# ---- avalon_pio_debounce ----
**avalon_pio_debounce: I/O nets highlighted**

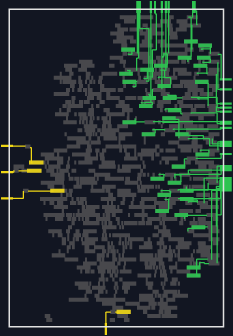

### src/rtl/avalon_pio_debounce.sv
// Avalon-MM pushbutton/LED PIO: debounced inputs, sticky edge capture,
// maskable level interrupt and a writable output register.
module avalon_pio_debounce #(
    parameter int          IN_WIDTH        = 4,
    parameter int          OUT_WIDTH       = 32,
    parameter int          DEBOUNCE_CYCLES = 50000,
    parameter int          EDGE_MODE       = 2,
    parameter int          IN_ACTIVE_LOW   = 1,
    parameter logic [31:0] OUT_RESET       = 32'h0
) (
    input  logic                 clk_clk,
    input  logic                 reset_reset_n,
    input  logic [1:0]           avs_address,
    input  logic                 avs_read,
    input  logic                 avs_write,
    input  logic [31:0]          avs_writedata,
    output logic [31:0]          avs_readdata,
    output logic                 irq,
    input  logic [IN_WIDTH-1:0]  pushbutton_export,
    output logic [OUT_WIDTH-1:0] to_hex_to_led_export
);

    localparam int CW = $clog2(DEBOUNCE_CYCLES);
    localparam logic [CW-1:0] CNT_LAST = CW'(DEBOUNCE_CYCLES - 1);
    localparam logic [IN_WIDTH-1:0] IDLE_RAW =
        (IN_ACTIVE_LOW != 0) ? '1 : '0;

    logic [IN_WIDTH-1:0]  r_sync1;
    logic [IN_WIDTH-1:0]  r_sync2;
    logic [IN_WIDTH-1:0]  r_stable;
    logic [IN_WIDTH-1:0]  r_mask;
    logic [IN_WIDTH-1:0]  r_edge;
    logic [CW-1:0]        r_cnt [IN_WIDTH];
    logic [OUT_WIDTH-1:0] r_out;
    logic [31:0]          r_rdata;
    logic                 r_irq;

    logic [IN_WIDTH-1:0]  w_logical;
    logic [IN_WIDTH-1:0]  w_stable_nxt;
    logic [IN_WIDTH-1:0]  w_rise;
    logic [IN_WIDTH-1:0]  w_fall;
    logic [IN_WIDTH-1:0]  w_set;
    logic [IN_WIDTH-1:0]  w_w1c;
    logic [31:0]          w_rd_mux;

    assign w_logical = r_sync2 ^ IDLE_RAW;

    // A channel flips only after DEBOUNCE_CYCLES consecutive mismatches
    always_comb begin
        w_stable_nxt = r_stable;
        for (int i = 0; i < IN_WIDTH; i++) begin
            if (w_logical[i] != r_stable[i] && r_cnt[i] == CNT_LAST)
                w_stable_nxt[i] = w_logical[i];
        end
    end

    assign w_rise = w_stable_nxt & ~r_stable;
    assign w_fall = ~w_stable_nxt & r_stable;
    assign w_set  = (EDGE_MODE == 0) ? w_fall :
                    (EDGE_MODE == 1) ? w_rise :
                    (w_rise | w_fall);

    assign w_w1c = (avs_write && avs_address == 2'd2) ?
                   avs_writedata[IN_WIDTH-1:0] : '0;

    always_comb begin
        w_rd_mux = '0;
        case (avs_address)
            2'd0:    w_rd_mux[IN_WIDTH-1:0]  = r_stable;
            2'd1:    w_rd_mux[IN_WIDTH-1:0]  = r_mask;
            2'd2:    w_rd_mux[IN_WIDTH-1:0]  = r_edge;
            default: w_rd_mux[OUT_WIDTH-1:0] = r_out;
        endcase
    end

    always_ff @(posedge clk_clk or negedge reset_reset_n) begin
        if (!reset_reset_n) begin
            r_sync1  <= IDLE_RAW;
            r_sync2  <= IDLE_RAW;
            r_stable <= '0;
            r_mask   <= '0;
            r_edge   <= '0;
            r_out    <= OUT_RESET[OUT_WIDTH-1:0];
            r_rdata  <= '0;
            r_irq    <= 1'b0;
            for (int i = 0; i < IN_WIDTH; i++)
                r_cnt[i] <= '0;
        end else begin
            r_sync1  <= pushbutton_export;
            r_sync2  <= r_sync1;
            r_stable <= w_stable_nxt;
            for (int i = 0; i < IN_WIDTH; i++) begin
                if (w_logical[i] == r_stable[i] || r_cnt[i] == CNT_LAST)
                    r_cnt[i] <= '0;
                else
                    r_cnt[i] <= r_cnt[i] + CW'(1);
            end
            // New edges win over a same-cycle clear
            r_edge <= (r_edge & ~w_w1c) | w_set;
            r_irq  <= |(r_edge & r_mask);
            if (avs_read)
                r_rdata <= w_rd_mux;
            if (avs_write && avs_address == 2'd1)
                r_mask <= avs_writedata[IN_WIDTH-1:0];
            if (avs_write && avs_address == 2'd3)
                r_out <= avs_writedata[OUT_WIDTH-1:0];
        end
    end

    assign avs_readdata         = r_rdata;
    assign irq                  = r_irq;
    assign to_hex_to_led_export = r_out;

endmodule
### config.mk
export PLATFORM = sky130hd
export DESIGN_NAME = avalon_pio_debounce
export DESIGN_NICKNAME = d
export VERILOG_FILES = /design/src/rtl/avalon_pio_debounce.sv
export SDC_FILE = /design/constraint.sdc
export NUM_CORES = 1
export LEC_CHECK = 0
export ABC_AREA = 1
export CORE_ASPECT_RATIO = 1.5
export CORE_MARGIN = 2
export CORE_UTILIZATION = 24
export CTS_CLUSTER_SIZE = 25
export DETAILED_ROUTE_END_ITERATION = 10
export PLACE_DENSITY = 0.44
export SYNTH_ARGS = -nofsm -noshare
export SYNTH_HDL_FRONTEND = slang
export SYNTH_SLANG_ARGS = --single-unit
### constraint.sdc
create_clock -name clk_clk -period 1.4 [get_ports clk_clk]
set_input_delay 0.28 -clock clk_clk [delete_from_list [all_inputs] [get_ports clk_clk]]
set_output_delay 0.28 -clock clk_clk [all_outputs]
set_load 0.05 [all_outputs]
# ---- muldiv_sequencer ----
## config.mk

```make
export PLATFORM = sky130hd
export DESIGN_NAME = muldiv_sequencer
export DESIGN_NICKNAME = d
export VERILOG_FILES = /design/src/rtl/alu_pkg.sv /design/src/rtl/muldiv_sequencer.sv
export SDC_FILE = /design/constraint.sdc
export NUM_CORES = 1
export LEC_CHECK = 0
export CAP_MARGIN = 5
export CORE_MARGIN = 2
export CORE_UTILIZATION = 40
export DETAILED_ROUTE_END_ITERATION = 8
export HOLD_SLACK_MARGIN = 0.02
export PLACE_DENSITY_LB_ADDON = 0.15
export SETUP_SLACK_MARGIN = 0.02
export SYNTH_ARGS = -nofsm -noshare
export SYNTH_HDL_FRONTEND = slang
export SYNTH_SLANG_ARGS = --single-unit
export TNS_END_PERCENT = 10
```

## constraint.sdc

```tcl
create_clock -name clk -period 2.3 [get_ports clk]
set_input_delay 0.23 -clock clk [delete_from_list [all_inputs] [get_ports clk]]
set_output_delay 0.23 -clock clk [all_outputs]
set_load 0.005 [all_outputs]
```

## src/rtl/alu_pkg.sv

```systemverilog
// Shared definitions for the execute-stage ALU and the MULT/DIV sequencer:
// ALU opcodes, HI/LO operation encodings and sequencer states.
package alu_pkg;

  localparam logic [3:0] ALU_ADDU = 4'b0000;
  localparam logic [3:0] ALU_SUBU = 4'b0001;
  localparam logic [3:0] ALU_ADD  = 4'b0010;
  localparam logic [3:0] ALU_SUB  = 4'b0011;
  localparam logic [3:0] ALU_AND  = 4'b0100;
  localparam logic [3:0] ALU_OR   = 4'b0101;
  localparam logic [3:0] ALU_XOR  = 4'b0110;
  localparam logic [3:0] ALU_NOR  = 4'b0111;
  localparam logic [3:0] ALU_LUI  = 4'b1000;
  localparam logic [3:0] ALU_SLTU = 4'b1010;
  localparam logic [3:0] ALU_SLT  = 4'b1011;
  localparam logic [3:0] ALU_SRA  = 4'b1100;
  localparam logic [3:0] ALU_SRL  = 4'b1101;
  localparam logic [3:0] ALU_SLL  = 4'b1110;

  localparam logic [1:0] MD_MULT  = 2'b00;
  localparam logic [1:0] MD_MULTU = 2'b01;
  localparam logic [1:0] MD_DIV   = 2'b10;
  localparam logic [1:0] MD_DIVU  = 2'b11;

  typedef enum logic [2:0] {
    ST_IDLE  = 3'd0,
    ST_ABS_A = 3'd1,
    ST_ABS_B = 3'd2,
    ST_ITER  = 3'd3,
    ST_FIX1  = 3'd4,
    ST_FIX2  = 3'd5,
    ST_DONE  = 3'd6
  } md_state_t;

endpackage

```

## src/rtl/muldiv_sequencer.sv

```systemverilog
// MULT/MULTU/DIV/DIVU sequencer: borrows the shared ALU for one add/sub per
// cycle (shift-add multiply, restoring divide) and writes HI/LO on completion.
module muldiv_sequencer
  import alu_pkg::*;
#(
  parameter int unsigned WIDTH = 32
) (
  input  logic             clk,
  input  logic             rst_n,
  input  logic             start,
  input  logic [1:0]       op,
  input  logic [WIDTH-1:0] a,
  input  logic [WIDTH-1:0] b,
  output logic             busy,
  output logic             done,
  output logic             div_by_zero,
  output logic [WIDTH-1:0] hi,
  output logic [WIDTH-1:0] lo,
  output logic             alu_req,
  output logic [WIDTH-1:0] alu_a,
  output logic [WIDTH-1:0] alu_b,
  output logic [3:0]       alu_aluc,
  input  logic [WIDTH-1:0] alu_r,
  input  logic             alu_carry
);

  md_state_t        state;
  logic [1:0]       op_r;
  logic             sign_a, sign_b, lo_zero;
  logic [WIDTH-1:0] acc, q, mag_b, fix1_r;
  logic [5:0]       cnt;

  logic             is_signed, is_div, neg_lo, neg_hi, qb;
  logic [WIDTH-1:0] div_t;

  assign is_signed = ~op_r[0];
  assign is_div    = op_r[1];
  assign neg_lo    = is_signed & (sign_a ^ sign_b);
  assign neg_hi    = is_div ? (is_signed & sign_a) : neg_lo;
  // Partial remainder is 33 bits wide: acc[MSB] is the bit shifted out of t.
  assign div_t     = {acc[WIDTH-2:0], q[WIDTH-1]};
  assign qb        = acc[WIDTH-1] | ~alu_carry;

  assign busy    = (state != ST_IDLE) && (state != ST_DONE);
  assign done    = (state == ST_DONE);
  assign alu_req = busy;

  always_comb begin
    alu_aluc = ALU_ADDU;
    alu_a    = '0;
    alu_b    = '0;
    case (state)
      ST_ABS_A: begin
        if (is_signed && sign_a) begin
          alu_aluc = ALU_SUBU;
          alu_b    = q;
        end else begin
          alu_a = q;
        end
      end
      ST_ABS_B: begin
        if (is_signed && sign_b) begin
          alu_aluc = ALU_SUBU;
          alu_b    = mag_b;
        end else begin
          alu_a = mag_b;
        end
      end
      ST_ITER: begin
        if (is_div) begin
          alu_aluc = ALU_SUBU;
          alu_a    = div_t;
          alu_b    = mag_b;
        end else begin
          alu_a = acc;
          alu_b = q[0] ? mag_b : '0;
        end
      end
      ST_FIX1: begin
        if (neg_lo) begin
          alu_aluc = ALU_SUBU;
          alu_b    = q;
        end else begin
          alu_a = q;
        end
      end
      ST_FIX2: begin
        // Product high word negates as ~acc plus the carry out of the low word.
        if (neg_hi && is_div) begin
          alu_aluc = ALU_SUBU;
          alu_b    = acc;
        end else if (neg_hi) begin
          alu_a = ~acc;
          alu_b = {{(WIDTH-1){1'b0}}, lo_zero};
        end else begin
          alu_a = acc;
        end
      end
      default: ;
    endcase
  end

  always_ff @(posedge clk or negedge rst_n) begin
    if (!rst_n) begin
      state       <= ST_IDLE;
      op_r        <= '0;
      sign_a      <= 1'b0;
      sign_b      <= 1'b0;
      lo_zero     <= 1'b0;
      acc         <= '0;
      q           <= '0;
      mag_b       <= '0;
      fix1_r      <= '0;
      cnt         <= '0;
      hi          <= '0;
      lo          <= '0;
      div_by_zero <= 1'b0;
    end else begin
      case (state)
        ST_IDLE, ST_DONE: begin
          state <= ST_IDLE;
          if (start) begin
            op_r        <= op;
            q           <= a;
            mag_b       <= b;
            sign_a      <= a[WIDTH-1];
            sign_b      <= b[WIDTH-1];
            div_by_zero <= 1'b0;
            if (op[1] && (b == '0)) begin
              hi          <= a;
              lo          <= '1;
              div_by_zero <= 1'b1;
              state       <= ST_DONE;
            end else begin
              state <= ST_ABS_A;
            end
          end
        end
        ST_ABS_A: begin
          q     <= alu_r;
          acc   <= '0;
          state <= ST_ABS_B;
        end
        ST_ABS_B: begin
          mag_b <= alu_r;
          cnt   <= '0;
          state <= ST_ITER;
        end
        ST_ITER: begin
          cnt <= cnt + 6'd1;
          if (is_div) begin
            acc <= qb ? alu_r : div_t;
            q   <= {q[WIDTH-2:0], qb};
          end else begin
            acc <= {alu_carry, alu_r[WIDTH-1:1]};
            q   <= {alu_r[0], q[WIDTH-1:1]};
          end
          if (cnt == 6'(WIDTH - 1)) state <= ST_FIX1;
        end
        ST_FIX1: begin
          fix1_r  <= alu_r;
          lo_zero <= (q == '0);
          state   <= ST_FIX2;
        end
        ST_FIX2: begin
          hi    <= alu_r;
          lo    <= fix1_r;
          state <= ST_DONE;
        end
        default: state <= ST_IDLE;
      endcase
    end
  end

endmodule

```

**muldiv_sequencer: a small window of the routed layout**

Region (74, 74) to (104, 104) um. Cells in grey, sequential cells in the stronger grey; small squares are vias.
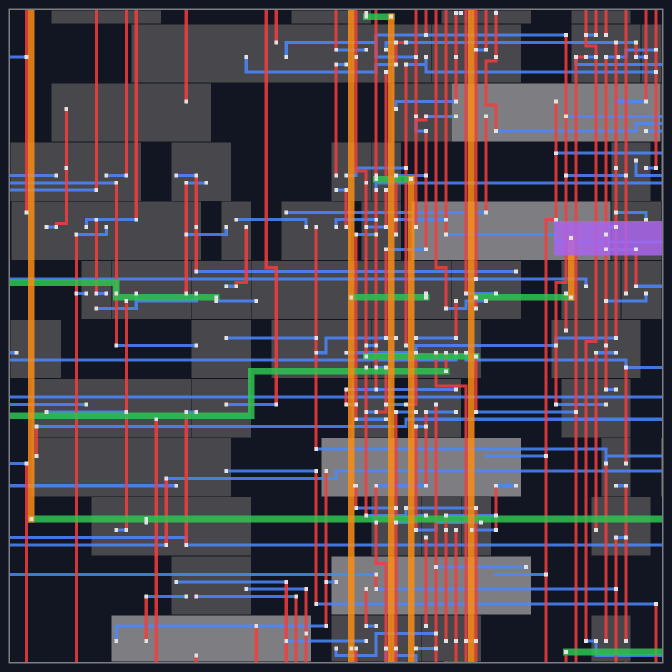
Key: orange = metal 4; red = metal 2; blue = metal 1; green = metal 3; purple = metal 5
Netlist names of flops here include cnt (3), state (2). Most frequent: buf_4 (8), o21ai_0 (6), dfrtp_1 (4). 53 logic cells have their middle in the window. Sequential cells in the window: 5.

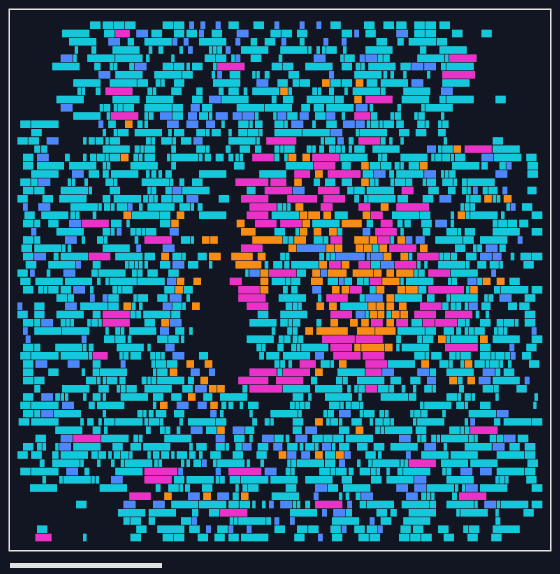
**Above:** muldiv_sequencer (sizing map).
Scale bar: 50 um.
Key: magenta = _6 and larger [cells 92, most used clkbuf_16]; blue = _2 cells [cells 208, most used mux2_2]; cyan = _0 and _1 cells [cells 1210, most used nand2_1]; orange = _3 and _4 cells [cells 129, most used buf_4]

==> CHANGELOG.md, muldiv_sequencer <==
## Flow update

- Met2 Wirelength: approximately 21000 um
- Final worst slack: -398 ps
- Internal power component: between 15000 and 20000 uW
- Vias per cell: slightly above 6
- Chip Area, Yosys: about 12000 um^2
- Clk sink count: 207
- Number of non-clock buffers: 395
- Met3 wire len: just under 4000 um
- Dominant logic cell types in the final layout: nand2_1 (207), dfrtp_1 (204), clkdlybuf4s50_1 (165)
- Post-Route WL: ~47000 um
- Final hold vios: 0
- NonClk Buf Share: 22.2%
- First-pass GRT wire length: approximately 70000 um
- Mi-comb count: approximately 980
- Top cells, area: dfrtp_1 (43%), mux2i_1 (7.8%), nand2_1 (6.5%), mux2_2 (5.9%), a222oi_1 (5.2%)
- Row count: 63
- Fmax: around 0.37 GHz
- Area grow syn2layout: 42.2%
- Comb area share: between 30 and 40%
- DR vias: 12.3k
- CTS buffer count: 26
- Final std cells w/o fill: between 2k and 2.5k
- Final setup vio count: around 65
- Switch share: 40.0%
- Outcome: complete, but fails checks
- GRT overflow: 0
- Clk latency of the worst-skew pair: 530 ps
- Failing checks: setup timing
- Top FF cell, synth: dfrtp_1
- LEAKAGE: about 0.0075 uW
- Worst Path Required: approximately 2100 ps
- Antenna Cells: 0
- TAP cells: a little under 400
muldiv_sequencer: kinds of logic after synthesis:
family | Yosys count
buf+inv | 138
fa+ha+maj | 3
flops | 207
simple gates | 429
xor+xnor | 3
mux | 157
compound gates | 386
other cells | 1
muldiv_sequencer: metrics by stage:
step	hold slack [ps]	util, %	TNS [ps]	instance area [um^2]	setup slack (ps)
floorplan	-65.6	-	-1230	12100	-29.3
global placement	173	52.8	-24980	15600	-412
detailed placement	178	52.8	-28080	15600	-430
CTS	198	57.6	-21340	17100	-387
global route	220	57.9	-24540	17200	-466
finish	196	57.9	-19750	17200	-398
muldiv_sequencer: timing repair:
item / CTS / global route
endpoints found under the setup margin: 68 / 79
pin swaps: 113 / 50
endpoints found under the hold margin: 146 / 0
setup buffers: 28 / 12
hold buffers: 1 / 0
gates resized: 292 / 35
gates cloned: 5 / 3
muldiv_sequencer: flip-flops by register name (all words and copies together) (netlist names), 2 cells and up:
register,cells
mag_b,32
hi,32
cnt,6
acc,32
fix1_r,32
op_r,2
state,3
lo,32
q,32
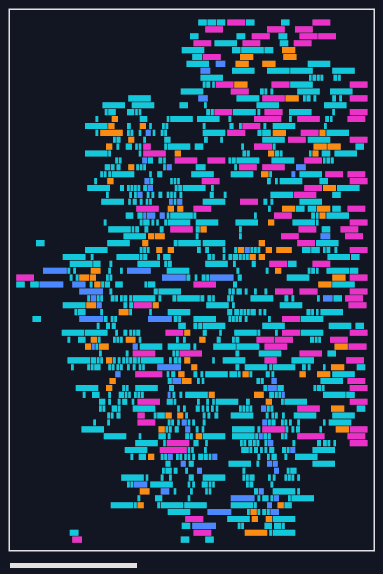
**Above:** avalon_pio_debounce (sizing map).
Scale bar: 50 um.
Key: blue = _2 cells [cells 62, most used nor2_2]; magenta = _6 and larger [cells 99, most used buf_12]; cyan = _0 and _1 cells [cells 730, most used nand2_1]; orange = _3 and _4 cells [cells 87, most used buf_4]

About 'I/O nets highlighted' of avalon_pio_debounce:
Key: green = avs_readdata [direction output, end cells 32, buffers 32, wire 1430 um]; yellow = pushbutton_export [direction input, end cells 4, buffers 4, wire 78.2 um]

==> CHANGELOG.md, avalon_pio_debounce <==
## Flow update

- Outcome: completed
- Fmax: 0.746 GHz
- Final period util: a little over nine tenths
- Crit path largest cell delay: around 460 ps
- Top FF cell, synth: dfrtp_1
- Fp_density: 24.3%
- DP HPWL: between 10000 and 15000 um
- CP max FO: 3
- Met2 usage: a little under a quarter
- Cell count listed in synth_stat.txt: roughly 800
- Seq/total area: 36.1%
- Largest net degree at the start of global routing: 35
- Nets: ~1k
- First-pass GRT wire length: around 30000 um
- Post-Route WL: 18800 um
- FFs w/ async S/R, synth: 100%
- Routed Antenna Nets: 0
- Antenna Cells: 0
- Final setup vio count: 0
- WP data arrival: around 1100 ps
- Mapped Avg Cell Area: 8.77 um^2
- H-tree levels: 4
- Clock Root Buffer: clkbuf_16
- Placed Cells: 1329
- CP bufs+invs: 1
- Hold wc startpoint: pushbutton_export[2]
- Synthesized cell area: ~7000 um^2
- Synth unique cells: 27
- Final hold vios: 0
- Hold path cells: 1
- Synth top cell by count: nand2_1
## avalon_pio_debounce: power breakdown
group          switching [uW]  internal [uW]  total (uW)  leakage (uW)
Combinational            1490           1470        2960       0.00229
Clock                    1880           3030        4910      0.000301
Sequential                408           4640        5050       0.00195
Total                    3770           9150       12900       0.00454
## avalon_pio_debounce: metal layers
layer  wire length (um)  up-vias
met1               7620     2696
met5                  0        -
met4                462        0
met3                743       30
met2               9970      105
li1                   -     2900
## avalon_pio_debounce: per-stage QoR
| step | hold WS (ps) | cell area [um^2] |
|---|---|---|
| 2_1_floorplan | -15.6 | 6990 |
| 3_3_place_gp | 225 | 9570 |
| 3_5_place_dp | 225 | 9570 |
| 4_1_cts | 228 | 10200 |
| 5_1_grt | 234 | 10400 |
| 6_report | 249 | 10400 |
## avalon_pio_debounce: worst reg2reg max path, stage by stage (launching register included)
cell     delay [ps]
dfrtp_1         350
ha_2            220
nand3_2         110
nor2_1          150
nand2_2         100
buf_4           160
nand2_1          50
o21ai_0          70
## avalon_pio_debounce: registers in the layout, summed over array words and instances (netlist names)
signal	flops
avs_readdata	32
irq	1
r_cnt	64
r_edge	4
r_mask	4
r_stable	4
r_sync1	4
r_sync2	4
to_hex_to_led_export	32

==> gallery <==
The clock network.
Plate I
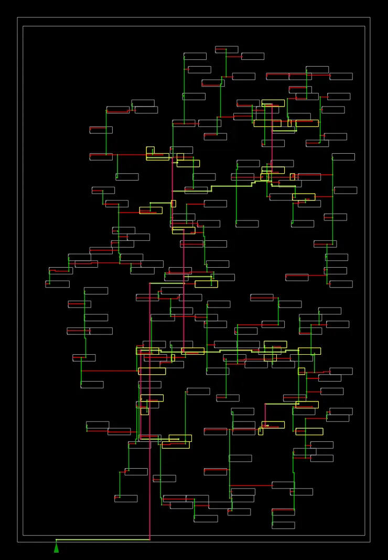
Plate II
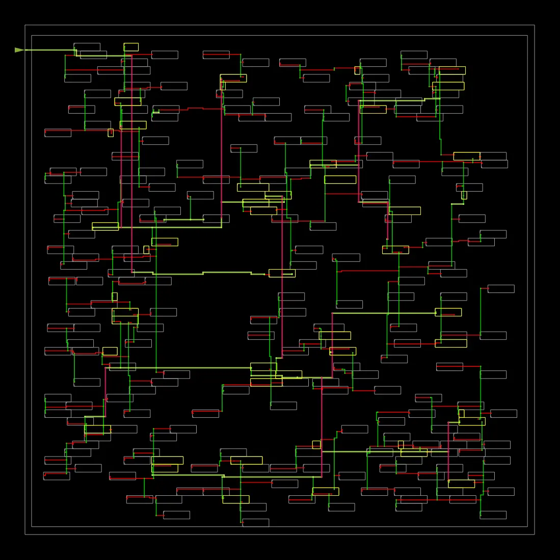
avalon_pio_debounce: Plate I
muldiv_sequencer: Plate II
Of these, most clock buffers: Plate II
Of these, most sequential cells: Plate II


# ---- muldiv_issue_sched ----
**muldiv_issue_sched: sizing map**

Scale bar: 20 um.
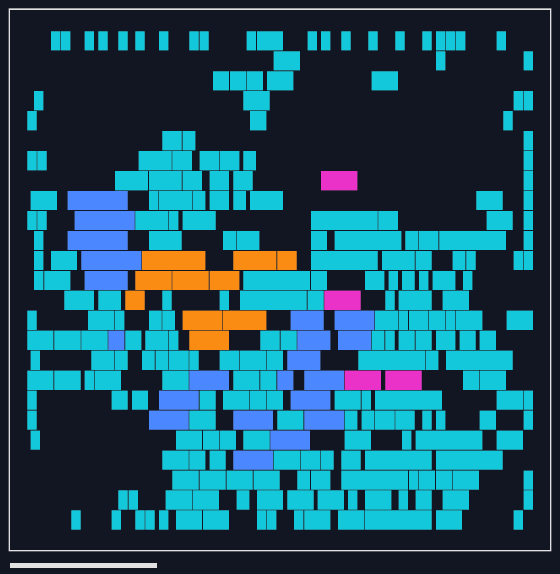

<file path="config.mk">
export PLATFORM = sky130hd
export DESIGN_NAME = muldiv_issue_sched
export DESIGN_NICKNAME = d
export VERILOG_FILES = /design/src/rtl/muldiv_sched_pkg.sv /design/src/rtl/muldiv_issue_sched_rr_arbiter.sv /design/src/rtl/muldiv_issue_sched.sv
export SDC_FILE = /design/constraint.sdc
export NUM_CORES = 1
export LEC_CHECK = 0
export CORE_MARGIN = 2
export CORE_UTILIZATION = 43
export DETAILED_ROUTE_END_ITERATION = 10
export GPL_TIMING_DRIVEN = 1
export PLACE_DENSITY = 0.88
export SLEW_MARGIN = 20
export SYNTH_ARGS = -nofsm -noshare
export SYNTH_HDL_FRONTEND = slang
export SYNTH_SLANG_ARGS = --single-unit
export TNS_END_PERCENT = 50
</file>
<file path="constraint.sdc">
create_clock -name clk -period 6.5 [get_ports clk]
set_input_delay 1.3 -clock clk [delete_from_list [all_inputs] [get_ports clk]]
set_output_delay 1.3 -clock clk [all_outputs]
set_load 0.02 [all_outputs]
</file>
<file path="src/rtl/muldiv_sched_pkg.sv">
// Shared types and default latencies for the mult/div issue scheduler.
package muldiv_sched_pkg;

    localparam int DEF_NUM_REQ  = 4;
    localparam int DEF_TAG_W    = 5;
    localparam int DEF_MULT_LAT = 3;
    localparam int DEF_DIV_LAT  = 16;

    typedef enum logic [1:0] {
        IDLE = 2'd0,
        RUN  = 2'd1,
        DONE = 2'd2
    } sched_state_t;

    typedef enum logic {
        OP_MUL = 1'b0,
        OP_DIV = 1'b1
    } op_t;

    function automatic int max_int(input int a, input int b);
        return (a > b) ? a : b;
    endfunction

endpackage

</file>
<file path="src/rtl/muldiv_issue_sched_rr_arbiter.sv">
// Combinational round-robin arbiter: first requester at or after ptr_i wins.
module rr_arbiter #(
    parameter  int N     = 4,
    localparam int IDX_W = (N > 1) ? $clog2(N) : 1
) (
    input  logic [N-1:0]     req_i,
    input  logic [IDX_W-1:0] ptr_i,
    output logic [N-1:0]     grant_o,
    output logic [IDX_W-1:0] idx_o,
    output logic             any_o
);

    logic [IDX_W-1:0] pos;
    logic             found;

    always_comb begin
        // NOTE: every output gets a default first so no path leaves a latch.
        grant_o = '0;
        idx_o   = '0;
        pos     = '0;
        found   = 1'b0;
        for (int k = 0; k < N; k++) begin
            pos = IDX_W'((int'(ptr_i) + k) % N);
            if (!found && req_i[pos]) begin
                found        = 1'b1;
                grant_o[pos] = 1'b1;
                idx_o        = pos;
            end
        end
        any_o = found;
    end

endmodule

</file>
<file path="src/rtl/muldiv_issue_sched.sv">
// Round-robin issue scheduler for the shared iterative mult/div unit.
// Optional perf counters are built when MULDIV_SCHED_PERF_EN is defined.
module muldiv_issue_sched
    import muldiv_sched_pkg::*;
#(
    parameter int NUM_REQ  = DEF_NUM_REQ,
    parameter int TAG_W    = DEF_TAG_W,
    parameter int MULT_LAT = DEF_MULT_LAT,
    parameter int DIV_LAT  = DEF_DIV_LAT
) (
    input  logic                     clk,
    input  logic                     reset,
    input  logic                     flush,
    input  logic [NUM_REQ-1:0]       req_valid,
    input  logic [NUM_REQ-1:0]       req_div,
    input  logic [NUM_REQ*TAG_W-1:0] req_tag,
    output logic [NUM_REQ-1:0]       grant,
    output logic                     issue_valid,
    output logic                     issue_div,
    output logic [TAG_W-1:0]         issue_tag,
    output logic                     unit_busy,
    output logic                     done_valid,
    output logic                     done_div,
    output logic [TAG_W-1:0]         done_tag,
    output logic [31:0]              perf_busy,
    output logic [31:0]              perf_stall
);

    localparam int IDX_W = $clog2(NUM_REQ);
    localparam int CNT_W = $clog2(max_int(MULT_LAT, DIV_LAT));

    sched_state_t      state_q, state_d;
    logic [CNT_W-1:0]  cnt_q, cnt_d;
    logic [IDX_W-1:0]  rr_q, rr_d;
    logic [TAG_W-1:0]  tag_q, tag_d;
    op_t               op_q, op_d;

    logic [NUM_REQ-1:0] arb_grant;
    logic [IDX_W-1:0]   arb_idx;
    logic               arb_any;
    logic               grant_ok;
    logic               win_div;
    logic [TAG_W-1:0]   win_tag;
    logic [CNT_W-1:0]   lat_m1;

    rr_arbiter #(.N(NUM_REQ)) u_arb (
        .req_i   (req_valid),
        .ptr_i   (rr_q),
        .grant_o (arb_grant),
        .idx_o   (arb_idx),
        .any_o   (arb_any)
    );

    // Reset is folded in so grant/issue read zero while reset is held.
    assign grant_ok = !reset && (state_q != RUN) && arb_any && !flush;
    assign win_div  = req_div[arb_idx];
    assign win_tag  = req_tag[arb_idx*TAG_W +: TAG_W];
    assign lat_m1   = win_div ? CNT_W'(DIV_LAT - 1) : CNT_W'(MULT_LAT - 1);

    // NOTE: sequential state uses non-blocking assignments so all flops update together.
    always_ff @(posedge clk or posedge reset) begin
        if (reset) state_q <= IDLE;
        else       state_q <= state_d;
    end

    always_comb begin
        state_d = state_q;
        unique case (state_q)
            IDLE:    if (grant_ok) state_d = RUN;
            RUN:     if (flush) state_d = IDLE;
                     else if (cnt_q == CNT_W'(1)) state_d = DONE;
            DONE:    state_d = grant_ok ? RUN : IDLE;
            default: state_d = IDLE;
        endcase
    end

    always_comb begin
        cnt_d = cnt_q;
        rr_d  = rr_q;
        tag_d = tag_q;
        op_d  = op_q;
        if (grant_ok) begin
            cnt_d = lat_m1;
            rr_d  = (arb_idx == IDX_W'(NUM_REQ - 1)) ? '0 : arb_idx + 1'b1;
            tag_d = win_tag;
            op_d  = win_div ? OP_DIV : OP_MUL;
        end else if (state_q == RUN) begin
            cnt_d = flush ? '0 : cnt_q - 1'b1;
        end
    end

    always_ff @(posedge clk or posedge reset) begin
        if (reset) begin
            cnt_q <= '0;
            rr_q  <= '0;
            tag_q <= '0;
            op_q  <= OP_MUL;
        end else begin
            cnt_q <= cnt_d;
            rr_q  <= rr_d;
            tag_q <= tag_d;
            op_q  <= op_d;
        end
    end

    always_comb begin
        grant       = grant_ok ? arb_grant : '0;
        issue_valid = grant_ok;
        issue_div   = grant_ok && win_div;
        issue_tag   = grant_ok ? win_tag : '0;
        unit_busy   = (state_q == RUN);
        done_valid  = (state_q == DONE) && !flush;
        done_div    = done_valid && (op_q == OP_DIV);
        done_tag    = done_valid ? tag_q : '0;
    end

`ifdef MULDIV_SCHED_PERF_EN
    logic [31:0] perf_busy_q, perf_stall_q;

    always_ff @(posedge clk or posedge reset) begin
        if (reset) begin
            perf_busy_q  <= '0;
            perf_stall_q <= '0;
        end else begin
            if (state_q == RUN && perf_busy_q != '1)
                perf_busy_q <= perf_busy_q + 32'd1;
            if (state_q == RUN && |req_valid && perf_stall_q != '1)
                perf_stall_q <= perf_stall_q + 32'd1;
        end
    end

    assign perf_busy  = perf_busy_q;
    assign perf_stall = perf_stall_q;
`else
    assign perf_busy  = '0;
    assign perf_stall = '0;
`endif

endmodule

</file>
# ---- cache_miss_controller_flat ----
File: src/rtl/cache_pkg.sv
// rtl/cache_pkg.sv - shared constants, FSM state type and address helpers
// for the 2-way data cache miss controller.
package cache_pkg;

  localparam int ADDR_WIDTH   = 32;
  localparam int DATA_WIDTH   = 32;
  localparam int SET_WIDTH    = 3;
  localparam int TAG_WIDTH    = ADDR_WIDTH - SET_WIDTH - 2;
  localparam int CACHE_LENGTH = 2 ** SET_WIDTH;

  typedef enum logic [1:0] {
    IDLE    = 2'd0,
    RD_MISS = 2'd1,
    FILL    = 2'd2,
    WR_THRU = 2'd3
  } state_t;

  function automatic logic [SET_WIDTH-1:0] addr_set(input logic [ADDR_WIDTH-1:0] addr);
    return addr[SET_WIDTH+1:2];
  endfunction

  function automatic logic [TAG_WIDTH-1:0] addr_tag(input logic [ADDR_WIDTH-1:0] addr);
    return addr[ADDR_WIDTH-1:ADDR_WIDTH-TAG_WIDTH];
  endfunction

endpackage

File: src/rtl/cache_miss_controller_if.sv
// rtl/cache_miss_controller_if.sv - data memory bus between the cache
// controller (master) and data memory (slave).
interface cache_miss_controller_if #(
  parameter int ADDR_WIDTH = cache_pkg::ADDR_WIDTH,
  parameter int DATA_WIDTH = cache_pkg::DATA_WIDTH
);

  logic                  mem_req_o;
  logic                  mem_we_o;
  logic [ADDR_WIDTH-1:0] mem_addr_o;
  logic [DATA_WIDTH-1:0] mem_wdata_o;
  logic                  mem_ack_i;
  logic [DATA_WIDTH-1:0] mem_rdata_i;

  modport master (
    output mem_req_o, mem_we_o, mem_addr_o, mem_wdata_o,
    input  mem_ack_i, mem_rdata_i
  );

  modport slave (
    input  mem_req_o, mem_we_o, mem_addr_o, mem_wdata_o,
    output mem_ack_i, mem_rdata_i
  );

endinterface

File: src/rtl/cache_way_array.sv
// rtl/cache_way_array.sv - one cache way: valid/tag/data per set with
// asynchronous read, synchronous write and reset-cleared valid bits.
module cache_way_array
  import cache_pkg::*;
#(
  parameter int SW  = SET_WIDTH,
  parameter int TW  = TAG_WIDTH,
  parameter int DW  = DATA_WIDTH,
  parameter int LEN = CACHE_LENGTH
) (
  input  logic          clk,
  input  logic          rst_n,
  input  logic [SW-1:0] rd_set,
  output logic          rd_valid,
  output logic [TW-1:0] rd_tag,
  output logic [DW-1:0] rd_data,
  input  logic          wr_en,
  input  logic [SW-1:0] wr_set,
  input  logic [TW-1:0] wr_tag,
  input  logic [DW-1:0] wr_data
);

  logic [LEN-1:0] valid_q;
  logic [TW-1:0]  tag_q  [LEN];
  logic [DW-1:0]  data_q [LEN];

  always_ff @(posedge clk or negedge rst_n) begin
    if (!rst_n) begin
      valid_q <= '0;
    end else if (wr_en) begin
      valid_q[wr_set] <= 1'b1;
    end
  end

  // Tag and data storage carry no reset; a clear valid bit masks them.
  always_ff @(posedge clk) begin
    if (wr_en) begin
      tag_q[wr_set]  <= wr_tag;
      data_q[wr_set] <= wr_data;
    end
  end

  assign rd_valid = valid_q[rd_set];
  assign rd_tag   = tag_q[rd_set];
  assign rd_data  = data_q[rd_set];

endmodule

File: src/rtl/cache_miss_controller.sv
// rtl/cache_miss_controller.sv - 2-way set-associative data cache: load hits
// answered from the arrays, load misses refilled, all stores written through.
module cache_miss_controller #(
  parameter int ADDR_WIDTH   = cache_pkg::ADDR_WIDTH,
  parameter int DATA_WIDTH   = cache_pkg::DATA_WIDTH,
  parameter int SET_WIDTH    = cache_pkg::SET_WIDTH,
  parameter int TAG_WIDTH    = cache_pkg::TAG_WIDTH,
  parameter int CACHE_LENGTH = cache_pkg::CACHE_LENGTH
) (
  input  logic                    clk,
  input  logic                    rst_n,
  input  logic                    cpu_req_i,
  input  logic                    cpu_we_i,
  input  logic [ADDR_WIDTH-1:0]   cpu_addr_i,
  input  logic [DATA_WIDTH-1:0]   cpu_wdata_i,
  output logic [DATA_WIDTH-1:0]   cpu_rdata_o,
  output logic                    cpu_stall_o,
  output logic                    hit_o,
  cache_miss_controller_if.master mem
);

  import cache_pkg::*;

  state_t state_q, state_d;

  logic [CACHE_LENGTH-1:0] lru_q;
  logic [DATA_WIDTH-1:0]   fill_q;
  logic                    req_q;
  logic                    we_q;
  logic [ADDR_WIDTH-1:0]   addr_q;
  logic [DATA_WIDTH-1:0]   wdata_q;

  logic [SET_WIDTH-1:0]  set;
  logic [TAG_WIDTH-1:0]  tag;
  logic                  v0, v1;
  logic [TAG_WIDTH-1:0]  t0, t1;
  logic [DATA_WIDTH-1:0] d0, d1;
  logic                  hit0, hit1, hit_any;
  logic                  victim;
  logic                  way_we0, way_we1;
  logic [DATA_WIDTH-1:0] way_wdata;
  logic                  lru_we, lru_val;
  logic                  start_mem;
  logic                  unused_addr_lsb;

  assign set             = addr_set(cpu_addr_i);
  assign tag             = addr_tag(cpu_addr_i);
  assign unused_addr_lsb = ^cpu_addr_i[1:0];

  cache_way_array u_way0 (
    .clk      (clk),
    .rst_n    (rst_n),
    .rd_set   (set),
    .rd_valid (v0),
    .rd_tag   (t0),
    .rd_data  (d0),
    .wr_en    (way_we0),
    .wr_set   (set),
    .wr_tag   (tag),
    .wr_data  (way_wdata)
  );

  cache_way_array u_way1 (
    .clk      (clk),
    .rst_n    (rst_n),
    .rd_set   (set),
    .rd_valid (v1),
    .rd_tag   (t1),
    .rd_data  (d1),
    .wr_en    (way_we1),
    .wr_set   (set),
    .wr_tag   (tag),
    .wr_data  (way_wdata)
  );

  assign hit0    = v0 & (t0 == tag);
  assign hit1    = v1 & (t1 == tag);
  assign hit_any = hit0 | hit1;

  // Empty ways are filled before LRU replacement kicks in.
  assign victim = !v0 ? 1'b0 : (!v1 ? 1'b1 : lru_q[set]);

  // Only a store or a load miss in IDLE launches a memory transaction.
  assign start_mem = (state_q == IDLE) && cpu_req_i && (cpu_we_i || !hit_any);

  always_ff @(posedge clk or negedge rst_n) begin
    if (!rst_n) begin
      state_q <= IDLE;
    end else begin
      state_q <= state_d;
    end
  end

  always_comb begin
    state_d     = state_q;
    cpu_stall_o = 1'b0;
    hit_o       = 1'b0;
    cpu_rdata_o = hit1 ? d1 : d0;
    way_we0     = 1'b0;
    way_we1     = 1'b0;
    way_wdata   = cpu_wdata_i;
    lru_we      = 1'b0;
    lru_val     = 1'b0;
    case (state_q)
      IDLE: begin
        hit_o = cpu_req_i & hit_any;
        if (cpu_req_i) begin
          if (cpu_we_i) begin
            cpu_stall_o = 1'b1;
            state_d     = WR_THRU;
            way_we0     = hit0;
            way_we1     = hit1;
            lru_we      = hit_any;
            lru_val     = hit0;
          end else if (hit_any) begin
            lru_we  = 1'b1;
            lru_val = hit0;
          end else begin
            cpu_stall_o = 1'b1;
            state_d     = RD_MISS;
          end
        end
      end
      RD_MISS: begin
        cpu_stall_o = 1'b1;
        if (mem.mem_ack_i) begin
          state_d = FILL;
        end
      end
      FILL: begin
        cpu_rdata_o = fill_q;
        way_wdata   = fill_q;
        way_we0     = !victim;
        way_we1     = victim;
        lru_we      = 1'b1;
        lru_val     = !victim;
        state_d     = IDLE;
      end
      WR_THRU: begin
        cpu_stall_o = !mem.mem_ack_i;
        if (mem.mem_ack_i) begin
          state_d = IDLE;
        end
      end
      default: state_d = IDLE;
    endcase
  end

  always_ff @(posedge clk or negedge rst_n) begin
    if (!rst_n) begin
      lru_q <= '0;
    end else if (lru_we) begin
      lru_q[set] <= lru_val;
    end
  end

  always_ff @(posedge clk or negedge rst_n) begin
    if (!rst_n) begin
      req_q   <= 1'b0;
      we_q    <= 1'b0;
      addr_q  <= '0;
      wdata_q <= '0;
      fill_q  <= '0;
    end else begin
      if (start_mem) begin
        req_q  <= 1'b1;
        we_q   <= cpu_we_i;
        addr_q <= {cpu_addr_i[ADDR_WIDTH-1:2], 2'b00};
        if (cpu_we_i) begin
          wdata_q <= cpu_wdata_i;
        end
      end else if (req_q && mem.mem_ack_i) begin
        req_q <= 1'b0;
        if (state_q == RD_MISS) begin
          fill_q <= mem.mem_rdata_i;
        end
      end
    end
  end

  assign mem.mem_req_o   = req_q;
  assign mem.mem_we_o    = we_q;
  assign mem.mem_addr_o  = addr_q;
  assign mem.mem_wdata_o = wdata_q;

endmodule

File: src/flat_wrapper.sv
// flat-port wrapper written by rule: the top's interface ports become plain ports
module cache_miss_controller_flat import cache_pkg::*;
#(
  parameter int ADDR_WIDTH   = cache_pkg::ADDR_WIDTH,
  parameter int DATA_WIDTH   = cache_pkg::DATA_WIDTH,
  parameter int SET_WIDTH    = cache_pkg::SET_WIDTH,
  parameter int TAG_WIDTH    = cache_pkg::TAG_WIDTH,
  parameter int CACHE_LENGTH = cache_pkg::CACHE_LENGTH
)
  (clk, rst_n, cpu_req_i, cpu_we_i, cpu_addr_i, cpu_wdata_i, cpu_rdata_o, cpu_stall_o, hit_o, mem_mem_req_o, mem_mem_we_o, mem_mem_addr_o, mem_mem_wdata_o, mem_mem_ack_i, mem_mem_rdata_i);
  cache_miss_controller_if #(.ADDR_WIDTH(ADDR_WIDTH), .DATA_WIDTH(DATA_WIDTH)) mem_i ();
  input  logic clk;
  input  logic rst_n;
  input  logic cpu_req_i;
  input  logic cpu_we_i;
  input  logic [ADDR_WIDTH-1:0] cpu_addr_i;
  input  logic [DATA_WIDTH-1:0] cpu_wdata_i;
  output logic [DATA_WIDTH-1:0] cpu_rdata_o;
  output logic cpu_stall_o;
  output logic hit_o;
  output wire logic [$bits(mem_i.mem_req_o)-1:0] mem_mem_req_o;
  output wire logic [$bits(mem_i.mem_we_o)-1:0] mem_mem_we_o;
  output wire logic [$bits(mem_i.mem_addr_o)-1:0] mem_mem_addr_o;
  output wire logic [$bits(mem_i.mem_wdata_o)-1:0] mem_mem_wdata_o;
  input wire logic [$bits(mem_i.mem_ack_i)-1:0] mem_mem_ack_i;
  input wire logic [$bits(mem_i.mem_rdata_i)-1:0] mem_mem_rdata_i;
  assign mem_mem_req_o = mem_i.mem_req_o;
  assign mem_mem_we_o = mem_i.mem_we_o;
  assign mem_mem_addr_o = mem_i.mem_addr_o;
  assign mem_mem_wdata_o = mem_i.mem_wdata_o;
  assign mem_i.mem_ack_i = mem_mem_ack_i;
  assign mem_i.mem_rdata_i = mem_mem_rdata_i;
  cache_miss_controller #(.ADDR_WIDTH(ADDR_WIDTH), .DATA_WIDTH(DATA_WIDTH), .SET_WIDTH(SET_WIDTH), .TAG_WIDTH(TAG_WIDTH), .CACHE_LENGTH(CACHE_LENGTH)) u_core (.clk(clk), .rst_n(rst_n), .cpu_req_i(cpu_req_i), .cpu_we_i(cpu_we_i), .cpu_addr_i(cpu_addr_i), .cpu_wdata_i(cpu_wdata_i), .cpu_rdata_o(cpu_rdata_o), .cpu_stall_o(cpu_stall_o), .hit_o(hit_o), .mem(mem_i));
endmodule
File: config.mk
export PLATFORM = sky130hd
export DESIGN_NAME = cache_miss_controller_flat
export DESIGN_NICKNAME = d
export VERILOG_FILES = /design/src/rtl/cache_pkg.sv /design/src/rtl/cache_miss_controller_if.sv /design/src/rtl/cache_way_array.sv /design/src/rtl/cache_miss_controller.sv /design/src/flat_wrapper.sv
export SDC_FILE = /design/constraint.sdc
export NUM_CORES = 1
export LEC_CHECK = 0
export ABC_AREA = 1
export CAP_MARGIN = 20
export CORE_UTILIZATION = 33
export CTS_CLUSTER_DIAMETER = 80
export DETAILED_ROUTE_END_ITERATION = 10
export SETUP_SLACK_MARGIN = 0.5
export SLEW_MARGIN = 20
export SYNTH_ARGS = -nofsm -noshare
export SYNTH_HDL_FRONTEND = slang
export SYNTH_SLANG_ARGS = --single-unit
export TNS_END_PERCENT = 20
File: constraint.sdc
create_clock -name clk -period 4.4 [get_ports clk]
set_input_delay 0.88 -clock clk [delete_from_list [all_inputs] [get_ports clk]]
set_output_delay 0.88 -clock clk [all_outputs]
set_load 0.005 [all_outputs]
**muldiv_issue_sched: I/O nets highlighted**

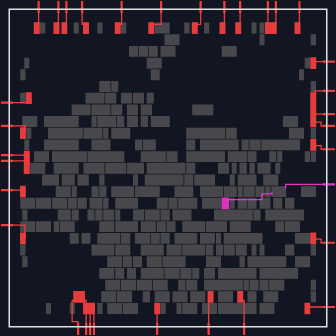
Key: red = perf_busy [direction output, end cells 32, buffers 0, wire 126 um]; magenta = issue_div [direction output, end cells 1, buffers 1, wire 23.0 um]

About 'sizing map' of muldiv_issue_sched:
Key: blue = _2 cells [cells 21]; cyan = _0 and _1 cells [cells 240, most used conb_1]; orange = _3 and _4 cells [cells 10]; magenta = _6 and larger [cells 4, most used clkbuf_8]

==> CHANGELOG.md, muldiv_issue_sched <==
## Flow update

- Row count: 25
- FFs w/ async S/R, synth: 100%
- Seq cells: 14
- Final hold vios: 0
- Logic area: 1400 um^2
- I/O Buffers: between 40 and 50
- Fmax: around 0.18 GHz
- H-tree levels: 1
- CP max FO: 17
- Mapped Avg Cell Area: roughly 9.0 um^2
- Sequential power share: between 10% and 20%
- Crit Path Category: in -> out
- Die Wd: 73.6 um
- Layout cell share with drive strength beyond 1: roughly 13%
- Final Max Slew Viols: 0
- CTS buffer count: 3
- Max-cap violation count: 0
- P_clk: 85.1 uW
- Worst Path Required: 5200 ps
- Clk cell area share: 2.28%
- Clock buf count: 4
- Die height: between 70 and 80 um
- CP bufs+invs: 2
- Power Density: ~400 nW/um^2
- Met2 Wirelength: roughly 2000 um
- Chip Area, Yosys: between 2000 and 2500 um^2
- Post-Route WL: approximately 4300 um
- Clk sink count: 14
- Cell repeated most along the worst path: clkdlybuf4s50_1
- Top FF cell, synth: dfrtp_1
- Clk latency of the worst-skew pair: about 240 ps
- First-pass GRT wire length: slightly below 7000 um
- Clock share of power: under 10%
- DP HPWL: about 3500 um
- Area grow syn2layout: 15.9%
- Outcome: completed
-- muldiv_issue_sched: worst paths after layout --
| check | startpoint | endpoint | slack (ps) | depth (start not counted) |
|---|---|---|---|---|
| setup / recovery | req_valid[3] | issue_tag[0] | 1090 | 7 |
| hold / removal | tag_q[2] | tag_q[2] | 470 | 2 |
| setup reg to reg | rr_q[0] | tag_q[4] | 3490 | 8 |
| hold reg to reg | tag_q[2] | tag_q[2] | 470 | 2 |
| max in group asynchronous | reset | state_q[0] | 4720 | 2 |
| min in group asynchronous | reset | rr_q[1] | 1430 | 2 |
-- muldiv_issue_sched: stage by stage --
| step | setup WS [ps] | hold WS [ps] | utilization, % | cells | total power (uW) |
|---|---|---|---|---|---|
| after floorplan | 2200 | 440 | - | 293 | 779 |
| after global placement | 1160 | 456 | 50.2 | 325 | 853 |
| after detailed placement | 1140 | 465 | 50.2 | 325 | 876 |
| after CTS | 1130 | 478 | 51.4 | 329 | 962 |
| after global routing | 862 | 497 | 51.4 | 329 | 1050 |
| final | 1090 | 474 | 51.4 | 329 | 964 |
-- muldiv_issue_sched: flip-flops by register name, indices dropped and copies added (netlist names) --
signal   flops
cnt_q        4
op_q         1
rr_q         2
state_q      2
tag_q        5
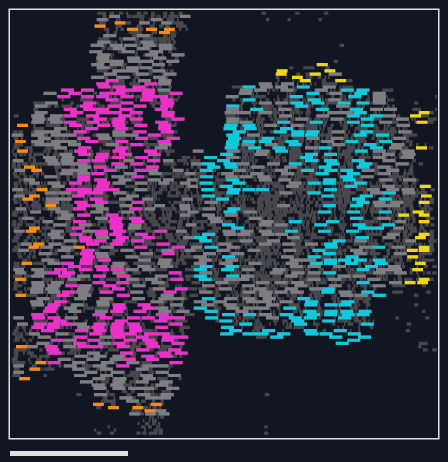
**Above:** cache_miss_controller_flat (sequential cells grouped by signal name).
Scale bar: 100 um.
Key: orange = u_core.fill_q [placed flops 32]; cyan = u_core.u_way0.tag_q [placed flops 216]; yellow = u_core.mem.mem_addr_o [placed flops 30]; magenta = u_core.u_way1.data_q [placed flops 256]
Another 532 sequential cells are not coloured.

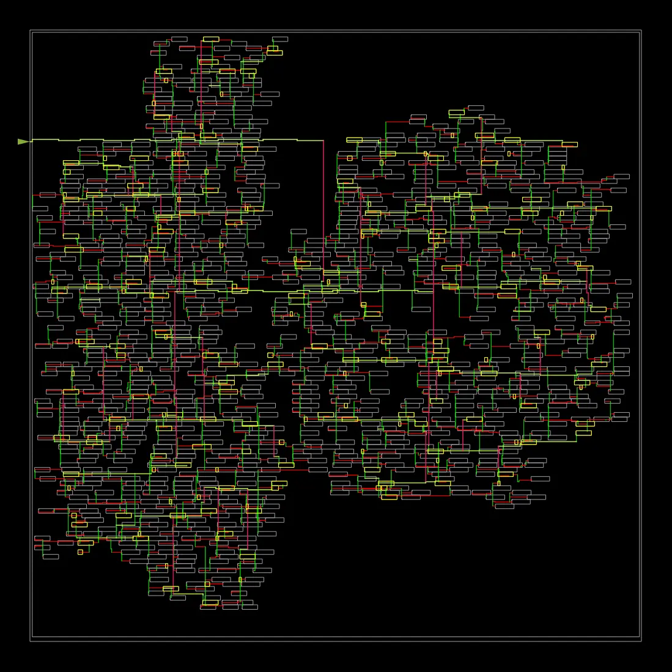
**Above:** cache_miss_controller_flat (the clock network).
worst clock skew: 32.7 ps
clock buf count: 143
CTS buffer count: 114
clk sink count: 1066

==> CHANGELOG.md, cache_miss_controller_flat <==
## Flow update

- Clock buffer depth: 3
- Flop2flop setup slack: roughly 900 ps
- Top sig layer: met4
- Crit path largest cell delay: 330 ps
- Cell repeated most along the worst path: nand2_1
- Dpl cell area: ~50000 um^2
- Vias per cell: 4.91
- RSZ-0062 raised after global routing: yes
- Yosys reg bits: between 1k and 1.5k
- TAP cells: around 1.7k
- GRT overflow: 0
- NonClk Buf Share: 12.3%
- Post-synth EDFFs: 944
- Synthesized cell area: 43000 um^2
- Failing checks: setup timing
- Met3 wire len: about 10000 um
- Sequential cell area: 31400 um^2
- Largest cell class: flip-flops and latches
- Antenna Cells: 0
- First-pass DRT Iterations: 5
- Share of the synthesized area in the top cell type: roughly two thirds
- Global routing usage on met1: a little over a quarter
- Hold_buf cts: 0
- Top cells, area: edfxtp_1 (66%), nand2_1 (8.3%), dfrtp_1 (7.1%), inv_1 (3.3%), nand3_1 (2.2%)
- CP endpoint: cpu_rdata_o[23]
- Final worst slack: -95.4 ps
- Fmax: around 0.22 GHz
- Vias in the first global route: 28.5k
- Power Density: between 400 and 500 nW/um^2
- Chip Area, Yosys: about 43000 um^2
- Synth unique cells: 39
- CTS tree: built
- Outcome: complete, but fails checks
- Final setup vio count: 12
- Grt met3 use: under 10%
- Endpoint class of the critical path: output pin
- CP max stage cell: o211ai_1
- Final period util: 102%
- Yosys adder share: 0%
- Mapped Cells: 3574
- Met2 usage: about a third
- Mapped Avg Cell Area: about 12 um^2
- Final Instance Area: between 50000 and 60000 um^2
-- cache_miss_controller_flat: per-stage QoR --
stage	std cells	util, %	hold slack (ps)	worst slack [ps]	total power, uW
global route	6010	42.9	228	-158	27500
CTS	5987	42.5	200	-44.8	26600
global placement	5703	38.7	433	-970	16900
detailed placement	5703	38.7	448	-996	17000
floorplan	3575	-	424	502	14600
finish	6010	42.9	181	-95.4	26500
-- cache_miss_controller_flat: repair_timing --
| item | 4_1_cts | 5_1_grt |
|---|---|---|
| cloned | 12 | 4 |
| setup buffers | 56 | 19 |
| gates resized | 287 | 78 |
| pin swaps | 96 | 83 |
| setup endpoints to repair | 983 | 203 |
-- cache_miss_controller_flat: sequential cells by signal (all words and copies together) (netlist names), 2 cells and up --
signal and flops:
u_core.state_q 2, u_core.u_way1.valid_q 8, u_core.mem.mem_wdata_o 32, u_core.u_way0.data_q 256, u_core.mem.mem_addr_o 30, u_core.fill_q 32
u_core.u_way0.valid_q 8, u_core.u_way1.tag_q 216, u_core.u_way0.tag_q 216, u_core.lru_q 8, u_core.u_way1.data_q 256
-- cache_miss_controller_flat: power by group --
part	switching [uW]	internal, uW
combinational	2470	1790
sequential	326	12300
clock	4060	5550

==> layout pictures side by side <==
Signal wires by layer.
(a)
Scale bar: 100 um.
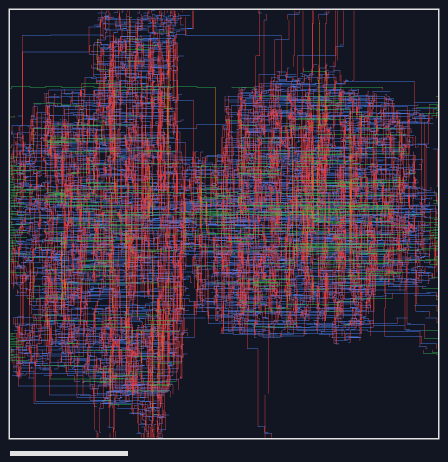
(b)
Scale bar: 20 um.
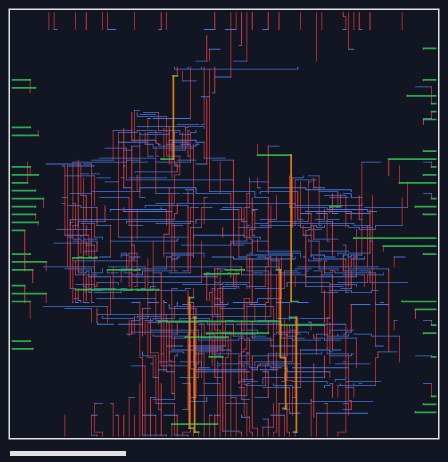
(a) -> cache_miss_controller_flat
(b) -> muldiv_issue_sched
Of these, largest die: (a)


# ---- axi_lite_slave_regs ----
**axi_lite_slave_regs: signal wires by layer**

Scale bar: 50 um.
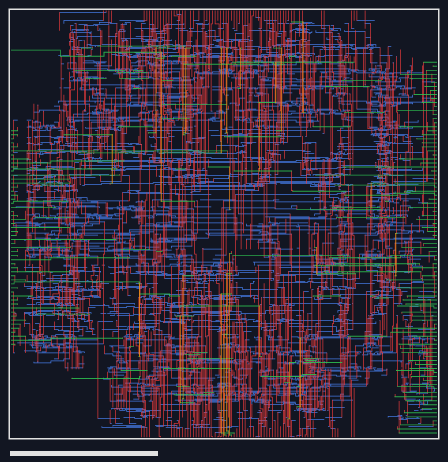

File: config.mk
export PLATFORM = sky130hd
export DESIGN_NAME = axi_lite_slave_regs
export DESIGN_NICKNAME = d
export VERILOG_FILES = /design/src/rtl/axi_lite_slave_regs.sv
export SDC_FILE = /design/constraint.sdc
export NUM_CORES = 1
export LEC_CHECK = 0
export ABC_AREA = 1
export CAP_MARGIN = 20
export CORE_UTILIZATION = 48
export CTS_CLUSTER_SIZE = 24
export DETAILED_ROUTE_END_ITERATION = 12
export PLACE_DENSITY = 0.84
export SLEW_MARGIN = 20
export SYNTH_ARGS = -nofsm -noshare
export SYNTH_HDL_FRONTEND = slang
export SYNTH_SLANG_ARGS = --single-unit
File: constraint.sdc
create_clock -name ACLK -period 2.9 [get_ports ACLK]
set_input_delay 0.58 -clock ACLK [delete_from_list [all_inputs] [get_ports ACLK]]
set_output_delay 0.58 -clock ACLK [all_outputs]
set_load 0.05 [all_outputs]
File: src/rtl/axi_lite_slave_regs.sv
// AXI4-Lite register bank: terminates AW/W/B and AR/R channels and maps them
// onto NUM_REGS 32-bit software-visible registers with byte-strobe writes.
// Register contents are exported flat on REG_OUT; REG_WR pulses for one cycle
// after a register has been written.
module axi_lite_slave_regs #(
  parameter int REG_WIDTH = 32,
  parameter int NUM_REGS  = 4
) (
  input  logic                          ACLK,
  input  logic                          ARESET,
  input  logic [REG_WIDTH-1:0]          AWADDR,
  input  logic                          AWVALID,
  output logic                          AWREADY,
  input  logic [REG_WIDTH-1:0]          WDATA,
  input  logic [REG_WIDTH/8-1:0]        WSTRB,
  input  logic                          WVALID,
  output logic                          WREADY,
  output logic [1:0]                    BRESP,
  output logic                          BVALID,
  input  logic                          BREADY,
  input  logic [REG_WIDTH-1:0]          ARADDR,
  input  logic                          ARVALID,
  output logic                          ARREADY,
  output logic [REG_WIDTH-1:0]          RDATA,
  output logic [1:0]                    RRESP,
  output logic                          RVALID,
  input  logic                          RREADY,
  output logic [NUM_REGS*REG_WIDTH-1:0] REG_OUT,
  output logic [NUM_REGS-1:0]           REG_WR
);

  localparam int                   STRB_W     = REG_WIDTH / 8;
  localparam int                   IDX_W      = (NUM_REGS > 1) ? $clog2(NUM_REGS) : 1;
  localparam logic [REG_WIDTH-1:0] ADDR_LIMIT = REG_WIDTH'(NUM_REGS * 4);
  localparam logic [1:0]           RESP_OKAY  = 2'b00;
  localparam logic [1:0]           RESP_SLVERR = 2'b10;

  logic                 aw_held, w_held;
  logic [REG_WIDTH-1:0] aw_addr_q;
  logic [REG_WIDTH-1:0] w_data_q;
  logic [STRB_W-1:0]    w_strb_q;
  logic [REG_WIDTH-1:0] regs [NUM_REGS];
  logic                 bvalid_q, rvalid_q;
  logic [1:0]           bresp_q, rresp_q;
  logic [REG_WIDTH-1:0] rdata_q;
  logic [NUM_REGS-1:0]  reg_wr_q;

  logic                 aw_hs, w_hs, ar_hs, commit;
  logic                 wr_in_range, rd_in_range;
  logic [IDX_W-1:0]     wr_idx, rd_idx;

  // READYs are held low while in reset so nothing is accepted during it.
  assign AWREADY = !ARESET && !aw_held && !bvalid_q;
  assign WREADY  = !ARESET && !w_held  && !bvalid_q;
  assign ARREADY = !ARESET && !rvalid_q;

  assign aw_hs  = AWVALID && AWREADY;
  assign w_hs   = WVALID  && WREADY;
  assign ar_hs  = ARVALID && ARREADY;
  assign commit = aw_held && w_held;

  // Index is only meaningful when in range; the range check uses the full address.
  assign wr_in_range = aw_addr_q < ADDR_LIMIT;
  assign rd_in_range = ARADDR    < ADDR_LIMIT;
  assign wr_idx      = aw_addr_q[2 +: IDX_W];
  assign rd_idx      = ARADDR[2 +: IDX_W];

  // Latch the AW and W halves independently; release both on commit.
  always_ff @(posedge ACLK) begin
    // NOTE: sequential state uses non-blocking assignments so every flop
    // samples pre-edge values, which is what gives reads the pre-write value.
    if (ARESET) begin
      aw_held   <= 1'b0;
      w_held    <= 1'b0;
      aw_addr_q <= '0;
      w_data_q  <= '0;
      w_strb_q  <= '0;
    end else if (commit) begin
      aw_held <= 1'b0;
      w_held  <= 1'b0;
    end else begin
      if (aw_hs) begin
        aw_held   <= 1'b1;
        aw_addr_q <= AWADDR;
      end
      if (w_hs) begin
        w_held   <= 1'b1;
        w_data_q <= WDATA;
        w_strb_q <= WSTRB;
      end
    end
  end

  // Write response: raised on commit, held until the master takes it.
  always_ff @(posedge ACLK) begin
    if (ARESET) begin
      bvalid_q <= 1'b0;
      bresp_q  <= RESP_OKAY;
    end else if (commit) begin
      bvalid_q <= 1'b1;
      bresp_q  <= wr_in_range ? RESP_OKAY : RESP_SLVERR;
    end else if (bvalid_q && BREADY) begin
      bvalid_q <= 1'b0;
    end
  end

  // Register bank update with per-byte strobes, plus the post-commit write pulse.
  always_ff @(posedge ACLK) begin
    // NOTE: the register array is explicitly reset because software expects
    // every register to read zero after reset, so it cannot map to plain RAM.
    if (ARESET) begin
      for (int i = 0; i < NUM_REGS; i++) regs[i] <= '0;
      reg_wr_q <= '0;
    end else begin
      for (int i = 0; i < NUM_REGS; i++) begin
        reg_wr_q[i] <= commit && wr_in_range && (wr_idx == IDX_W'(i));
        if (commit && wr_in_range && (wr_idx == IDX_W'(i))) begin
          for (int k = 0; k < STRB_W; k++) begin
            if (w_strb_q[k]) regs[i][8*k +: 8] <= w_data_q[8*k +: 8];
          end
        end
      end
    end
  end

  // Read path: capture on AR handshake, hold until R handshake, then clear data.
  always_ff @(posedge ACLK) begin
    if (ARESET) begin
      rvalid_q <= 1'b0;
      rdata_q  <= '0;
      rresp_q  <= RESP_OKAY;
    end else if (ar_hs) begin
      rvalid_q <= 1'b1;
      rdata_q  <= rd_in_range ? regs[rd_idx] : '0;
      rresp_q  <= rd_in_range ? RESP_OKAY : RESP_SLVERR;
    end else if (rvalid_q && RREADY) begin
      rvalid_q <= 1'b0;
      rdata_q  <= '0;
    end
  end

  generate
    for (genvar g = 0; g < NUM_REGS; g++) begin : g_reg_out
      assign REG_OUT[g*REG_WIDTH +: REG_WIDTH] = regs[g];
    end
  endgenerate

  assign BVALID = bvalid_q;
  assign BRESP  = bresp_q;
  assign RVALID = rvalid_q;
  assign RDATA  = rdata_q;
  assign RRESP  = rresp_q;
  assign REG_WR = reg_wr_q;

endmodule

# ---- mem_wb_stage ----
`src/rtl/mem_pkg.sv`:
```
// mem_pkg: shared types and widths for the memory / write-back stage
package mem_pkg;
  localparam int ADDR_W = 16;
  localparam int DATA_W = 24;
  localparam int REG_W = 24;
  typedef enum logic {IDLE, BUSY} state_t;
  typedef struct packed {
    logic [DATA_W-1:0] result;
    logic [REG_W-1:0] wa3;
    logic reg_write;
    logic pc_src;
  } wb_t;
endpackage

```
`src/rtl/mem_wb_timer.sv`:
```
// mem_wb_timer: counts BUSY cycles and flags expiry on the LIMIT-th cycle
module mem_wb_timer #(
  parameter int LIMIT = 15
) (
  input  logic clk,
  input  logic rst,
  input  logic clr,
  input  logic en,
  output logic expired
);
  localparam int CW = $clog2(LIMIT + 1);
  logic [CW-1:0] count;
  always_ff @(posedge clk) begin
    if (rst || clr) count <= '0;
    else if (en) count <= count + 1'b1;
  end
  assign expired = en && (count == CW'(LIMIT - 1));
endmodule

```
`src/rtl/mem_wb_stage.sv`:
```
// mem_wb_stage: data-memory req/ack controller and MEM/WB register; MEM_TIMEOUT_EN adds a BUSY abort timer
module mem_wb_stage
  import mem_pkg::*;
#(
  parameter int TIMEOUT_CYCLES = 15
) (
  input  logic              clk,
  input  logic              rst,
  input  logic [ADDR_W-1:0] A,
  input  logic [DATA_W-1:0] WD,
  input  logic [REG_W-1:0]  WA3M,
  input  logic              PCSrcM,
  input  logic              regWriteM,
  input  logic              memWriteM,
  input  logic              memToRegM,
  output logic              memReq,
  output logic              memWe,
  output logic [ADDR_W-1:0] memAddr,
  output logic [DATA_W-1:0] memWData,
  input  logic [DATA_W-1:0] memRData,
  input  logic              memAck,
  output logic              stallM,
  output logic [DATA_W-1:0] resultW,
  output logic [REG_W-1:0]  WA3W,
  output logic              regWriteW,
  output logic              PCSrcW,
  output logic              memErr
);
  state_t state, state_nxt;
  wb_t wb, wb_nxt;
  logic access, busy, accept, done, abort;
  logic [ADDR_W-1:0] lat_a;
  logic [DATA_W-1:0] lat_wd;
  logic [REG_W-1:0] lat_wa3;
  logic lat_pcs, lat_rw, lat_mw, lat_m2r;
  assign access = memWriteM | memToRegM;
  assign busy = state == BUSY;
  assign accept = !busy && access;
  assign done = busy && memAck;
`ifdef MEM_TIMEOUT_EN
  logic expired;
  mem_wb_timer #(.LIMIT(TIMEOUT_CYCLES)) u_timer (
    .clk(clk),
    .rst(rst),
    .clr(accept),
    .en(busy),
    .expired(expired)
  );
  // an ack arriving in the expiry cycle still completes the access
  assign abort = expired && !memAck;
  always_ff @(posedge clk) begin
    if (rst) memErr <= 1'b0;
    else if (abort) memErr <= 1'b1;
  end
`else
  localparam int unused_timeout = TIMEOUT_CYCLES;
  assign abort = 1'b0;
  assign memErr = 1'b0;
`endif
  always_comb begin
    state_nxt = busy ? ((memAck || abort) ? IDLE : BUSY) : (access ? BUSY : IDLE);
    wb_nxt = '0;
    if (!busy && !access)
      wb_nxt = '{result: {(DATA_W-ADDR_W)'(0), A}, wa3: WA3M, reg_write: regWriteM, pc_src: PCSrcM};
    else if (done)
      wb_nxt = '{result: lat_m2r ? memRData : {(DATA_W-ADDR_W)'(0), lat_a},
                 wa3: lat_wa3, reg_write: lat_rw, pc_src: lat_pcs};
  end
  always_ff @(posedge clk) begin
    if (rst) begin
      state <= IDLE;
      wb <= '0;
      lat_a <= '0;
      lat_wd <= '0;
      lat_wa3 <= '0;
      {lat_pcs, lat_rw, lat_mw, lat_m2r} <= '0;
    end else begin
      state <= state_nxt;
      wb <= wb_nxt;
      if (accept) begin
        lat_a <= A;
        lat_wd <= WD;
        lat_wa3 <= WA3M;
        {lat_pcs, lat_rw, lat_mw, lat_m2r} <= {PCSrcM, regWriteM, memWriteM, memToRegM};
      end
    end
  end
  assign stallM = busy ? (!memAck && !abort) : access;
  assign memReq = busy;
  assign memWe = busy && lat_mw;
  assign memAddr = lat_a;
  assign memWData = lat_wd;
  assign resultW = wb.result;
  assign WA3W = wb.wa3;
  assign regWriteW = wb.reg_write;
  assign PCSrcW = wb.pc_src;
endmodule

```
`config.mk`:
```
export PLATFORM = sky130hd
export DESIGN_NAME = mem_wb_stage
export DESIGN_NICKNAME = d
export VERILOG_FILES = /design/src/rtl/mem_pkg.sv /design/src/rtl/mem_wb_timer.sv /design/src/rtl/mem_wb_stage.sv
export SDC_FILE = /design/constraint.sdc
export NUM_CORES = 1
export LEC_CHECK = 0
export ABC_AREA = 0
export ABC_CLOCK_PERIOD_IN_PS = 2800
export CAP_MARGIN = 20
export CELL_PAD_IN_SITES_DETAIL_PLACEMENT = 1
export CELL_PAD_IN_SITES_GLOBAL_PLACEMENT = 2
export CORE_MARGIN = 2
export CORE_UTILIZATION = 28
export CTS_CLUSTER_SIZE = 14
export DETAILED_ROUTE_END_ITERATION = 8
export PLACE_DENSITY = 0.81
export SLEW_MARGIN = 20
export SYNTH_ARGS = -nofsm -noshare
export SYNTH_HDL_FRONTEND = slang
export SYNTH_SLANG_ARGS = --single-unit
export TNS_END_PERCENT = 20
```
`constraint.sdc`:
```
create_clock -name clk -period 2.8 [get_ports clk]
set_input_delay 0.7 -clock clk [delete_from_list [all_inputs] [get_ports clk]]
set_output_delay 0.7 -clock clk [all_outputs]
set_load 0.005 [all_outputs]
```
# ---- store_buffer ----
==> src/rtl/store_buffer.sv <==
// store_buffer: in-order FIFO of pending stores between MEM stage and data memory
//
// Drains one entry per cycle into the memory write port, but only on cycles
// without a load. Loads that hit a buffered word get the youngest matching
// data forwarded combinationally.
//
// Optional feature macro: STORE_COALESCE_EN
//   When defined, a store to the youngest entry's word address overwrites
//   that entry in place instead of allocating a new one.
//
// Ports:
//   clk, rst        clock, asynchronous active-high reset
//   st_valid/addr/data, st_ready   store handshake from the core
//   ld_req, ld_addr                core load (owns the memory address port)
//   ld_hit, ld_data                forwarding result
//   mem_write, mem_addr, mem_write_data   memory port
//   empty, full, count             occupancy status
module store_buffer #(
   parameter int DEPTH  = 4,
   parameter int ADDR_W = 32,
   parameter int DATA_W = 32
) (
   input  logic                       clk,
   input  logic                       rst,
   input  logic                       st_valid,
   input  logic [ADDR_W-1:0]          st_addr,
   input  logic [DATA_W-1:0]          st_data,
   output logic                       st_ready,
   input  logic                       ld_req,
   input  logic [ADDR_W-1:0]          ld_addr,
   output logic                       ld_hit,
   output logic [DATA_W-1:0]          ld_data,
   output logic                       mem_write,
   output logic [ADDR_W-1:0]          mem_addr,
   output logic [DATA_W-1:0]          mem_write_data,
   output logic                       empty,
   output logic                       full,
   output logic [$clog2(DEPTH):0]     count
);
   localparam int PW = $clog2(DEPTH);
   localparam int CW = PW + 1;
   localparam int WW = ADDR_W - 2;
   logic [WW-1:0]     addr_q [DEPTH];
   logic [DATA_W-1:0] data_q [DEPTH];
   logic [PW-1:0]     head_q, head_d, tail_q, tail_d;
   logic [CW-1:0]     count_q, count_d;
   logic              drain, alloc, coal, fwd_hit;
   logic [DATA_W-1:0] fwd_data;
   logic              unused_bits;
   assign unused_bits = ^{st_addr[1:0], ld_addr[1:0]};
   assign empty = count_q == '0;
   assign full  = count_q == CW'(DEPTH);
   assign count = count_q;
   assign drain = !empty && !ld_req;
`ifdef STORE_COALESCE_EN
   logic [PW-1:0] yng;
   assign yng = tail_q - 1'b1;
   // a lone entry that is leaving this cycle cannot absorb the store
   assign coal = !empty && addr_q[yng] == st_addr[ADDR_W-1:2] && !(yng == head_q && drain);
`else
   assign coal = 1'b0;
`endif
   assign st_ready = !full || coal;
   assign alloc    = st_valid && st_ready && !coal;
   assign mem_write      = drain;
   assign mem_addr       = drain ? {addr_q[head_q], 2'b00} : ld_addr;
   assign mem_write_data = data_q[head_q];
   // walk oldest to youngest so the last match (youngest) wins
   always_comb begin
      fwd_hit  = 1'b0;
      fwd_data = '0;
      for (int i = 0; i < DEPTH; i++) begin
         if (CW'(i) < count_q && addr_q[head_q + PW'(i)] == ld_addr[ADDR_W-1:2]) begin
            fwd_hit  = 1'b1;
            fwd_data = data_q[head_q + PW'(i)];
         end
      end
   end
   assign ld_hit  = ld_req && fwd_hit;
   assign ld_data = ld_hit ? fwd_data : '0;
   assign head_d  = head_q + PW'(drain);
   assign tail_d  = tail_q + PW'(alloc);
   assign count_d = count_q + CW'(alloc) - CW'(drain);
   always_ff @(posedge clk or posedge rst) begin
      if (rst) begin
         head_q  <= '0;
         tail_q  <= '0;
         count_q <= '0;
      end else begin
         head_q  <= head_d;
         tail_q  <= tail_d;
         count_q <= count_d;
      end
   end
   always_ff @(posedge clk) begin
      if (alloc) begin
         addr_q[tail_q] <= st_addr[ADDR_W-1:2];
         data_q[tail_q] <= st_data;
      end
`ifdef STORE_COALESCE_EN
      else if (st_valid && coal) data_q[yng] <= st_data;
`endif
   end
endmodule

==> config.mk <==
export PLATFORM = sky130hd
export DESIGN_NAME = store_buffer
export DESIGN_NICKNAME = d
export VERILOG_FILES = /design/src/rtl/store_buffer.sv
export SDC_FILE = /design/constraint.sdc
export NUM_CORES = 1
export LEC_CHECK = 0
export CAP_MARGIN = 20
export CORE_MARGIN = 10
export CORE_UTILIZATION = 50
export CTS_CLUSTER_SIZE = 16
export DETAILED_ROUTE_END_ITERATION = 8
export PLACE_DENSITY = 0.79
export SYNTH_ARGS = -nofsm -noshare
export SYNTH_HDL_FRONTEND = slang
export SYNTH_SLANG_ARGS = --single-unit
==> constraint.sdc <==
create_clock -name clk -period 5.2 [get_ports clk]
set_input_delay 0.78 -clock clk [delete_from_list [all_inputs] [get_ports clk]]
set_output_delay 0.78 -clock clk [all_outputs]
set_load 0.02 [all_outputs]
# ---- temp_sensor_reader ----
File: src/rtl/temp_sensor_reader.sv
// temp_sensor_reader
// Polls up to eight MAX6630-type temperature sensors that share one serial
// clock (SCK) and one data line (SO). Each has its own active-low chip select.
// Each frame is timed as follows:
//   CS setup (C_CS_SETUP cycles)
//   C_TEMP_SENSOR_PO_WL SCK high/low pairs (C_SCK_DIV cycles per half-period)
//   an inter-frame gap with every CS high (C_CS_SETUP cycles)
//   one STORE cycle
// At defaults a frame is 145 cycles. SO is sampled on every rising SCK edge,
// MSB first.
//
// Optional feature: define TEMP_SENSOR_ALARM_EN to add a signed over-threshold
// comparator per channel. When the macro is undefined, Alarm_OUT is tied low.
module temp_sensor_reader #(
  parameter int C_CHANNELS            = 4,
  parameter int C_TEMP_SENSOR_PO_WL   = 16,
  parameter int C_TEMP_SENSOR_DATA_WL = 13,
  parameter int C_SCK_DIV             = 4,
  parameter int C_CS_SETUP            = 8
) (
  input  logic                                        CLK_IN,
  input  logic                                        RST_IN,
  input  logic                                        Start_IN,
  input  logic                                        Scan_mode_IN,
  input  logic                                        Temp_sensor_SO_IN,
  output logic                                        Temp_sensor_SCK_OUT,
  output logic [C_CHANNELS-1:0]                       Temp_sensor_CS_OUT,
  output logic [C_CHANNELS*C_TEMP_SENSOR_DATA_WL-1:0] Temp_data_OUT,
  output logic                                        Data_valid_OUT,
  output logic [2:0]                                  Channel_OUT,
  output logic [C_CHANNELS-1:0]                       Fault_OUT,
  input  logic [C_TEMP_SENSOR_DATA_WL-1:0]            Alarm_threshold_IN,
  output logic [C_CHANNELS-1:0]                       Alarm_OUT,
  output logic                                        Busy_OUT
);

  localparam int PO_WL   = C_TEMP_SENSOR_PO_WL;
  localparam int DATA_WL = C_TEMP_SENSOR_DATA_WL;
  // The sensor reports its open/short fault in frame bit 2.
  localparam int FAULT_BIT = 2;

  // One phase counter serves both the SCK half-periods and the setup/gap waits.
  localparam int CNT_MAX = (C_SCK_DIV > C_CS_SETUP) ? C_SCK_DIV : C_CS_SETUP;
  localparam int CNT_W   = $clog2(CNT_MAX + 1);
  localparam int BIT_W   = $clog2(PO_WL + 1);

  localparam logic [CNT_W-1:0] SETUP_LAST = CNT_W'(C_CS_SETUP - 1);
  localparam logic [CNT_W-1:0] HALF_LAST  = CNT_W'(C_SCK_DIV - 1);
  localparam logic [BIT_W-1:0] BIT_LAST   = BIT_W'(PO_WL - 1);
  localparam logic [2:0]       CH_LAST    = 3'(C_CHANNELS - 1);

  typedef enum logic [2:0] {
    IDLE,
    CS_SETUP,
    SCK_HIGH,
    SCK_LOW,
    GAP,
    STORE
  } state_t;

  state_t             state_reg, state_next;
  logic [CNT_W-1:0]   cnt_reg, cnt_next;
  logic [BIT_W-1:0]   bit_reg, bit_next;
  logic [2:0]         ch_reg, ch_next;
  logic [PO_WL-1:0]   shift_reg;
  logic               sck_reg, sck_next;
  logic [C_CHANNELS-1:0] cs_reg, cs_next;
  logic               valid_reg;
  logic [2:0]         channel_reg;

  logic               active_next;
  logic               shift_en;
  logic               store_en;
  logic [DATA_WL-1:0] frame_data;
  logic               frame_fault;

  logic [DATA_WL-1:0] temp_reg  [C_CHANNELS];
  logic               fault_reg [C_CHANNELS];

  // Next-state logic: phase timing, bit counting and channel sequencing
  always_comb begin
    state_next = state_reg;
    cnt_next   = cnt_reg + 1'b1;
    bit_next   = bit_reg;
    ch_next    = ch_reg;
    case (state_reg)
      IDLE: begin
        cnt_next = '0;
        bit_next = '0;
        if (Start_IN || Scan_mode_IN) begin
          state_next = CS_SETUP;
          ch_next    = '0;
        end
      end
      CS_SETUP: begin
        if (cnt_reg == SETUP_LAST) begin
          state_next = SCK_HIGH;
          cnt_next   = '0;
        end
      end
      SCK_HIGH: begin
        if (cnt_reg == HALF_LAST) begin
          state_next = SCK_LOW;
          cnt_next   = '0;
        end
      end
      SCK_LOW: begin
        if (cnt_reg == HALF_LAST) begin
          cnt_next = '0;
          if (bit_reg == BIT_LAST) begin
            state_next = GAP;
            bit_next   = '0;
          end else begin
            state_next = SCK_HIGH;
            bit_next   = bit_reg + 1'b1;
          end
        end
      end
      GAP: begin
        if (cnt_reg == SETUP_LAST) begin
          state_next = STORE;
          cnt_next   = '0;
        end
      end
      STORE: begin
        cnt_next = '0;
        if (ch_reg == CH_LAST) begin
          // Scan mode is sampled only here, so dropping it mid-sweep still
          // lets the sweep finish on the last channel.
          ch_next    = '0;
          state_next = Scan_mode_IN ? CS_SETUP : IDLE;
        end else begin
          ch_next    = ch_reg + 3'd1;
          state_next = CS_SETUP;
        end
      end
      default: begin
        state_next = IDLE;
        cnt_next   = '0;
        bit_next   = '0;
        ch_next    = '0;
      end
    endcase
  end

  // Pins are decoded from the next state so they change on the same edge as
  // the state register and leave the block glitch-free.
  assign active_next = (state_next == CS_SETUP) || (state_next == SCK_HIGH) ||
                       (state_next == SCK_LOW);
  assign sck_next    = (state_next == SCK_HIGH);
  assign shift_en    = (state_next == SCK_HIGH) && (state_reg != SCK_HIGH);
  assign store_en    = (state_next == STORE) && (state_reg != STORE);

  // The temperature field sits in the frame MSBs.
  assign frame_data  = shift_reg[PO_WL-1 -: DATA_WL];
  assign frame_fault = shift_reg[FAULT_BIT];

  // State register, counters, serial pins, shift register and the valid strobe
  always_ff @(posedge CLK_IN) begin
    if (RST_IN) begin
      state_reg   <= IDLE;
      cnt_reg     <= '0;
      bit_reg     <= '0;
      ch_reg      <= '0;
      sck_reg     <= 1'b0;
      cs_reg      <= '1;
      shift_reg   <= '0;
      valid_reg   <= 1'b0;
      channel_reg <= '0;
    end else begin
      state_reg <= state_next;
      cnt_reg   <= cnt_next;
      bit_reg   <= bit_next;
      ch_reg    <= ch_next;
      sck_reg   <= sck_next;
      cs_reg    <= cs_next;
      if (shift_en) begin
        shift_reg <= {shift_reg[PO_WL-2:0], Temp_sensor_SO_IN};
      end
      valid_reg <= store_en;
      if (store_en) begin
        channel_reg <= ch_reg;
      end
    end
  end

  generate
    for (genvar gi = 0; gi < C_CHANNELS; gi++) begin : g_chan
      logic hit;
      assign hit = store_en && (ch_reg == 3'(gi));

      // Only the channel currently being sequenced may pull its select low.
      assign cs_next[gi] = ~(active_next && (ch_next == 3'(gi)));

      // Capture the finished frame into this channel's reading and fault flag
      always_ff @(posedge CLK_IN) begin
        if (RST_IN) begin
          temp_reg[gi]  <= '0;
          fault_reg[gi] <= 1'b0;
        end else if (hit) begin
          temp_reg[gi]  <= frame_data;
          fault_reg[gi] <= frame_fault;
        end
      end

      assign Temp_data_OUT[gi*DATA_WL +: DATA_WL] = temp_reg[gi];
      assign Fault_OUT[gi]                        = fault_reg[gi];
    end
  endgenerate

`ifdef TEMP_SENSOR_ALARM_EN
  logic alarm_hit;
  logic alarm_reg [C_CHANNELS];

  // Both operands are two's complement, so the comparison must be signed.
  assign alarm_hit = $signed(frame_data) > $signed(Alarm_threshold_IN);

  generate
    for (genvar gi = 0; gi < C_CHANNELS; gi++) begin : g_alarm
      // Refresh the over-temperature flag together with the reading
      always_ff @(posedge CLK_IN) begin
        if (RST_IN) begin
          alarm_reg[gi] <= 1'b0;
        end else if (store_en && (ch_reg == 3'(gi))) begin
          alarm_reg[gi] <= alarm_hit;
        end
      end
      assign Alarm_OUT[gi] = alarm_reg[gi];
    end
  endgenerate
`else
  // The comparator is not built, so the threshold input is ignored.
  logic unused_alarm_threshold;
  assign unused_alarm_threshold = ^Alarm_threshold_IN;
  assign Alarm_OUT              = '0;
`endif

  assign Temp_sensor_SCK_OUT = sck_reg;
  assign Temp_sensor_CS_OUT  = cs_reg;
  assign Data_valid_OUT      = valid_reg;
  assign Channel_OUT         = channel_reg;
  assign Busy_OUT            = (state_reg != IDLE);

endmodule
File: config.mk
export PLATFORM = sky130hd
export DESIGN_NAME = temp_sensor_reader
export DESIGN_NICKNAME = d
export VERILOG_FILES = /design/src/rtl/temp_sensor_reader.sv
export SDC_FILE = /design/constraint.sdc
export NUM_CORES = 1
export LEC_CHECK = 0
export CAP_MARGIN = 5
export CORE_MARGIN = 2
export CORE_UTILIZATION = 50
export CTS_CLUSTER_DIAMETER = 60
export DETAILED_ROUTE_END_ITERATION = 10
export PLACE_DENSITY = 0.79
export SLEW_MARGIN = 20
export SYNTH_ARGS = -nofsm -noshare
export SYNTH_HDL_FRONTEND = slang
export SYNTH_SLANG_ARGS = --single-unit
File: constraint.sdc
create_clock -name CLK_IN -period 2.4 [get_ports CLK_IN]
set_input_delay 0.6 -clock CLK_IN [delete_from_list [all_inputs] [get_ports CLK_IN]]
set_output_delay 0.6 -clock CLK_IN [all_outputs]
set_load 0.005 [all_outputs]
**mem_wb_stage: sequential cells grouped by signal name**

Scale bar: 50 um.
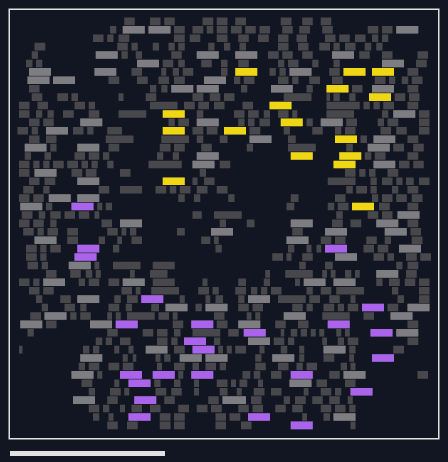
Key: purple = WA3W [placed flops 24]; yellow = memAddr [placed flops 16]

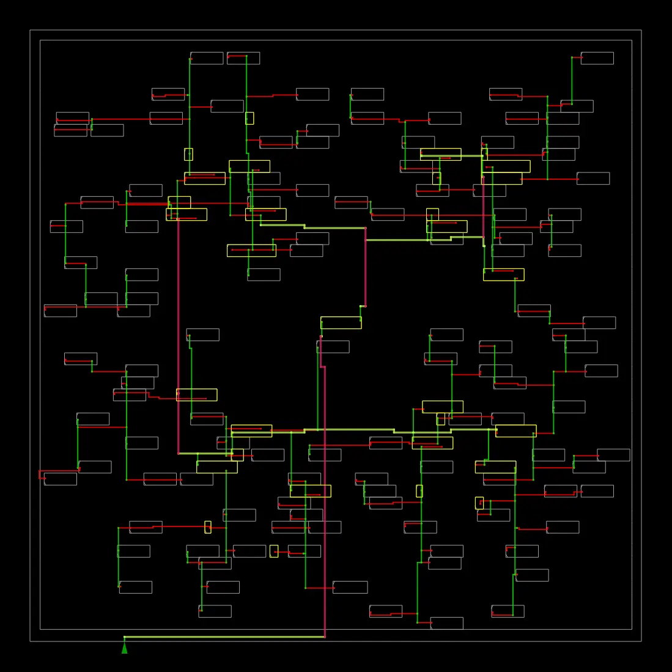
**Above:** mem_wb_stage (the clock network).
Seq cells: 119
clk sink count: 119
P_clk: 2080 uW
worst clock skew: 12.8 ps
CTS buffer count: 17

==> CHANGELOG.md, mem_wb_stage <==
## Flow update

- Synthesized cell area: between 5000 and 6000 um^2
- CP startpoint: memToRegM
- Final GP Congestion: 0.718
- Area leader, netlist: dfxtp_1
- Xor+xnor area frac: 0%
- Synth unique cells: 23
- Clock buffer depth: 2
- AO/OA Area Share: 5.35%
- CP bufs+invs: 2
- Hold Path End: lat_mw
- TAP cells: about 230
- Top FF cell, synth: dfxtp_1
- IO Pins: between 150 and 200
- GRT overflow: 0
- Tool warning count: 26
- Antenna Cells: 0
- Post CTS Setup Buffer Count: 0
- Syn nets: just under 600
- First-pass GRT wire length: between 20000 and 25000 um
- Area grow syn2layout: 51.4%
- Internal power component: between 3000 and 4000 uW
- Top comb family, area: simple AND/OR/NAND/NOR gates
- Vias per cell: 4.67
- Placed Cells: 878
- Post-synth EDFFs: 0
- Final hold vios: 0
- Simple-gate portion of the synthesized area: a little over a quarter
- R2R depth: 3
- Yosys reg bits: ~120
- Outcome: completed
- NonClk Buf Share: between 20% and 30%
- Setup_tns: 0 ps
- Fp_density: 28.3%
- Cell repeated most along the worst path: clkdlybuf4s50_1
- LEAKAGE: between 0.002 and 0.003 uW
- Dpl cell area: 7090 um^2
- Final Max Slew Viols: 0
- Largest cell class: multi-input combinational cells
- Nets: between 700 and 800
- Combinational power: 668 uW
- Sequential power share: about 40%
- Final setup vio count: 0
- Flop2flop setup slack: a little over 900 ps
- Clock Root Buffer: clkbuf_16
- Drt drc: 0
- CP max FO: 2
- Clock share of power: a little under half
- Routed Antenna Nets: 0
- Reg-to-Reg End: resultW[2]
- Final period util: 94.1%
- Mux frac, synth: 16.2%
- Non-clk invs: 0
- Layout cell share with drive strength beyond 1: 6.18%
-- mem_wb_stage: worst max-delay path by stage --
stage | depth (start not counted) | to | slack [ps]
2_1_floorplan | 3 | stallM | 840
3_3_place_gp | 3 | stallM | 130
3_5_place_dp | 3 | stallM | 140
4_1_cts | 3 | stallM | 140
5_1_grt | 4 | stallM | 130
6_report | 4 | stallM | 160
-- mem_wb_stage: metal layers --
layer	vias to the layer above	share of wire (%)	track usage [%]
met5	-	0	0
met4	0	1.6	5.37
met3	14	6.0	5.68
met2	119	51	28.6
met1	2062	42	18.0
li1	2052	-	-
-- mem_wb_stage: cells in the final DEF (no fill, tap or decap) --
master,count
a211oi_1,1
a21oi_1,27
and2_1,9
and4b_1,1
buf_12,3
buf_4,9
bufinv_16,2
clkbuf_1,3
clkbuf_16,17
clkbuf_8,1
clkdlybuf4s50_1,186
clkinv_2,6
clkinvlp_4,2
conb_1,1
dfxtp_1,118
dfxtp_2,1
mux2i_1,82
nand2b_1,134
nand3_1,26
nand3b_1,1
nor3_1,1
o21ai_1,2
o21ba_4,1
o21bai_1,1
o22ai_1,16
or3_1,1
or3b_1,2
or4b_1,26
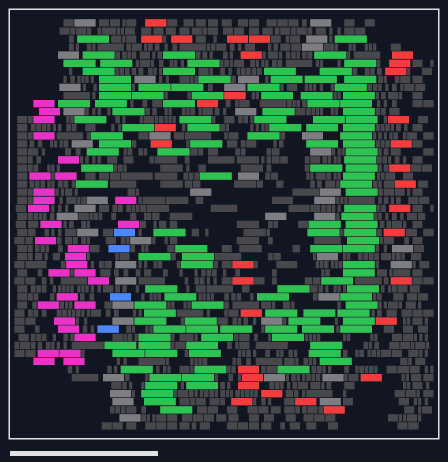
**Above:** axi_lite_slave_regs (sequential cells grouped by signal name).
Scale bar: 50 um.
Key: magenta = aw_addr_q [placed flops 30]; green = regs [placed flops 128]; red = RDATA [placed flops 32]; blue = REG_WR [placed flops 4, where left middle]
Another 42 sequential cells are not coloured.

## Picture notes: 'signal wires by layer' of axi_lite_slave_regs
Key: green = metal 3 [wire length 2340 um]; blue = metal 1 [wire length 10200 um]; red = metal 2 [wire length 13800 um]; orange = metal 4 [wire length 722 um]

==> CHANGELOG.md, axi_lite_slave_regs <==
## Flow update

- Outcome: completed
- Clock buffer depth: 3
- Drt wl/cell: between 15 and 20 um
- Placed Cells: 1553
- Global-route total usage across every layer: 25.7%
- Most instantiated cells after synthesis: nor2_1 (265), o21ai_0 (138), edfxtp_1 (128)
- LEAKAGE: roughly 0.0049 uW
- Dominant logic cell types in the final layout: clkdlybuf4s50_1 (267), nor2_1 (265), o21ai_0 (136)
- Die Wd: 144 um
- Hold Path End: aw_addr_q[15]
- Final GP Congestion: 0.810
- I/O Buffers: 273
- CTS resizes: 0
- CTS tree: built
- Antenna Cells: 0
- FILL cells: between 1k and 1.5k
- CP max FO: 9
- Dominant logic cell type in the layout: clkdlybuf4s50_1
- Final Max Slew Viols: 0
- Vias in the first global route: 7835
- Final std cells w/o fill: roughly 1.6k
- Endpoint class of the critical path: flop
- Dpl cell area: 12800 um^2
- Final setup vio count: 0
- Cell repeated most along the worst path: nand2_1
- Post CTS Setup Buffer Count: 0
- Mux frac, synth: 0%
- Hold wc startpoint: ARESET
- DP HPWL: between 15000 and 20000 um
- Max-cap violation count: 0
- Nets: around 1.4k
- GRT overflow: 0
- Fmax: 0.403 GHz
- Top reg by flops: regs
- Largest net degree at the start of global routing: between 60 and 70
- CP startpoint: aw_held
==> axi_lite_slave_regs: power by group <==
part	leakage [uW]	switching, uW	internal, uW
Sequential	0.00220	77.9	3640
Clock	0.000394	1230	1880
Combinational	0.00226	648	368
Total	0.00486	1960	5890
==> axi_lite_slave_regs: how the worst max path moves through the flow <==
| stage | to | slack [ps] | cells after the start |
|---|---|---|---|
| after floorplan | w_data_q[28] | 110 | 6 |
| after global placement | regs[0][13] | 450 | 7 |
| after detailed placement | regs[2][4] | 370 | 6 |
| after CTS | regs[2][4] | 340 | 6 |
| after global routing | regs[0][15] | 290 | 7 |
| final | regs[0][13] | 420 | 7 |
==> axi_lite_slave_regs: layer usage <==
metal,vias to the layer above,global-route usage [%],share of wire (%)
li1,4050,-,-
met1,3875,31.1,38
met2,344,45.9,51
met3,57,4.77,8.7
met4,0,8.20,2.7
met5,-,0,0
==> axi_lite_slave_regs: final cells by class <==
cell class	count	area, um^2	area share [%]
flip-flops and latches	236	6010	44.0
inverters	45	170	1.25
well taps	265	332	2.43
clock buffers	30	664	4.87
repair buffers	310	3040	22.3
clock inverters	13	138	1.01
multi-input cells	697	3290	24.1
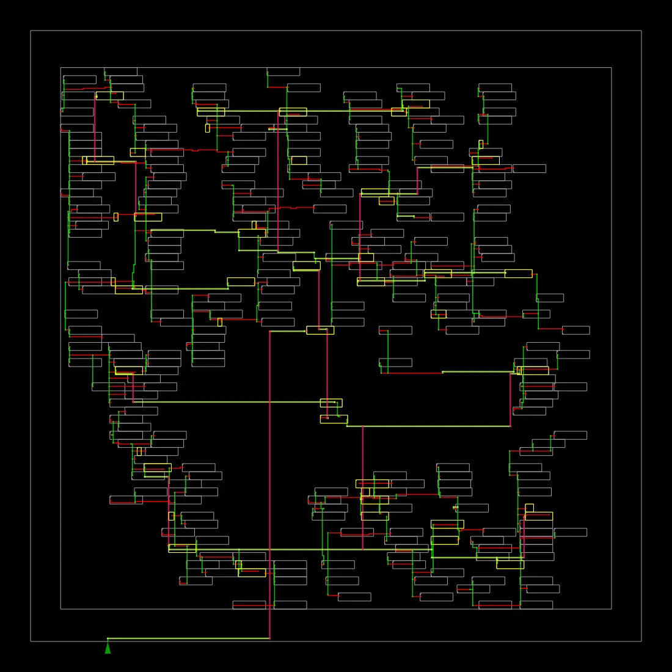
**Above:** store_buffer (the clock network).
clock buf count: 41
CTS buffer count: 27
Seq cells: 255
clk latency of the worst-skew pair: 560 ps
worst clock skew: 8.26 ps

==> CHANGELOG.md, store_buffer <==
## Flow update

- Sequential cell area: between 7000 and 8000 um^2
- Hold_buf cts: 0
- Max-cap violation count: 0
- Chip area: 42300 um^2
- Synthesized cell area: about 17000 um^2
- Outcome: completed
- Final std cells w/o fill: ~2.0k
- Pre-CTS WS: -549 ps
- WP data arrival: between 4000 and 5000 ps
- Crit path largest cell delay: around 500 ps
- Worst Path Required: around 4400 ps
- First-pass DRT Iterations: 6
- Dominant logic cell types in the final layout: edfxtp_1 (248), clkdlybuf4s50_1 (168), mux4_2 (123), buf_4 (123), mux2i_1 (115)
- Reg2reg start: count[1]
- CTS tree: built
- Seq/Total Area, Yosys: 44.3%
- Layout cell share with drive strength beyond 1: roughly 29%
- Synthesis warning total: 0
- R2R depth: 9
==> store_buffer: registers in the layout, summed over array words and instances, names as in the netlist <==
register	flops
data_q	128
count	3
tail_q	2
head_q	2
addr_q	120
==> store_buffer: stage by stage <==
stage	hold WS [ps]	setup TNS [ps]
global placement	571	-13820
CTS	455	0
detailed placement	557	-15980
global route	466	-1100
finish	459	0
floorplan	509	0
==> store_buffer: worst reg2reg max path, cell delays in order, from the launching register on <==
cell	delay [ps]
dfrtp_1	460
nor3_1	400
or2_2	630
inv_1	330
ha_1	370
inv_1	50
ha_1	130
inv_1	50
fa_1	410
xor2_1	170
==> store_buffer: cell type report <==
| class | instances | share of cell area (%) |
|---|---|---|
| Antenna cell | 1 | 0.0116 |
| Clock buffer | 41 | 3.64 |
| Clock inverter | 8 | 0.503 |
| Inverter | 20 | 0.347 |
| Multi-Input combinational cell | 906 | 42.1 |
| Sequential cell | 255 | 35.3 |
| Tap cell | 448 | 2.59 |
| Timing Repair Buffer | 348 | 15.5 |
==> store_buffer: power breakdown <==
part | internal [uW] | switching (uW)
logic | 3140 | 3590
registers | 2750 | 325
clock network | 1140 | 810
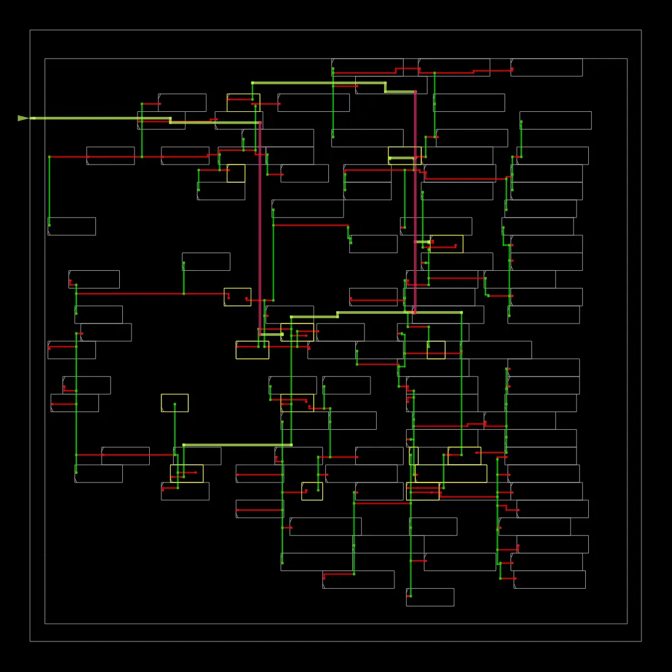
**Above:** temp_sensor_reader (the clock network).
clock buf count: 9
P_clk: 1070 uW
Seq cells: 96
CTS buffer count: 9

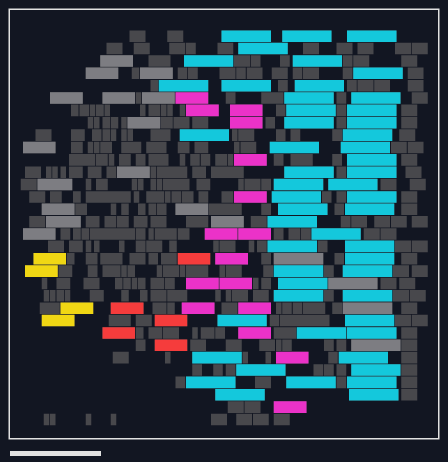
**Above:** temp_sensor_reader (sequential cells grouped by signal name).
Scale bar: 20 um.
Key: yellow = cnt_reg [placed flops 4]; magenta = shift_reg [placed flops 16]; cyan = temp_reg [placed flops 52]; red = bit_reg [placed flops 5]
Another 19 sequential cells are not coloured.

==> CHANGELOG.md, temp_sensor_reader <==
## Flow update

- Synthesis warning total: 0
- VDD IR-drop max: 0.354 mV
- Share of the synthesized area in the top cell type: about two fifths
- Yosys reg bits: around 96
- Largest net degree at the start of global routing: 18
- R2R depth: 5
- Fp_density: 52.1%
- Final Instance Area: between 5000 and 6000 um^2
- Max-cap violation count: 0
- DR vias: around 2.6k
- Endpoint class of the critical path: output pin
- Area leader, netlist: edfxtp_1
- Final hold vios: 0
- Critical Path Source Type: flop
- Clk latency of the worst-skew pair: approximately 360 ps
- Yosys adder share: 1.85%
- CTS resizes: 1
- First-pass GRT wire length: 11900 um
- Final GP Congestion: between 0.8 and 0.9
- Hold_buf cts: 0
- Total chip power: just over 3000 uW
- Post CTS Setup Buffer Count: 0
- Outcome: completed
- Mux frac, synth: about 4.7%
- Mapped Cells: 336
- Top FF cell, synth: edfxtp_1
- Top comb family, area: simple AND/OR/NAND/NOR gates
- Placed Cells: approximately 490
- Tmin final: between 2000 and 2500 ps
- Die height: ~94 um
- Final Max Slew Viols: 0
- Area grow syn2layout: 24.2%
## temp_sensor_reader: critical path: stages (launching register included)
cell and delay (ps):
dfxtp_1 640, nor3_1 80, inv_1 110, clkdlybuf4s50_1 510
## temp_sensor_reader: power by group
part           internal (uW)  switching, uW  leakage, uW
combinational           97.5           76.8      0.00103
clock                    494            572    0.0000969
sequential              1770           17.1     0.000902
## temp_sensor_reader: routing by layer
layer	up-vias	part of all wire, %	routed length (um)	global-route usage [%]
li1	1291	-	-	-
met1	1259	44	3310	22.0
met2	77	50	3740	30.7
met3	6	5.3	395	4.01
met4	0	0.88	66	6.40
met5	-	0	0	0
## temp_sensor_reader: layout make-up
type / count / area [um^2] / share of cell area, %
clock buffers: 9 / 124 / 2.45
clock inverters: 7 / 80.1 / 1.59
inverters: 7 / 26.3 / 0.520
multi-input cells: 211 / 1420 / 28.1
flip-flops and latches: 96 / 2480 / 49.2
well taps: 102 / 128 / 2.53
repair buffers: 78 / 786 / 15.6
## temp_sensor_reader: logic make-up after synthesis
logic type                 count (synthesis)
muxes                                     19
buffers and inverters                     32
DFF                                       96
and+or+nand+nor                          139
other                                      1
adders and majority gates                  6
xor gates and xnor gates                   3
AOI/OAI and AO/OA                         40

==> layout pictures side by side <==
I/O nets highlighted.
image #1
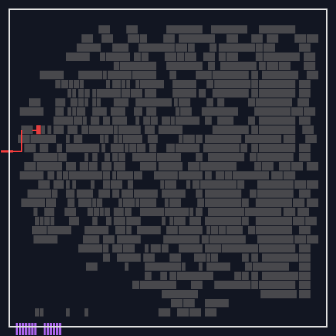
image #2
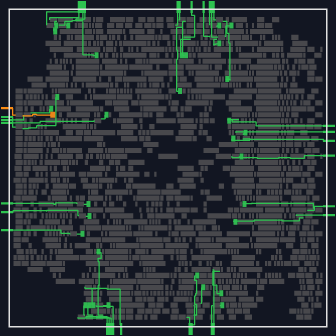
image #3
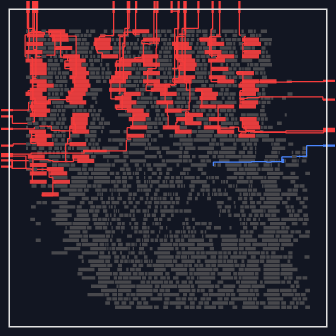
image #4
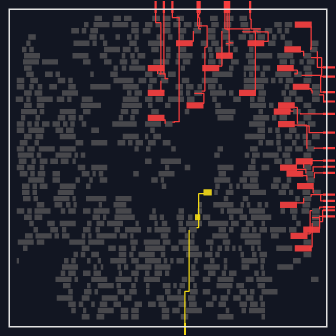
temp_sensor_reader: image #1
axi_lite_slave_regs: image #2
store_buffer: image #3
mem_wb_stage: image #4
Of these, fewest cells: image #1
Of these, most cells: image #3


# ---- result_display_sequencer ----
**result_display_sequencer: I/O nets highlighted**

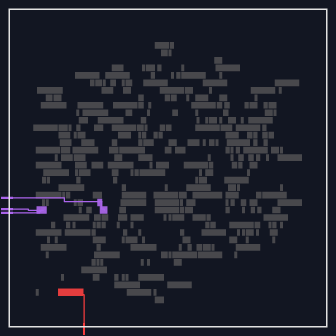

===== config.mk =====
export PLATFORM = sky130hd
export DESIGN_NAME = result_display_sequencer
export DESIGN_NICKNAME = d
export VERILOG_FILES = /design/src/rtl/result_display_sequencer.sv
export SDC_FILE = /design/constraint.sdc
export NUM_CORES = 1
export LEC_CHECK = 0
export CELL_PAD_IN_SITES_DETAIL_PLACEMENT = 0
export CELL_PAD_IN_SITES_GLOBAL_PLACEMENT = 2
export CORE_MARGIN = 8
export CORE_UTILIZATION = 30
export DETAILED_ROUTE_END_ITERATION = 12
export DONT_BUFFER_PORTS = 1
export GPL_ROUTABILITY_DRIVEN = 1
export PLACE_DENSITY = 0.68
export REMOVE_ABC_BUFFERS = 1
export SKIP_CTS_REPAIR_TIMING = 1
export SLEW_MARGIN = 20
export SYNTH_ARGS = -nofsm -noshare
export SYNTH_HDL_FRONTEND = slang
export SYNTH_SLANG_ARGS = --single-unit

===== constraint.sdc =====
create_clock -name clk -period 3.5 [get_ports clk]
set_clock_uncertainty 0.2 [all_clocks]
set_input_delay 0.35 -clock clk [delete_from_list [all_inputs] [get_ports clk]]
set_output_delay 0.35 -clock clk [all_outputs]
set_load 0.005 [all_outputs]

===== src/rtl/result_display_sequencer.sv =====
// Drives the four message digits: an idle word, or a blinking-then-steady result word ending in a done pulse.
// Build option: define DISP_BLANK_HANDS_EN so that blank_hands follows the blink-OFF phases.
module result_display_sequencer #(
  parameter int TICK_DIV    = 25000000,
  parameter int CNT_W       = 25,
  parameter int BLINK_COUNT = 3,
  parameter int HOLD_TICKS  = 4
) (
  input  logic       clk,
  input  logic       reset,
  input  logic [2:0] state_msg,
  input  logic       result_req,
  input  logic [1:0] result_code,
  output logic       result_busy,
  output logic       result_done,
  output logic       blank_hands,
  output logic [5:0] letter3,
  output logic [5:0] letter2,
  output logic [5:0] letter1,
  output logic [5:0] letter0,
  output logic [2:0] dbgState
);

  localparam int PAIR_W = (BLINK_COUNT < 2) ? 1 : $clog2(BLINK_COUNT + 1);
  localparam int HOLD_W = (HOLD_TICKS < 2) ? 1 : $clog2(HOLD_TICKS + 1);
  localparam logic [CNT_W-1:0] PRESC_TOP = CNT_W'(TICK_DIV - 1);
  localparam logic [23:0] ALL_OFF = {4{6'h3F}};

  typedef enum logic [2:0] {IDLE, BLINK_ON, BLINK_OFF, HOLD, DONE} dispState_e;

  dispState_e        stateQ, stateNext;
  logic [1:0]        codeQ, codeNext;
  logic [PAIR_W-1:0] pairCnt, pairNext;
  logic [HOLD_W-1:0] holdCnt, holdNext;
  logic [CNT_W-1:0]  prescQ;
  logic              clearPresc;
  logic              tick;
  logic [23:0]       lettersQ, lettersNext;

  function automatic logic [23:0] msgWord(input logic [2:0] msg);
    case (msg)
      3'd0:    msgWord = {6'h1C, 6'h1D, 6'h1B, 6'h1D};  // STRT
      3'd1:    msgWord = {6'h0D, 6'h0E, 6'h0A, 6'h15};  // DEAL
      default: msgWord = {6'h19, 6'h15, 6'h0A, 6'h22};  // PLAY
    endcase
  endfunction

  function automatic logic [23:0] resultWord(input logic [1:0] code);
    case (code)
      2'd0:    resultWord = {6'h3F, 6'h20, 6'h12, 6'h17};  // _WIN
      2'd1:    resultWord = {6'h15, 6'h18, 6'h1C, 6'h0E};  // LOSE
      2'd2:    resultWord = {6'h3F, 6'h1D, 6'h12, 6'h0E};  // _TIE
      default: resultWord = {6'h0B, 6'h15, 6'h13, 6'h14};  // BLJK
    endcase
  endfunction

  // The phase tick only matters inside a sequence; the prescaler restarts on accept.
  assign tick = (stateQ != IDLE) && (prescQ == PRESC_TOP);

  always_comb begin
    stateNext  = stateQ;
    codeNext   = codeQ;
    pairNext   = pairCnt;
    holdNext   = holdCnt;
    clearPresc = 1'b0;
    case (stateQ)
      IDLE: begin
        if (result_req) begin
          codeNext   = result_code;
          clearPresc = 1'b1;
          pairNext   = '0;
          holdNext   = '0;
          stateNext  = (BLINK_COUNT > 0) ? BLINK_ON : HOLD;
        end
      end
      BLINK_ON: if (tick) stateNext = BLINK_OFF;
      BLINK_OFF: begin
        if (tick) begin
          if (int'(pairCnt) >= BLINK_COUNT - 1) begin
            pairNext  = '0;
            stateNext = HOLD;
          end else begin
            pairNext  = pairCnt + 1'b1;
            stateNext = BLINK_ON;
          end
        end
      end
      HOLD: begin
        if (tick) begin
          if (int'(holdCnt) >= HOLD_TICKS - 1) stateNext = DONE;
          else holdNext = holdCnt + 1'b1;
        end
      end
      DONE:    stateNext = IDLE;
      default: stateNext = IDLE;
    endcase
  end

  // Outputs are computed from the next state so the registered letters line up with the phase.
  always_comb begin
    lettersNext = lettersQ;
    case (stateNext)
      IDLE:           lettersNext = msgWord(state_msg);
      BLINK_OFF:      lettersNext = ALL_OFF;
      BLINK_ON, HOLD: lettersNext = resultWord(codeNext);
      default:        lettersNext = lettersQ;
    endcase
  end

  always_ff @(posedge clk or posedge reset) begin
    if (reset) begin
      stateQ      <= IDLE;
      codeQ       <= 2'd0;
      pairCnt     <= '0;
      holdCnt     <= '0;
      prescQ      <= '0;
      lettersQ    <= ALL_OFF;
      result_busy <= 1'b0;
      result_done <= 1'b0;
    end else begin
      stateQ      <= stateNext;
      codeQ       <= codeNext;
      pairCnt     <= pairNext;
      holdCnt     <= holdNext;
      if (clearPresc || prescQ == PRESC_TOP) prescQ <= '0;
      else prescQ <= prescQ + 1'b1;
      lettersQ    <= lettersNext;
      result_busy <= (stateNext != IDLE);
      result_done <= (stateNext == DONE);
    end
  end

`ifdef DISP_BLANK_HANDS_EN
  always_ff @(posedge clk or posedge reset) begin
    if (reset) blank_hands <= 1'b0;
    else blank_hands <= (stateNext == BLINK_OFF);
  end
`else
  assign blank_hands = 1'b0;
`endif

  assign {letter3, letter2, letter1, letter0} = lettersQ;
  assign dbgState = stateQ;

endmodule


# ---- control_unit ----
**config.mk**
```make
export PLATFORM = sky130hd
export DESIGN_NAME = control_unit
export DESIGN_NICKNAME = d
export VERILOG_FILES = /design/src/rtl/cpu_pkg.sv /design/src/rtl/opcode_class_decode.sv /design/src/rtl/control_unit.sv
export SDC_FILE = /design/constraint.sdc
export NUM_CORES = 1
export LEC_CHECK = 0
export ABC_CLOCK_PERIOD_IN_PS = 4900
export CAP_MARGIN = 25
export CORE_MARGIN = 2
export CORE_UTILIZATION = 50
export CTS_CLUSTER_SIZE = 16
export DETAILED_ROUTE_END_ITERATION = 6
export DONT_BUFFER_PORTS = 1
export GPL_ROUTABILITY_DRIVEN = 0
export SYNTH_ARGS = -nofsm -noshare
export SYNTH_HDL_FRONTEND = slang
export SYNTH_SLANG_ARGS = --single-unit
```
**constraint.sdc**
```tcl
create_clock -name Clock -period 4.9 [get_ports Clock]
set_input_delay 0.98 -clock Clock [delete_from_list [all_inputs] [get_ports Clock]]
set_output_delay 0.98 -clock Clock [all_outputs]
set_load 0.1 [all_outputs]
```
**src/rtl/cpu_pkg.sv**
```systemverilog
// Shared opcode constants, FSM state encoding, instruction classes and control-strobe bundle.
// Latency: n/a (types and constants only).
// Backpressure: n/a.
package cpu_pkg;

  localparam logic [4:0] OP_LD   = 5'b00000;
  localparam logic [4:0] OP_LDI  = 5'b00001;
  localparam logic [4:0] OP_ST   = 5'b00010;
  localparam logic [4:0] OP_ADD  = 5'b00011;
  localparam logic [4:0] OP_SUB  = 5'b00100;
  localparam logic [4:0] OP_SHR  = 5'b00101;
  localparam logic [4:0] OP_SHL  = 5'b00110;
  localparam logic [4:0] OP_ROR  = 5'b00111;
  localparam logic [4:0] OP_ROL  = 5'b01000;
  localparam logic [4:0] OP_AND  = 5'b01001;
  localparam logic [4:0] OP_OR   = 5'b01010;
  localparam logic [4:0] OP_ADDI = 5'b01011;
  localparam logic [4:0] OP_ANDI = 5'b01100;
  localparam logic [4:0] OP_ORI  = 5'b01101;
  localparam logic [4:0] OP_MUL  = 5'b01110;
  localparam logic [4:0] OP_DIV  = 5'b01111;
  localparam logic [4:0] OP_BR   = 5'b10010;
  localparam logic [4:0] OP_JR   = 5'b10011;
  localparam logic [4:0] OP_IN   = 5'b10101;
  localparam logic [4:0] OP_OUT  = 5'b10110;
  localparam logic [4:0] OP_MFHI = 5'b10111;
  localparam logic [4:0] OP_MFLO = 5'b11000;
  localparam logic [4:0] OP_NOP  = 5'b11001;
  localparam logic [4:0] OP_HALT = 5'b11010;

  // The ALU adds during fetch to increment the PC.
  localparam logic [4:0] ALU_ADD = OP_ADD;

  // T0..T7 are consecutive so a step advance is a simple increment.
  typedef enum logic [3:0] {
    RESET, T0, T1, T2, T3, T4, T5, T6, T7, HALT
  } state_e;

  typedef enum logic [3:0] {
    CLS_RTYPE, CLS_IMM, CLS_LD, CLS_LDI, CLS_ST,
    CLS_BR, CLS_MULDIV, CLS_SINGLE, CLS_NOP, CLS_HALT
  } op_class_e;

  typedef struct packed {
    logic pc_out;     logic mdr_out;    logic zlow_out;  logic zhigh_out;
    logic hi_out;     logic lo_out;     logic inport_out; logic c_out;
    logic ba_out;     logic r_out;
    logic pc_en;      logic inc_pc;     logic mar_en;    logic mdr_en;
    logic mdr_read;   logic ir_en;      logic y_en;      logic zlow_in;
    logic zhigh_in;   logic hi_en;      logic lo_en;     logic r_in;
    logic con_en;     logic outport_en; logic ram_write;
    logic gra;        logic grb;        logic grc;
  } ctrl_t;

  // Final step of each instruction class; the FSM leaves for T0 or HALT from here.
  function automatic state_e last_step(input op_class_e c);
    case (c)
      CLS_RTYPE, CLS_IMM, CLS_LDI: return T5;
      CLS_LD, CLS_ST:              return T7;
      CLS_BR, CLS_MULDIV:          return T6;
      CLS_SINGLE:                  return T3;
      default:                     return T2;
    endcase
  endfunction

endpackage

```
**src/rtl/opcode_class_decode.sv**
```systemverilog
// Maps the 5-bit opcode onto the instruction class that selects the execute sequence.
// Latency: purely combinational.
// Backpressure: none.
module opcode_class_decode
  import cpu_pkg::*;
(
  input  logic [4:0] opcode,
  output op_class_e  op_class
);

  // Undefined opcodes fall into the no-op class.
  always_comb begin
    op_class = CLS_NOP;
    case (opcode)
      OP_ADD, OP_SUB, OP_AND, OP_OR,
      OP_SHR, OP_SHL, OP_ROR, OP_ROL:    op_class = CLS_RTYPE;
      OP_ADDI, OP_ANDI, OP_ORI:          op_class = CLS_IMM;
      OP_LD:                             op_class = CLS_LD;
      OP_LDI:                            op_class = CLS_LDI;
      OP_ST:                             op_class = CLS_ST;
      OP_BR:                             op_class = CLS_BR;
      OP_MUL, OP_DIV:                    op_class = CLS_MULDIV;
      OP_JR, OP_IN, OP_OUT,
      OP_MFHI, OP_MFLO:                  op_class = CLS_SINGLE;
      OP_HALT:                           op_class = CLS_HALT;
      default:                           op_class = CLS_NOP;
    endcase
  end

endmodule

```
**src/rtl/control_unit.sv**
```systemverilog
// Moore sequencer for the CPU: fetch T0-T2, class-specific execute T3-T7, HALT.
// Latency: one state per Clock; instructions take 3 to 8 cycles.
// Backpressure: none; Stop is honoured only at the final step of an instruction.
module control_unit
  import cpu_pkg::*;
(
  input  logic        Clock,
  input  logic        Clear,
  input  logic [31:0] IR,
  input  logic        CON_FF,
  input  logic        Stop,
  output logic        Run,
  output logic        PCout, MDRout, ZLowout, ZHighout, HIout, LOout,
  output logic        InPortout, Cout, BAout, R_out,
  output logic        PC_enable, IncPC, MAR_enable, MDR_enable, MDR_read,
  output logic        IR_enable, Y_enable, ZLowIn, ZHighIn, HI_enable,
  output logic        LO_enable, R_in, CON_enable, OutPort_enable, RAM_write,
  output logic        Gra, Grb, Grc,
  output logic [4:0]  ALU_op
);

  state_e    state_q, state_d;
  op_class_e op_class;
  ctrl_t     ctl;
  logic      unused_ir;

  // Only the opcode field steers sequencing; register fields go straight to the datapath.
  assign unused_ir = ^IR[26:0];

  opcode_class_decode u_dec (
    .opcode   (IR[31:27]),
    .op_class (op_class)
  );

  // State register; Clear forces RESET immediately, even mid-instruction.
  always_ff @(posedge Clock or negedge Clear) begin
    if (!Clear) state_q <= RESET;
    else        state_q <= state_d;
  end

  // Step sequencing; T7 always ends an instruction so a stray IR change cannot run past it.
  always_comb begin
    state_d = state_q;
    case (state_q)
      RESET:   state_d = T0;
      HALT:    state_d = HALT;
      default: begin
        if (state_q == last_step(op_class) || state_q == T7)
          state_d = (op_class == CLS_HALT || Stop) ? HALT : T0;
        else
          state_d = state_e'(state_q + 4'd1);
      end
    endcase
  end

  // Strobe decode from state and class; CON_FF gates the branch PC load directly.
  always_comb begin
    ctl    = '0;
    ALU_op = 5'b00000;
    case (state_q)
      T0: begin ctl.pc_out = 1'b1; ctl.mar_en = 1'b1; ctl.inc_pc = 1'b1; ctl.zlow_in = 1'b1; ALU_op = ALU_ADD; end
      T1: begin ctl.zlow_out = 1'b1; ctl.pc_en = 1'b1; ctl.mdr_read = 1'b1; ctl.mdr_en = 1'b1; ALU_op = ALU_ADD; end
      T2: begin ctl.mdr_out = 1'b1; ctl.ir_en = 1'b1; ALU_op = ALU_ADD; end
      T3: begin
        ALU_op = IR[31:27];
        case (op_class)
          CLS_RTYPE, CLS_IMM:      begin ctl.grb = 1'b1; ctl.r_out = 1'b1; ctl.y_en = 1'b1; end
          CLS_LD, CLS_LDI, CLS_ST: begin ctl.grb = 1'b1; ctl.ba_out = 1'b1; ctl.y_en = 1'b1; end
          CLS_BR:                  begin ctl.gra = 1'b1; ctl.r_out = 1'b1; ctl.con_en = 1'b1; end
          CLS_MULDIV:              begin ctl.gra = 1'b1; ctl.r_out = 1'b1; ctl.y_en = 1'b1; end
          CLS_SINGLE: begin
            case (IR[31:27])
              OP_JR:   begin ctl.gra = 1'b1; ctl.r_out = 1'b1; ctl.pc_en = 1'b1; end
              OP_IN:   begin ctl.inport_out = 1'b1; ctl.gra = 1'b1; ctl.r_in = 1'b1; end
              OP_OUT:  begin ctl.gra = 1'b1; ctl.r_out = 1'b1; ctl.outport_en = 1'b1; end
              OP_MFHI: begin ctl.hi_out = 1'b1; ctl.gra = 1'b1; ctl.r_in = 1'b1; end
              OP_MFLO: begin ctl.lo_out = 1'b1; ctl.gra = 1'b1; ctl.r_in = 1'b1; end
              default: ;
            endcase
          end
          default: ;
        endcase
      end
      T4: begin
        ALU_op = IR[31:27];
        case (op_class)
          CLS_RTYPE:                        begin ctl.grc = 1'b1; ctl.r_out = 1'b1; ctl.zlow_in = 1'b1; end
          CLS_IMM, CLS_LD, CLS_LDI, CLS_ST: begin ctl.c_out = 1'b1; ctl.zlow_in = 1'b1; end
          CLS_BR:                           begin ctl.pc_out = 1'b1; ctl.y_en = 1'b1; end
          CLS_MULDIV:                       begin ctl.grb = 1'b1; ctl.r_out = 1'b1; ctl.zlow_in = 1'b1; ctl.zhigh_in = 1'b1; end
          default: ;
        endcase
      end
      T5: begin
        ALU_op = IR[31:27];
        case (op_class)
          CLS_RTYPE, CLS_IMM, CLS_LDI: begin ctl.zlow_out = 1'b1; ctl.gra = 1'b1; ctl.r_in = 1'b1; end
          CLS_LD, CLS_ST:              begin ctl.zlow_out = 1'b1; ctl.mar_en = 1'b1; end
          CLS_BR:                      begin ctl.c_out = 1'b1; ctl.zlow_in = 1'b1; end
          CLS_MULDIV:                  begin ctl.zlow_out = 1'b1; ctl.lo_en = 1'b1; end
          default: ;
        endcase
      end
      T6: begin
        ALU_op = IR[31:27];
        case (op_class)
          CLS_LD:     begin ctl.mdr_read = 1'b1; ctl.mdr_en = 1'b1; end
          CLS_ST:     begin ctl.gra = 1'b1; ctl.r_out = 1'b1; ctl.mdr_en = 1'b1; end
          CLS_BR:     begin ctl.zlow_out = 1'b1; ctl.pc_en = CON_FF; end
          CLS_MULDIV: begin ctl.zhigh_out = 1'b1; ctl.hi_en = 1'b1; end
          default: ;
        endcase
      end
      T7: begin
        ALU_op = IR[31:27];
        case (op_class)
          CLS_LD:  begin ctl.mdr_out = 1'b1; ctl.gra = 1'b1; ctl.r_in = 1'b1; end
          CLS_ST:  ctl.ram_write = 1'b1;
          default: ;
        endcase
      end
      default: ;
    endcase
  end

  assign Run            = (state_q != HALT);
  assign PCout          = ctl.pc_out;
  assign MDRout         = ctl.mdr_out;
  assign ZLowout        = ctl.zlow_out;
  assign ZHighout       = ctl.zhigh_out;
  assign HIout          = ctl.hi_out;
  assign LOout          = ctl.lo_out;
  assign InPortout      = ctl.inport_out;
  assign Cout           = ctl.c_out;
  assign BAout          = ctl.ba_out;
  assign R_out          = ctl.r_out;
  assign PC_enable      = ctl.pc_en;
  assign IncPC          = ctl.inc_pc;
  assign MAR_enable     = ctl.mar_en;
  assign MDR_enable     = ctl.mdr_en;
  assign MDR_read       = ctl.mdr_read;
  assign IR_enable      = ctl.ir_en;
  assign Y_enable       = ctl.y_en;
  assign ZLowIn         = ctl.zlow_in;
  assign ZHighIn        = ctl.zhigh_in;
  assign HI_enable      = ctl.hi_en;
  assign LO_enable      = ctl.lo_en;
  assign R_in           = ctl.r_in;
  assign CON_enable     = ctl.con_en;
  assign OutPort_enable = ctl.outport_en;
  assign RAM_write      = ctl.ram_write;
  assign Gra            = ctl.gra;
  assign Grb            = ctl.grb;
  assign Grc            = ctl.grc;

endmodule

```
**control_unit: I/O nets highlighted**

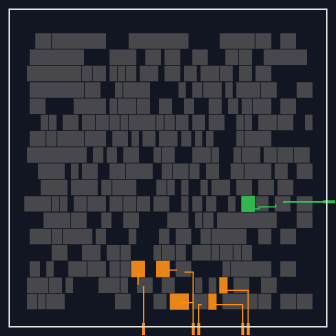
Key: orange = ALU_op [direction output, end cells 5, buffers 3, wire 43.9 um]; green = R_out [direction output, end cells 1, buffers 1, wire 11.1 um]

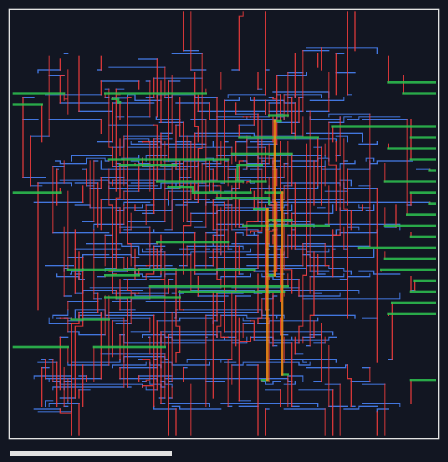
**Above:** control_unit (signal wires by layer).
Scale bar: 20 um.
Key: red = metal 2 [wire length 1580 um]; green = metal 3 [wire length 318 um]; orange = metal 4 [wire length 62.6 um]; blue = metal 1 [wire length 1550 um]

==> CHANGELOG.md, control_unit <==
## Flow update

- Vias per cell: between 6 and 7
- Switching pwr: between 700 and 800 uW
- Final Max Slew Viols: 0
- Tool warning count: around 62
- Flop2flop setup slack: 2900 ps
- Clock buffer depth: 2
- Drt wl/cell: ~15 um
- Post CTS Setup Buffer Count: 0
- Hold Slack: between 400 and 500 ps
- Biggest regs: state_q: 4 flops
- Synthesis warning total: 0
- Mapped Avg Cell Area: around 6.5 um^2
- Post-synth EDFFs: 0
- FFs w/ async S/R, synth: 100%
- Fp_density: between 50% and 60%
- I/O Buffers: 0
- Global-route total usage across every layer: between 20% and 30%
- H-tree levels: 1
- Outcome: completed
- CTS resizes: 0
- IO Pins: about 70
- Fmax: about 0.23 GHz
- Final period util: about nine tenths
- CTS tree: built
- Vias in the first global route: 1307
- Core Box Area: roughly 2200 um^2
- Placed Cells: roughly 230
- Largest net degree at the start of global routing: 18
- Internal power component: between 200 and 300 uW
- Cell count listed in synth_stat.txt: 182
- FILL cells: 202
- Top comb family, area: simple AND/OR/NAND/NOR gates
- DR vias: 1464
- Max transition margin: roughly two fifths
- Synth top cell by count: nand2_1
- Cell repeated most along the worst path: or3_1
- Routed Antenna Nets: 0
- Top reg by flops: state_q
- Initial antenna violation count: 0
- Setup_tns: 0 ps
- WP depth: 10
- DP HPWL: roughly 2800 um
- Yosys reg bits: 4
- CP max FO: 17
- CP endpoint: Gra
- Crit Path Category: in -> out
- Worst Tran Pin Value: 898 ps
- Combinational share of power: 87.1%
- Top cells, area: ha_1 (9.5%), dfrtp_1 (8.4%), nand2_1 (7.3%), nor2_1 (6.3%), a21oi_1 (5.9%)
## control_unit: area by class of cell
cell class	count	area [um^2]	area share, %
Timing Repair Buffer	32	269	17.0
Inverter	9	33.8	2.13
Multi-Input combinational cell	156	1120	70.9
Clock buffer	3	22.5	1.42
Sequential cell	4	100	6.32
Tap cell	28	35.0	2.21
## control_unit: layer usage
metal | vias to the layer above | global-route usage [%] | wire, um
met4 | 0 | 8.12 | 62
met1 | 672 | 40.5 | 1550
met3 | 6 | 0.857 | 318
met5 | - | 0 | 0
li1 | 708 | - | -
met2 | 78 | 42.7 | 1580
## control_unit: power groups by stage
stage | logic [uW] | registers (uW) | clock network (uW)
after floorplan | 730 | 64.6 | 0
after global placement | 840 | 88.9 | 0
final | 883 | 92.4 | 38.2
after global routing | 929 | 96.6 | 41.7
after CTS | 881 | 90.7 | 39.9
after detailed placement | 880 | 91.3 | 0
## control_unit: through the flow
stage          power (uW)  cell area, um^2
2_1_floorplan         794             1230
3_3_place_gp          929             1530
3_5_place_dp          971             1560
4_1_cts              1010             1580
5_1_grt              1070             1580
6_report             1010             1580
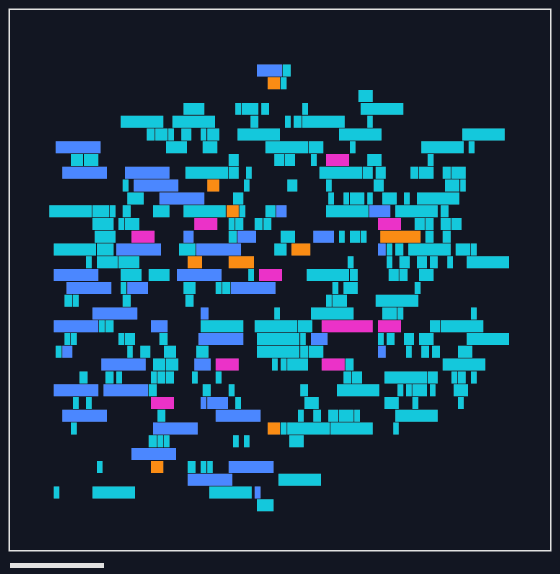
**Above:** result_display_sequencer (sizing map).
Scale bar: 20 um.
Key: blue = _2 cells [cells 40, most used dfstp_2]; cyan = _0 and _1 cells [cells 239, most used nor2_1]; magenta = _6 and larger [cells 10, most used clkbuf_8]; orange = _3 and _4 cells [cells 9, most used buf_4]

Notes on 'I/O nets highlighted' of result_display_sequencer above:
Key: purple = state_msg [direction input, end cells 4, buffers 0, wire 62.6 um]; red = result_done [direction output, end cells 1, buffers 0, wire 11.5 um]

==> CHANGELOG.md, result_display_sequencer <==
## Flow update

- Nets: a little over 300
- Die Wd: 115 um
- Final GP Congestion: ~0.76
- Final std cells w/o fill: 431
- Met2 usage: 17.8%
- Grt met3 use: between 6 and 7%
- CTS clk-pin slew, worst paths: 60 ps
- Synthesized cell area: about 3000 um^2
- Top FF cell, synth: dfrtp_1
- RSZ-0062 raised after global routing: no
- Hold path cells: 2
- Vias in the first global route: about 2.2k
- Switching pwr: 582 uW
- Yosys reg bits: ~60
- Final Max Slew Viols: 0
- Clk latency of the worst-skew pair: between 300 and 400 ps
- Outcome: completed
- WP depth: 7
- Final period util: between 70% and 80%
- CTS tree: built
- Total chip power: 1960 uW
- Global routing usage on met1: between 10% and 20%
- Global routing's busiest layer: met2
- Drt wl/cell: around 16 um
- Hold Path End: lettersQ[18]
- First-pass DRT Iterations: 4
- Final hold vios: 0
- Dominant logic cell types in the final layout: nor2_1 (41), dfrtp_1 (37), nand2_1 (23), dfstp_2 (23), inv_1 (13)
- IO Pins: 38
- Placed Cells: 415
- Worst Path Required: 3550 ps
- Switch share: between 20 and 30%
- Largest net degree at the start of global routing: 28
- Area leader, netlist: dfrtp_1
- CP startpoint: prescQ[8]
- Top cells, area: dfrtp_1 (32%), dfstp_2 (21%), nor2_1 (5.2%), ha_1 (3.8%), xnor2_1 (3.6%)
- Tool warning count: 30
- First-pass GRT wire length: 11400 um
- Crit path largest cell delay: 460 ps
- Post-layout util: 33.8%
- Crit Path Category: reg -> reg
[result_display_sequencer: cell type report]
type | count | area, um^2
Clock buffer | 12 | 135
Clock inverter | 3 | 40.0
Fill cell | 1031 | 6380
Inverter | 17 | 70.1
Multi-Input combinational cell | 200 | 1270
Sequential cell | 60 | 1530
Tap cell | 133 | 166
Timing Repair Buffer | 6 | 47.5
[result_display_sequencer: registers in the layout (all words and copies together), names as in the netlist]
register / flops
codeQ: 2
dbgState: 3
holdCnt: 3
lettersQ: 23
pairCnt: 2
prescQ: 25
result_busy: 1
result_done: 1
[result_display_sequencer: logic make-up after synthesis]
group           share of synthesized area (%)
xor+xnor                                 6.27
simple gates                             22.1
other cells                             0.128
mux                                      1.54
flops                                    52.2
buf+inv                                  4.44
fa+ha+maj                                3.84
compound gates                           9.51
[result_display_sequencer: worst register-to-register path, stage by stage (launching register included)]
cell and delay [ps]:
dfrtp_1 460, nor4b_4 310, nand4_1 170, or3_4 380, mux2_4 300, clkinv_4 140, a211oi_1 380, o21ai_1 130

# ---- tx_byte_shifter ----
<file path="src/rtl/tx_byte_shifter.sv">
`default_nettype none
// ============================================================================
//  Module      : tx_byte_shifter
//  Description : USB TX byte transmitter and bit timer. Loads a byte from the
//                TX FSM or the TX FIFO, shifts it out LSB-first at the bit
//                rate, auto-reloads back-to-back bytes, flags each byte
//                completion and raises eod after DATA_BYTES payload bytes.
//                Honours the downstream bit-stuffer stall request.
//  Options     : TX_BYTE_COUNT_EN - exposes the payload byte counter on the
//                byte_count output port.
//  Revision    : 1.0 - initial release
// ============================================================================
module tx_byte_shifter #(
  parameter int CLKS_PER_BIT = 8,   // system clocks per USB bit period (>= 2)
  parameter int DATA_BYTES   = 64   // payload bytes per packet before eod (1..127)
) (
  input  logic       clk,
  input  logic       n_rst,
  input  logic       tx_enable,
  input  logic       cnt_rst,
  input  logic       load_en,
  input  logic       select,
  input  logic [7:0] fsm_byte,
  input  logic [7:0] fifo_byte,
  input  logic       stuff_stall,
  output logic       serial_out,
  output logic       serial_valid,
  output logic       bit_strobe,
  output logic       load_byte,
`ifdef TX_BYTE_COUNT_EN
  output logic       eod,
  output logic [6:0] byte_count
`else
  output logic       eod
`endif
);

  // --------------------------------------------------------------------------
  // Constants
  // --------------------------------------------------------------------------
  localparam int         c_CNT_W   = (CLKS_PER_BIT > 1) ? $clog2(CLKS_PER_BIT) : 1;
  localparam logic [c_CNT_W-1:0] c_CNT_MAX = c_CNT_W'(CLKS_PER_BIT - 1);
  localparam logic [2:0] c_LAST_BIT = 3'd7;
  localparam logic [6:0] c_EOD_CNT  = 7'(DATA_BYTES - 1);

  // --------------------------------------------------------------------------
  // State encoding
  // --------------------------------------------------------------------------
  typedef enum logic [0:0] {
    ST_IDLE  = 1'b0,
    ST_SHIFT = 1'b1
  } state_t;

  // --------------------------------------------------------------------------
  // Registers
  // --------------------------------------------------------------------------
  state_t               r_state;
  logic [7:0]           r_shreg;
  logic [c_CNT_W-1:0]   r_clk_cnt;
  logic [2:0]           r_bit_idx;
  logic [6:0]           r_byte_cnt;
  logic                 r_bit_strobe;
  logic                 r_load_byte;
  logic                 r_eod;

  // --------------------------------------------------------------------------
  // Next-state / combinational signals
  // --------------------------------------------------------------------------
  state_t               w_state_nxt;
  logic [7:0]           w_shreg_nxt;
  logic [c_CNT_W-1:0]   w_clk_cnt_nxt;
  logic [2:0]           w_bit_idx_nxt;
  logic                 w_strobe_nxt;
  logic                 w_byte_done;
  logic                 w_tick;
  logic                 w_eod_hit;
  logic [7:0]           w_mux_byte;

  // The source byte only matters at load points (start from IDLE or reload).
  assign w_mux_byte = select ? fsm_byte : fifo_byte;

  // Last clock of the current bit period.
  assign w_tick = (r_clk_cnt == c_CNT_MAX);

  // Byte completion that lands on the final payload byte.
  assign w_eod_hit = w_byte_done && (r_byte_cnt == c_EOD_CNT);

  // State register plus shift datapath and registered pulses.
  always_ff @(posedge clk or negedge n_rst) begin
    if (!n_rst) begin
      r_state      <= ST_IDLE;
      r_shreg      <= 8'd0;
      r_clk_cnt    <= '0;
      r_bit_idx    <= 3'd0;
      r_bit_strobe <= 1'b0;
      r_load_byte  <= 1'b0;
      r_eod        <= 1'b0;
    end else begin
      r_state      <= w_state_nxt;
      r_shreg      <= w_shreg_nxt;
      r_clk_cnt    <= w_clk_cnt_nxt;
      r_bit_idx    <= w_bit_idx_nxt;
      r_bit_strobe <= w_strobe_nxt;
      r_load_byte  <= w_byte_done;
      r_eod        <= w_eod_hit;
    end
  end

  // Next-state, bit timer and shifter decisions.
  always_comb begin
    w_state_nxt   = r_state;
    w_shreg_nxt   = r_shreg;
    w_clk_cnt_nxt = r_clk_cnt;
    w_bit_idx_nxt = r_bit_idx;
    w_strobe_nxt  = 1'b0;
    w_byte_done   = 1'b0;

    case (r_state)
      ST_IDLE: begin
        w_clk_cnt_nxt = '0;
        w_bit_idx_nxt = 3'd0;
        // A load request is only honoured while the timer is enabled.
        if (load_en && tx_enable) begin
          w_state_nxt = ST_SHIFT;
          w_shreg_nxt = w_mux_byte;
        end
      end

      ST_SHIFT: begin
        if (!tx_enable) begin
          // Abort: drop the byte in flight, no completion reported.
          w_state_nxt   = ST_IDLE;
          w_clk_cnt_nxt = '0;
          w_bit_idx_nxt = 3'd0;
        end else begin
          w_clk_cnt_nxt = w_tick ? '0 : (r_clk_cnt + c_CNT_W'(1));
          if (w_tick) begin
            // The strobe marks every bit period, including stuffed ones.
            w_strobe_nxt = 1'b1;
            // A stuffed bit consumes the period without advancing the byte.
            if (!stuff_stall) begin
              if (r_bit_idx == c_LAST_BIT) begin
                // Byte done: reload the next byte back-to-back.
                w_shreg_nxt   = w_mux_byte;
                w_bit_idx_nxt = 3'd0;
                w_byte_done   = 1'b1;
              end else begin
                w_shreg_nxt   = {1'b0, r_shreg[7:1]};
                w_bit_idx_nxt = r_bit_idx + 3'd1;
              end
            end
          end
        end
      end

      default: begin
        w_state_nxt   = ST_IDLE;
        w_clk_cnt_nxt = '0;
        w_bit_idx_nxt = 3'd0;
      end
    endcase
  end

  // Payload byte counter; an explicit clear wins over a completion increment.
  always_ff @(posedge clk or negedge n_rst) begin
    if (!n_rst) begin
      r_byte_cnt <= 7'd0;
    end else if (cnt_rst) begin
      r_byte_cnt <= 7'd0;
    end else if (w_byte_done) begin
      r_byte_cnt <= w_eod_hit ? 7'd0 : (r_byte_cnt + 7'd1);
    end
  end

  // --------------------------------------------------------------------------
  // Outputs
  // --------------------------------------------------------------------------
  assign serial_valid = (r_state == ST_SHIFT);
  assign serial_out   = (r_state == ST_SHIFT) ? r_shreg[0] : 1'b0;
  assign bit_strobe   = r_bit_strobe;
  assign load_byte    = r_load_byte;
  assign eod          = r_eod;

`ifdef TX_BYTE_COUNT_EN
  assign byte_count   = r_byte_cnt;
`endif

endmodule
`default_nettype wire
</file>
<file path="config.mk">
export PLATFORM = sky130hd
export DESIGN_NAME = tx_byte_shifter
export DESIGN_NICKNAME = d
export VERILOG_FILES = /design/src/rtl/tx_byte_shifter.sv
export SDC_FILE = /design/constraint.sdc
export NUM_CORES = 1
export LEC_CHECK = 0
export CORE_ASPECT_RATIO = 0.7
export CORE_MARGIN = 5
export CORE_UTILIZATION = 56
export CTS_BUF_LIST = sky130_fd_sc_hd__clkbuf_4 sky130_fd_sc_hd__clkbuf_8
export DETAILED_ROUTE_END_ITERATION = 16
export PLACE_DENSITY_LB_ADDON = 0.25
export SYNTH_ARGS = -nofsm -noshare
export SYNTH_HDL_FRONTEND = slang
export SYNTH_SLANG_ARGS = --single-unit
</file>
<file path="constraint.sdc">
create_clock -name clk -period 3.7 [get_ports clk]
set_input_delay 0.925 -clock clk [delete_from_list [all_inputs] [get_ports clk]]
set_output_delay 0.925 -clock clk [all_outputs]
set_load 0.03 [all_outputs]
</file>
# ---- fp_round_stage ----
==> config.mk <==
export PLATFORM = sky130hd
export DESIGN_NAME = fp_round_stage
export DESIGN_NICKNAME = d
export VERILOG_FILES = /design/src/rtl/fp_pkg.sv /design/src/rtl/fp_rnd_core.sv /design/src/rtl/fp_round_stage.sv
export SDC_FILE = /design/constraint.sdc
export NUM_CORES = 1
export LEC_CHECK = 0
export CAP_MARGIN = 25
export CORE_UTILIZATION = 43
export CTS_CLUSTER_DIAMETER = 200
export DETAILED_ROUTE_END_ITERATION = 8
export PLACE_DENSITY = 0.76
export SKIP_CTS_REPAIR_TIMING = 1
export SYNTH_ARGS = -nofsm -noshare
export SYNTH_HDL_FRONTEND = slang
export SYNTH_SLANG_ARGS = --single-unit
==> constraint.sdc <==
create_clock -name clk_i -period 2.9 [get_ports clk_i]
set_input_delay 0.58 -clock clk_i [delete_from_list [all_inputs] [get_ports clk_i]]
set_output_delay 0.58 -clock clk_i [all_outputs]
set_load 0.02 [all_outputs]
==> src/rtl/fp_pkg.sv <==
// fp_pkg: shared floating-point types and format helpers.
//   fp_format_e   - supported binary interchange formats
//   roundmode_e   - IEEE-754 rounding modes
//   uround_res_t  - unrounded result handed from the arithmetic units to the
//                   rounding stage (u_result is sized for the widest format;
//                   narrower formats use the low bits)
//   fp_encoding_t - field view of an FP32 encoding
//   fflags_t      - exception flags {NV, DZ, OF, UF, NX}
package fp_pkg;

  typedef enum logic [1:0] {
    FP16 = 2'd0,
    FP32 = 2'd1,
    FP64 = 2'd2
  } fp_format_e;

  typedef enum logic [2:0] {
    RNE = 3'd0,
    RTZ = 3'd1,
    RDN = 3'd2,
    RUP = 3'd3,
    RMM = 3'd4
  } roundmode_e;

  localparam int unsigned FP_MAX_WIDTH = 64;

  typedef struct packed {
    logic [FP_MAX_WIDTH-1:0] u_result;
    logic [1:0]              rs;        // {round, sticky}
    logic                    round_en;
    logic                    invalid;
    logic [1:0]              exp_cout;  // 01: overflow, 10: underflow
  } uround_res_t;

  typedef struct packed {
    logic        sign;
    logic [7:0]  exponent;
    logic [22:0] mantissa;
  } fp_encoding_t;

  typedef struct packed {
    logic nv;
    logic dz;
    logic of;
    logic uf;
    logic nx;
  } fflags_t;

  function automatic int unsigned exp_bits(fp_format_e fmt);
    case (fmt)
      FP16:    return 5;
      FP64:    return 11;
      default: return 8;
    endcase
  endfunction

  function automatic int unsigned man_bits(fp_format_e fmt);
    case (fmt)
      FP16:    return 10;
      FP64:    return 52;
      default: return 23;
    endcase
  endfunction

  function automatic int unsigned fp_width(fp_format_e fmt);
    return 1 + exp_bits(fmt) + man_bits(fmt);
  endfunction

endpackage

==> src/rtl/fp_rnd_core.sv <==
// fp_rnd_core: purely combinational IEEE-754 rounding of an unrounded result.
// Ports:
//   urnd_result_i - unrounded payload (u_result, rs, round_en, invalid, exp_cout)
//   rnd_i         - rounding mode
//   result_o      - rounded encoding, FP_WIDTH bits
//   fflags_o      - {NV, DZ, OF, UF, NX}
module fp_rnd_core
  import fp_pkg::*;
#(
  parameter fp_format_e FP_FORMAT = FP32,
  localparam int unsigned EXP_WIDTH  = exp_bits(FP_FORMAT),
  localparam int unsigned MANT_WIDTH = man_bits(FP_FORMAT),
  localparam int unsigned FP_WIDTH   = fp_width(FP_FORMAT)
) (
  input  uround_res_t         urnd_result_i,
  input  roundmode_e          rnd_i,
  output logic [FP_WIDTH-1:0] result_o,
  output fflags_t             fflags_o
);

  function automatic logic round_inc(roundmode_e mode, logic sign, logic lsb,
                                     logic r, logic s);
    case (mode)
      RNE:     return r & (s | lsb);
      RTZ:     return 1'b0;
      RDN:     return sign & (r | s);
      RUP:     return ~sign & (r | s);
      RMM:     return r;
      default: return 1'b0;
    endcase
  endfunction

  // Overflow saturates to infinity only when the mode rounds away from zero
  // in the direction of the result's sign.
  function automatic logic ovf_to_inf(roundmode_e mode, logic sign);
    case (mode)
      RNE, RMM: return 1'b1;
      RUP:      return ~sign;
      RDN:      return sign;
      default:  return 1'b0;
    endcase
  endfunction

  logic [FP_WIDTH-1:0]             u;
  logic                            sign;
  logic                            inc;
  logic [EXP_WIDTH+MANT_WIDTH-1:0] sum;
  logic [EXP_WIDTH-1:0]            post_exp;
  logic                            nx;

  if (FP_WIDTH < FP_MAX_WIDTH) begin : g_hi
    logic unused_hi;
    assign unused_hi = ^urnd_result_i.u_result[FP_MAX_WIDTH-1:FP_WIDTH];
  end

  always_comb begin
    u        = urnd_result_i.u_result[FP_WIDTH-1:0];
    sign     = u[FP_WIDTH-1];
    inc      = round_inc(rnd_i, sign, u[0], urnd_result_i.rs[1], urnd_result_i.rs[0]);
    // Mantissa carry ripples into the exponent through the shared adder.
    sum      = u[FP_WIDTH-2:0] + (EXP_WIDTH+MANT_WIDTH)'(inc);
    post_exp = sum[EXP_WIDTH+MANT_WIDTH-1:MANT_WIDTH];
    nx       = |urnd_result_i.rs;

    result_o    = u;
    fflags_o    = '0;
    fflags_o.nv = urnd_result_i.invalid;

    if (urnd_result_i.round_en) begin
      if (urnd_result_i.exp_cout == 2'b10) begin
        result_o    = {sign, {(FP_WIDTH-1){1'b0}}};
        fflags_o.uf = 1'b1;
        fflags_o.nx = 1'b1;
      end else if (urnd_result_i.exp_cout == 2'b01 || (&post_exp)) begin
        if (ovf_to_inf(rnd_i, sign))
          result_o = {sign, {EXP_WIDTH{1'b1}}, {MANT_WIDTH{1'b0}}};
        else
          result_o = {sign, {(EXP_WIDTH-1){1'b1}}, 1'b0, {MANT_WIDTH{1'b1}}};
        fflags_o.of = 1'b1;
        fflags_o.nx = 1'b1;
      end else begin
        result_o    = {sign, sum};
        fflags_o.nx = nx;
        fflags_o.uf = nx & (post_exp == '0);
      end
    end
  end

endmodule

==> src/rtl/fp_round_stage.sv <==
// fp_round_stage: two-entry registered rounding stage at the consumer end of
// the unrounded-result interface. Captures a payload on a done pulse, rounds
// it combinationally into the output register and presents it valid/ready.
// Ports:
//   clk_i, reset_i       - clock, synchronous active-high reset
//   valid_i              - one-cycle done pulse qualifying urnd_result_i/rnd_i
//   urnd_result_i, rnd_i - unrounded payload and rounding mode
//   busy_o               - both entries full and stalled; valid_i is dropped
//   overrun_o            - sticky: a valid_i arrived while busy_o
//   valid_o, ready_i     - output handshake
//   result_o, fflags_o   - rounded encoding and {NV, DZ, OF, UF, NX}
// Optional (macro FP_ROUND_ACC_FLAGS_EN):
//   clr_flags_i          - clears the accumulated flags (wins over accumulate)
//   fflags_acc_o         - OR of fflags_o over every output handshake
module fp_round_stage
  import fp_pkg::*;
#(
  parameter fp_format_e FP_FORMAT = FP32,
  localparam int unsigned FP_WIDTH = fp_width(FP_FORMAT)
) (
  input  logic                clk_i,
  input  logic                reset_i,
  input  logic                valid_i,
  input  uround_res_t         urnd_result_i,
  input  roundmode_e          rnd_i,
  output logic                busy_o,
  output logic                overrun_o,
  output logic                valid_o,
  input  logic                ready_i,
  output logic [FP_WIDTH-1:0] result_o,
`ifdef FP_ROUND_ACC_FLAGS_EN
  input  logic                clr_flags_i,
  output logic [4:0]          fflags_acc_o,
`endif
  output logic [4:0]          fflags_o
);

  logic                vld_p1;
  uround_res_t         res_p1;
  roundmode_e          rnd_p1;
  logic                vld_p2;
  logic [FP_WIDTH-1:0] result_p2;
  fflags_t             fflags_p2;
  logic [FP_WIDTH-1:0] rnd_result;
  fflags_t             rnd_fflags;
  logic                adv;
  logic                accept;

  assign adv    = vld_p1 & (~vld_p2 | ready_i);
  assign busy_o = vld_p1 & vld_p2 & ~ready_i;
  assign accept = valid_i & ~busy_o;

  // Stage p1: capture payload. When not busy, s1 is either empty or
  // advancing, so a new capture never overwrites a held entry.
  always_ff @(posedge clk_i) begin
    if (reset_i) begin
      vld_p1    <= 1'b0;
      overrun_o <= 1'b0;
    end else begin
      if (accept)
        vld_p1 <= 1'b1;
      else if (adv)
        vld_p1 <= 1'b0;
      if (valid_i & busy_o)
        overrun_o <= 1'b1;
    end
  end

  always_ff @(posedge clk_i) begin
    if (accept) begin
      res_p1 <= urnd_result_i;
      rnd_p1 <= rnd_i;
    end
  end

  fp_rnd_core #(
    .FP_FORMAT(FP_FORMAT)
  ) u_rnd_core (
    .urnd_result_i(res_p1),
    .rnd_i        (rnd_p1),
    .result_o     (rnd_result),
    .fflags_o     (rnd_fflags)
  );

  // Stage p2: output register.
  always_ff @(posedge clk_i) begin
    if (reset_i) begin
      vld_p2    <= 1'b0;
      result_p2 <= '0;
      fflags_p2 <= '0;
    end else if (adv) begin
      vld_p2    <= 1'b1;
      result_p2 <= rnd_result;
      fflags_p2 <= rnd_fflags;
    end else if (ready_i) begin
      vld_p2 <= 1'b0;
    end
  end

  assign valid_o  = vld_p2;
  assign result_o = result_p2;
  assign fflags_o = fflags_p2;

`ifdef FP_ROUND_ACC_FLAGS_EN
  logic [4:0] fflags_acc;

  always_ff @(posedge clk_i) begin
    if (reset_i || clr_flags_i)
      fflags_acc <= '0;
    else if (vld_p2 & ready_i)
      fflags_acc <= fflags_acc | fflags_p2;
  end

  assign fflags_acc_o = fflags_acc;
`endif

endmodule

**fp_round_stage: I/O nets highlighted**

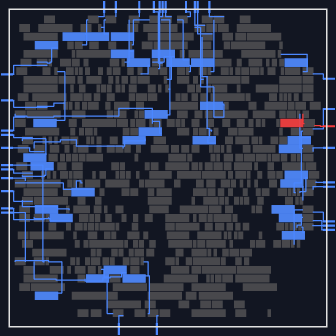
Key: blue = result_o [direction output, end cells 32, buffers 32, wire 926 um]; red = valid_o [direction output, end cells 1, buffers 1, wire 6.70 um]

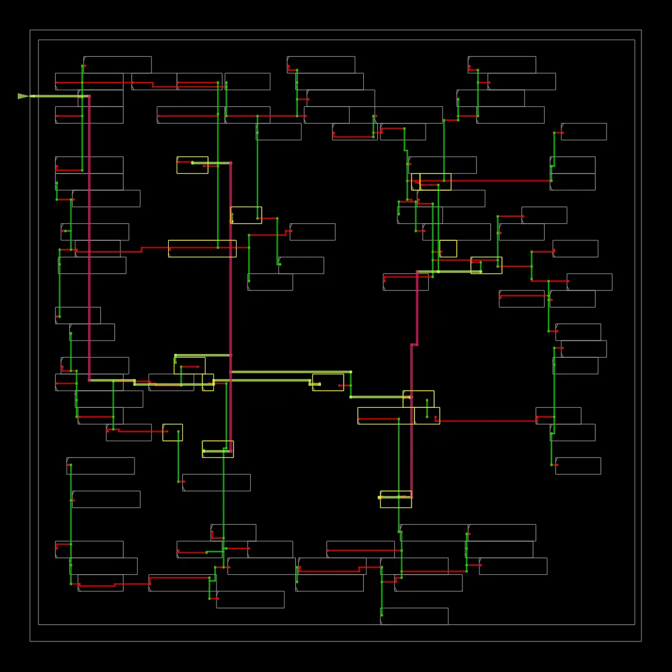
**Above:** fp_round_stage (the clock network).
P_clk: 890 uW
Seq cells: 80
worst clock skew: 10.1 ps

==> CHANGELOG.md, fp_round_stage <==
## Flow update

- Clock buffer depth: 2
- Yosys adder share: 0.857%
- H-tree levels: 3
- Nets: roughly 640
- GRT overflow: 0
- Met2 Wirelength: 6080 um
- Final setup vio count: 32
- DP HPWL: ~8600 um
- Switching pwr: about 760 uW
- Critical Path Source Type: flop
- Antenna Cells: 0
- Internal power component: approximately 2000 uW
- Clk cell area share: between 3 and 4%
- CTS clk-pin slew, worst paths: 90 ps
- CTS tree: built
- Fmax: between 0.3 and 0.4 GHz
- Failing checks: setup timing
- Met2 usage: a little over two fifths
- Share of the synthesized area in the top cell type: a little under a third
- CP bufs+invs: 0
- Max-cap violation count: 0
- Row count: 35
- Total chip power: around 2700 uW
- Xor+xnor area frac: roughly 1.3%
- Clock buf count: 11
- Mapped Cells: 445
- Final worst slack: -391 ps
- Layout cell share with drive strength beyond 1: 19.6%
- Flop2flop setup slack: -390 ps
- Grt met3 use: under 10%
- Post-Route WL: approximately 12000 um
- Top comb family, area: simple AND/OR/NAND/NOR gates
- Initial antenna violation count: 0
- Number of non-clock buffers: approximately 140
- Largest cell class: multi-input combinational cells
- Top cells, area: edfxtp_1 (30%), dfxtp_1 (19%), nor2_1 (6.2%), a21oi_1 (3.7%), o21ai_0 (3.1%)
- CP max stage cell: or4_4
- Top FF cell, synth: edfxtp_1
- Crit Path Category: reg -> reg
- Combinational power: 511 uW
- Vias in the first global route: between 3k and 4k
- Clk latency of the worst-skew pair: roughly 360 ps
- Simple-gate portion of the synthesized area: between 20% and 30%
- Worst Hold Class: reg -> reg
- VDD IR-drop max: slightly above 0.3 mV
- WP data arrival: around 3600 ps
- Outcome: complete, but fails checks
- Hold Slack: between 400 and 500 ps
-- fp_round_stage: worst min-delay path: stages, from the launching register on --
cell,delay (ps)
dfxtp_1,320
nand2_1,50
a21oi_1,50
-- fp_round_stage: registers in the layout, indices dropped and copies added (netlist names) --
signal	cells
result_o	32
res_p1	38
valid_o	1
vld_p1	1
fflags_o	4
overrun_o	1
rnd_p1	3
-- fp_round_stage: final timing paths --
kind	from	to	cells after the start
hold / removal	fflags_o[0]	fflags_o[0]	2
setup / recovery	rnd_p1[0]	result_o[11]	13
setup reg to reg	rnd_p1[0]	result_o[11]	13
hold reg to reg	fflags_o[0]	fflags_o[0]	2
-- fp_round_stage: placed cells by master (no fill, tap or decap), drive strengths merged, types with 6 or more instances in the layout --
master         instances
a311oi                 8
a21oi                 30
clkdlybuf4s50         83
o21a                   6
o31a                   6
nor3                  18
a31oi                 15
dfxtp                 39
edfxtp                41
buf                   54
and3                   6
clkbuf                11
a211oi                 8
nand4                 11
nor4                  10
nor2                  68
nand2                 32
inv                    9
o21ai                 26
nand3                 20
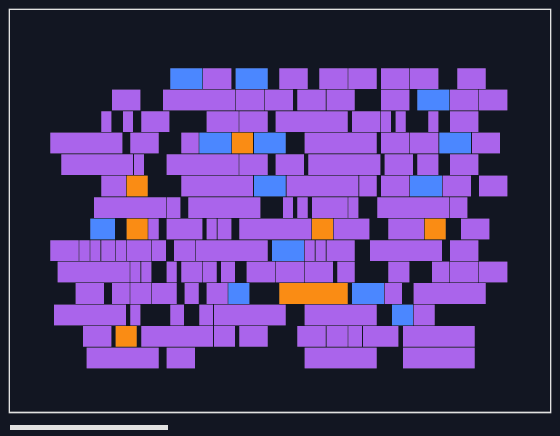
**Above:** tx_byte_shifter (sizing map).
Scale bar: 20 um.
Key: blue = _2 cells [cells 13, most used mux2_2]; purple = _0 and _1 cells [cells 124, most used clkdlybuf4s50_1]; orange = _3 and _4 cells [cells 7, most used clkbuf_4]

==> CHANGELOG.md, tx_byte_shifter <==
## Flow update

- CP cell instances: and2_1 -> clkdlybuf4s50_1
- Dpl cell area: between 1500 and 2000 um^2
- DP HPWL: 2110 um
- Outcome: completed
- Synthesized cell area: 1340 um^2
- Seq cells: 25
- Max transition margin: a little over two thirds
- Yosys reg bits: 25
- Layout cell share with drive strength beyond 1: 13.9%
- Xor+xnor area frac: 0%
- Top sig layer: met3
- Reg2reg start: r_bit_idx[0]
- Nets: 173
- Synthesis warning total: 0
- Sequential power share: 57.3%
- NonClk Buf Share: between 10% and 20%
- Seq/Total Area, Yosys: 46.9%
- AO/OA Area Share: under 10%
- Clk sink count: 25
- Switching pwr: 147 uW
- Final Instance Area: around 1600 um^2
- CTS tree: built
- FFs w/ async S/R, synth: 100%
- Post-Route WL: around 2700 um
- Clk cell area share: around 1.8%
- CP endpoint: serial_out
- CP startpoint: serial_valid
- Final GP Congestion: about 0.84
- Antenna Cells: 0
- TAP cells: 32
- Flop2flop setup slack: around 1600 ps
- Critical Path Source Type: flop
- LEAKAGE: between 0.0007 and 0.0008 uW
- I/O Buffers: 27
- VDD IR-drop max: roughly 0.29 mV
- Global-route total usage across every layer: approximately 17%
- Largest net degree at the start of global routing: 26
## tx_byte_shifter: metrics by stage
step | setup WS, ps | hold WS (ps) | cells
floorplan | 1690 | 419 | 116
global placement | 1050 | 431 | 172
detailed placement | 1010 | 436 | 172
CTS | 1010 | 455 | 176
global route | 926 | 464 | 176
finish | 1020 | 454 | 176
## tx_byte_shifter: state kept, by name, summed over array words and instances (netlist names)
name	flops
r_shreg	8
r_clk_cnt	3
serial_valid	1
eod	1
bit_strobe	1
r_bit_idx	3
load_byte	1
r_byte_cnt	7
## tx_byte_shifter: synthesized netlist by cell type, types with 3 or more instances
master	number	area, um^2
nand2_1	6	22.5
a21oi_1	4	20.0
mux2i_1	16	160
inv_1	8	30.0
ha_1	5	62.6
nor2_1	6	22.5
o21ai_0	3	15.0
dfrtp_1	25	626
mux2_2	9	101
## tx_byte_shifter: routing by layer
layer,track usage [%],up-vias
met5,0,-
met4,1.98,0
met3,4.82,0
met2,30.2,26
met1,22.5,486
li1,-,478
## tx_byte_shifter: worst max-delay path: cells and delay by family, from the launching register on
| kind | cells | cell delay (ps) |
|---|---|---|
| buffers and inverters | 1 | 660 |
| flip-flops | 1 | 580 |
| AND/OR/NAND/NOR | 1 | 180 |

==> screenshots <==
Signal wires by layer.
Scale bar: 20 um.
picture 1
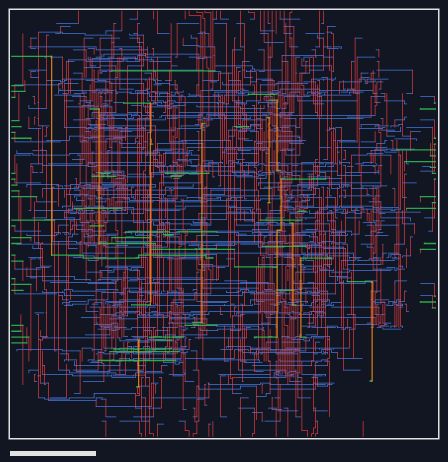
picture 2
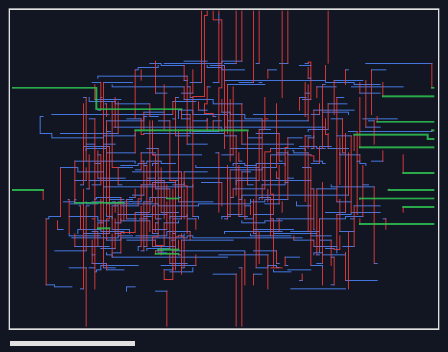
- tx_byte_shifter = picture 2
- fp_round_stage = picture 1
- most wire: picture 1
- largest die: picture 1

Key to picture 1:
Key: orange = metal 4 [wire length 316 um]; red = metal 2 [wire length 6080 um]; green = metal 3 [wire length 441 um]; blue = metal 1 [wire length 5200 um]


# ---- uart_tx_serializer ----
**uart_tx_serializer: sizing map**

Scale bar: 20 um.
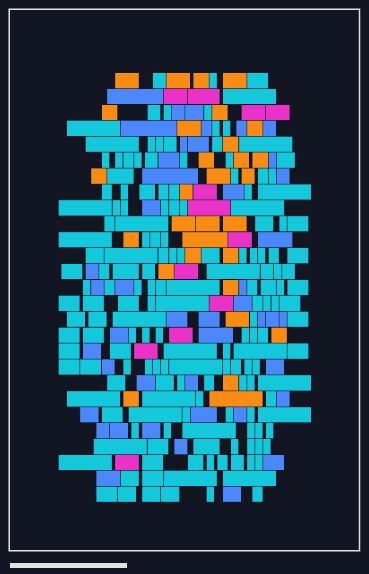

<file path="src/rtl/uart_tx_serializer.sv">
// uart_tx_serializer: UART transmit framer (start, LSB-first data, optional parity, stop)
// with a per-frame captured bit-period prescaler.
module uart_tx_serializer #(
  parameter int DATA_WIDTH     = 8,
  parameter int PRESCALE_WIDTH = 6
) (
  input  logic                      i_clk,
  input  logic                      i_rst_n,
  input  logic                      i_data_valid,
  input  logic [DATA_WIDTH-1:0]     i_p_data,
  input  logic                      i_par_en,
  input  logic                      i_par_typ,
  input  logic [PRESCALE_WIDTH-1:0] i_prescale,
  output logic                      o_tx_out,
  output logic                      o_busy
);
  localparam logic [2:0] IDLE   = 3'd0;
  localparam logic [2:0] START  = 3'd1;
  localparam logic [2:0] DATA   = 3'd2;
  localparam logic [2:0] PARITY = 3'd3;
  localparam logic [2:0] STOP   = 3'd4;
  localparam int BW = (DATA_WIDTH > 1) ? $clog2(DATA_WIDTH) : 1;
  logic [2:0]                state_q, state_d;
  logic [DATA_WIDTH-1:0]     shift_q, shift_d;
  logic [BW-1:0]             bit_cnt_q, bit_cnt_d;
  logic [PRESCALE_WIDTH-1:0] pre_cnt_q, pre_cnt_d, np_q, np_d;
  logic                      par_en_q, par_en_d, par_bit_q, par_bit_d;
  logic                      tx_q, tx_d, busy_q, busy_d;
  logic                      tick;
  assign tick     = pre_cnt_q == np_q - PRESCALE_WIDTH'(1);
  assign o_tx_out = tx_q;
  assign o_busy   = busy_q;
  always_comb begin
    state_d   = state_q;
    shift_d   = shift_q;
    bit_cnt_d = bit_cnt_q;
    np_d      = np_q;
    par_en_d  = par_en_q;
    par_bit_d = par_bit_q;
    tx_d      = tx_q;
    busy_d    = busy_q;
    pre_cnt_d = tick ? '0 : pre_cnt_q + PRESCALE_WIDTH'(1);
    case (state_q)
      IDLE: begin
        pre_cnt_d = '0;
        if (i_data_valid) begin
          state_d   = START;
          shift_d   = i_p_data;
          par_en_d  = i_par_en;
          par_bit_d = i_par_typ ^ (^i_p_data);
          np_d      = (i_prescale == '0) ? PRESCALE_WIDTH'(1) : i_prescale;
          tx_d      = 1'b0;
          busy_d    = 1'b1;
        end
      end
      START: if (tick) begin
        state_d   = DATA;
        bit_cnt_d = '0;
        tx_d      = shift_q[0];
      end
      DATA: if (tick) begin
        shift_d   = shift_q >> 1;
        bit_cnt_d = bit_cnt_q + BW'(1);
        // last data bit hands over to parity or stop; otherwise present the next bit
        if (bit_cnt_q == BW'(DATA_WIDTH - 1)) begin
          state_d = par_en_q ? PARITY : STOP;
          tx_d    = par_en_q ? par_bit_q : 1'b1;
        end else begin
          tx_d = shift_q[1];
        end
      end
      PARITY: if (tick) begin
        state_d = STOP;
        tx_d    = 1'b1;
      end
      STOP: if (tick) begin
        state_d = IDLE;
        tx_d    = 1'b1;
        busy_d  = 1'b0;
      end
      default: begin
        state_d = IDLE;
        tx_d    = 1'b1;
        busy_d  = 1'b0;
      end
    endcase
  end
  always_ff @(posedge i_clk or negedge i_rst_n) begin
    if (!i_rst_n) begin
      state_q   <= IDLE;
      shift_q   <= '0;
      bit_cnt_q <= '0;
      pre_cnt_q <= '0;
      np_q      <= '0;
      par_en_q  <= 1'b0;
      par_bit_q <= 1'b0;
      tx_q      <= 1'b1;
      busy_q    <= 1'b0;
    end else begin
      state_q   <= state_d;
      shift_q   <= shift_d;
      bit_cnt_q <= bit_cnt_d;
      pre_cnt_q <= pre_cnt_d;
      np_q      <= np_d;
      par_en_q  <= par_en_d;
      par_bit_q <= par_bit_d;
      tx_q      <= tx_d;
      busy_q    <= busy_d;
    end
  end
endmodule

</file>
<file path="config.mk">
export PLATFORM = sky130hd
export DESIGN_NAME = uart_tx_serializer
export DESIGN_NICKNAME = d
export VERILOG_FILES = /design/src/rtl/uart_tx_serializer.sv
export SDC_FILE = /design/constraint.sdc
export NUM_CORES = 1
export LEC_CHECK = 0
export ABC_AREA = 1
export CORE_ASPECT_RATIO = 1.75
export CORE_MARGIN = 8
export CORE_UTILIZATION = 52
export CTS_BUF_LIST = sky130_fd_sc_hd__clkbuf_4
export DETAILED_ROUTE_END_ITERATION = 10
export GPL_TIMING_DRIVEN = 0
export PLACE_DENSITY = 0.87
export SETUP_SLACK_MARGIN = 0.4
export SYNTH_ARGS = -nofsm -noshare
export SYNTH_HDL_FRONTEND = slang
export SYNTH_SLANG_ARGS = --single-unit
</file>
<file path="constraint.sdc">
create_clock -name i_clk -period 1.8 [get_ports i_clk]
set_clock_uncertainty 0.05 [all_clocks]
set_input_delay 0.45 -clock i_clk [delete_from_list [all_inputs] [get_ports i_clk]]
set_output_delay 0.45 -clock i_clk [all_outputs]
set_load 0.05 [all_outputs]
</file>
# ---- cam_init_seq ----
`config.mk`:
```
export PLATFORM = sky130hd
export DESIGN_NAME = cam_init_seq
export DESIGN_NICKNAME = d
export VERILOG_FILES = /design/src/rtl/cam_init_seq.sv
export SDC_FILE = /design/constraint.sdc
export NUM_CORES = 1
export LEC_CHECK = 0
export ABC_AREA = 1
export CAP_MARGIN = 20
export CORE_ASPECT_RATIO = 0.5
export CORE_UTILIZATION = 40
export CTS_CLUSTER_SIZE = 20
export DETAILED_ROUTE_END_ITERATION = 8
export HOLD_SLACK_MARGIN = 0.12
export PLACE_DENSITY_LB_ADDON = 0.25
export SYNTH_ARGS = -nofsm -noshare
export SYNTH_HDL_FRONTEND = slang
export SYNTH_SLANG_ARGS = --single-unit
```
`constraint.sdc`:
```
create_clock -name CLK -period 4.4 [get_ports CLK]
set_input_delay 0.66 -clock CLK [delete_from_list [all_inputs] [get_ports CLK]]
set_output_delay 0.66 -clock CLK [all_outputs]
set_load 0.05 [all_outputs]
```
`src/rtl/cam_init_seq.sv`:
```
// cam_init_seq: walks a {reg,val} table in an external ROM and streams camera
// register writes (device address, register, value) into an I2C command FIFO.
// Table entries may also request a delay or mark the end of the table.
module cam_init_seq #(
    parameter logic [7:0] DEV_ADDR   = 8'h42,
    parameter int         DELAY_UNIT = 24000,
    parameter int         GAP_WAIT   = 64
) (
    input  logic        CLK,
    input  logic        RST,
    input  logic        START,
    output logic        BUSY,
    output logic        DONE,
    output logic [7:0]  ROM_ADDR,
    input  logic [15:0] ROM_DATA,
    output logic        FIFO_WE,
    output logic [8:0]  FIFO_WData,
    input  logic        FIFO_Full,
    input  logic        FIFO_Empty
);

    // Counter must hold the longest delay (255 units) and never be narrower than 24 bits.
    localparam int DLY_MAX = 255 * DELAY_UNIT;
    localparam int DLY_W   = $clog2(DLY_MAX + 1);
    localparam int GAP_W   = $clog2(GAP_WAIT + 1);
    localparam int CNT_W0  = (DLY_W > 24) ? DLY_W : 24;
    localparam int CNT_W   = (GAP_W > CNT_W0) ? GAP_W : CNT_W0;

    typedef enum logic [3:0] {
        IDLE,
        FETCH,
        DECODE,
        PUSH_DEV,
        PUSH_REG,
        PUSH_VAL,
        DRAIN,
        GAP,
        DELAY,
        NEXT,
        FINISH
    } state_t;

    state_t           state;
    logic [7:0]       reg_byte;
    logic [7:0]       val_byte;
    logic [CNT_W-1:0] cnt;
    logic             push_st;

    // The write strobe has to react to FIFO_Full in the same cycle, so it is
    // decoded from the registered state rather than registered itself.
    assign push_st = (state == PUSH_DEV) || (state == PUSH_REG) || (state == PUSH_VAL);
    assign FIFO_WE = push_st && !FIFO_Full;

    // Sequencer: table walk, FIFO pushes, drain/gap and delay timing.
    always_ff @(posedge CLK) begin
        if (RST) begin
            state      <= IDLE;
            BUSY       <= 1'b0;
            DONE       <= 1'b0;
            ROM_ADDR   <= '0;
            FIFO_WData <= '0;
            cnt        <= '0;
            reg_byte   <= '0;
            val_byte   <= '0;
        end else begin
            case (state)
                IDLE: begin
                    if (START) begin
                        ROM_ADDR <= '0;
                        DONE     <= 1'b0;
                        BUSY     <= 1'b1;
                        state    <= FETCH;
                    end
                end
                // ROM output lags the address by one cycle.
                FETCH: state <= DECODE;
                DECODE: begin
                    if (ROM_DATA == 16'hFFFF) begin
                        state <= FINISH;
                    end else if (ROM_DATA[15:8] == 8'hFF) begin
                        cnt   <= CNT_W'(ROM_DATA[7:0]) * CNT_W'(DELAY_UNIT);
                        state <= DELAY;
                    end else if (ROM_DATA[7:0] == 8'h00) begin
                        state <= NEXT;
                    end else begin
                        reg_byte   <= ROM_DATA[15:8];
                        val_byte   <= ROM_DATA[7:0];
                        // First word is staged now so the pushes run back to back.
                        FIFO_WData <= {DEV_ADDR, 1'b0};
                        state      <= PUSH_DEV;
                    end
                end
                PUSH_DEV: begin
                    if (!FIFO_Full) begin
                        FIFO_WData <= {reg_byte, 1'b0};
                        state      <= PUSH_REG;
                    end
                end
                PUSH_REG: begin
                    if (!FIFO_Full) begin
                        FIFO_WData <= {val_byte, 1'b0};
                        state      <= PUSH_VAL;
                    end
                end
                PUSH_VAL: begin
                    if (!FIFO_Full) state <= DRAIN;
                end
                // The I2C stage issues STOP once the FIFO runs dry.
                DRAIN: begin
                    if (FIFO_Empty) begin
                        cnt   <= CNT_W'(GAP_WAIT - 1);
                        state <= GAP;
                    end
                end
                // Spend GAP_WAIT cycles here so the STOP completes.
                GAP: begin
                    if (cnt == '0) state <= NEXT;
                    else           cnt   <= cnt - 1'b1;
                end
                DELAY: begin
                    if (cnt == '0) state <= NEXT;
                    else           cnt   <= cnt - 1'b1;
                end
                // The last table slot ends the run instead of wrapping the address.
                NEXT: begin
                    if (ROM_ADDR == 8'hFF) begin
                        state <= FINISH;
                    end else begin
                        ROM_ADDR <= ROM_ADDR + 8'd1;
                        state    <= FETCH;
                    end
                end
                FINISH: begin
                    DONE  <= 1'b1;
                    BUSY  <= 1'b0;
                    state <= IDLE;
                end
                default: state <= IDLE;
            endcase
        end
    end

endmodule

```
# ---- theremin_freq_counter ----
[config.mk]
export PLATFORM = sky130hd
export DESIGN_NAME = theremin_freq_counter
export DESIGN_NICKNAME = d
export VERILOG_FILES = /design/src/rtl/theremin_freq_counter.sv
export SDC_FILE = /design/constraint.sdc
export NUM_CORES = 1
export LEC_CHECK = 0
export CAP_MARGIN = 25
export CORE_MARGIN = 8
export CORE_UTILIZATION = 50
export CTS_BUF_LIST = sky130_fd_sc_hd__clkbuf_4 sky130_fd_sc_hd__clkbuf_8 sky130_fd_sc_hd__clkbuf_16
export CTS_CLUSTER_SIZE = 12
export DETAILED_ROUTE_END_ITERATION = 16
export GPL_TIMING_DRIVEN = 0
export PLACE_DENSITY = 0.86
export SLEW_MARGIN = 10
export SYNTH_ARGS = -nofsm -noshare
export SYNTH_HDL_FRONTEND = slang
export SYNTH_SLANG_ARGS = --single-unit
[constraint.sdc]
create_clock -name clk -period 3 [get_ports clk]
set_clock_uncertainty 0.2 [all_clocks]
set_input_delay 0.6 -clock clk [delete_from_list [all_inputs] [get_ports clk]]
set_output_delay 0.6 -clock clk [all_outputs]
set_load 0.02 [all_outputs]
[src/rtl/theremin_freq_counter.sv]
// ---------------------------------------------------------------------------
// theremin_freq_counter
//
// Gated frequency counter for the theremin pitch oscillator. Rising edges of
// the asynchronous osc_in square wave are counted over a fixed window of
// GATE_CYCLES clocks. Each window's count is latched as a result for the CPU,
// which reads it over an Avalon-MM slave port. An optional interrupt signals
// that a new result is available.
//
// Ports:
//   clk            system clock
//   reset          synchronous, active-high reset
//   osc_in         asynchronous oscillator input (phases >= 2 clk periods)
//   avs_address    register word address (0 RESULT, 1 STATUS, 2 CTRL, 3 GATE)
//   avs_read       read strobe; avs_readdata is valid one cycle later
//   avs_readdata   registered read data; holds its value between reads
//   avs_write      write strobe (only CTRL is writable)
//   avs_writedata  write data
//   irq            level interrupt: status.new & ctrl.irq_en, registered
//   meas_count     last latched result (conduit)
//   meas_valid     one-cycle pulse when meas_count updates
// ---------------------------------------------------------------------------
module theremin_freq_counter #(
    parameter int GATE_CYCLES = 500000,
    parameter int CNT_W       = 24,
    parameter int SYNC_STAGES = 2
) (
    input  logic             clk,
    input  logic             reset,
    input  logic             osc_in,
    input  logic [1:0]       avs_address,
    input  logic             avs_read,
    output logic [31:0]      avs_readdata,
    input  logic             avs_write,
    input  logic [31:0]      avs_writedata,
    output logic             irq,
    output logic [CNT_W-1:0] meas_count,
    output logic             meas_valid
);

    localparam int               GW        = (GATE_CYCLES > 2) ? $clog2(GATE_CYCLES) : 1;
    localparam logic [GW-1:0]    GATE_LAST = GW'(GATE_CYCLES - 1);
    localparam logic [CNT_W-1:0] CNT_MAX   = '1;

    // Register addresses
    localparam logic [1:0] ADDR_RESULT = 2'd0;
    localparam logic [1:0] ADDR_STATUS = 2'd1;
    localparam logic [1:0] ADDR_CTRL   = 2'd2;
    localparam logic [1:0] ADDR_GATE   = 2'd3;

    // Synchronizer chain plus one extra stage for edge detection
    logic [SYNC_STAGES-1:0] sync_q;
    logic                   prev_q;
    logic                   rise;

    // Measurement state
    logic [GW-1:0]    gate_q,    gate_d;
    logic [CNT_W-1:0] edge_q,    edge_d;
    logic             ovf_run_q, ovf_run_d;
    logic [CNT_W-1:0] result_q,  result_d;
    logic             valid_q,   valid_d;

    // Registers visible to the CPU
    logic             new_q,     new_d;
    logic             ovf_q,     ovf_d;
    logic [1:0]       ctrl_q,    ctrl_d;
    logic [31:0]      rdata_q,   rdata_d;
    logic             irq_q,     irq_d;

    logic             enable;
    logic             terminal;
    logic             edge_at_max;
    logic             unused_wdata;

    // Only the two CTRL bits of the write bus carry information.
    assign unused_wdata = ^avs_writedata[31:2];

    always_ff @(posedge clk) begin
        if (reset) begin
            sync_q <= '0;
            prev_q <= 1'b0;
        end else begin
            sync_q <= {sync_q[SYNC_STAGES-2:0], osc_in};
            prev_q <= sync_q[SYNC_STAGES-1];
        end
    end

    assign rise        = sync_q[SYNC_STAGES-1] & ~prev_q;
    assign enable      = ctrl_q[0];
    assign terminal    = enable && (gate_q == GATE_LAST);
    assign edge_at_max = (edge_q == CNT_MAX);

    always_comb begin
        gate_d    = gate_q;
        edge_d    = edge_q;
        ovf_run_d = ovf_run_q;
        result_d  = result_q;
        ovf_d     = ovf_q;
        new_d     = new_q;
        valid_d   = 1'b0;
        ctrl_d    = ctrl_q;
        rdata_d   = rdata_q;

        if (!enable) begin
            // Idle: counters held at zero so the first window after an
            // enable starts from a clean state.
            gate_d    = '0;
            edge_d    = '0;
            ovf_run_d = 1'b0;
        end else if (terminal) begin
            // A rise on the terminal cycle belongs to the window that ends
            // here; the next window starts from zero.
            gate_d    = '0;
            edge_d    = '0;
            ovf_run_d = 1'b0;
            result_d  = (rise && !edge_at_max) ? edge_q + 1'b1 : edge_q;
            ovf_d     = ovf_run_q | (rise & edge_at_max);
            valid_d   = 1'b1;
        end else begin
            gate_d = gate_q + 1'b1;
            if (rise) begin
                if (edge_at_max) begin
                    ovf_run_d = 1'b1;
                end else begin
                    edge_d = edge_q + 1'b1;
                end
            end
        end

        // Clearing read first so that a coincident capture wins.
        if (avs_read && (avs_address == ADDR_RESULT)) begin
            new_d = 1'b0;
        end
        if (terminal) begin
            new_d = 1'b1;
        end

        if (avs_write && (avs_address == ADDR_CTRL)) begin
            ctrl_d = avs_writedata[1:0];
        end

        // Read mux uses current register values, so a same-cycle CTRL write
        // or capture is not visible until the following read.
        if (avs_read) begin
            case (avs_address)
                ADDR_RESULT: rdata_d = 32'(result_q);
                ADDR_STATUS: rdata_d = {30'd0, ovf_q, new_q};
                ADDR_CTRL:   rdata_d = {30'd0, ctrl_q};
                ADDR_GATE:   rdata_d = 32'(GATE_CYCLES);
                default:     rdata_d = 32'd0;
            endcase
        end

        irq_d = new_d & ctrl_d[1];
    end

    always_ff @(posedge clk) begin
        if (reset) begin
            gate_q    <= '0;
            edge_q    <= '0;
            ovf_run_q <= 1'b0;
            result_q  <= '0;
            valid_q   <= 1'b0;
            new_q     <= 1'b0;
            ovf_q     <= 1'b0;
            ctrl_q    <= 2'b00;
            rdata_q   <= 32'd0;
            irq_q     <= 1'b0;
        end else begin
            gate_q    <= gate_d;
            edge_q    <= edge_d;
            ovf_run_q <= ovf_run_d;
            result_q  <= result_d;
            valid_q   <= valid_d;
            new_q     <= new_d;
            ovf_q     <= ovf_d;
            ctrl_q    <= ctrl_d;
            rdata_q   <= rdata_d;
            irq_q     <= irq_d;
        end
    end

    assign avs_readdata = rdata_q;
    assign irq          = irq_q;
    assign meas_count   = result_q;
    assign meas_valid   = valid_q;

endmodule
# ---- square_gen_seq ----
===== config.mk =====
export PLATFORM = sky130hd
export DESIGN_NAME = square_gen_seq
export DESIGN_NICKNAME = d
export VERILOG_FILES = /design/src/rtl/square_gen_pkg.sv /design/src/rtl/square_gen_core.sv /design/src/rtl/square_gen_seq.sv
export SDC_FILE = /design/constraint.sdc
export NUM_CORES = 1
export LEC_CHECK = 0
export CAP_MARGIN = 20
export CORE_UTILIZATION = 40
export CTS_BUF_LIST = sky130_fd_sc_hd__clkbuf_8
export DETAILED_ROUTE_END_ITERATION = 7
export SKIP_LAST_GASP = 1
export SYNTH_ARGS = -nofsm -noshare
export SYNTH_HDL_FRONTEND = slang
export SYNTH_HIERARCHICAL = 1
export SYNTH_SLANG_ARGS = --single-unit

===== constraint.sdc =====
create_clock -name clk -period 4 [get_ports clk]
set_input_delay 0.6 -clock clk [delete_from_list [all_inputs] [get_ports clk]]
set_output_delay 0.6 -clock clk [all_outputs]
set_load 0.02 [all_outputs]

===== src/rtl/square_gen_pkg.sv =====
// Shared definitions for the sequential squarer: FSM encoding and width helpers.
package square_gen_pkg;

    typedef logic [1:0] state_t;

    localparam state_t IDLE = 2'd0;
    localparam state_t CALC = 2'd1;
    localparam state_t DONE = 2'd2;

    // Result width: full square plus accumulator guard bits.
    function automatic int unsigned ow_width(input int unsigned n, input int unsigned acc_w);
        return 2 * n + acc_w;
    endfunction

    // Bit-position counter width; it only needs to reach N-1.
    function automatic int unsigned cnt_width(input int unsigned n);
        return (n < 2) ? 1 : $clog2(n);
    endfunction

endpackage


===== src/rtl/square_gen_core.sv =====
// Shift-add squaring datapath: one partial product per step, N steps per operand.
module square_gen_core
    import square_gen_pkg::*;
#(
    parameter int unsigned N = 4
) (
    input  logic           clk,
    input  logic           rst,
    input  logic           load,
    input  logic           step,
    input  logic [N-1:0]   num,
    output logic           done,
    output logic [2*N-1:0] prod,
    output logic [2*N-1:0] prod_next
);

    localparam int unsigned CW = cnt_width(N);

    logic [N-1:0]   a;
    logic [N-1:0]   m;
    logic [CW-1:0]  cnt;
    logic [2*N-1:0] addend;

    // Partial product for the current bit; prod_next includes it so the final step's
    // contribution is visible to the top on the same edge the FSM leaves CALC.
    always_comb begin
        addend    = m[0] ? ({{N{1'b0}}, a} << cnt) : '0;
        prod_next = prod + addend;
        done      = (cnt == CW'(N - 1));
    end

    // Operand, multiplier shift register, product and bit counter.
    always_ff @(posedge clk) begin
        if (rst) begin
            a    <= '0;
            m    <= '0;
            prod <= '0;
            cnt  <= '0;
        end else if (load) begin
            a    <= num;
            m    <= num;
            prod <= '0;
            cnt  <= '0;
        end else if (step) begin
            prod <= prod_next;
            m    <= m >> 1;
            cnt  <= cnt + 1'b1;
        end
    end

endmodule


===== src/rtl/square_gen_seq.sv =====
// Sequential squarer with valid/ready on both sides and an optional running sum of squares.
module square_gen_seq
    import square_gen_pkg::*;
#(
    parameter  int unsigned N     = 4,
    parameter  int unsigned ACC_W = 4,
    localparam int unsigned OW    = ow_width(N, ACC_W)
) (
    input  logic          clk,
    input  logic          rst,
    input  logic          in_valid,
    output logic          in_ready,
    input  logic [N-1:0]  num,
    input  logic          acc_mode,
    input  logic          acc_clear,
    output logic          out_valid,
    input  logic          out_ready,
    output logic [OW-1:0] out,
    output logic          ovf
);

    state_t         state;
    state_t         state_next;
    logic           mode;
    logic [OW-1:0]  acc;
    logic [OW:0]    sum;
    logic           load;
    logic           step;
    logic           core_done;
    logic [2*N-1:0] prod;
    logic [2*N-1:0] prod_next;
    logic           finish;

    square_gen_core #(
        .N (N)
    ) u_core (
        .clk       (clk),
        .rst       (rst),
        .load      (load),
        .step      (step),
        .num       (num),
        .done      (core_done),
        .prod      (prod),
        .prod_next (prod_next)
    );

    // Handshake decode and accumulator adder; sum keeps one extra bit to expose the carry.
    always_comb begin
        in_ready  = (state == IDLE);
        out_valid = (state == DONE);
        load      = in_valid && in_ready;
        step      = (state == CALC);
        finish    = step && core_done;
        sum       = {1'b0, acc} + (OW + 1)'(prod_next);
    end

    // Next-state logic for IDLE -> CALC -> DONE -> IDLE.
    always_comb begin
        state_next = state;
        case (state)
            IDLE:    if (load) state_next = CALC;
            CALC:    if (core_done) state_next = DONE;
            DONE:    if (out_ready) state_next = IDLE;
            default: state_next = IDLE;
        endcase
    end

    // State, captured mode, result, accumulator and sticky overflow.
    always_ff @(posedge clk) begin
        if (rst) begin
            state <= IDLE;
            mode  <= 1'b0;
            out   <= '0;
            acc   <= '0;
            ovf   <= 1'b0;
        end else begin
            state <= state_next;
            if (load) begin
                mode <= acc_mode;
            end
            if (finish) begin
                if (mode) begin
                    out <= sum[OW-1:0];
                    acc <= sum[OW-1:0];
                    if (sum[OW]) begin
                        ovf <= 1'b1;
                    end
                end else begin
                    out <= OW'(prod_next);
                end
            end
            // Clear overrides a same-edge accumulate; out still carries the pre-clear sum.
            if (acc_clear) begin
                acc <= '0;
                ovf <= 1'b0;
            end
        end
    end

endmodule

# ---- uv_bru ----
<file path="config.mk">
export PLATFORM = sky130hd
export DESIGN_NAME = uv_bru
export DESIGN_NICKNAME = d
export VERILOG_FILES = /design/src/rtl/uv_bru.sv
export SDC_FILE = /design/constraint.sdc
export NUM_CORES = 1
export LEC_CHECK = 0
export CORE_AREA = 2 2 172 174
export CTS_CLUSTER_SIZE = 10
export DETAILED_ROUTE_END_ITERATION = 7
export DIE_AREA = 0 0 174 176
export PLACE_DENSITY = 0.56
export SETUP_SLACK_MARGIN = 0.1
export SLEW_MARGIN = 20
export SYNTH_ARGS = -nofsm -noshare
export SYNTH_HDL_FRONTEND = slang
export SYNTH_SLANG_ARGS = --single-unit
</file>
<file path="constraint.sdc">
create_clock -name clk -period 2.4 [get_ports clk]
set_input_delay 0.24 -clock clk [delete_from_list [all_inputs] [get_ports clk]]
set_output_delay 0.24 -clock clk [all_outputs]
set_load 0.05 [all_outputs]
</file>
<file path="src/rtl/uv_bru.sv">
// Branch resolution unit: resolves JAL/JALR/BRANCH targets in EX, flushes and redirects the IFU on mispredict.
// Optional perf counters (br_cnt/mis_cnt) are built only when UV_BRU_PERF_EN is defined.
module uv_bru #(
  parameter int ALEN = 32,
  parameter int XLEN = 32
`ifdef UV_BRU_PERF_EN
  ,
  parameter int PCNTW = 32
`endif
) (
  input  logic            clk,
  input  logic            rst_n,
  input  logic            ex2br_vld,
  output logic            br2ex_rdy,
  input  logic [1:0]      ex2br_op,
  input  logic [2:0]      ex2br_funct3,
  input  logic [ALEN-1:0] ex2br_pc,
  input  logic [XLEN-1:0] ex2br_rs1,
  input  logic [XLEN-1:0] ex2br_rs2,
  input  logic [ALEN-1:0] ex2br_imm,
  input  logic [ALEN-1:0] ex2br_pred_pc,
  output logic [ALEN-1:0] br2ex_link,
  output logic            br2ex_misalign,
  output logic            br2pl_flush,
`ifdef UV_BRU_PERF_EN
  output logic [PCNTW-1:0] br_cnt,
  output logic [PCNTW-1:0] mis_cnt,
`endif
  output logic            br2if_redir_vld,
  output logic [ALEN-1:0] br2if_redir_pc,
  input  logic            if2br_redir_rdy
);

  localparam logic [1:0] OP_BRANCH = 2'b00;
  localparam logic [1:0] OP_JALR   = 2'b01;
  localparam logic [1:0] OP_JAL    = 2'b11;

  typedef enum logic {IDLE, REDIR} state_t;
  state_t state;

  logic            accept;
  logic            is_bjp;
  logic            cond;
  logic            taken;
  logic [ALEN-1:0] act_pc;
  logic            mispred;
  logic            misalign;

  // Handshakes: a transfer happens on a clock edge where vld and rdy are both high.
  // EX waits on br2ex_rdy; the redirect holds vld and pc stable until the IFU raises rdy.
  assign br2ex_rdy  = (state == IDLE);
  assign accept     = ex2br_vld & br2ex_rdy;
  assign is_bjp     = (ex2br_op != 2'b10);
  assign br2ex_link = ex2br_pc + ALEN'(4);

  always_comb begin
    cond = 1'b0;
    case (ex2br_funct3)
      3'b000:  cond = (ex2br_rs1 == ex2br_rs2);
      3'b001:  cond = (ex2br_rs1 != ex2br_rs2);
      3'b100:  cond = ($signed(ex2br_rs1) <  $signed(ex2br_rs2));
      3'b101:  cond = ($signed(ex2br_rs1) >= $signed(ex2br_rs2));
      3'b110:  cond = (ex2br_rs1 <  ex2br_rs2);
      3'b111:  cond = (ex2br_rs1 >= ex2br_rs2);
      default: cond = 1'b0;
    endcase
  end

  always_comb begin
    taken  = 1'b0;
    act_pc = ex2br_pc + ALEN'(4);
    case (ex2br_op)
      OP_JAL: begin
        taken  = 1'b1;
        act_pc = ex2br_pc + ex2br_imm;
      end
      OP_JALR: begin
        taken  = 1'b1;
        act_pc = (ALEN'(ex2br_rs1) + ex2br_imm) & ~ALEN'(1);
      end
      OP_BRANCH: begin
        taken  = cond;
        act_pc = cond ? (ex2br_pc + ex2br_imm) : (ex2br_pc + ALEN'(4));
      end
      default: begin
        taken  = 1'b0;
        act_pc = ex2br_pc + ALEN'(4);
      end
    endcase
  end

  // A halfword-aligned target is reported instead of redirected to.
  assign mispred  = accept & is_bjp & (act_pc != ex2br_pred_pc) & ~act_pc[1];
  assign misalign = accept & taken & act_pc[1];

  always_ff @(posedge clk or negedge rst_n) begin
    if (!rst_n) begin
      state           <= IDLE;
      br2if_redir_vld <= 1'b0;
      br2if_redir_pc  <= '0;
      br2pl_flush     <= 1'b0;
      br2ex_misalign  <= 1'b0;
    end else begin
      br2pl_flush    <= 1'b0;
      br2ex_misalign <= misalign;
      case (state)
        IDLE: begin
          if (mispred) begin
            state           <= REDIR;
            br2if_redir_vld <= 1'b1;
            br2if_redir_pc  <= act_pc;
            br2pl_flush     <= 1'b1;
          end
        end
        REDIR: begin
          if (if2br_redir_rdy) begin
            state           <= IDLE;
            br2if_redir_vld <= 1'b0;
          end
        end
        default: begin
          state           <= IDLE;
          br2if_redir_vld <= 1'b0;
        end
      endcase
    end
  end

`ifdef UV_BRU_PERF_EN
  always_ff @(posedge clk or negedge rst_n) begin
    if (!rst_n) begin
      br_cnt  <= '0;
      mis_cnt <= '0;
    end else begin
      if (accept & is_bjp) br_cnt <= br_cnt + PCNTW'(1);
      if (mispred)         mis_cnt <= mis_cnt + PCNTW'(1);
    end
  end
`endif

endmodule

</file>
**cam_init_seq: sequential cells grouped by signal name**

Scale bar: 50 um.
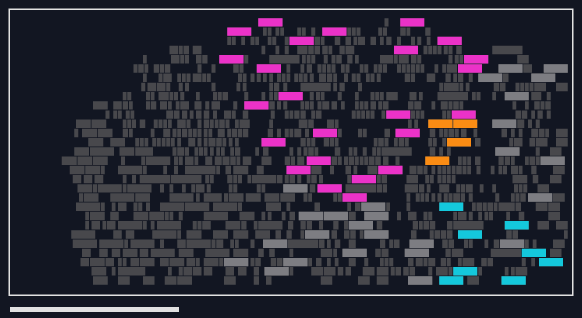
Key: cyan = FIFO_WData [placed flops 8, where bottom right]; magenta = cnt [placed flops 24]; orange = state [placed flops 4, where right middle]
Another 26 sequential cells are not coloured.

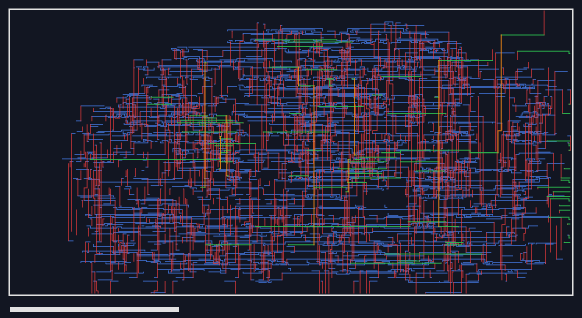
**Above:** cam_init_seq (signal wires by layer).
Scale bar: 50 um.
Key: green = metal 3 [wire length 706 um]; orange = metal 4 [wire length 233 um]; blue = metal 1 [wire length 7090 um]; red = metal 2 [wire length 5850 um]

==> CHANGELOG.md, cam_init_seq <==
## Flow update

- Sequential cell area: approximately 1200 um^2
- Seq/Total Area, Yosys: a little under a quarter
- AO/OA Area Share: between 10% and 20%
- Drt drc: 6
- Area leader, netlist: dfxtp_1
- CP cell instances: clkdlybuf4s50_1 -> fa_1 -> fa_1 -> inv_1 -> fa_1 -> fa_1 -> inv_1 -> ha_4 -> nand2_1 -> nand2_1 -> inv_1 -> nand2_1 -> nand2_1 -> nand4_1 -> a21oi_2 -> nor2_1 -> nor2_1
- Grt met3 use: ~3.8%
- Non-clk invs: ~150
- Simple-gate portion of the synthesized area: 32.8%
- Outcome: complete, but fails checks
- Final std cells w/o fill: 1090
- Core Box Area: ~13000 um^2
- Clk cell area share: under 10%
- Vias in the first global route: between 5k and 6k
- Failing checks: DRC
- Hold Path End: reg_byte[6]
- Hold_buf cts: 0
==> cam_init_seq: through the flow <==
step	setup TNS [ps]	worst slack [ps]	hold slack (ps)
after floorplan	0	345	424
after global routing	0	5.73	474
after CTS	0	16.5	451
final	0	214	449
after detailed placement	-2860	-346	443
after global placement	-2110	-261	438
==> cam_init_seq: cells in the mapped netlist <==
| cell | number |
|---|---|
| nand3_2 | 2 |
| o2111ai_1 | 1 |
| a31oi_1 | 1 |
| ha_1 | 45 |
| buf_2 | 1 |
| xnor2_1 | 2 |
| dfxtp_1 | 62 |
| nand4_1 | 12 |
| o21ai_1 | 2 |
| o21ai_0 | 39 |
| inv_2 | 4 |
| fa_1 | 25 |
| nor2_1 | 111 |
| a21oi_1 | 60 |
| xor2_1 | 5 |
| nor2_4 | 2 |
| buf_4 | 1 |
| nor3_1 | 6 |
| buf_1 | 2 |
| conb_1 | 1 |
| o22ai_1 | 6 |
| inv_1 | 148 |
| o21bai_1 | 3 |
| clkbuf_1 | 9 |
| or2_2 | 4 |
| buf_6 | 3 |
| and2_1 | 1 |
| nor2_2 | 2 |
| nand3_1 | 54 |
| nand2_2 | 2 |
| nand3b_1 | 4 |
| nand2_1 | 223 |
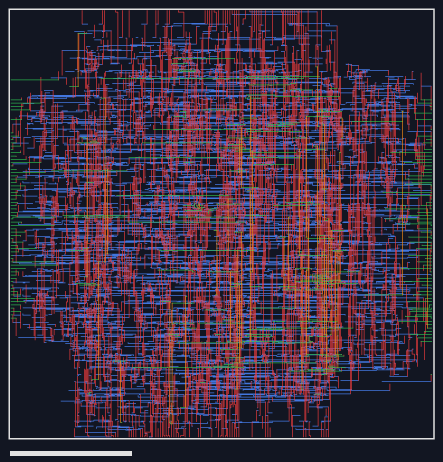
**Above:** uv_bru (signal wires by layer).
Scale bar: 50 um.
Key: green = metal 3 [wire length 2410 um]; orange = metal 4 [wire length 1730 um]; blue = metal 1 [wire length 19500 um]; red = metal 2 [wire length 20.9 mm]

==> CHANGELOG.md, uv_bru <==
## Flow update

- Row count: around 62
- Drt drc: 0
- I/O Buffers: ~240
- Failing checks: setup timing
- Final setup vio count: 37
- Switching pwr: between 3000 and 4000 uW
- Die height: about 180 um
- Post-Route WL: 44500 um
- Reg-to-Reg End: br2if_redir_pc[25]
- Final worst slack: -1960 ps
- Clock Root Buffer: clkbuf_16
- Met2 usage: between 40 and 50%
- Antenna Cells: 0
- Vias in the first global route: ~12k
- Outcome: complete, but fails checks
uv_bru: through the flow:
stage | TNS [ps] | hold WS (ps) | area, um^2 | power [uW] | std cells
final | -66370 | 43.3 | 17600 | 8290 | 2299
after global routing | -70200 | 116 | 17600 | 8710 | 2299
after CTS | -62780 | 67.8 | 17300 | 8140 | 2290
after detailed placement | -113640 | 367 | 15300 | 6900 | 2209
after global placement | -112240 | 357 | 15300 | 6830 | 2209
after floorplan | -52070 | -55.6 | 8780 | 4100 | 1169
uv_bru: cell type report:
cell class                 count  area (um^2)
timing repair buffer         792         7000
fill                        2533        11000
inverter                      79          304
multi-input combinational   1000         8760
clock buffer                   8          146
tap                          384          480
sequential                    36          901
uv_bru: power by group through the flow:
stage,clock [uW],sequential (uW),combinational (uW)
final,644,1070,6580
after global routing,679,1110,6930
after CTS,659,1060,6420
after floorplan,0,2010,2090
after global placement,0,1060,5770
after detailed placement,0,1070,5830
uv_bru: cell usage after synthesis, drive strengths merged, types with 19 or more instances:
master,n
nor2,77
xor2,32
a211oi,19
nand4,34
o21ai,72
nand3,36
o211ai,19
dfrtp,36
mux2i,22
a21o,24
nor3,32
inv,79
nand2,97
xnor2,75
mux2,21
a21oi,103
clkbuf,42
ha,94
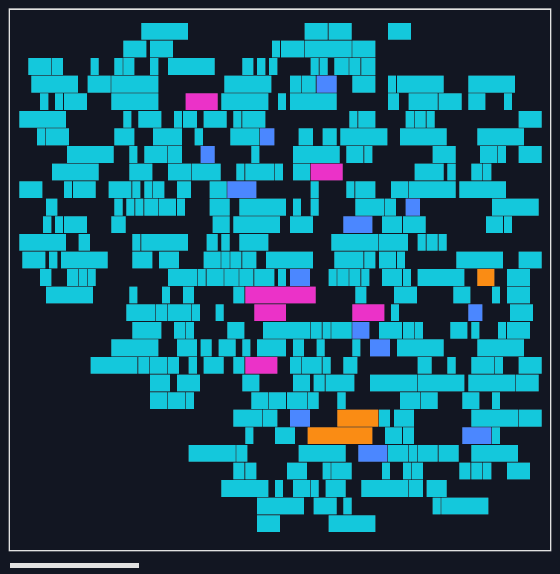
**Above:** square_gen_seq (sizing map).
Scale bar: 20 um.
Key: blue = _2 cells [cells 13, most used or2_2]; magenta = _6 and larger [cells 6, most used clkbuf_8]; orange = _3 and _4 cells [cells 3]; cyan = _0 and _1 cells [cells 310, most used dfxtp_1]

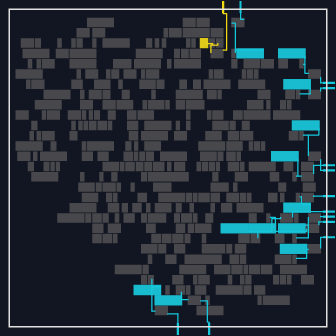
**Above:** square_gen_seq (I/O nets highlighted).
Key: cyan = out [direction output, end cells 12, buffers 12, wire 158 um]; yellow = out_valid [direction output, end cells 1, buffers 1, wire 18.5 um]

==> CHANGELOG.md, square_gen_seq <==
## Flow update

- RSZ-0062 raised after global routing: no
- Final std cells w/o fill: 409
- Max-cap violation count: 0
- CTS resizes: 0
- Dpl cell area: just under 3000 um^2
- Synth top cell by count: dfxtp_1
- Layout cell share with drive strength beyond 1: 6.63%
- DR vias: ~2.2k
- WP data arrival: between 3000 and 4000 ps
- Placed Cells: roughly 400
- Routed Antenna Nets: 0
- NonClk Buf Share: slightly above 8%
- Met2 usage: approximately a quarter
- Fmax: approximately 0.27 GHz
- Initial antenna violation count: 0
- GRT overflow: 0
- Clock Root Buffer: clkbuf_8
- Area grow syn2layout: 14.8%
- DP HPWL: approximately 4000 um
- Outcome: completed
- Yosys reg bits: between 40 and 50
- Worst clock skew: ~10 ps
- Clk latency of the worst-skew pair: 300 ps
- Vias in the first global route: 2003
- Fp_density: a little over two fifths
- Area leader, netlist: dfxtp_1
- Final period util: between 90% and 100%
- Global-route total usage across every layer: 16.6%
- Post CTS Setup Buffer Count: 0
- CTS clk-pin slew, worst paths: roughly 90 ps
- First-pass GRT wire length: 9490 um
- Largest net degree at the start of global routing: 30
- IO Pins: 25
- CP max stage cell: dfxtp_1
- AO/OA Area Share: between 10% and 20%
- Worst Hold Class: reg -> reg
- Synthesized cell area: between 2000 and 3000 um^2
- Endpoint class of the critical path: flop
- Total chip power: 893 uW
- Post-Route WL: about 5600 um
- Final worst slack: ~360 ps
- Clock share of power: a little under two fifths
- Top comb family, area: simple AND/OR/NAND/NOR gates
- Clock buffer depth: 2
## square_gen_seq: worst paths after layout
check	start	end	slack, ps	depth (start not counted)
setup / recovery	u_core/cnt[0]	out[8]	360	16
hold / removal	ovf	ovf	450	2
setup reg to reg	u_core/cnt[0]	out[8]	360	16
hold reg to reg	ovf	ovf	450	2
## square_gen_seq: registers in the layout, indices dropped and copies added (netlist names), 2 cells and up
signal       flops
acc             12
out             12
state            2
u_core/a         4
u_core/cnt       2
u_core/m         4
u_core/prod      8
## square_gen_seq: worst register-to-register path: stages (launching register included)
cell	delay, ps
dfxtp_1	510
mux2i_1	270
mux2i_1	90
and2_1	160
ha_1	320
o21ai_0	220
nor2_1	80
o21a_1	230
nor2_1	130
xnor2_1	190
ha_1	360
o21a_1	190
o21a_1	170
o22a_1	250
xnor2_1	150
a22oi_1	160
nor2_1	50
## square_gen_seq: per-layer routing
| layer | wire length [um] | share of wire (%) |
|---|---|---|
| met5 | 0 | 0 |
| met4 | 59 | 1.1 |
| met3 | 169 | 3.0 |
| met2 | 2510 | 45 |
| met1 | 2820 | 51 |
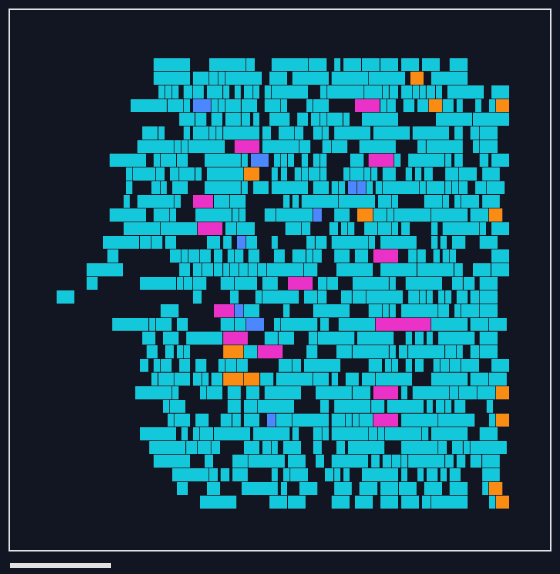
**Above:** theremin_freq_counter (sizing map).
Scale bar: 20 um.
Key: cyan = _0 and _1 cells [cells 532, most used dfxtp_1]; magenta = _6 and larger [cells 13, most used clkbuf_8]; blue = _2 cells [cells 9, most used buf_2]; orange = _3 and _4 cells [cells 13, most used buf_4]

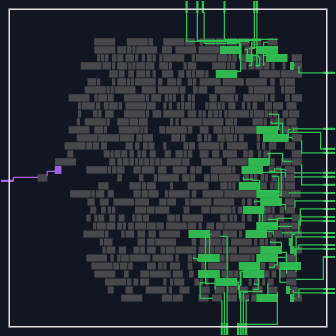
**Above:** theremin_freq_counter (I/O nets highlighted).
Key: purple = osc_in [direction input, end cells 1, buffers 1, wire 14.3 um]; green = avs_readdata [direction output, end cells 32, buffers 32, wire 868 um]

==> CHANGELOG.md, theremin_freq_counter <==
## Flow update

- Outcome: completed
- Mapped Avg Cell Area: about 8.6 um^2
- Metal-1 WL: roughly 5000 um
- Logic area: 2000 um^2
- RSZ-0062 raised after global routing: no
- Tmin final: around 2800 ps
- Grt met3 use: around 2.6%
- Drt drc: 0
- Post-synth EDFFs: 0
- Dominant logic cell types in the final layout: dfxtp_1 (101), nor2_1 (95), clkdlybuf4s50_1 (58)
- Die height: 107 um
- Top sig layer: met4
- Clock buffer depth: 2
- Crit Path Category: reg -> reg
- Row count: 33
- Dpl cell area: 4920 um^2
- Synth unique cells: 40
- Vias per cell: between 5 and 6
- Drt wl/cell: roughly 16 um
- Tool warning count: about 56
- Chip area: roughly 12000 um^2
- Total chip power: around 2400 uW
- LEAKAGE: around 0.0016 uW
- Clk cell area share: roughly 4.2%
- Power Density: 465 nW/um^2
- Seq/Total Area, Yosys: between 40% and 50%
- Synthesized cell area: about 4200 um^2
- Dominant logic cell type in the layout: dfxtp_1
- Max-cap violation count: 0
- Final Instance Area: 5140 um^2
theremin_freq_counter: sequential cells by signal (all words and copies together), names as in the netlist:
name and cells:
avs_readdata 24, ctrl_q 2, edge_q 24, gate_q 19, irq 1, meas_count 24
meas_valid 1, new_q 1, ovf_q 1, ovf_run_q 1, prev_q 1, sync_q 2
theremin_freq_counter: power by group:
group	switching [uW]	internal [uW]	leakage, uW
Combinational	71.2	43.2	0.000693
Sequential	5.89	1350	0.000816
Clock	494	425	0.000110
theremin_freq_counter: cell usage after synthesis, types with 10 or more instances:
cell type / n
or3_1: 10
a21oi_1: 41
nor2_1: 95
nor2b_1: 20
dfxtp_1: 101
clkbuf_1: 18
xnor2_1: 22
nand3_1: 18
nor3_1: 15
nand2_1: 23
a211oi_1: 20
theremin_freq_counter: cells by family after synthesis:
kind of cell / count (synthesis) / synth area share [%]
simple gates: 224 / 26.6
buf+inv: 38 / 4.28
xor+xnor: 30 / 6.29
other cells: 1 / 0.0897
flops: 101 / 48.4
compound gates: 85 / 12.8
mux: 4 / 0.958
fa+ha+maj: 2 / 0.599
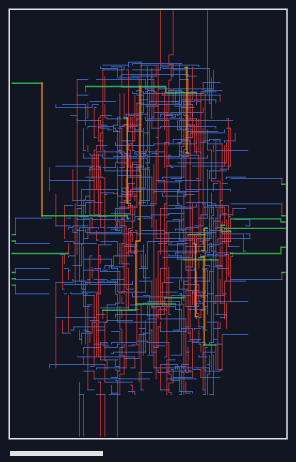
**Above:** uart_tx_serializer (signal wires by layer).
Scale bar: 20 um.
Key: green = metal 3 [wire length 150 um]; blue = metal 1 [wire length 1690 um]; red = metal 2 [wire length 2370 um]; orange = metal 4 [wire length 153 um]

Notes on 'sizing map' of uart_tx_serializer above:
Key: magenta = _6 and larger [cells 12, most used buf_6]; cyan = _0 and _1 cells [cells 167, most used nand2_1]; blue = _2 cells [cells 44, most used o21ai_2]; orange = _3 and _4 cells [cells 30, most used buf_4]

==> CHANGELOG.md, uart_tx_serializer <==
## Flow update

- Yosys reg bits: 30
- Failing checks: setup timing
- Critical Path Source Type: flop
- Clock Root Buffer: clkbuf_4
- CP max stage cell: dfrtp_1
- CP max FO: 6
- Final setup vio count: 19
- CTS buffer count: 5
- Mapped Cells: about 210
- Outcome: complete, but fails checks
- Area grow syn2layout: 37.4%
- Power Density: 1690 nW/um^2
- R2R depth: 11
- Syn nets: between 200 and 250
- Global-route total usage across every layer: between 15 and 20%
- Tool warning count: 29
- Final worst slack: -68.3 ps
- IO Pins: 21
- Worst Hold Class: in -> async
==> uart_tx_serializer: Yosys cell counts <==
cell,count
o21ai_0,11
nor4_1,1
nor2_4,1
inv_1,22
o21bai_1,1
dfrtp_1,29
o21ai_1,4
o21ai_2,7
nor3b_1,2
nand2_2,6
or2_1,1
nor3_1,1
nor2_1,12
buf_6,1
nand4_1,5
a31oi_2,1
buf_4,1
ha_1,4
inv_2,3
nand2_1,50
a21oi_1,2
mux2i_1,7
nand3_1,14
dfstp_2,1
xor2_1,6
nand3_2,1
buf_2,2
xnor2_1,6
nor2_2,4
a31oi_1,1
o211ai_1,1
==> uart_tx_serializer: layout make-up <==
type,instances,area share (%)
Tap cell,43,2.26
Clock inverter,2,0.368
Buffer,4,1.47
Inverter,25,4.16
Sequential cell,30,31.7
Timing Repair Buffer,37,15.1
Multi-Input combinational cell,149,43.0
Clock buffer,6,1.89
==> uart_tx_serializer: routing by layer <==
metal	vias to the layer above	share of wire, %
li1	772	-
met1	758	39
met2	36	54
met3	15	3.4
met4	0	3.5
met5	-	0
==> uart_tx_serializer: registers in the layout (all words and copies together) (netlist names), 3 cells and up <==
name and cells:
shift_q 8, state_q 3, np_q 6, pre_cnt_q 6, bit_cnt_q 3

==> notes/layouts.md <==
Pictures saved along the way, in no particular order.

The clock network.
shot_01.png
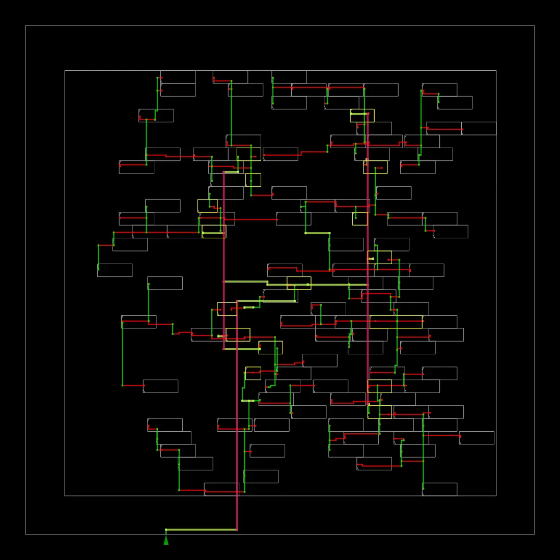
shot_02.png
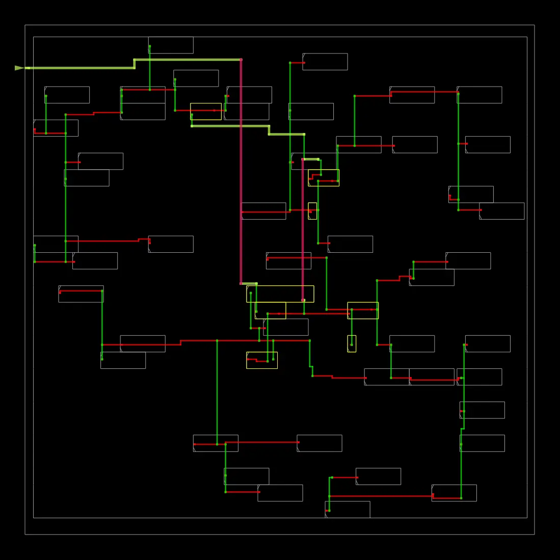
shot_03.png
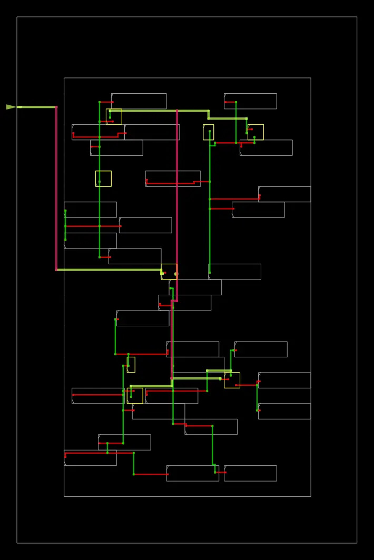
shot_04.png
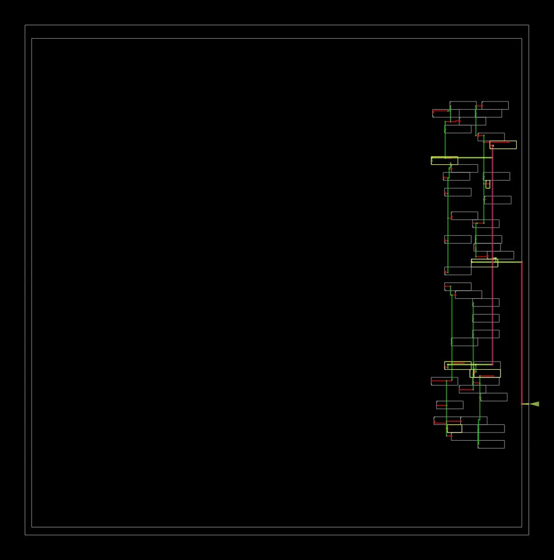
The one with the most sequential cells is shot_01.png.
| from | picture |
|---|---|
| uart_tx_serializer | shot_03.png |
| uv_bru | shot_04.png |
| theremin_freq_counter | shot_01.png |
| square_gen_seq | shot_02.png |


# ---- i2c_master_mb ----
### config.mk
export PLATFORM = sky130hd
export DESIGN_NAME = i2c_master_mb
export DESIGN_NICKNAME = d
export VERILOG_FILES = /design/src/rtl/i2c_master_mb.sv
export SDC_FILE = /design/constraint.sdc
export NUM_CORES = 1
export LEC_CHECK = 0
export CAP_MARGIN = 20
export CORE_UTILIZATION = 40
export DETAILED_ROUTE_END_ITERATION = 16
export HOLD_SLACK_MARGIN = 0.05
export SETUP_SLACK_MARGIN = 0.05
export SLEW_MARGIN = 20
export SYNTH_ARGS = -nofsm -noshare
export SYNTH_HDL_FRONTEND = slang
export SYNTH_SLANG_ARGS = --single-unit
### constraint.sdc
create_clock -name clk -period 4.27 [get_ports clk]
set_input_delay 0.854 -clock clk [delete_from_list [all_inputs] [get_ports clk]]
set_output_delay 0.854 -clock clk [all_outputs]
set_load 0.02 [all_outputs]
### src/rtl/i2c_master_mb.sv
// Multi-byte I2C master: divided SCL, open-drain style pull controls, valid/ready byte streams.
// Each bit is four quarters of DIV clocks; SCL is pulled low in Q0-Q1 and SDA changes only at Q0 entry.
module i2c_master_mb #(
   parameter int DIV   = 4,
   parameter int LEN_W = 4
) (
   input  logic             clk,
   input  logic             reset,
   input  logic             start,
   input  logic             rw,
   input  logic [6:0]       addr,
   input  logic [LEN_W-1:0] len,
   input  logic [7:0]       wr_data,
   input  logic             wr_valid,
   output logic             wr_ready,
   output logic [7:0]       rd_data,
   output logic             rd_valid,
   output logic             busy,
   output logic             done,
   output logic             nack,
   output logic             scl_low,
   output logic             sda_low,
   input  logic             sda_in
);

   // state     | meaning
   // S_IDLE    | bus released, waiting for start
   // S_START   | START condition: SDA falls while SCL is high
   // S_ADDR    | 7 address bits then rw, MSB first
   // S_ACK_A   | slave acknowledge of the address
   // S_WR_WAIT | next write byte not yet valid; SCL held low, timer frozen
   // S_WR_BIT  | 8 write data bits, MSB first
   // S_ACK_W   | slave acknowledge of a write byte
   // S_RD_BIT  | 8 read data bits sampled from the slave
   // S_MACK    | master ACK (more bytes) or NACK (last byte)
   // S_STOP    | STOP condition: SDA rises while SCL is high
   typedef enum logic [3:0] {
      S_IDLE, S_START, S_ADDR, S_ACK_A, S_WR_WAIT,
      S_WR_BIT, S_ACK_W, S_RD_BIT, S_MACK, S_STOP
   } state_t;

   localparam int TW = (DIV > 1) ? $clog2(DIV) : 1;
   localparam logic [TW-1:0] TMR_LOAD = TW'(DIV - 1);

   state_t           state, state_d;
   logic [TW-1:0]    tmr;
   logic [1:0]       q;
   logic [2:0]       bit_cnt;
   logic [LEN_W-1:0] byte_cnt;
   logic [7:0]       shift;
   logic [6:0]       rx;
   logic             rw_r;
   logic             tc, bit_end, smp, accept, last_byte;

   assign tc        = (tmr == '0);
   assign bit_end   = tc && (q == 2'd3);
   assign smp       = tc && (q == 2'd2);
   assign accept    = start && (state == S_IDLE);
   assign last_byte = (byte_cnt == LEN_W'(1));
   assign busy      = (state != S_IDLE);

   always_ff @(posedge clk) begin
      if (reset) state <= S_IDLE;
      else       state <= state_d;
   end

   always_comb begin
      state_d  = state;
      wr_ready = 1'b0;
      scl_low  = ~q[1];
      sda_low  = 1'b0;
      case (state)
         S_IDLE: begin
            scl_low = 1'b0;
            if (start) state_d = S_START;
         end
         S_START: begin
            scl_low = 1'b0;
            sda_low = q[1];
            if (bit_end) state_d = S_ADDR;
         end
         S_ADDR: begin
            sda_low = ~shift[7];
            if (bit_end && bit_cnt == 3'd0) state_d = S_ACK_A;
         end
         S_ACK_A, S_ACK_W: begin
            if (bit_end) begin
               if (nack || (state == S_ACK_W && last_byte)) state_d = S_STOP;
               else if (state == S_ACK_A && rw_r)          state_d = S_RD_BIT;
               else if (wr_valid) begin
                  state_d  = S_WR_BIT;
                  wr_ready = 1'b1;
               end else                                    state_d = S_WR_WAIT;
            end
         end
         S_WR_WAIT: begin
            scl_low = 1'b1;
            if (wr_valid) begin
               state_d  = S_WR_BIT;
               wr_ready = 1'b1;
            end
         end
         S_WR_BIT: begin
            sda_low = ~shift[7];
            if (bit_end && bit_cnt == 3'd0) state_d = S_ACK_W;
         end
         S_RD_BIT: begin
            if (bit_end && bit_cnt == 3'd0) state_d = S_MACK;
         end
         S_MACK: begin
            sda_low = ~last_byte;
            if (bit_end) state_d = last_byte ? S_STOP : S_RD_BIT;
         end
         S_STOP: begin
            sda_low = (q != 2'd3);
            if (bit_end) state_d = S_IDLE;
         end
         default: state_d = S_IDLE;
      endcase
   end

   always_ff @(posedge clk) begin
      if (reset) begin
         tmr      <= '0;
         q        <= 2'd0;
         bit_cnt  <= 3'd0;
         byte_cnt <= '0;
         shift    <= 8'h00;
         rx       <= 7'h00;
         rw_r     <= 1'b0;
         rd_data  <= 8'h00;
         rd_valid <= 1'b0;
         done     <= 1'b0;
         nack     <= 1'b0;
      end else begin
         rd_valid <= 1'b0;
         done     <= 1'b0;

         // Quarter timer is parked at full count while idle or stalled for write data.
         if (state == S_IDLE || state == S_WR_WAIT) begin
            tmr <= TMR_LOAD;
            q   <= 2'd0;
         end else if (tc) begin
            tmr <= TMR_LOAD;
            q   <= q + 2'd1;
         end else begin
            tmr <= tmr - TW'(1);
         end

         if (accept) begin
            rw_r     <= rw;
            shift    <= {addr, rw};
            byte_cnt <= (len == '0) ? LEN_W'(1) : len;
            nack     <= 1'b0;
            bit_cnt  <= 3'd7;
         end

         if (wr_ready) shift <= wr_data;

         if (bit_end) begin
            bit_cnt <= (state_d != state) ? 3'd7 : bit_cnt - 3'd1;
            if (state == S_ADDR || state == S_WR_BIT) shift <= {shift[6:0], 1'b0};
            if ((state == S_ACK_W || state == S_MACK) && !last_byte)
               byte_cnt <= byte_cnt - LEN_W'(1);
            if (state == S_STOP) done <= 1'b1;
         end

         if (smp) begin
            if ((state == S_ACK_A || state == S_ACK_W) && sda_in) nack <= 1'b1;
            if (state == S_RD_BIT) begin
               rx <= {rx[5:0], sda_in};
               if (bit_cnt == 3'd0) begin
                  rd_data  <= {rx, sda_in};
                  rd_valid <= 1'b1;
               end
            end
         end
      end
   end

endmodule

# ---- uart_tx_fc ----
[src/rtl/uart_pkg.sv]
// Shared definitions for the UART transmit path: state encoding and frame constants.
package uart_pkg;

    // Transmitter sequencing states; START may shortcut to GAP on a failed handshake.
    typedef enum logic [2:0] {
        IDLE  = 3'd0,
        START = 3'd1,
        DATA  = 3'd2,
        STOP  = 3'd3,
        GAP   = 3'd4
    } tx_state_t;

    // Bit period shared with the receiver side.
    localparam int CLKS_PER_BIT_DEFAULT = 13;

    // Payload bits per 8N1 frame.
    localparam int DATA_BITS = 8;

endpackage

[src/rtl/sync_fifo.sv]
// Small synchronous FIFO: DEPTH entries of WIDTH bits, head word visible combinationally.
// Pushes while full and pops while empty are ignored.
module sync_fifo #(
    parameter int DEPTH = 4,
    parameter int WIDTH = 8
) (
    input  logic                     clk,
    input  logic                     rst_n,
    input  logic                     push,
    input  logic [WIDTH-1:0]         push_data,
    input  logic                     pop,
    output logic [WIDTH-1:0]         head_data,
    output logic [$clog2(DEPTH):0]   count,
    output logic                     full,
    output logic                     empty
);

    localparam int AW = $clog2(DEPTH);
    localparam int CW = AW + 1;

    logic [WIDTH-1:0] mem [DEPTH];
    logic [AW-1:0]    wr_ptr;
    logic [AW-1:0]    rd_ptr;
    logic             push_ok;
    logic             pop_ok;

    assign full      = (count == CW'(DEPTH));
    assign empty     = (count == '0);
    assign head_data = mem[rd_ptr];
    assign push_ok   = push && !full;
    assign pop_ok    = pop && !empty;

    // Pointer and occupancy bookkeeping; pointers wrap naturally since DEPTH is a power of two.
    always_ff @(posedge clk or negedge rst_n) begin
        if (!rst_n) begin
            wr_ptr <= '0;
            rd_ptr <= '0;
            count  <= '0;
        end else begin
            if (push_ok) wr_ptr <= wr_ptr + 1'b1;
            if (pop_ok)  rd_ptr <= rd_ptr + 1'b1;
            case ({push_ok, pop_ok})
                2'b10:   count <= count + 1'b1;
                2'b01:   count <= count - 1'b1;
                default: count <= count;
            endcase
        end
    end

    // Storage array; no reset needed because occupancy gates every read that matters.
    always_ff @(posedge clk) begin
        if (push_ok) mem[wr_ptr] <= push_data;
    end

endmodule

[src/rtl/uart_tx_fc.sv]
// 8N1 UART transmitter with RTS/CTS handshake. Bytes queue in a FIFO; each frame raises
// RTS with the start bit and requires CTS (active low) during the start bit, otherwise the
// attempt is aborted and retried, and after MAX_RETRY failures the head byte is dropped.
module uart_tx_fc
    import uart_pkg::*;
#(
    parameter int CLKS_PER_BIT = CLKS_PER_BIT_DEFAULT,
    parameter int DEPTH        = 4,
    parameter int MAX_RETRY    = 3
) (
    input  logic                   clk,
    input  logic                   rst_n,
    input  logic [7:0]             wr_data,
    input  logic                   wr_valid,
    output logic                   wr_ready,
    output logic                   tx,
    output logic                   rts,
    input  logic                   cts,
    output logic                   busy,
    output logic [$clog2(DEPTH):0] fifo_count,
    output logic                   abort,
    output logic                   drop,
    output tx_state_t              state_dbg
);

    localparam int TW = $clog2(CLKS_PER_BIT);
    localparam int RW = $clog2(MAX_RETRY + 1);
    localparam logic [TW-1:0] BIT_LAST   = TW'(CLKS_PER_BIT - 1);
    localparam logic [RW-1:0] RETRY_LAST = RW'(MAX_RETRY - 1);
    localparam logic [2:0]    IDX_LAST   = 3'(DATA_BITS - 1);

    // Write port: valid/ready, a byte transfers on any rising edge where wr_valid && wr_ready.
    // wr_ready reflects the registered occupancy only, so a full FIFO refuses a push even
    // on the cycle it pops.

    tx_state_t     state, state_next;
    logic [TW-1:0] timer, timer_next;
    logic [2:0]    bit_idx, bit_idx_next;
    logic [7:0]    shift, shift_next;
    logic [RW-1:0] retry_cnt, retry_next;
    logic          cts_meta, cts_sync;
    logic          cts_seen, cts_seen_next;
    logic          tx_next, rts_next, abort_next, drop_next;
    logic          push, pop;
    logic          fifo_full, fifo_empty;
    logic [7:0]    head;
    logic          bit_end;

    assign wr_ready  = !fifo_full;
    assign push      = wr_valid && !fifo_full;
    assign busy      = (state != IDLE) || !fifo_empty;
    assign bit_end   = (timer == BIT_LAST);
    assign state_dbg = state;

    sync_fifo #(
        .DEPTH (DEPTH),
        .WIDTH (8)
    ) u_fifo (
        .clk       (clk),
        .rst_n     (rst_n),
        .push      (push),
        .push_data (wr_data),
        .pop       (pop),
        .head_data (head),
        .count     (fifo_count),
        .full      (fifo_full),
        .empty     (fifo_empty)
    );

    // Two-flop synchroniser for the asynchronous CTS input; idles high (not clear).
    always_ff @(posedge clk or negedge rst_n) begin
        if (!rst_n) begin
            cts_meta <= 1'b1;
            cts_sync <= 1'b1;
        end else begin
            cts_meta <= cts;
            cts_sync <= cts_meta;
        end
    end

    // State, counters and registered line outputs.
    always_ff @(posedge clk or negedge rst_n) begin
        if (!rst_n) begin
            state     <= IDLE;
            timer     <= '0;
            bit_idx   <= '0;
            shift     <= '0;
            retry_cnt <= '0;
            cts_seen  <= 1'b0;
            tx        <= 1'b1;
            rts       <= 1'b1;
            abort     <= 1'b0;
            drop      <= 1'b0;
        end else begin
            state     <= state_next;
            timer     <= timer_next;
            bit_idx   <= bit_idx_next;
            shift     <= shift_next;
            retry_cnt <= retry_next;
            cts_seen  <= cts_seen_next;
            tx        <= tx_next;
            rts       <= rts_next;
            abort     <= abort_next;
            drop      <= drop_next;
        end
    end

    // Next-state logic: tx/rts values are those to be driven during the next cycle.
    always_comb begin
        state_next    = state;
        timer_next    = bit_end ? '0 : timer + 1'b1;
        bit_idx_next  = bit_idx;
        shift_next    = shift;
        retry_next    = retry_cnt;
        cts_seen_next = cts_seen;
        tx_next       = tx;
        rts_next      = rts;
        abort_next    = 1'b0;
        drop_next     = 1'b0;
        pop           = 1'b0;

        case (state)
            IDLE: begin
                timer_next = '0;
                if (!fifo_empty) begin
                    state_next    = START;
                    tx_next       = 1'b0;
                    rts_next      = 1'b0;
                    shift_next    = head;
                    cts_seen_next = 1'b0;
                end
            end
            START: begin
                if (!cts_sync) cts_seen_next = 1'b1;
                if (bit_end) begin
                    if (cts_seen || !cts_sync) begin
                        state_next   = DATA;
                        retry_next   = '0;
                        bit_idx_next = '0;
                        tx_next      = shift[0];
                    end else begin
                        state_next = GAP;
                        tx_next    = 1'b1;
                        rts_next   = 1'b1;
                        abort_next = 1'b1;
                        if (retry_cnt == RETRY_LAST) begin
                            drop_next  = 1'b1;
                            pop        = 1'b1;
                            retry_next = '0;
                        end else begin
                            retry_next = retry_cnt + 1'b1;
                        end
                    end
                end
            end
            DATA: begin
                if (bit_end) begin
                    if (bit_idx == IDX_LAST) begin
                        state_next   = STOP;
                        bit_idx_next = '0;
                        tx_next      = 1'b1;
                    end else begin
                        bit_idx_next = bit_idx + 1'b1;
                        shift_next   = {1'b0, shift[7:1]};
                        tx_next      = shift[1];
                    end
                end
            end
            STOP: begin
                if (bit_end) begin
                    state_next = GAP;
                    pop        = 1'b1;
                    rts_next   = 1'b1;
                end
            end
            GAP: begin
                if (bit_end) state_next = IDLE;
            end
            default: begin
                state_next = IDLE;
                tx_next    = 1'b1;
                rts_next   = 1'b1;
            end
        endcase
    end

endmodule
[config.mk]
export PLATFORM = sky130hd
export DESIGN_NAME = uart_tx_fc
export DESIGN_NICKNAME = d
export VERILOG_FILES = /design/src/rtl/uart_pkg.sv /design/src/rtl/sync_fifo.sv /design/src/rtl/uart_tx_fc.sv
export SDC_FILE = /design/constraint.sdc
export NUM_CORES = 1
export LEC_CHECK = 0
export ABC_AREA = 1
export CAP_MARGIN = 15
export CORE_MARGIN = 1
export CORE_UTILIZATION = 30
export CTS_CLUSTER_SIZE = 25
export DETAILED_ROUTE_END_ITERATION = 8
export MAX_ROUTING_LAYER = met4
export PLACE_DENSITY = 0.6
export RECOVER_POWER = 50
export SYNTH_ARGS = -nofsm -noshare
export SYNTH_HDL_FRONTEND = slang
export SYNTH_SLANG_ARGS = --single-unit
[constraint.sdc]
create_clock -name clk -period 2.24 [get_ports clk]
set_input_delay 0.448 -clock clk [delete_from_list [all_inputs] [get_ports clk]]
set_output_delay 0.448 -clock clk [all_outputs]
set_load 0.05 [all_outputs]
# ---- fp_uu_rd_tracker_flat ----
`src/rtl/fp_uu_rd_tracker_pkg.sv`:
```
// Shared types and sizes for the FP pipelined-unit rd tracker.
// The stage entry pairs an occupancy bit with the destination register it tracks.
package fp_uu_pkg;

    localparam int NUM_UU_STAGES = 3;
    localparam int FP_REG_AW     = 5;
    localparam int UU_CNT_W      = $clog2(NUM_UU_STAGES + 1);

    typedef struct packed {
        logic                 valid;
        logic [FP_REG_AW-1:0] rd;
    } uu_entry_t;

endpackage

```
`src/rtl/fp_uu_rd_tracker_if.sv`:
```
// Issue/retire/busy-register signals between ID/EXE, the tracker and FP_busy_registers.
// The slave modport is the tracker itself; the master modport is its environment.
interface fp_uu_rd_tracker_if;
    import fp_uu_pkg::*;

    logic                                        issue_valid;
    logic [FP_REG_AW-1:0]                        issue_rd;
    logic                                        issue_single_cycle;
    logic                                        branch_hazard;
    logic                                        wb_stall;
    logic                                        issue_ready;
    logic [NUM_UU_STAGES-1:0][FP_REG_AW-1:0]     all_uu_FP_rd;
    logic [NUM_UU_STAGES-1:0]                    all_uu_FP_rd_busy;
    logic [NUM_UU_STAGES-1:0]                    uu_valid;
    logic [NUM_UU_STAGES-1:0]                    uu_live;
    logic                                        clear_last;
    logic                                        retire_valid;
    logic [FP_REG_AW-1:0]                        retire_rd;
    logic [UU_CNT_W-1:0]                         uu_count;
    logic                                        uu_empty;

    modport slave (
        input  issue_valid, issue_rd, issue_single_cycle, branch_hazard, wb_stall,
        input  all_uu_FP_rd_busy,
        output issue_ready, all_uu_FP_rd, uu_valid, uu_live, clear_last,
        output retire_valid, retire_rd, uu_count, uu_empty
    );

    modport master (
        output issue_valid, issue_rd, issue_single_cycle, branch_hazard, wb_stall,
        output all_uu_FP_rd_busy,
        input  issue_ready, all_uu_FP_rd, uu_valid, uu_live, clear_last,
        input  retire_valid, retire_rd, uu_count, uu_empty
    );

endinterface

```
`src/rtl/fp_uu_rd_tracker_stage.sv`:
```
// One pipeline slot of the rd tracker: clear wins over load, otherwise the entry holds.
module fp_uu_stage
    import fp_uu_pkg::*;
(
    input  logic      clk,
    input  logic      clear_i,
    input  logic      load_i,
    input  uu_entry_t d_i,
    output uu_entry_t q_o
);

    uu_entry_t entry_q;

    always_ff @(posedge clk) begin
        if (clear_i) begin
            entry_q <= '0;
        end else if (load_i) begin
            entry_q <= d_i;
        end
    end

    assign q_o = entry_q;

endmodule

```
`src/rtl/fp_uu_rd_tracker.sv`:
```
// Tracks destination FP registers in flight through the pipelined FP unit, blocks
// WAW issue onto an in-flight rd and retires the last stage toward write-back.
module fp_uu_rd_tracker
    import fp_uu_pkg::*;
(
    input  logic                clk,
    input  logic                reset,
    fp_uu_rd_tracker_if.slave   uu
);

    localparam int N = NUM_UU_STAGES;

    uu_entry_t           stage_q [N];
    uu_entry_t           stage_d [N];
    logic                waw_hit;
    logic                accept;
    logic                retire;
    logic [UU_CNT_W-1:0] uu_count_q;
    logic [UU_CNT_W-1:0] uu_count_d;

    // The retiring stage still counts, so an rd cannot re-issue in its own retire cycle.
    always_comb begin
        waw_hit = 1'b0;
        for (int i = 0; i < N; i++) begin
            if (stage_q[i].valid && (stage_q[i].rd == uu.issue_rd)) begin
                waw_hit = 1'b1;
            end
        end
    end

    assign uu.issue_ready = ~uu.wb_stall & ~waw_hit;
    assign accept = uu.issue_valid & uu.issue_ready & ~uu.issue_single_cycle & ~uu.branch_hazard;
    assign retire = stage_q[N-1].valid & ~uu.wb_stall;

    // Stage 0 keeps its stale rd on a bubble; later stages shift whatever they receive.
    always_comb begin
        stage_d[0].valid = accept;
        stage_d[0].rd    = accept ? uu.issue_rd : stage_q[0].rd;
        for (int i = 1; i < N; i++) begin
            stage_d[i] = stage_q[i-1];
        end
    end

    for (genvar g = 0; g < N; g++) begin : g_stage
        fp_uu_stage u_stage (
            .clk     (clk),
            .clear_i (reset),
            .load_i  (~uu.wb_stall),
            .d_i     (stage_d[g]),
            .q_o     (stage_q[g])
        );
    end

    always_comb begin
        uu_count_d = uu_count_q;
        if (accept && !retire) begin
            uu_count_d = uu_count_q + UU_CNT_W'(1);
        end else if (retire && !accept) begin
            uu_count_d = uu_count_q - UU_CNT_W'(1);
        end
    end

    always_ff @(posedge clk) begin
        if (reset) begin
            uu_count_q <= '0;
        end else begin
            uu_count_q <= uu_count_d;
        end
    end

    always_comb begin
        for (int i = 0; i < N; i++) begin
            uu.all_uu_FP_rd[i] = stage_q[i].rd;
            uu.uu_valid[i]     = stage_q[i].valid;
            uu.uu_live[i]      = stage_q[i].valid & uu.all_uu_FP_rd_busy[i];
        end
    end

    assign uu.retire_valid = retire;
    assign uu.clear_last   = retire & uu.all_uu_FP_rd_busy[N-1];
    assign uu.retire_rd    = stage_q[N-1].rd;
    assign uu.uu_count     = uu_count_q;
    assign uu.uu_empty     = (uu_count_q == '0);

endmodule

```
`src/flat_wrapper.sv`:
```
// flat-port wrapper written by rule: the top's interface ports become plain ports
module fp_uu_rd_tracker_flat import fp_uu_pkg::*;
  (clk, reset, uu_issue_valid, uu_issue_rd, uu_issue_single_cycle, uu_branch_hazard, uu_wb_stall, uu_all_uu_FP_rd_busy, uu_issue_ready, uu_all_uu_FP_rd, uu_uu_valid, uu_uu_live, uu_clear_last, uu_retire_valid, uu_retire_rd, uu_uu_count, uu_uu_empty);
  fp_uu_rd_tracker_if uu_i ();
  input  logic clk;
  input  logic reset;
  input wire logic [$bits(uu_i.issue_valid)-1:0] uu_issue_valid;
  input wire logic [$bits(uu_i.issue_rd)-1:0] uu_issue_rd;
  input wire logic [$bits(uu_i.issue_single_cycle)-1:0] uu_issue_single_cycle;
  input wire logic [$bits(uu_i.branch_hazard)-1:0] uu_branch_hazard;
  input wire logic [$bits(uu_i.wb_stall)-1:0] uu_wb_stall;
  input wire logic [$bits(uu_i.all_uu_FP_rd_busy)-1:0] uu_all_uu_FP_rd_busy;
  output wire logic [$bits(uu_i.issue_ready)-1:0] uu_issue_ready;
  output wire logic [$bits(uu_i.all_uu_FP_rd)-1:0] uu_all_uu_FP_rd;
  output wire logic [$bits(uu_i.uu_valid)-1:0] uu_uu_valid;
  output wire logic [$bits(uu_i.uu_live)-1:0] uu_uu_live;
  output wire logic [$bits(uu_i.clear_last)-1:0] uu_clear_last;
  output wire logic [$bits(uu_i.retire_valid)-1:0] uu_retire_valid;
  output wire logic [$bits(uu_i.retire_rd)-1:0] uu_retire_rd;
  output wire logic [$bits(uu_i.uu_count)-1:0] uu_uu_count;
  output wire logic [$bits(uu_i.uu_empty)-1:0] uu_uu_empty;
  assign uu_i.issue_valid = uu_issue_valid;
  assign uu_i.issue_rd = uu_issue_rd;
  assign uu_i.issue_single_cycle = uu_issue_single_cycle;
  assign uu_i.branch_hazard = uu_branch_hazard;
  assign uu_i.wb_stall = uu_wb_stall;
  assign uu_i.all_uu_FP_rd_busy = uu_all_uu_FP_rd_busy;
  assign uu_issue_ready = uu_i.issue_ready;
  assign uu_all_uu_FP_rd = uu_i.all_uu_FP_rd;
  assign uu_uu_valid = uu_i.uu_valid;
  assign uu_uu_live = uu_i.uu_live;
  assign uu_clear_last = uu_i.clear_last;
  assign uu_retire_valid = uu_i.retire_valid;
  assign uu_retire_rd = uu_i.retire_rd;
  assign uu_uu_count = uu_i.uu_count;
  assign uu_uu_empty = uu_i.uu_empty;
  fp_uu_rd_tracker u_core (.clk(clk), .reset(reset), .uu(uu_i));
endmodule
```
`config.mk`:
```
export PLATFORM = sky130hd
export DESIGN_NAME = fp_uu_rd_tracker_flat
export DESIGN_NICKNAME = d
export VERILOG_FILES = /design/src/rtl/fp_uu_rd_tracker_pkg.sv /design/src/rtl/fp_uu_rd_tracker_if.sv /design/src/rtl/fp_uu_rd_tracker_stage.sv /design/src/rtl/fp_uu_rd_tracker.sv /design/src/flat_wrapper.sv
export SDC_FILE = /design/constraint.sdc
export NUM_CORES = 1
export LEC_CHECK = 0
export ABC_AREA = 1
export CAP_MARGIN = 20
export CORE_ASPECT_RATIO = 0.7
export CORE_MARGIN = 2
export CORE_UTILIZATION = 42
export CTS_CLUSTER_DIAMETER = 80
export DETAILED_ROUTE_END_ITERATION = 16
export HOLD_SLACK_MARGIN = 0.1
export PLACE_DENSITY = 0.79
export SYNTH_ARGS = -nofsm -noshare
export SYNTH_HDL_FRONTEND = slang
export SYNTH_SLANG_ARGS = --single-unit
```
`constraint.sdc`:
```
create_clock -name clk -period 2.2 [get_ports clk]
set_input_delay 0.44 -clock clk [delete_from_list [all_inputs] [get_ports clk]]
set_output_delay 0.44 -clock clk [all_outputs]
set_load 0.02 [all_outputs]
```
# ---- srlfifo32x8_flat ----
===== config.mk =====
export PLATFORM = sky130hd
export DESIGN_NAME = srlfifo32x8_flat
export DESIGN_NICKNAME = d
export VERILOG_FILES = /design/src/rtl/srlfifo32x8_if.sv /design/src/rtl/srlfifo32x8.sv /design/src/flat_wrapper.sv
export SDC_FILE = /design/constraint.sdc
export NUM_CORES = 1
export LEC_CHECK = 0
export ABC_CLOCK_PERIOD_IN_PS = 29400
export CELL_PAD_IN_SITES_DETAIL_PLACEMENT = 2
export CELL_PAD_IN_SITES_GLOBAL_PLACEMENT = 2
export CORE_MARGIN = 2
export CORE_UTILIZATION = 46
export DETAILED_ROUTE_END_ITERATION = 16
export PLACE_DENSITY = 0.89
export SLEW_MARGIN = 20
export SYNTH_ARGS = -nofsm -noshare
export SYNTH_HDL_FRONTEND = slang
export SYNTH_SLANG_ARGS = --single-unit
export TNS_END_PERCENT = 100

===== constraint.sdc =====
create_clock -name clk -period 29.4 [get_ports clk]
set_input_delay 4.41 -clock clk [delete_from_list [all_inputs] [get_ports clk]]
set_output_delay 4.41 -clock clk [all_outputs]
set_load 0.02 [all_outputs]

===== src/rtl/srlfifo32x8_if.sv =====
`default_nettype none
// ============================================================================
//  Module   : srlfifo32x8_if
//  Purpose  : Bundles the data/handshake/status signals of the srlfifo32x8
//             show-ahead FIFO.
//  Ports    : master - drives d, wr, rd, clr; observes y and status
//             slave  - the FIFO side (mirror of master)
//  Signals  : d/y (W bits) write/read data, wr/rd requests, clr sync clear,
//             empty/full/afull/cnt occupancy status, ovf/unf sticky errors
//  Revision : 1.0 - initial release
// ============================================================================
interface srlfifo32x8_if #(
  parameter int W = 8
);
  logic [W-1:0] d;
  logic         wr;
  logic         rd;
  logic         clr;
  logic [W-1:0] y;
  logic         empty;
  logic         full;
  logic         afull;
  logic [5:0]   cnt;
  logic         ovf;
  logic         unf;

  modport master (
    output d, wr, rd, clr,
    input  y, empty, full, afull, cnt, ovf, unf
  );

  modport slave (
    input  d, wr, rd, clr,
    output y, empty, full, afull, cnt, ovf, unf
  );
endinterface
`default_nettype wire


===== src/rtl/srlfifo32x8.sv =====
`default_nettype none
// ============================================================================
//  Module   : srlfifo32x8
//  Purpose  : 32-word show-ahead FIFO built on an addressable shift register.
//             Writes shift into stage 0; the occupancy counter selects the
//             tap so the oldest word is always presented on y.
//  Ports    : clk   - clock, rising edge
//             rstn  - asynchronous active-low reset (occupancy and flags only)
//             bus   - srlfifo32x8_if.slave: d, wr, rd, clr in;
//                     y, empty, full, afull, cnt, ovf, unf out
//  Revision : 1.0 - initial release
// ============================================================================
module srlfifo32x8 #(
  parameter int W     = 8,
  parameter int AFULL = 24
) (
  input  wire logic          clk,
  input  wire logic          rstn,
  srlfifo32x8_if.slave       bus
);

  localparam int          DEPTH   = 32;
  localparam logic [5:0]  C_FULL  = 6'(DEPTH);
  localparam logic [5:0]  C_AFULL = 6'(AFULL);

  // Storage has no reset: stale contents are hidden behind empty/cnt.
  logic [W-1:0] srl_q [DEPTH];

  logic [5:0] cnt_q, cnt_d;
  logic       ovf_q, ovf_d;
  logic       unf_q, unf_d;

  logic       w_empty, w_full;
  logic       w_we, w_re;
  logic [4:0] w_tap;

  // Status is a pure decode of the registered count; no wr/rd feedthrough.
  assign w_empty = (cnt_q == 6'd0);
  assign w_full  = (cnt_q == C_FULL);

  // A write is allowed at full only if a pop frees the slot in the same edge.
  // clr suppresses both so that nothing shifts during a clear.
  assign w_we = bus.wr & (~w_full | bus.rd) & ~bus.clr;
  assign w_re = bus.rd & ~w_empty & ~bus.clr;

  // Tap = cnt-1; at cnt=32 the 5-bit subtraction lands on 31 as required.
  assign w_tap = w_empty ? 5'd0 : (cnt_q[4:0] - 5'd1);

  always_ff @(posedge clk) begin
    if (w_we) begin
      srl_q[0] <= bus.d;
      for (int i = 1; i < DEPTH; i++) begin
        srl_q[i] <= srl_q[i-1];
      end
    end
  end

  always_comb begin
    cnt_d = cnt_q;
    ovf_d = ovf_q;
    unf_d = unf_q;
    if (bus.clr) begin
      cnt_d = 6'd0;
      ovf_d = 1'b0;
      unf_d = 1'b0;
    end else begin
      cnt_d = cnt_q + {5'd0, w_we} - {5'd0, w_re};
      // Error conditions look at the raw requests, not the accepted ones.
      if (bus.wr & w_full & ~bus.rd) ovf_d = 1'b1;
      if (bus.rd & w_empty)          unf_d = 1'b1;
    end
  end

  always_ff @(posedge clk or negedge rstn) begin
    if (!rstn) begin
      cnt_q <= 6'd0;
      ovf_q <= 1'b0;
      unf_q <= 1'b0;
    end else begin
      cnt_q <= cnt_d;
      ovf_q <= ovf_d;
      unf_q <= unf_d;
    end
  end

  assign bus.y     = srl_q[w_tap];
  assign bus.empty = w_empty;
  assign bus.full  = w_full;
  assign bus.afull = (cnt_q >= C_AFULL);
  assign bus.cnt   = cnt_q;
  assign bus.ovf   = ovf_q;
  assign bus.unf   = unf_q;

endmodule
`default_nettype wire


===== src/flat_wrapper.sv =====
// flat-port wrapper written by rule: the top's interface ports become plain ports
module srlfifo32x8_flat 
#(
  parameter int W     = 8,
  parameter int AFULL = 24
)
  (clk, rstn, bus_d, bus_wr, bus_rd, bus_clr, bus_y, bus_empty, bus_full, bus_afull, bus_cnt, bus_ovf, bus_unf);
  srlfifo32x8_if #(.W(W)) bus_i ();
  input  wire logic clk;
  input  wire logic rstn;
  input wire logic [$bits(bus_i.d)-1:0] bus_d;
  input wire logic [$bits(bus_i.wr)-1:0] bus_wr;
  input wire logic [$bits(bus_i.rd)-1:0] bus_rd;
  input wire logic [$bits(bus_i.clr)-1:0] bus_clr;
  output wire logic [$bits(bus_i.y)-1:0] bus_y;
  output wire logic [$bits(bus_i.empty)-1:0] bus_empty;
  output wire logic [$bits(bus_i.full)-1:0] bus_full;
  output wire logic [$bits(bus_i.afull)-1:0] bus_afull;
  output wire logic [$bits(bus_i.cnt)-1:0] bus_cnt;
  output wire logic [$bits(bus_i.ovf)-1:0] bus_ovf;
  output wire logic [$bits(bus_i.unf)-1:0] bus_unf;
  assign bus_i.d = bus_d;
  assign bus_i.wr = bus_wr;
  assign bus_i.rd = bus_rd;
  assign bus_i.clr = bus_clr;
  assign bus_y = bus_i.y;
  assign bus_empty = bus_i.empty;
  assign bus_full = bus_i.full;
  assign bus_afull = bus_i.afull;
  assign bus_cnt = bus_i.cnt;
  assign bus_ovf = bus_i.ovf;
  assign bus_unf = bus_i.unf;
  srlfifo32x8 #(.W(W), .AFULL(AFULL)) u_core (.clk(clk), .rstn(rstn), .bus(bus_i));
endmodule

**fp_uu_rd_tracker_flat: the clock network**

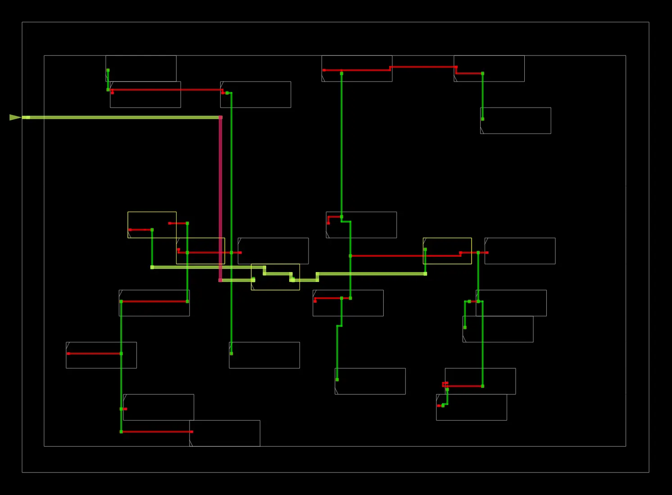
worst clock skew: 1.99 ps
clock buf count: 4
P_clk: 283 uW

==> CHANGELOG.md, fp_uu_rd_tracker_flat <==
## Flow update

- Outcome: completed
- Sequential power share: a little over two fifths
- Synth unique cells: 19
- CP endpoint: uu_retire_valid
- Top cells, area: dfxtp_1 (36%), nand2_1 (17%), a21oi_1 (8.6%), inv_1 (8.1%), nor2_1 (7.8%)
- RSZ-0062 raised after global routing: no
- Row count: 15
- Tool warning count: 26
- Reg2reg start: u_core.g_stage[0].u_stage.q_o[0]
- Fp_density: between 40 and 50%
- Hold wc startpoint: u_core.uu.uu_count[1]
- Drt drc: 0
- FFs w/ async S/R, synth: 0%
- Simple-gate portion of the synthesized area: a little under a third
- LEAKAGE: between 0.0007 and 0.0008 uW
- GRT overflow: 0
- DP HPWL: 2330 um
- Area grow syn2layout: 54.0%
- Fmax: 0.476 GHz
- First-pass GRT wire length: between 5000 and 6000 um
- I/O Buffers: between 40 and 50
- Most instantiated cells after synthesis: nand2_1 (51), inv_1 (24), nor2_1 (23)
- Routed Antenna Nets: 0
- Switch share: between 20% and 30%
- Worst Path Required: 1760 ps
- Mux frac, synth: 0%
- Final Max Slew Viols: 0
- IO Pins: 46
- Clock Root Buffer: clkbuf_8
[fp_uu_rd_tracker_flat: layer usage]
layer  vias to the layer above  part of all wire, %  global-route usage (%)
li1                        662                    -                       -
met1                       576                   46                    27.6
met2                        51                   44                    36.1
met3                         4                  9.1                    7.43
met4                         0                  1.2                    7.92
met5                         -                    0                       0
[fp_uu_rd_tracker_flat: area by class of cell]
class	instances	area, um^2
clock buffers	4	55.1
fillers	225	768
inverters	29	109
multi-input cells	121	539
flip-flops and latches	20	400
well taps	34	42.5
repair buffers	62	563
[fp_uu_rd_tracker_flat: stage by stage]
stage          std cells  utilization, %  hold WS, ps  setup WS (ps)
2_1_floorplan        180               -          509            269
5_1_grt              270            69.0          533           24.4
4_1_cts              270            69.2          499           92.4
3_3_place_gp         266            67.2          468           -455
6_report             270            69.0          497            101
3_5_place_dp         266            67.2          475           -441
[fp_uu_rd_tracker_flat: worst reg2reg max path, cell delays in order (launching register included)]
cell and delay [ps]:
dfxtp_1 430, inv_1 80, nand2_1 70, nand2_1 50
nor2_1 100, nand3_1 70, nand2_1 110, nor2_4 50
buf_4 140, nand2_2 60, inv_1 40, ha_1 280
a21oi_1 110, o21ai_1 90, o21ai_1 130, a21oi_1 50
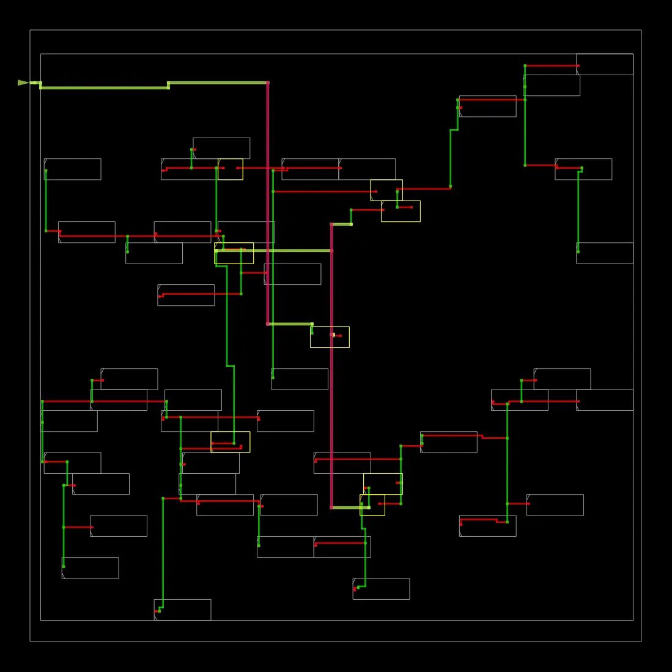
**Above:** i2c_master_mb (the clock network).
clock buf count: 5
CTS buffer count: 5

==> CHANGELOG.md, i2c_master_mb <==
## Flow update

- Outcome: completed
- Worst Path Required: 3420 ps
- Clk latency of the worst-skew pair: between 300 and 400 ps
- Routed Antenna Nets: 0
- Seq/Total Area, Yosys: 35.2%
- Hold path cells: 1
- Synth top cell by count: dfxtp_1
- CP startpoint: state[0]
- Total chip power: approximately 810 uW
- Core Box Area: between 5000 and 6000 um^2
- Pre-CTS WS: between 900 and 1000 ps
- Met2 Wirelength: 2560 um
- Fmax: between 0.2 and 0.3 GHz
- Crit path largest cell delay: around 540 ps
- Final worst slack: approximately 800 ps
- Final Max Slew Viols: 0
- Drt drc: 0
- Final setup vio count: 0
- Power Density: around 280 nW/um^2
-- i2c_master_mb: power by group --
group          internal (uW)  switching [uW]  leakage, uW
Combinational           55.5            56.6     0.000701
Clock                    122             161    0.0000506
Sequential               405            11.3     0.000342
-- i2c_master_mb: sequential cells by signal, summed over array words and instances (netlist names) --
register and count:
rd_data 8, shift 8, rx 7, byte_cnt 4, state 4, bit_cnt 3, q 2, tmr 2
done 1, nack 1, rd_valid 1, rw_r 1
-- i2c_master_mb: area by class of cell --
type / count / area [um^2]
clock buffer: 5 / 68.8
clock inverter: 3 / 28.8
fill: 550 / 2740
inverter: 12 / 45.0
multi-input combinational: 212 / 1420
sequential: 42 / 841
tap: 72 / 90.1
timing repair buffer: 42 / 413
-- i2c_master_mb: layout by cell type, fill, tap and decap left out, types with 3 or more instances in the layout --
master	count
dfxtp_1	42
nand4_1	5
nor3_1	6
nand4b_1	3
a21oi_1	9
nand2_1	37
o21ai_0	8
ha_1	7
nor2_1	27
inv_1	12
nor4_1	4
mux2i_1	16
clkdlybuf4s50_1	39
nand3_1	11
a22o_1	7
and3_1	5
a311oi_1	3
mux2_2	7
nor2b_1	6
clkbuf_8	5
buf_4	3
and2_1	3
and3b_1	3
a31oi_1	3
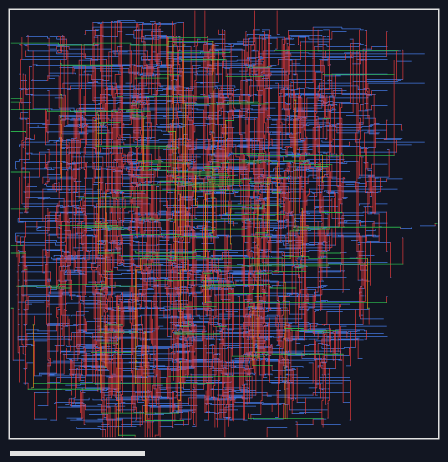
**Above:** srlfifo32x8_flat (signal wires by layer).
Scale bar: 50 um.
Key: red = metal 2 [wire length 16500 um]; blue = metal 1 [wire length 12700 um]; green = metal 3 [wire length 2130 um]; orange = metal 4 [wire length 1080 um]

==> CHANGELOG.md, srlfifo32x8_flat <==
## Flow update

- Pre-CTS WS: approximately 19000 ps
- CP max FO: 39
- Clock share of power: a little under a quarter
- Starting DRT DRC Count: ~740
- Clock buffer depth: 3
- Final std cells w/o fill: around 1.1k
- Nets: roughly 750
- Top Consumer: combinational cells
- Endpoint class of the critical path: output pin
- R2R depth: 13
- Drt wl/cell: between 30 and 40 um
- CTS tree: built
- Met2 Wirelength: around 16000 um
- Post-Route WL: between 30000 and 40000 um
- FFs w/ async S/R, synth: under 10%
- Final Instance Area: between 10000 and 15000 um^2
- Max transition margin: a little over a quarter
- Global-route total usage across every layer: 26.5%
- DR vias: between 6k and 7k
- Yosys reg bits: 264
- Switch share: a little over two fifths
- CP endpoint: bus_y[0]
- Row count: between 50 and 60
- Flop2flop setup slack: 23960 ps
- Clk latency of the worst-skew pair: ~550 ps
- Synthesis warning total: 0
- Fmax: 0.0941 GHz
- Metal-1 WL: ~13000 um
- Hold wc startpoint: u_core.srl_q[30][4]
- GRT overflow: 0
- Top cells, area: edfxtp_1 (70%), mux2i_1 (5.3%), dfrtp_1 (1.8%), ha_1 (1.8%), a21oi_1 (1.2%)
- Final hold vios: 0
- Dominant logic cell type in the layout: edfxtp_1
- Max-cap violation count: 0
- Outcome: completed
- DP HPWL: approximately 19000 um
- Worst Path Required: between 20000 and 25000 ps
- Antenna Cells: 0
- Dpl cell area: 11500 um^2
- Seq/Total Area, Yosys: roughly 72%
- Most instantiated cells after synthesis: edfxtp_1 (256), mux2i_1 (58), nor2_1 (36)
- Mapped Cells: 696
- Met2 usage: between 40 and 50%
- Top sig layer: met4
- Post CTS Setup Buffer Count: 0
- Synth unique cells: 65
[srlfifo32x8_flat: logic make-up after synthesis]
family	after synthesis	synth area share [%]
mux	63	6.24
fa+ha+maj	17	2.02
simple gates	119	5.35
xor+xnor	6	0.550
flops	264	72.2
compound gates	170	11.2
buf+inv	57	2.44
[srlfifo32x8_flat: critical path, stage by stage (launching register included)]
cell	delay, ps
dfrtp_4	690
inv_2	610
ha_1	790
nand3_2	750
inv_2	630
nor2_2	270
buf_4	310
a2111oi_0	510
o22ai_1	180
nand4_1	230
clkdlybuf4s50_1	650
[srlfifo32x8_flat: sequential cells by signal, summed over array words and instances (netlist names)]
name / flops
u_core.bus.ovf: 1
u_core.srl_q: 256
u_core.bus.cnt: 6
u_core.bus.unf: 1
[srlfifo32x8_flat: area by class of cell]
cell class              instances  area (um^2)  area share [%]
repair buffers                 38          395            3.18
clock inverters                19          141            1.14
flip-flops and latches        264         7890            63.5
inverters                      14         52.6           0.423
clock buffers                  34          744            5.99
multi-input cells             375         2800            22.5
well taps                     319          399            3.21
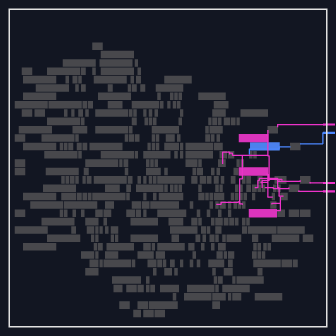
**Above:** uart_tx_fc (I/O nets highlighted).
Key: blue = tx [direction output, end cells 1, buffers 1, wire 27.3 um]; magenta = state_dbg [direction output, end cells 3, buffers 4, wire 158 um]

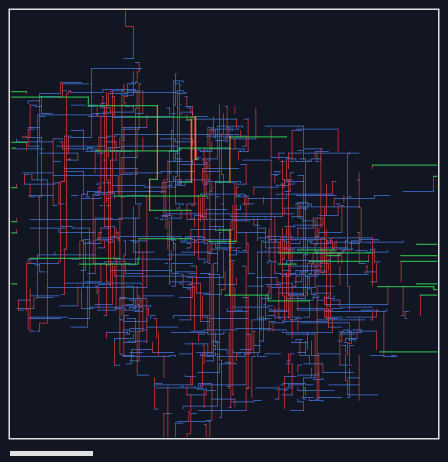
**Above:** uart_tx_fc (signal wires by layer).
Scale bar: 20 um.
Key: red = metal 2 [wire length 2940 um]; green = metal 3 [wire length 364 um]; blue = metal 1 [wire length 2560 um]; orange = metal 4 [wire length 76.8 um]

==> CHANGELOG.md, uart_tx_fc <==
## Flow update

- Synthesized cell area: a little over 3000 um^2
- CP max stage cell: dfrtp_1
- Post-synth EDFFs: 32
- Switch share: between 20% and 30%
- Clk cell area share: ~5.4%
- Mi-comb count: 221
- Clock share of power: around 44%
- Post CTS Setup Buffer Count: 0
- Internal power component: ~1800 uW
- Clk sink count: ~66
- Power Density: around 620 nW/um^2
- CTS resizes: 0
- Final GP Congestion: 0.823
- Reg-to-Reg End: u_fifo.count[2]
- CTS tree: built
- CP bufs+invs: 3
- Outcome: completed
- DR vias: between 2k and 2.5k
- Antenna Cells: 0
- Seq/Total Area, Yosys: between 50% and 60%
- Non-clk invs: 30
- Max-cap violation count: 0
- Hold Path End: cts_sync
- Switching pwr: roughly 510 uW
- Syn nets: about 350
- H-tree levels: 3
- Seq cells: approximately 66
- Hold Slack: 359 ps
- Synth top cell by count: nand2_1
- Reg2reg start: timer[0]
- Worst Tran Pin Value: ~840 ps
-- uart_tx_fc: routing by layer --
metal	vias up	part of all wire, %
met4	0	1.3
met3	13	6.1
met1	1004	43
li1	1116	-
met2	51	49
met5	-	0
-- uart_tx_fc: flip-flops by register name, summed over array words and instances, names as in the netlist, 2 cells and up --
register / cells
retry_cnt: 2
u_fifo.mem: 32
u_fifo.rd_ptr: 2
shift: 8
u_fifo.count: 3
state_dbg: 3
u_fifo.wr_ptr: 2
bit_idx: 3
timer: 4
-- uart_tx_fc: logic make-up (layout without fill, tap and decap cells) --
kind of cell / count (synthesis) / count (layout) / synth area share, %
buffers and inverters: 36 / 81 / 4.91
adder cells (fa/ha/maj): 10 / 10 / 4.34
AND/OR/NAND/NOR: 186 / 186 / 26.2
XOR/XNOR: 7 / 7 / 2.01
AND-OR/OR-AND: 18 / 18 / 3.03
flip-flops: 66 / 66 / 59.5
-- uart_tx_fc: through the flow --
step	instances	cell area, um^2	utilization, %
4_1_cts	500	3710	37.8
3_5_place_dp	484	3510	35.8
5_1_grt	501	3720	37.9
3_3_place_gp	484	3510	35.8
6_report	501	3720	37.9
2_1_floorplan	323	3080	-

## Gallery

Sequential cells grouped by signal name.
panel A
Scale bar: 20 um.
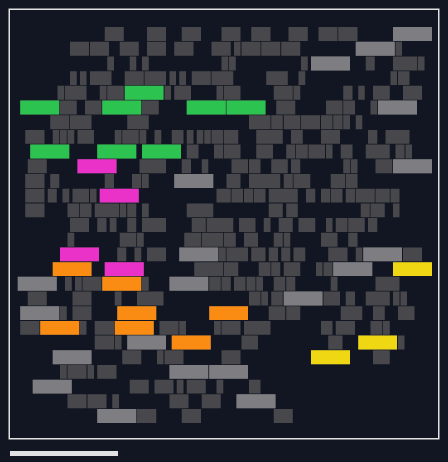
panel B
Scale bar: 50 um.
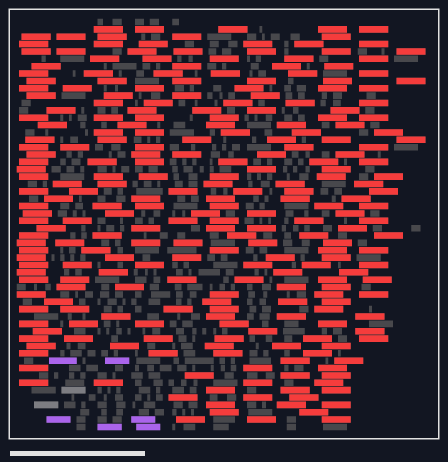
panel C
Scale bar: 20 um.
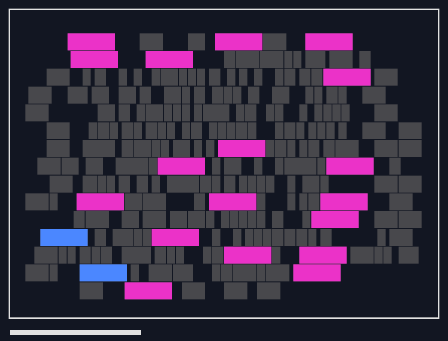
panel D
Scale bar: 20 um.
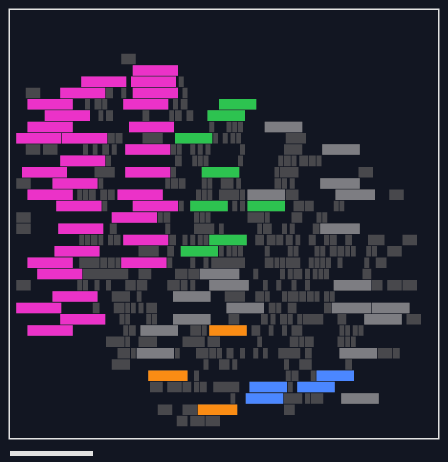
Panel A comes from i2c_master_mb.
Panel D comes from uart_tx_fc.
Panel C comes from fp_uu_rd_tracker_flat.
Panel B comes from srlfifo32x8_flat.



==> gallery <==
I/O nets highlighted.
picture 1
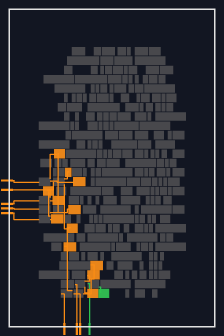
picture 2
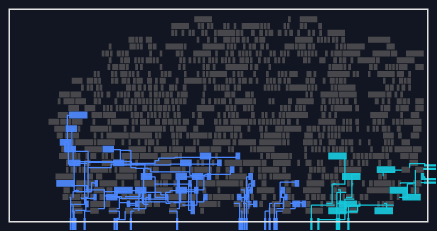
picture 3
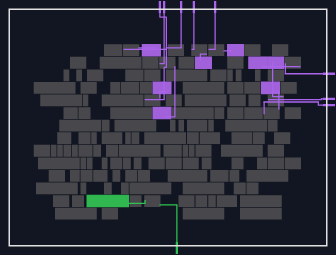
picture 4
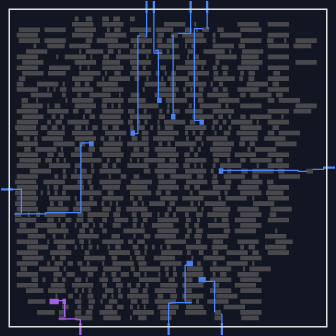
picture 5
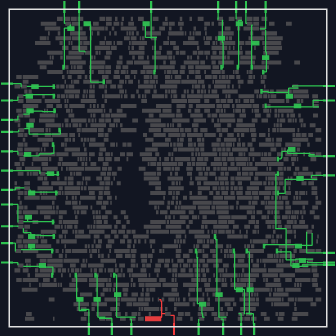
picture 6
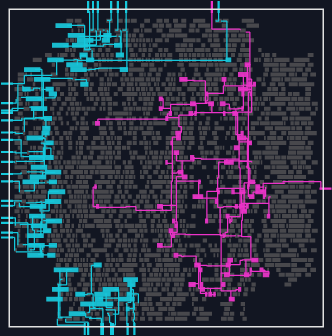
tx_byte_shifter is picture 3.
muldiv_sequencer is picture 5.
srlfifo32x8_flat is picture 4.
cam_init_seq is picture 2.
uv_bru is picture 6.
uart_tx_serializer is picture 1.
- fewest cells: picture 3

Key to picture 6:
Key: cyan = ex2br_rs1 [direction input, end cells 66, buffers 56, wire 1420 um]; magenta = ex2br_op [direction input, end cells 100, buffers 7, wire 1380 um]


==> layout pictures side by side <==
The clock network.
(a)
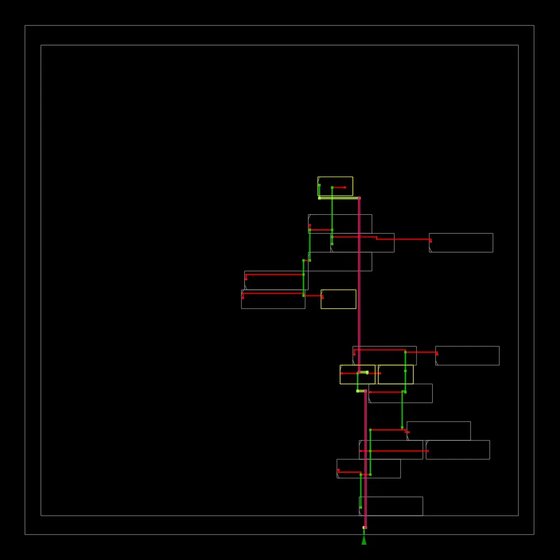
(b)
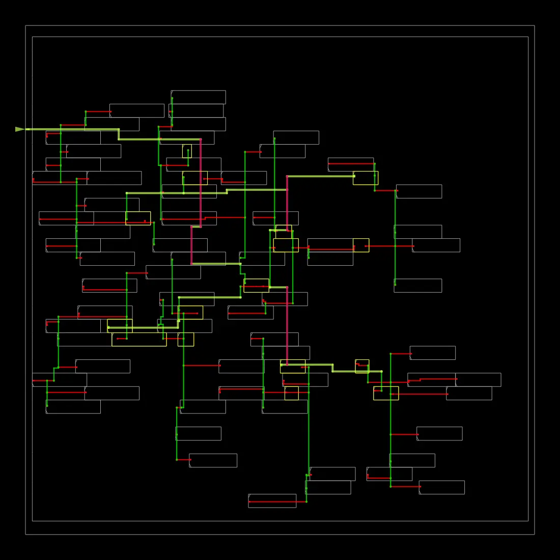
(c)
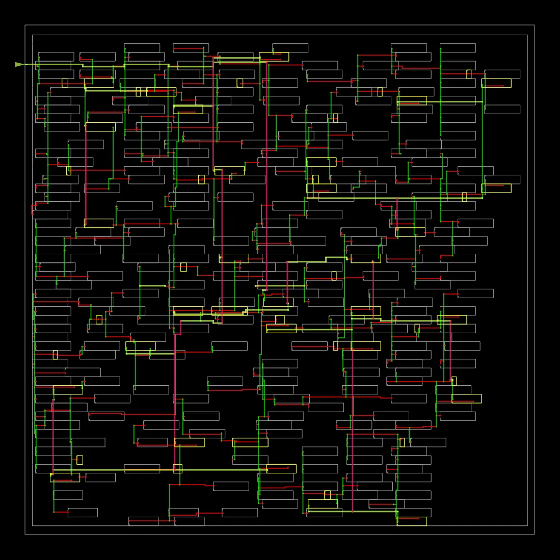
(d)
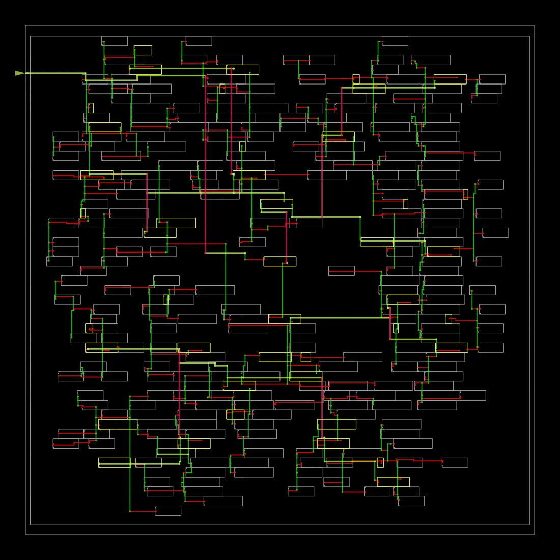
(e)
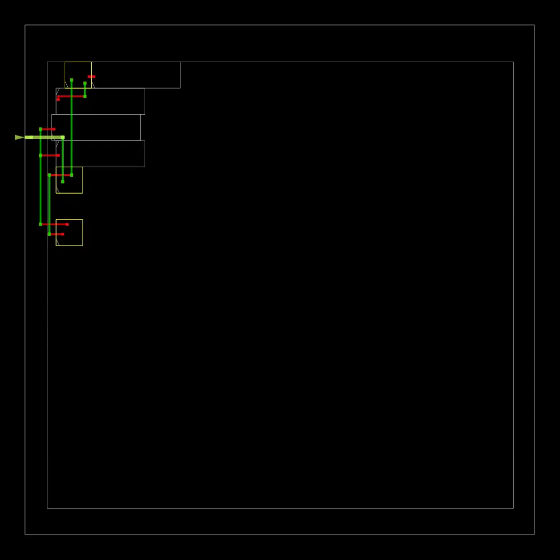
(f)
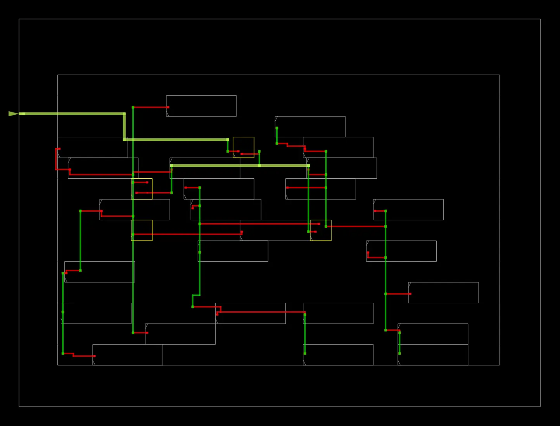
Of these, fewest sequential cells: (e)
muldiv_issue_sched -> (a)
axi_lite_slave_regs -> (d)
srlfifo32x8_flat -> (c)
tx_byte_shifter -> (f)
control_unit -> (e)
uart_tx_fc -> (b)

Power is estimated from default activity; no workload was simulated.
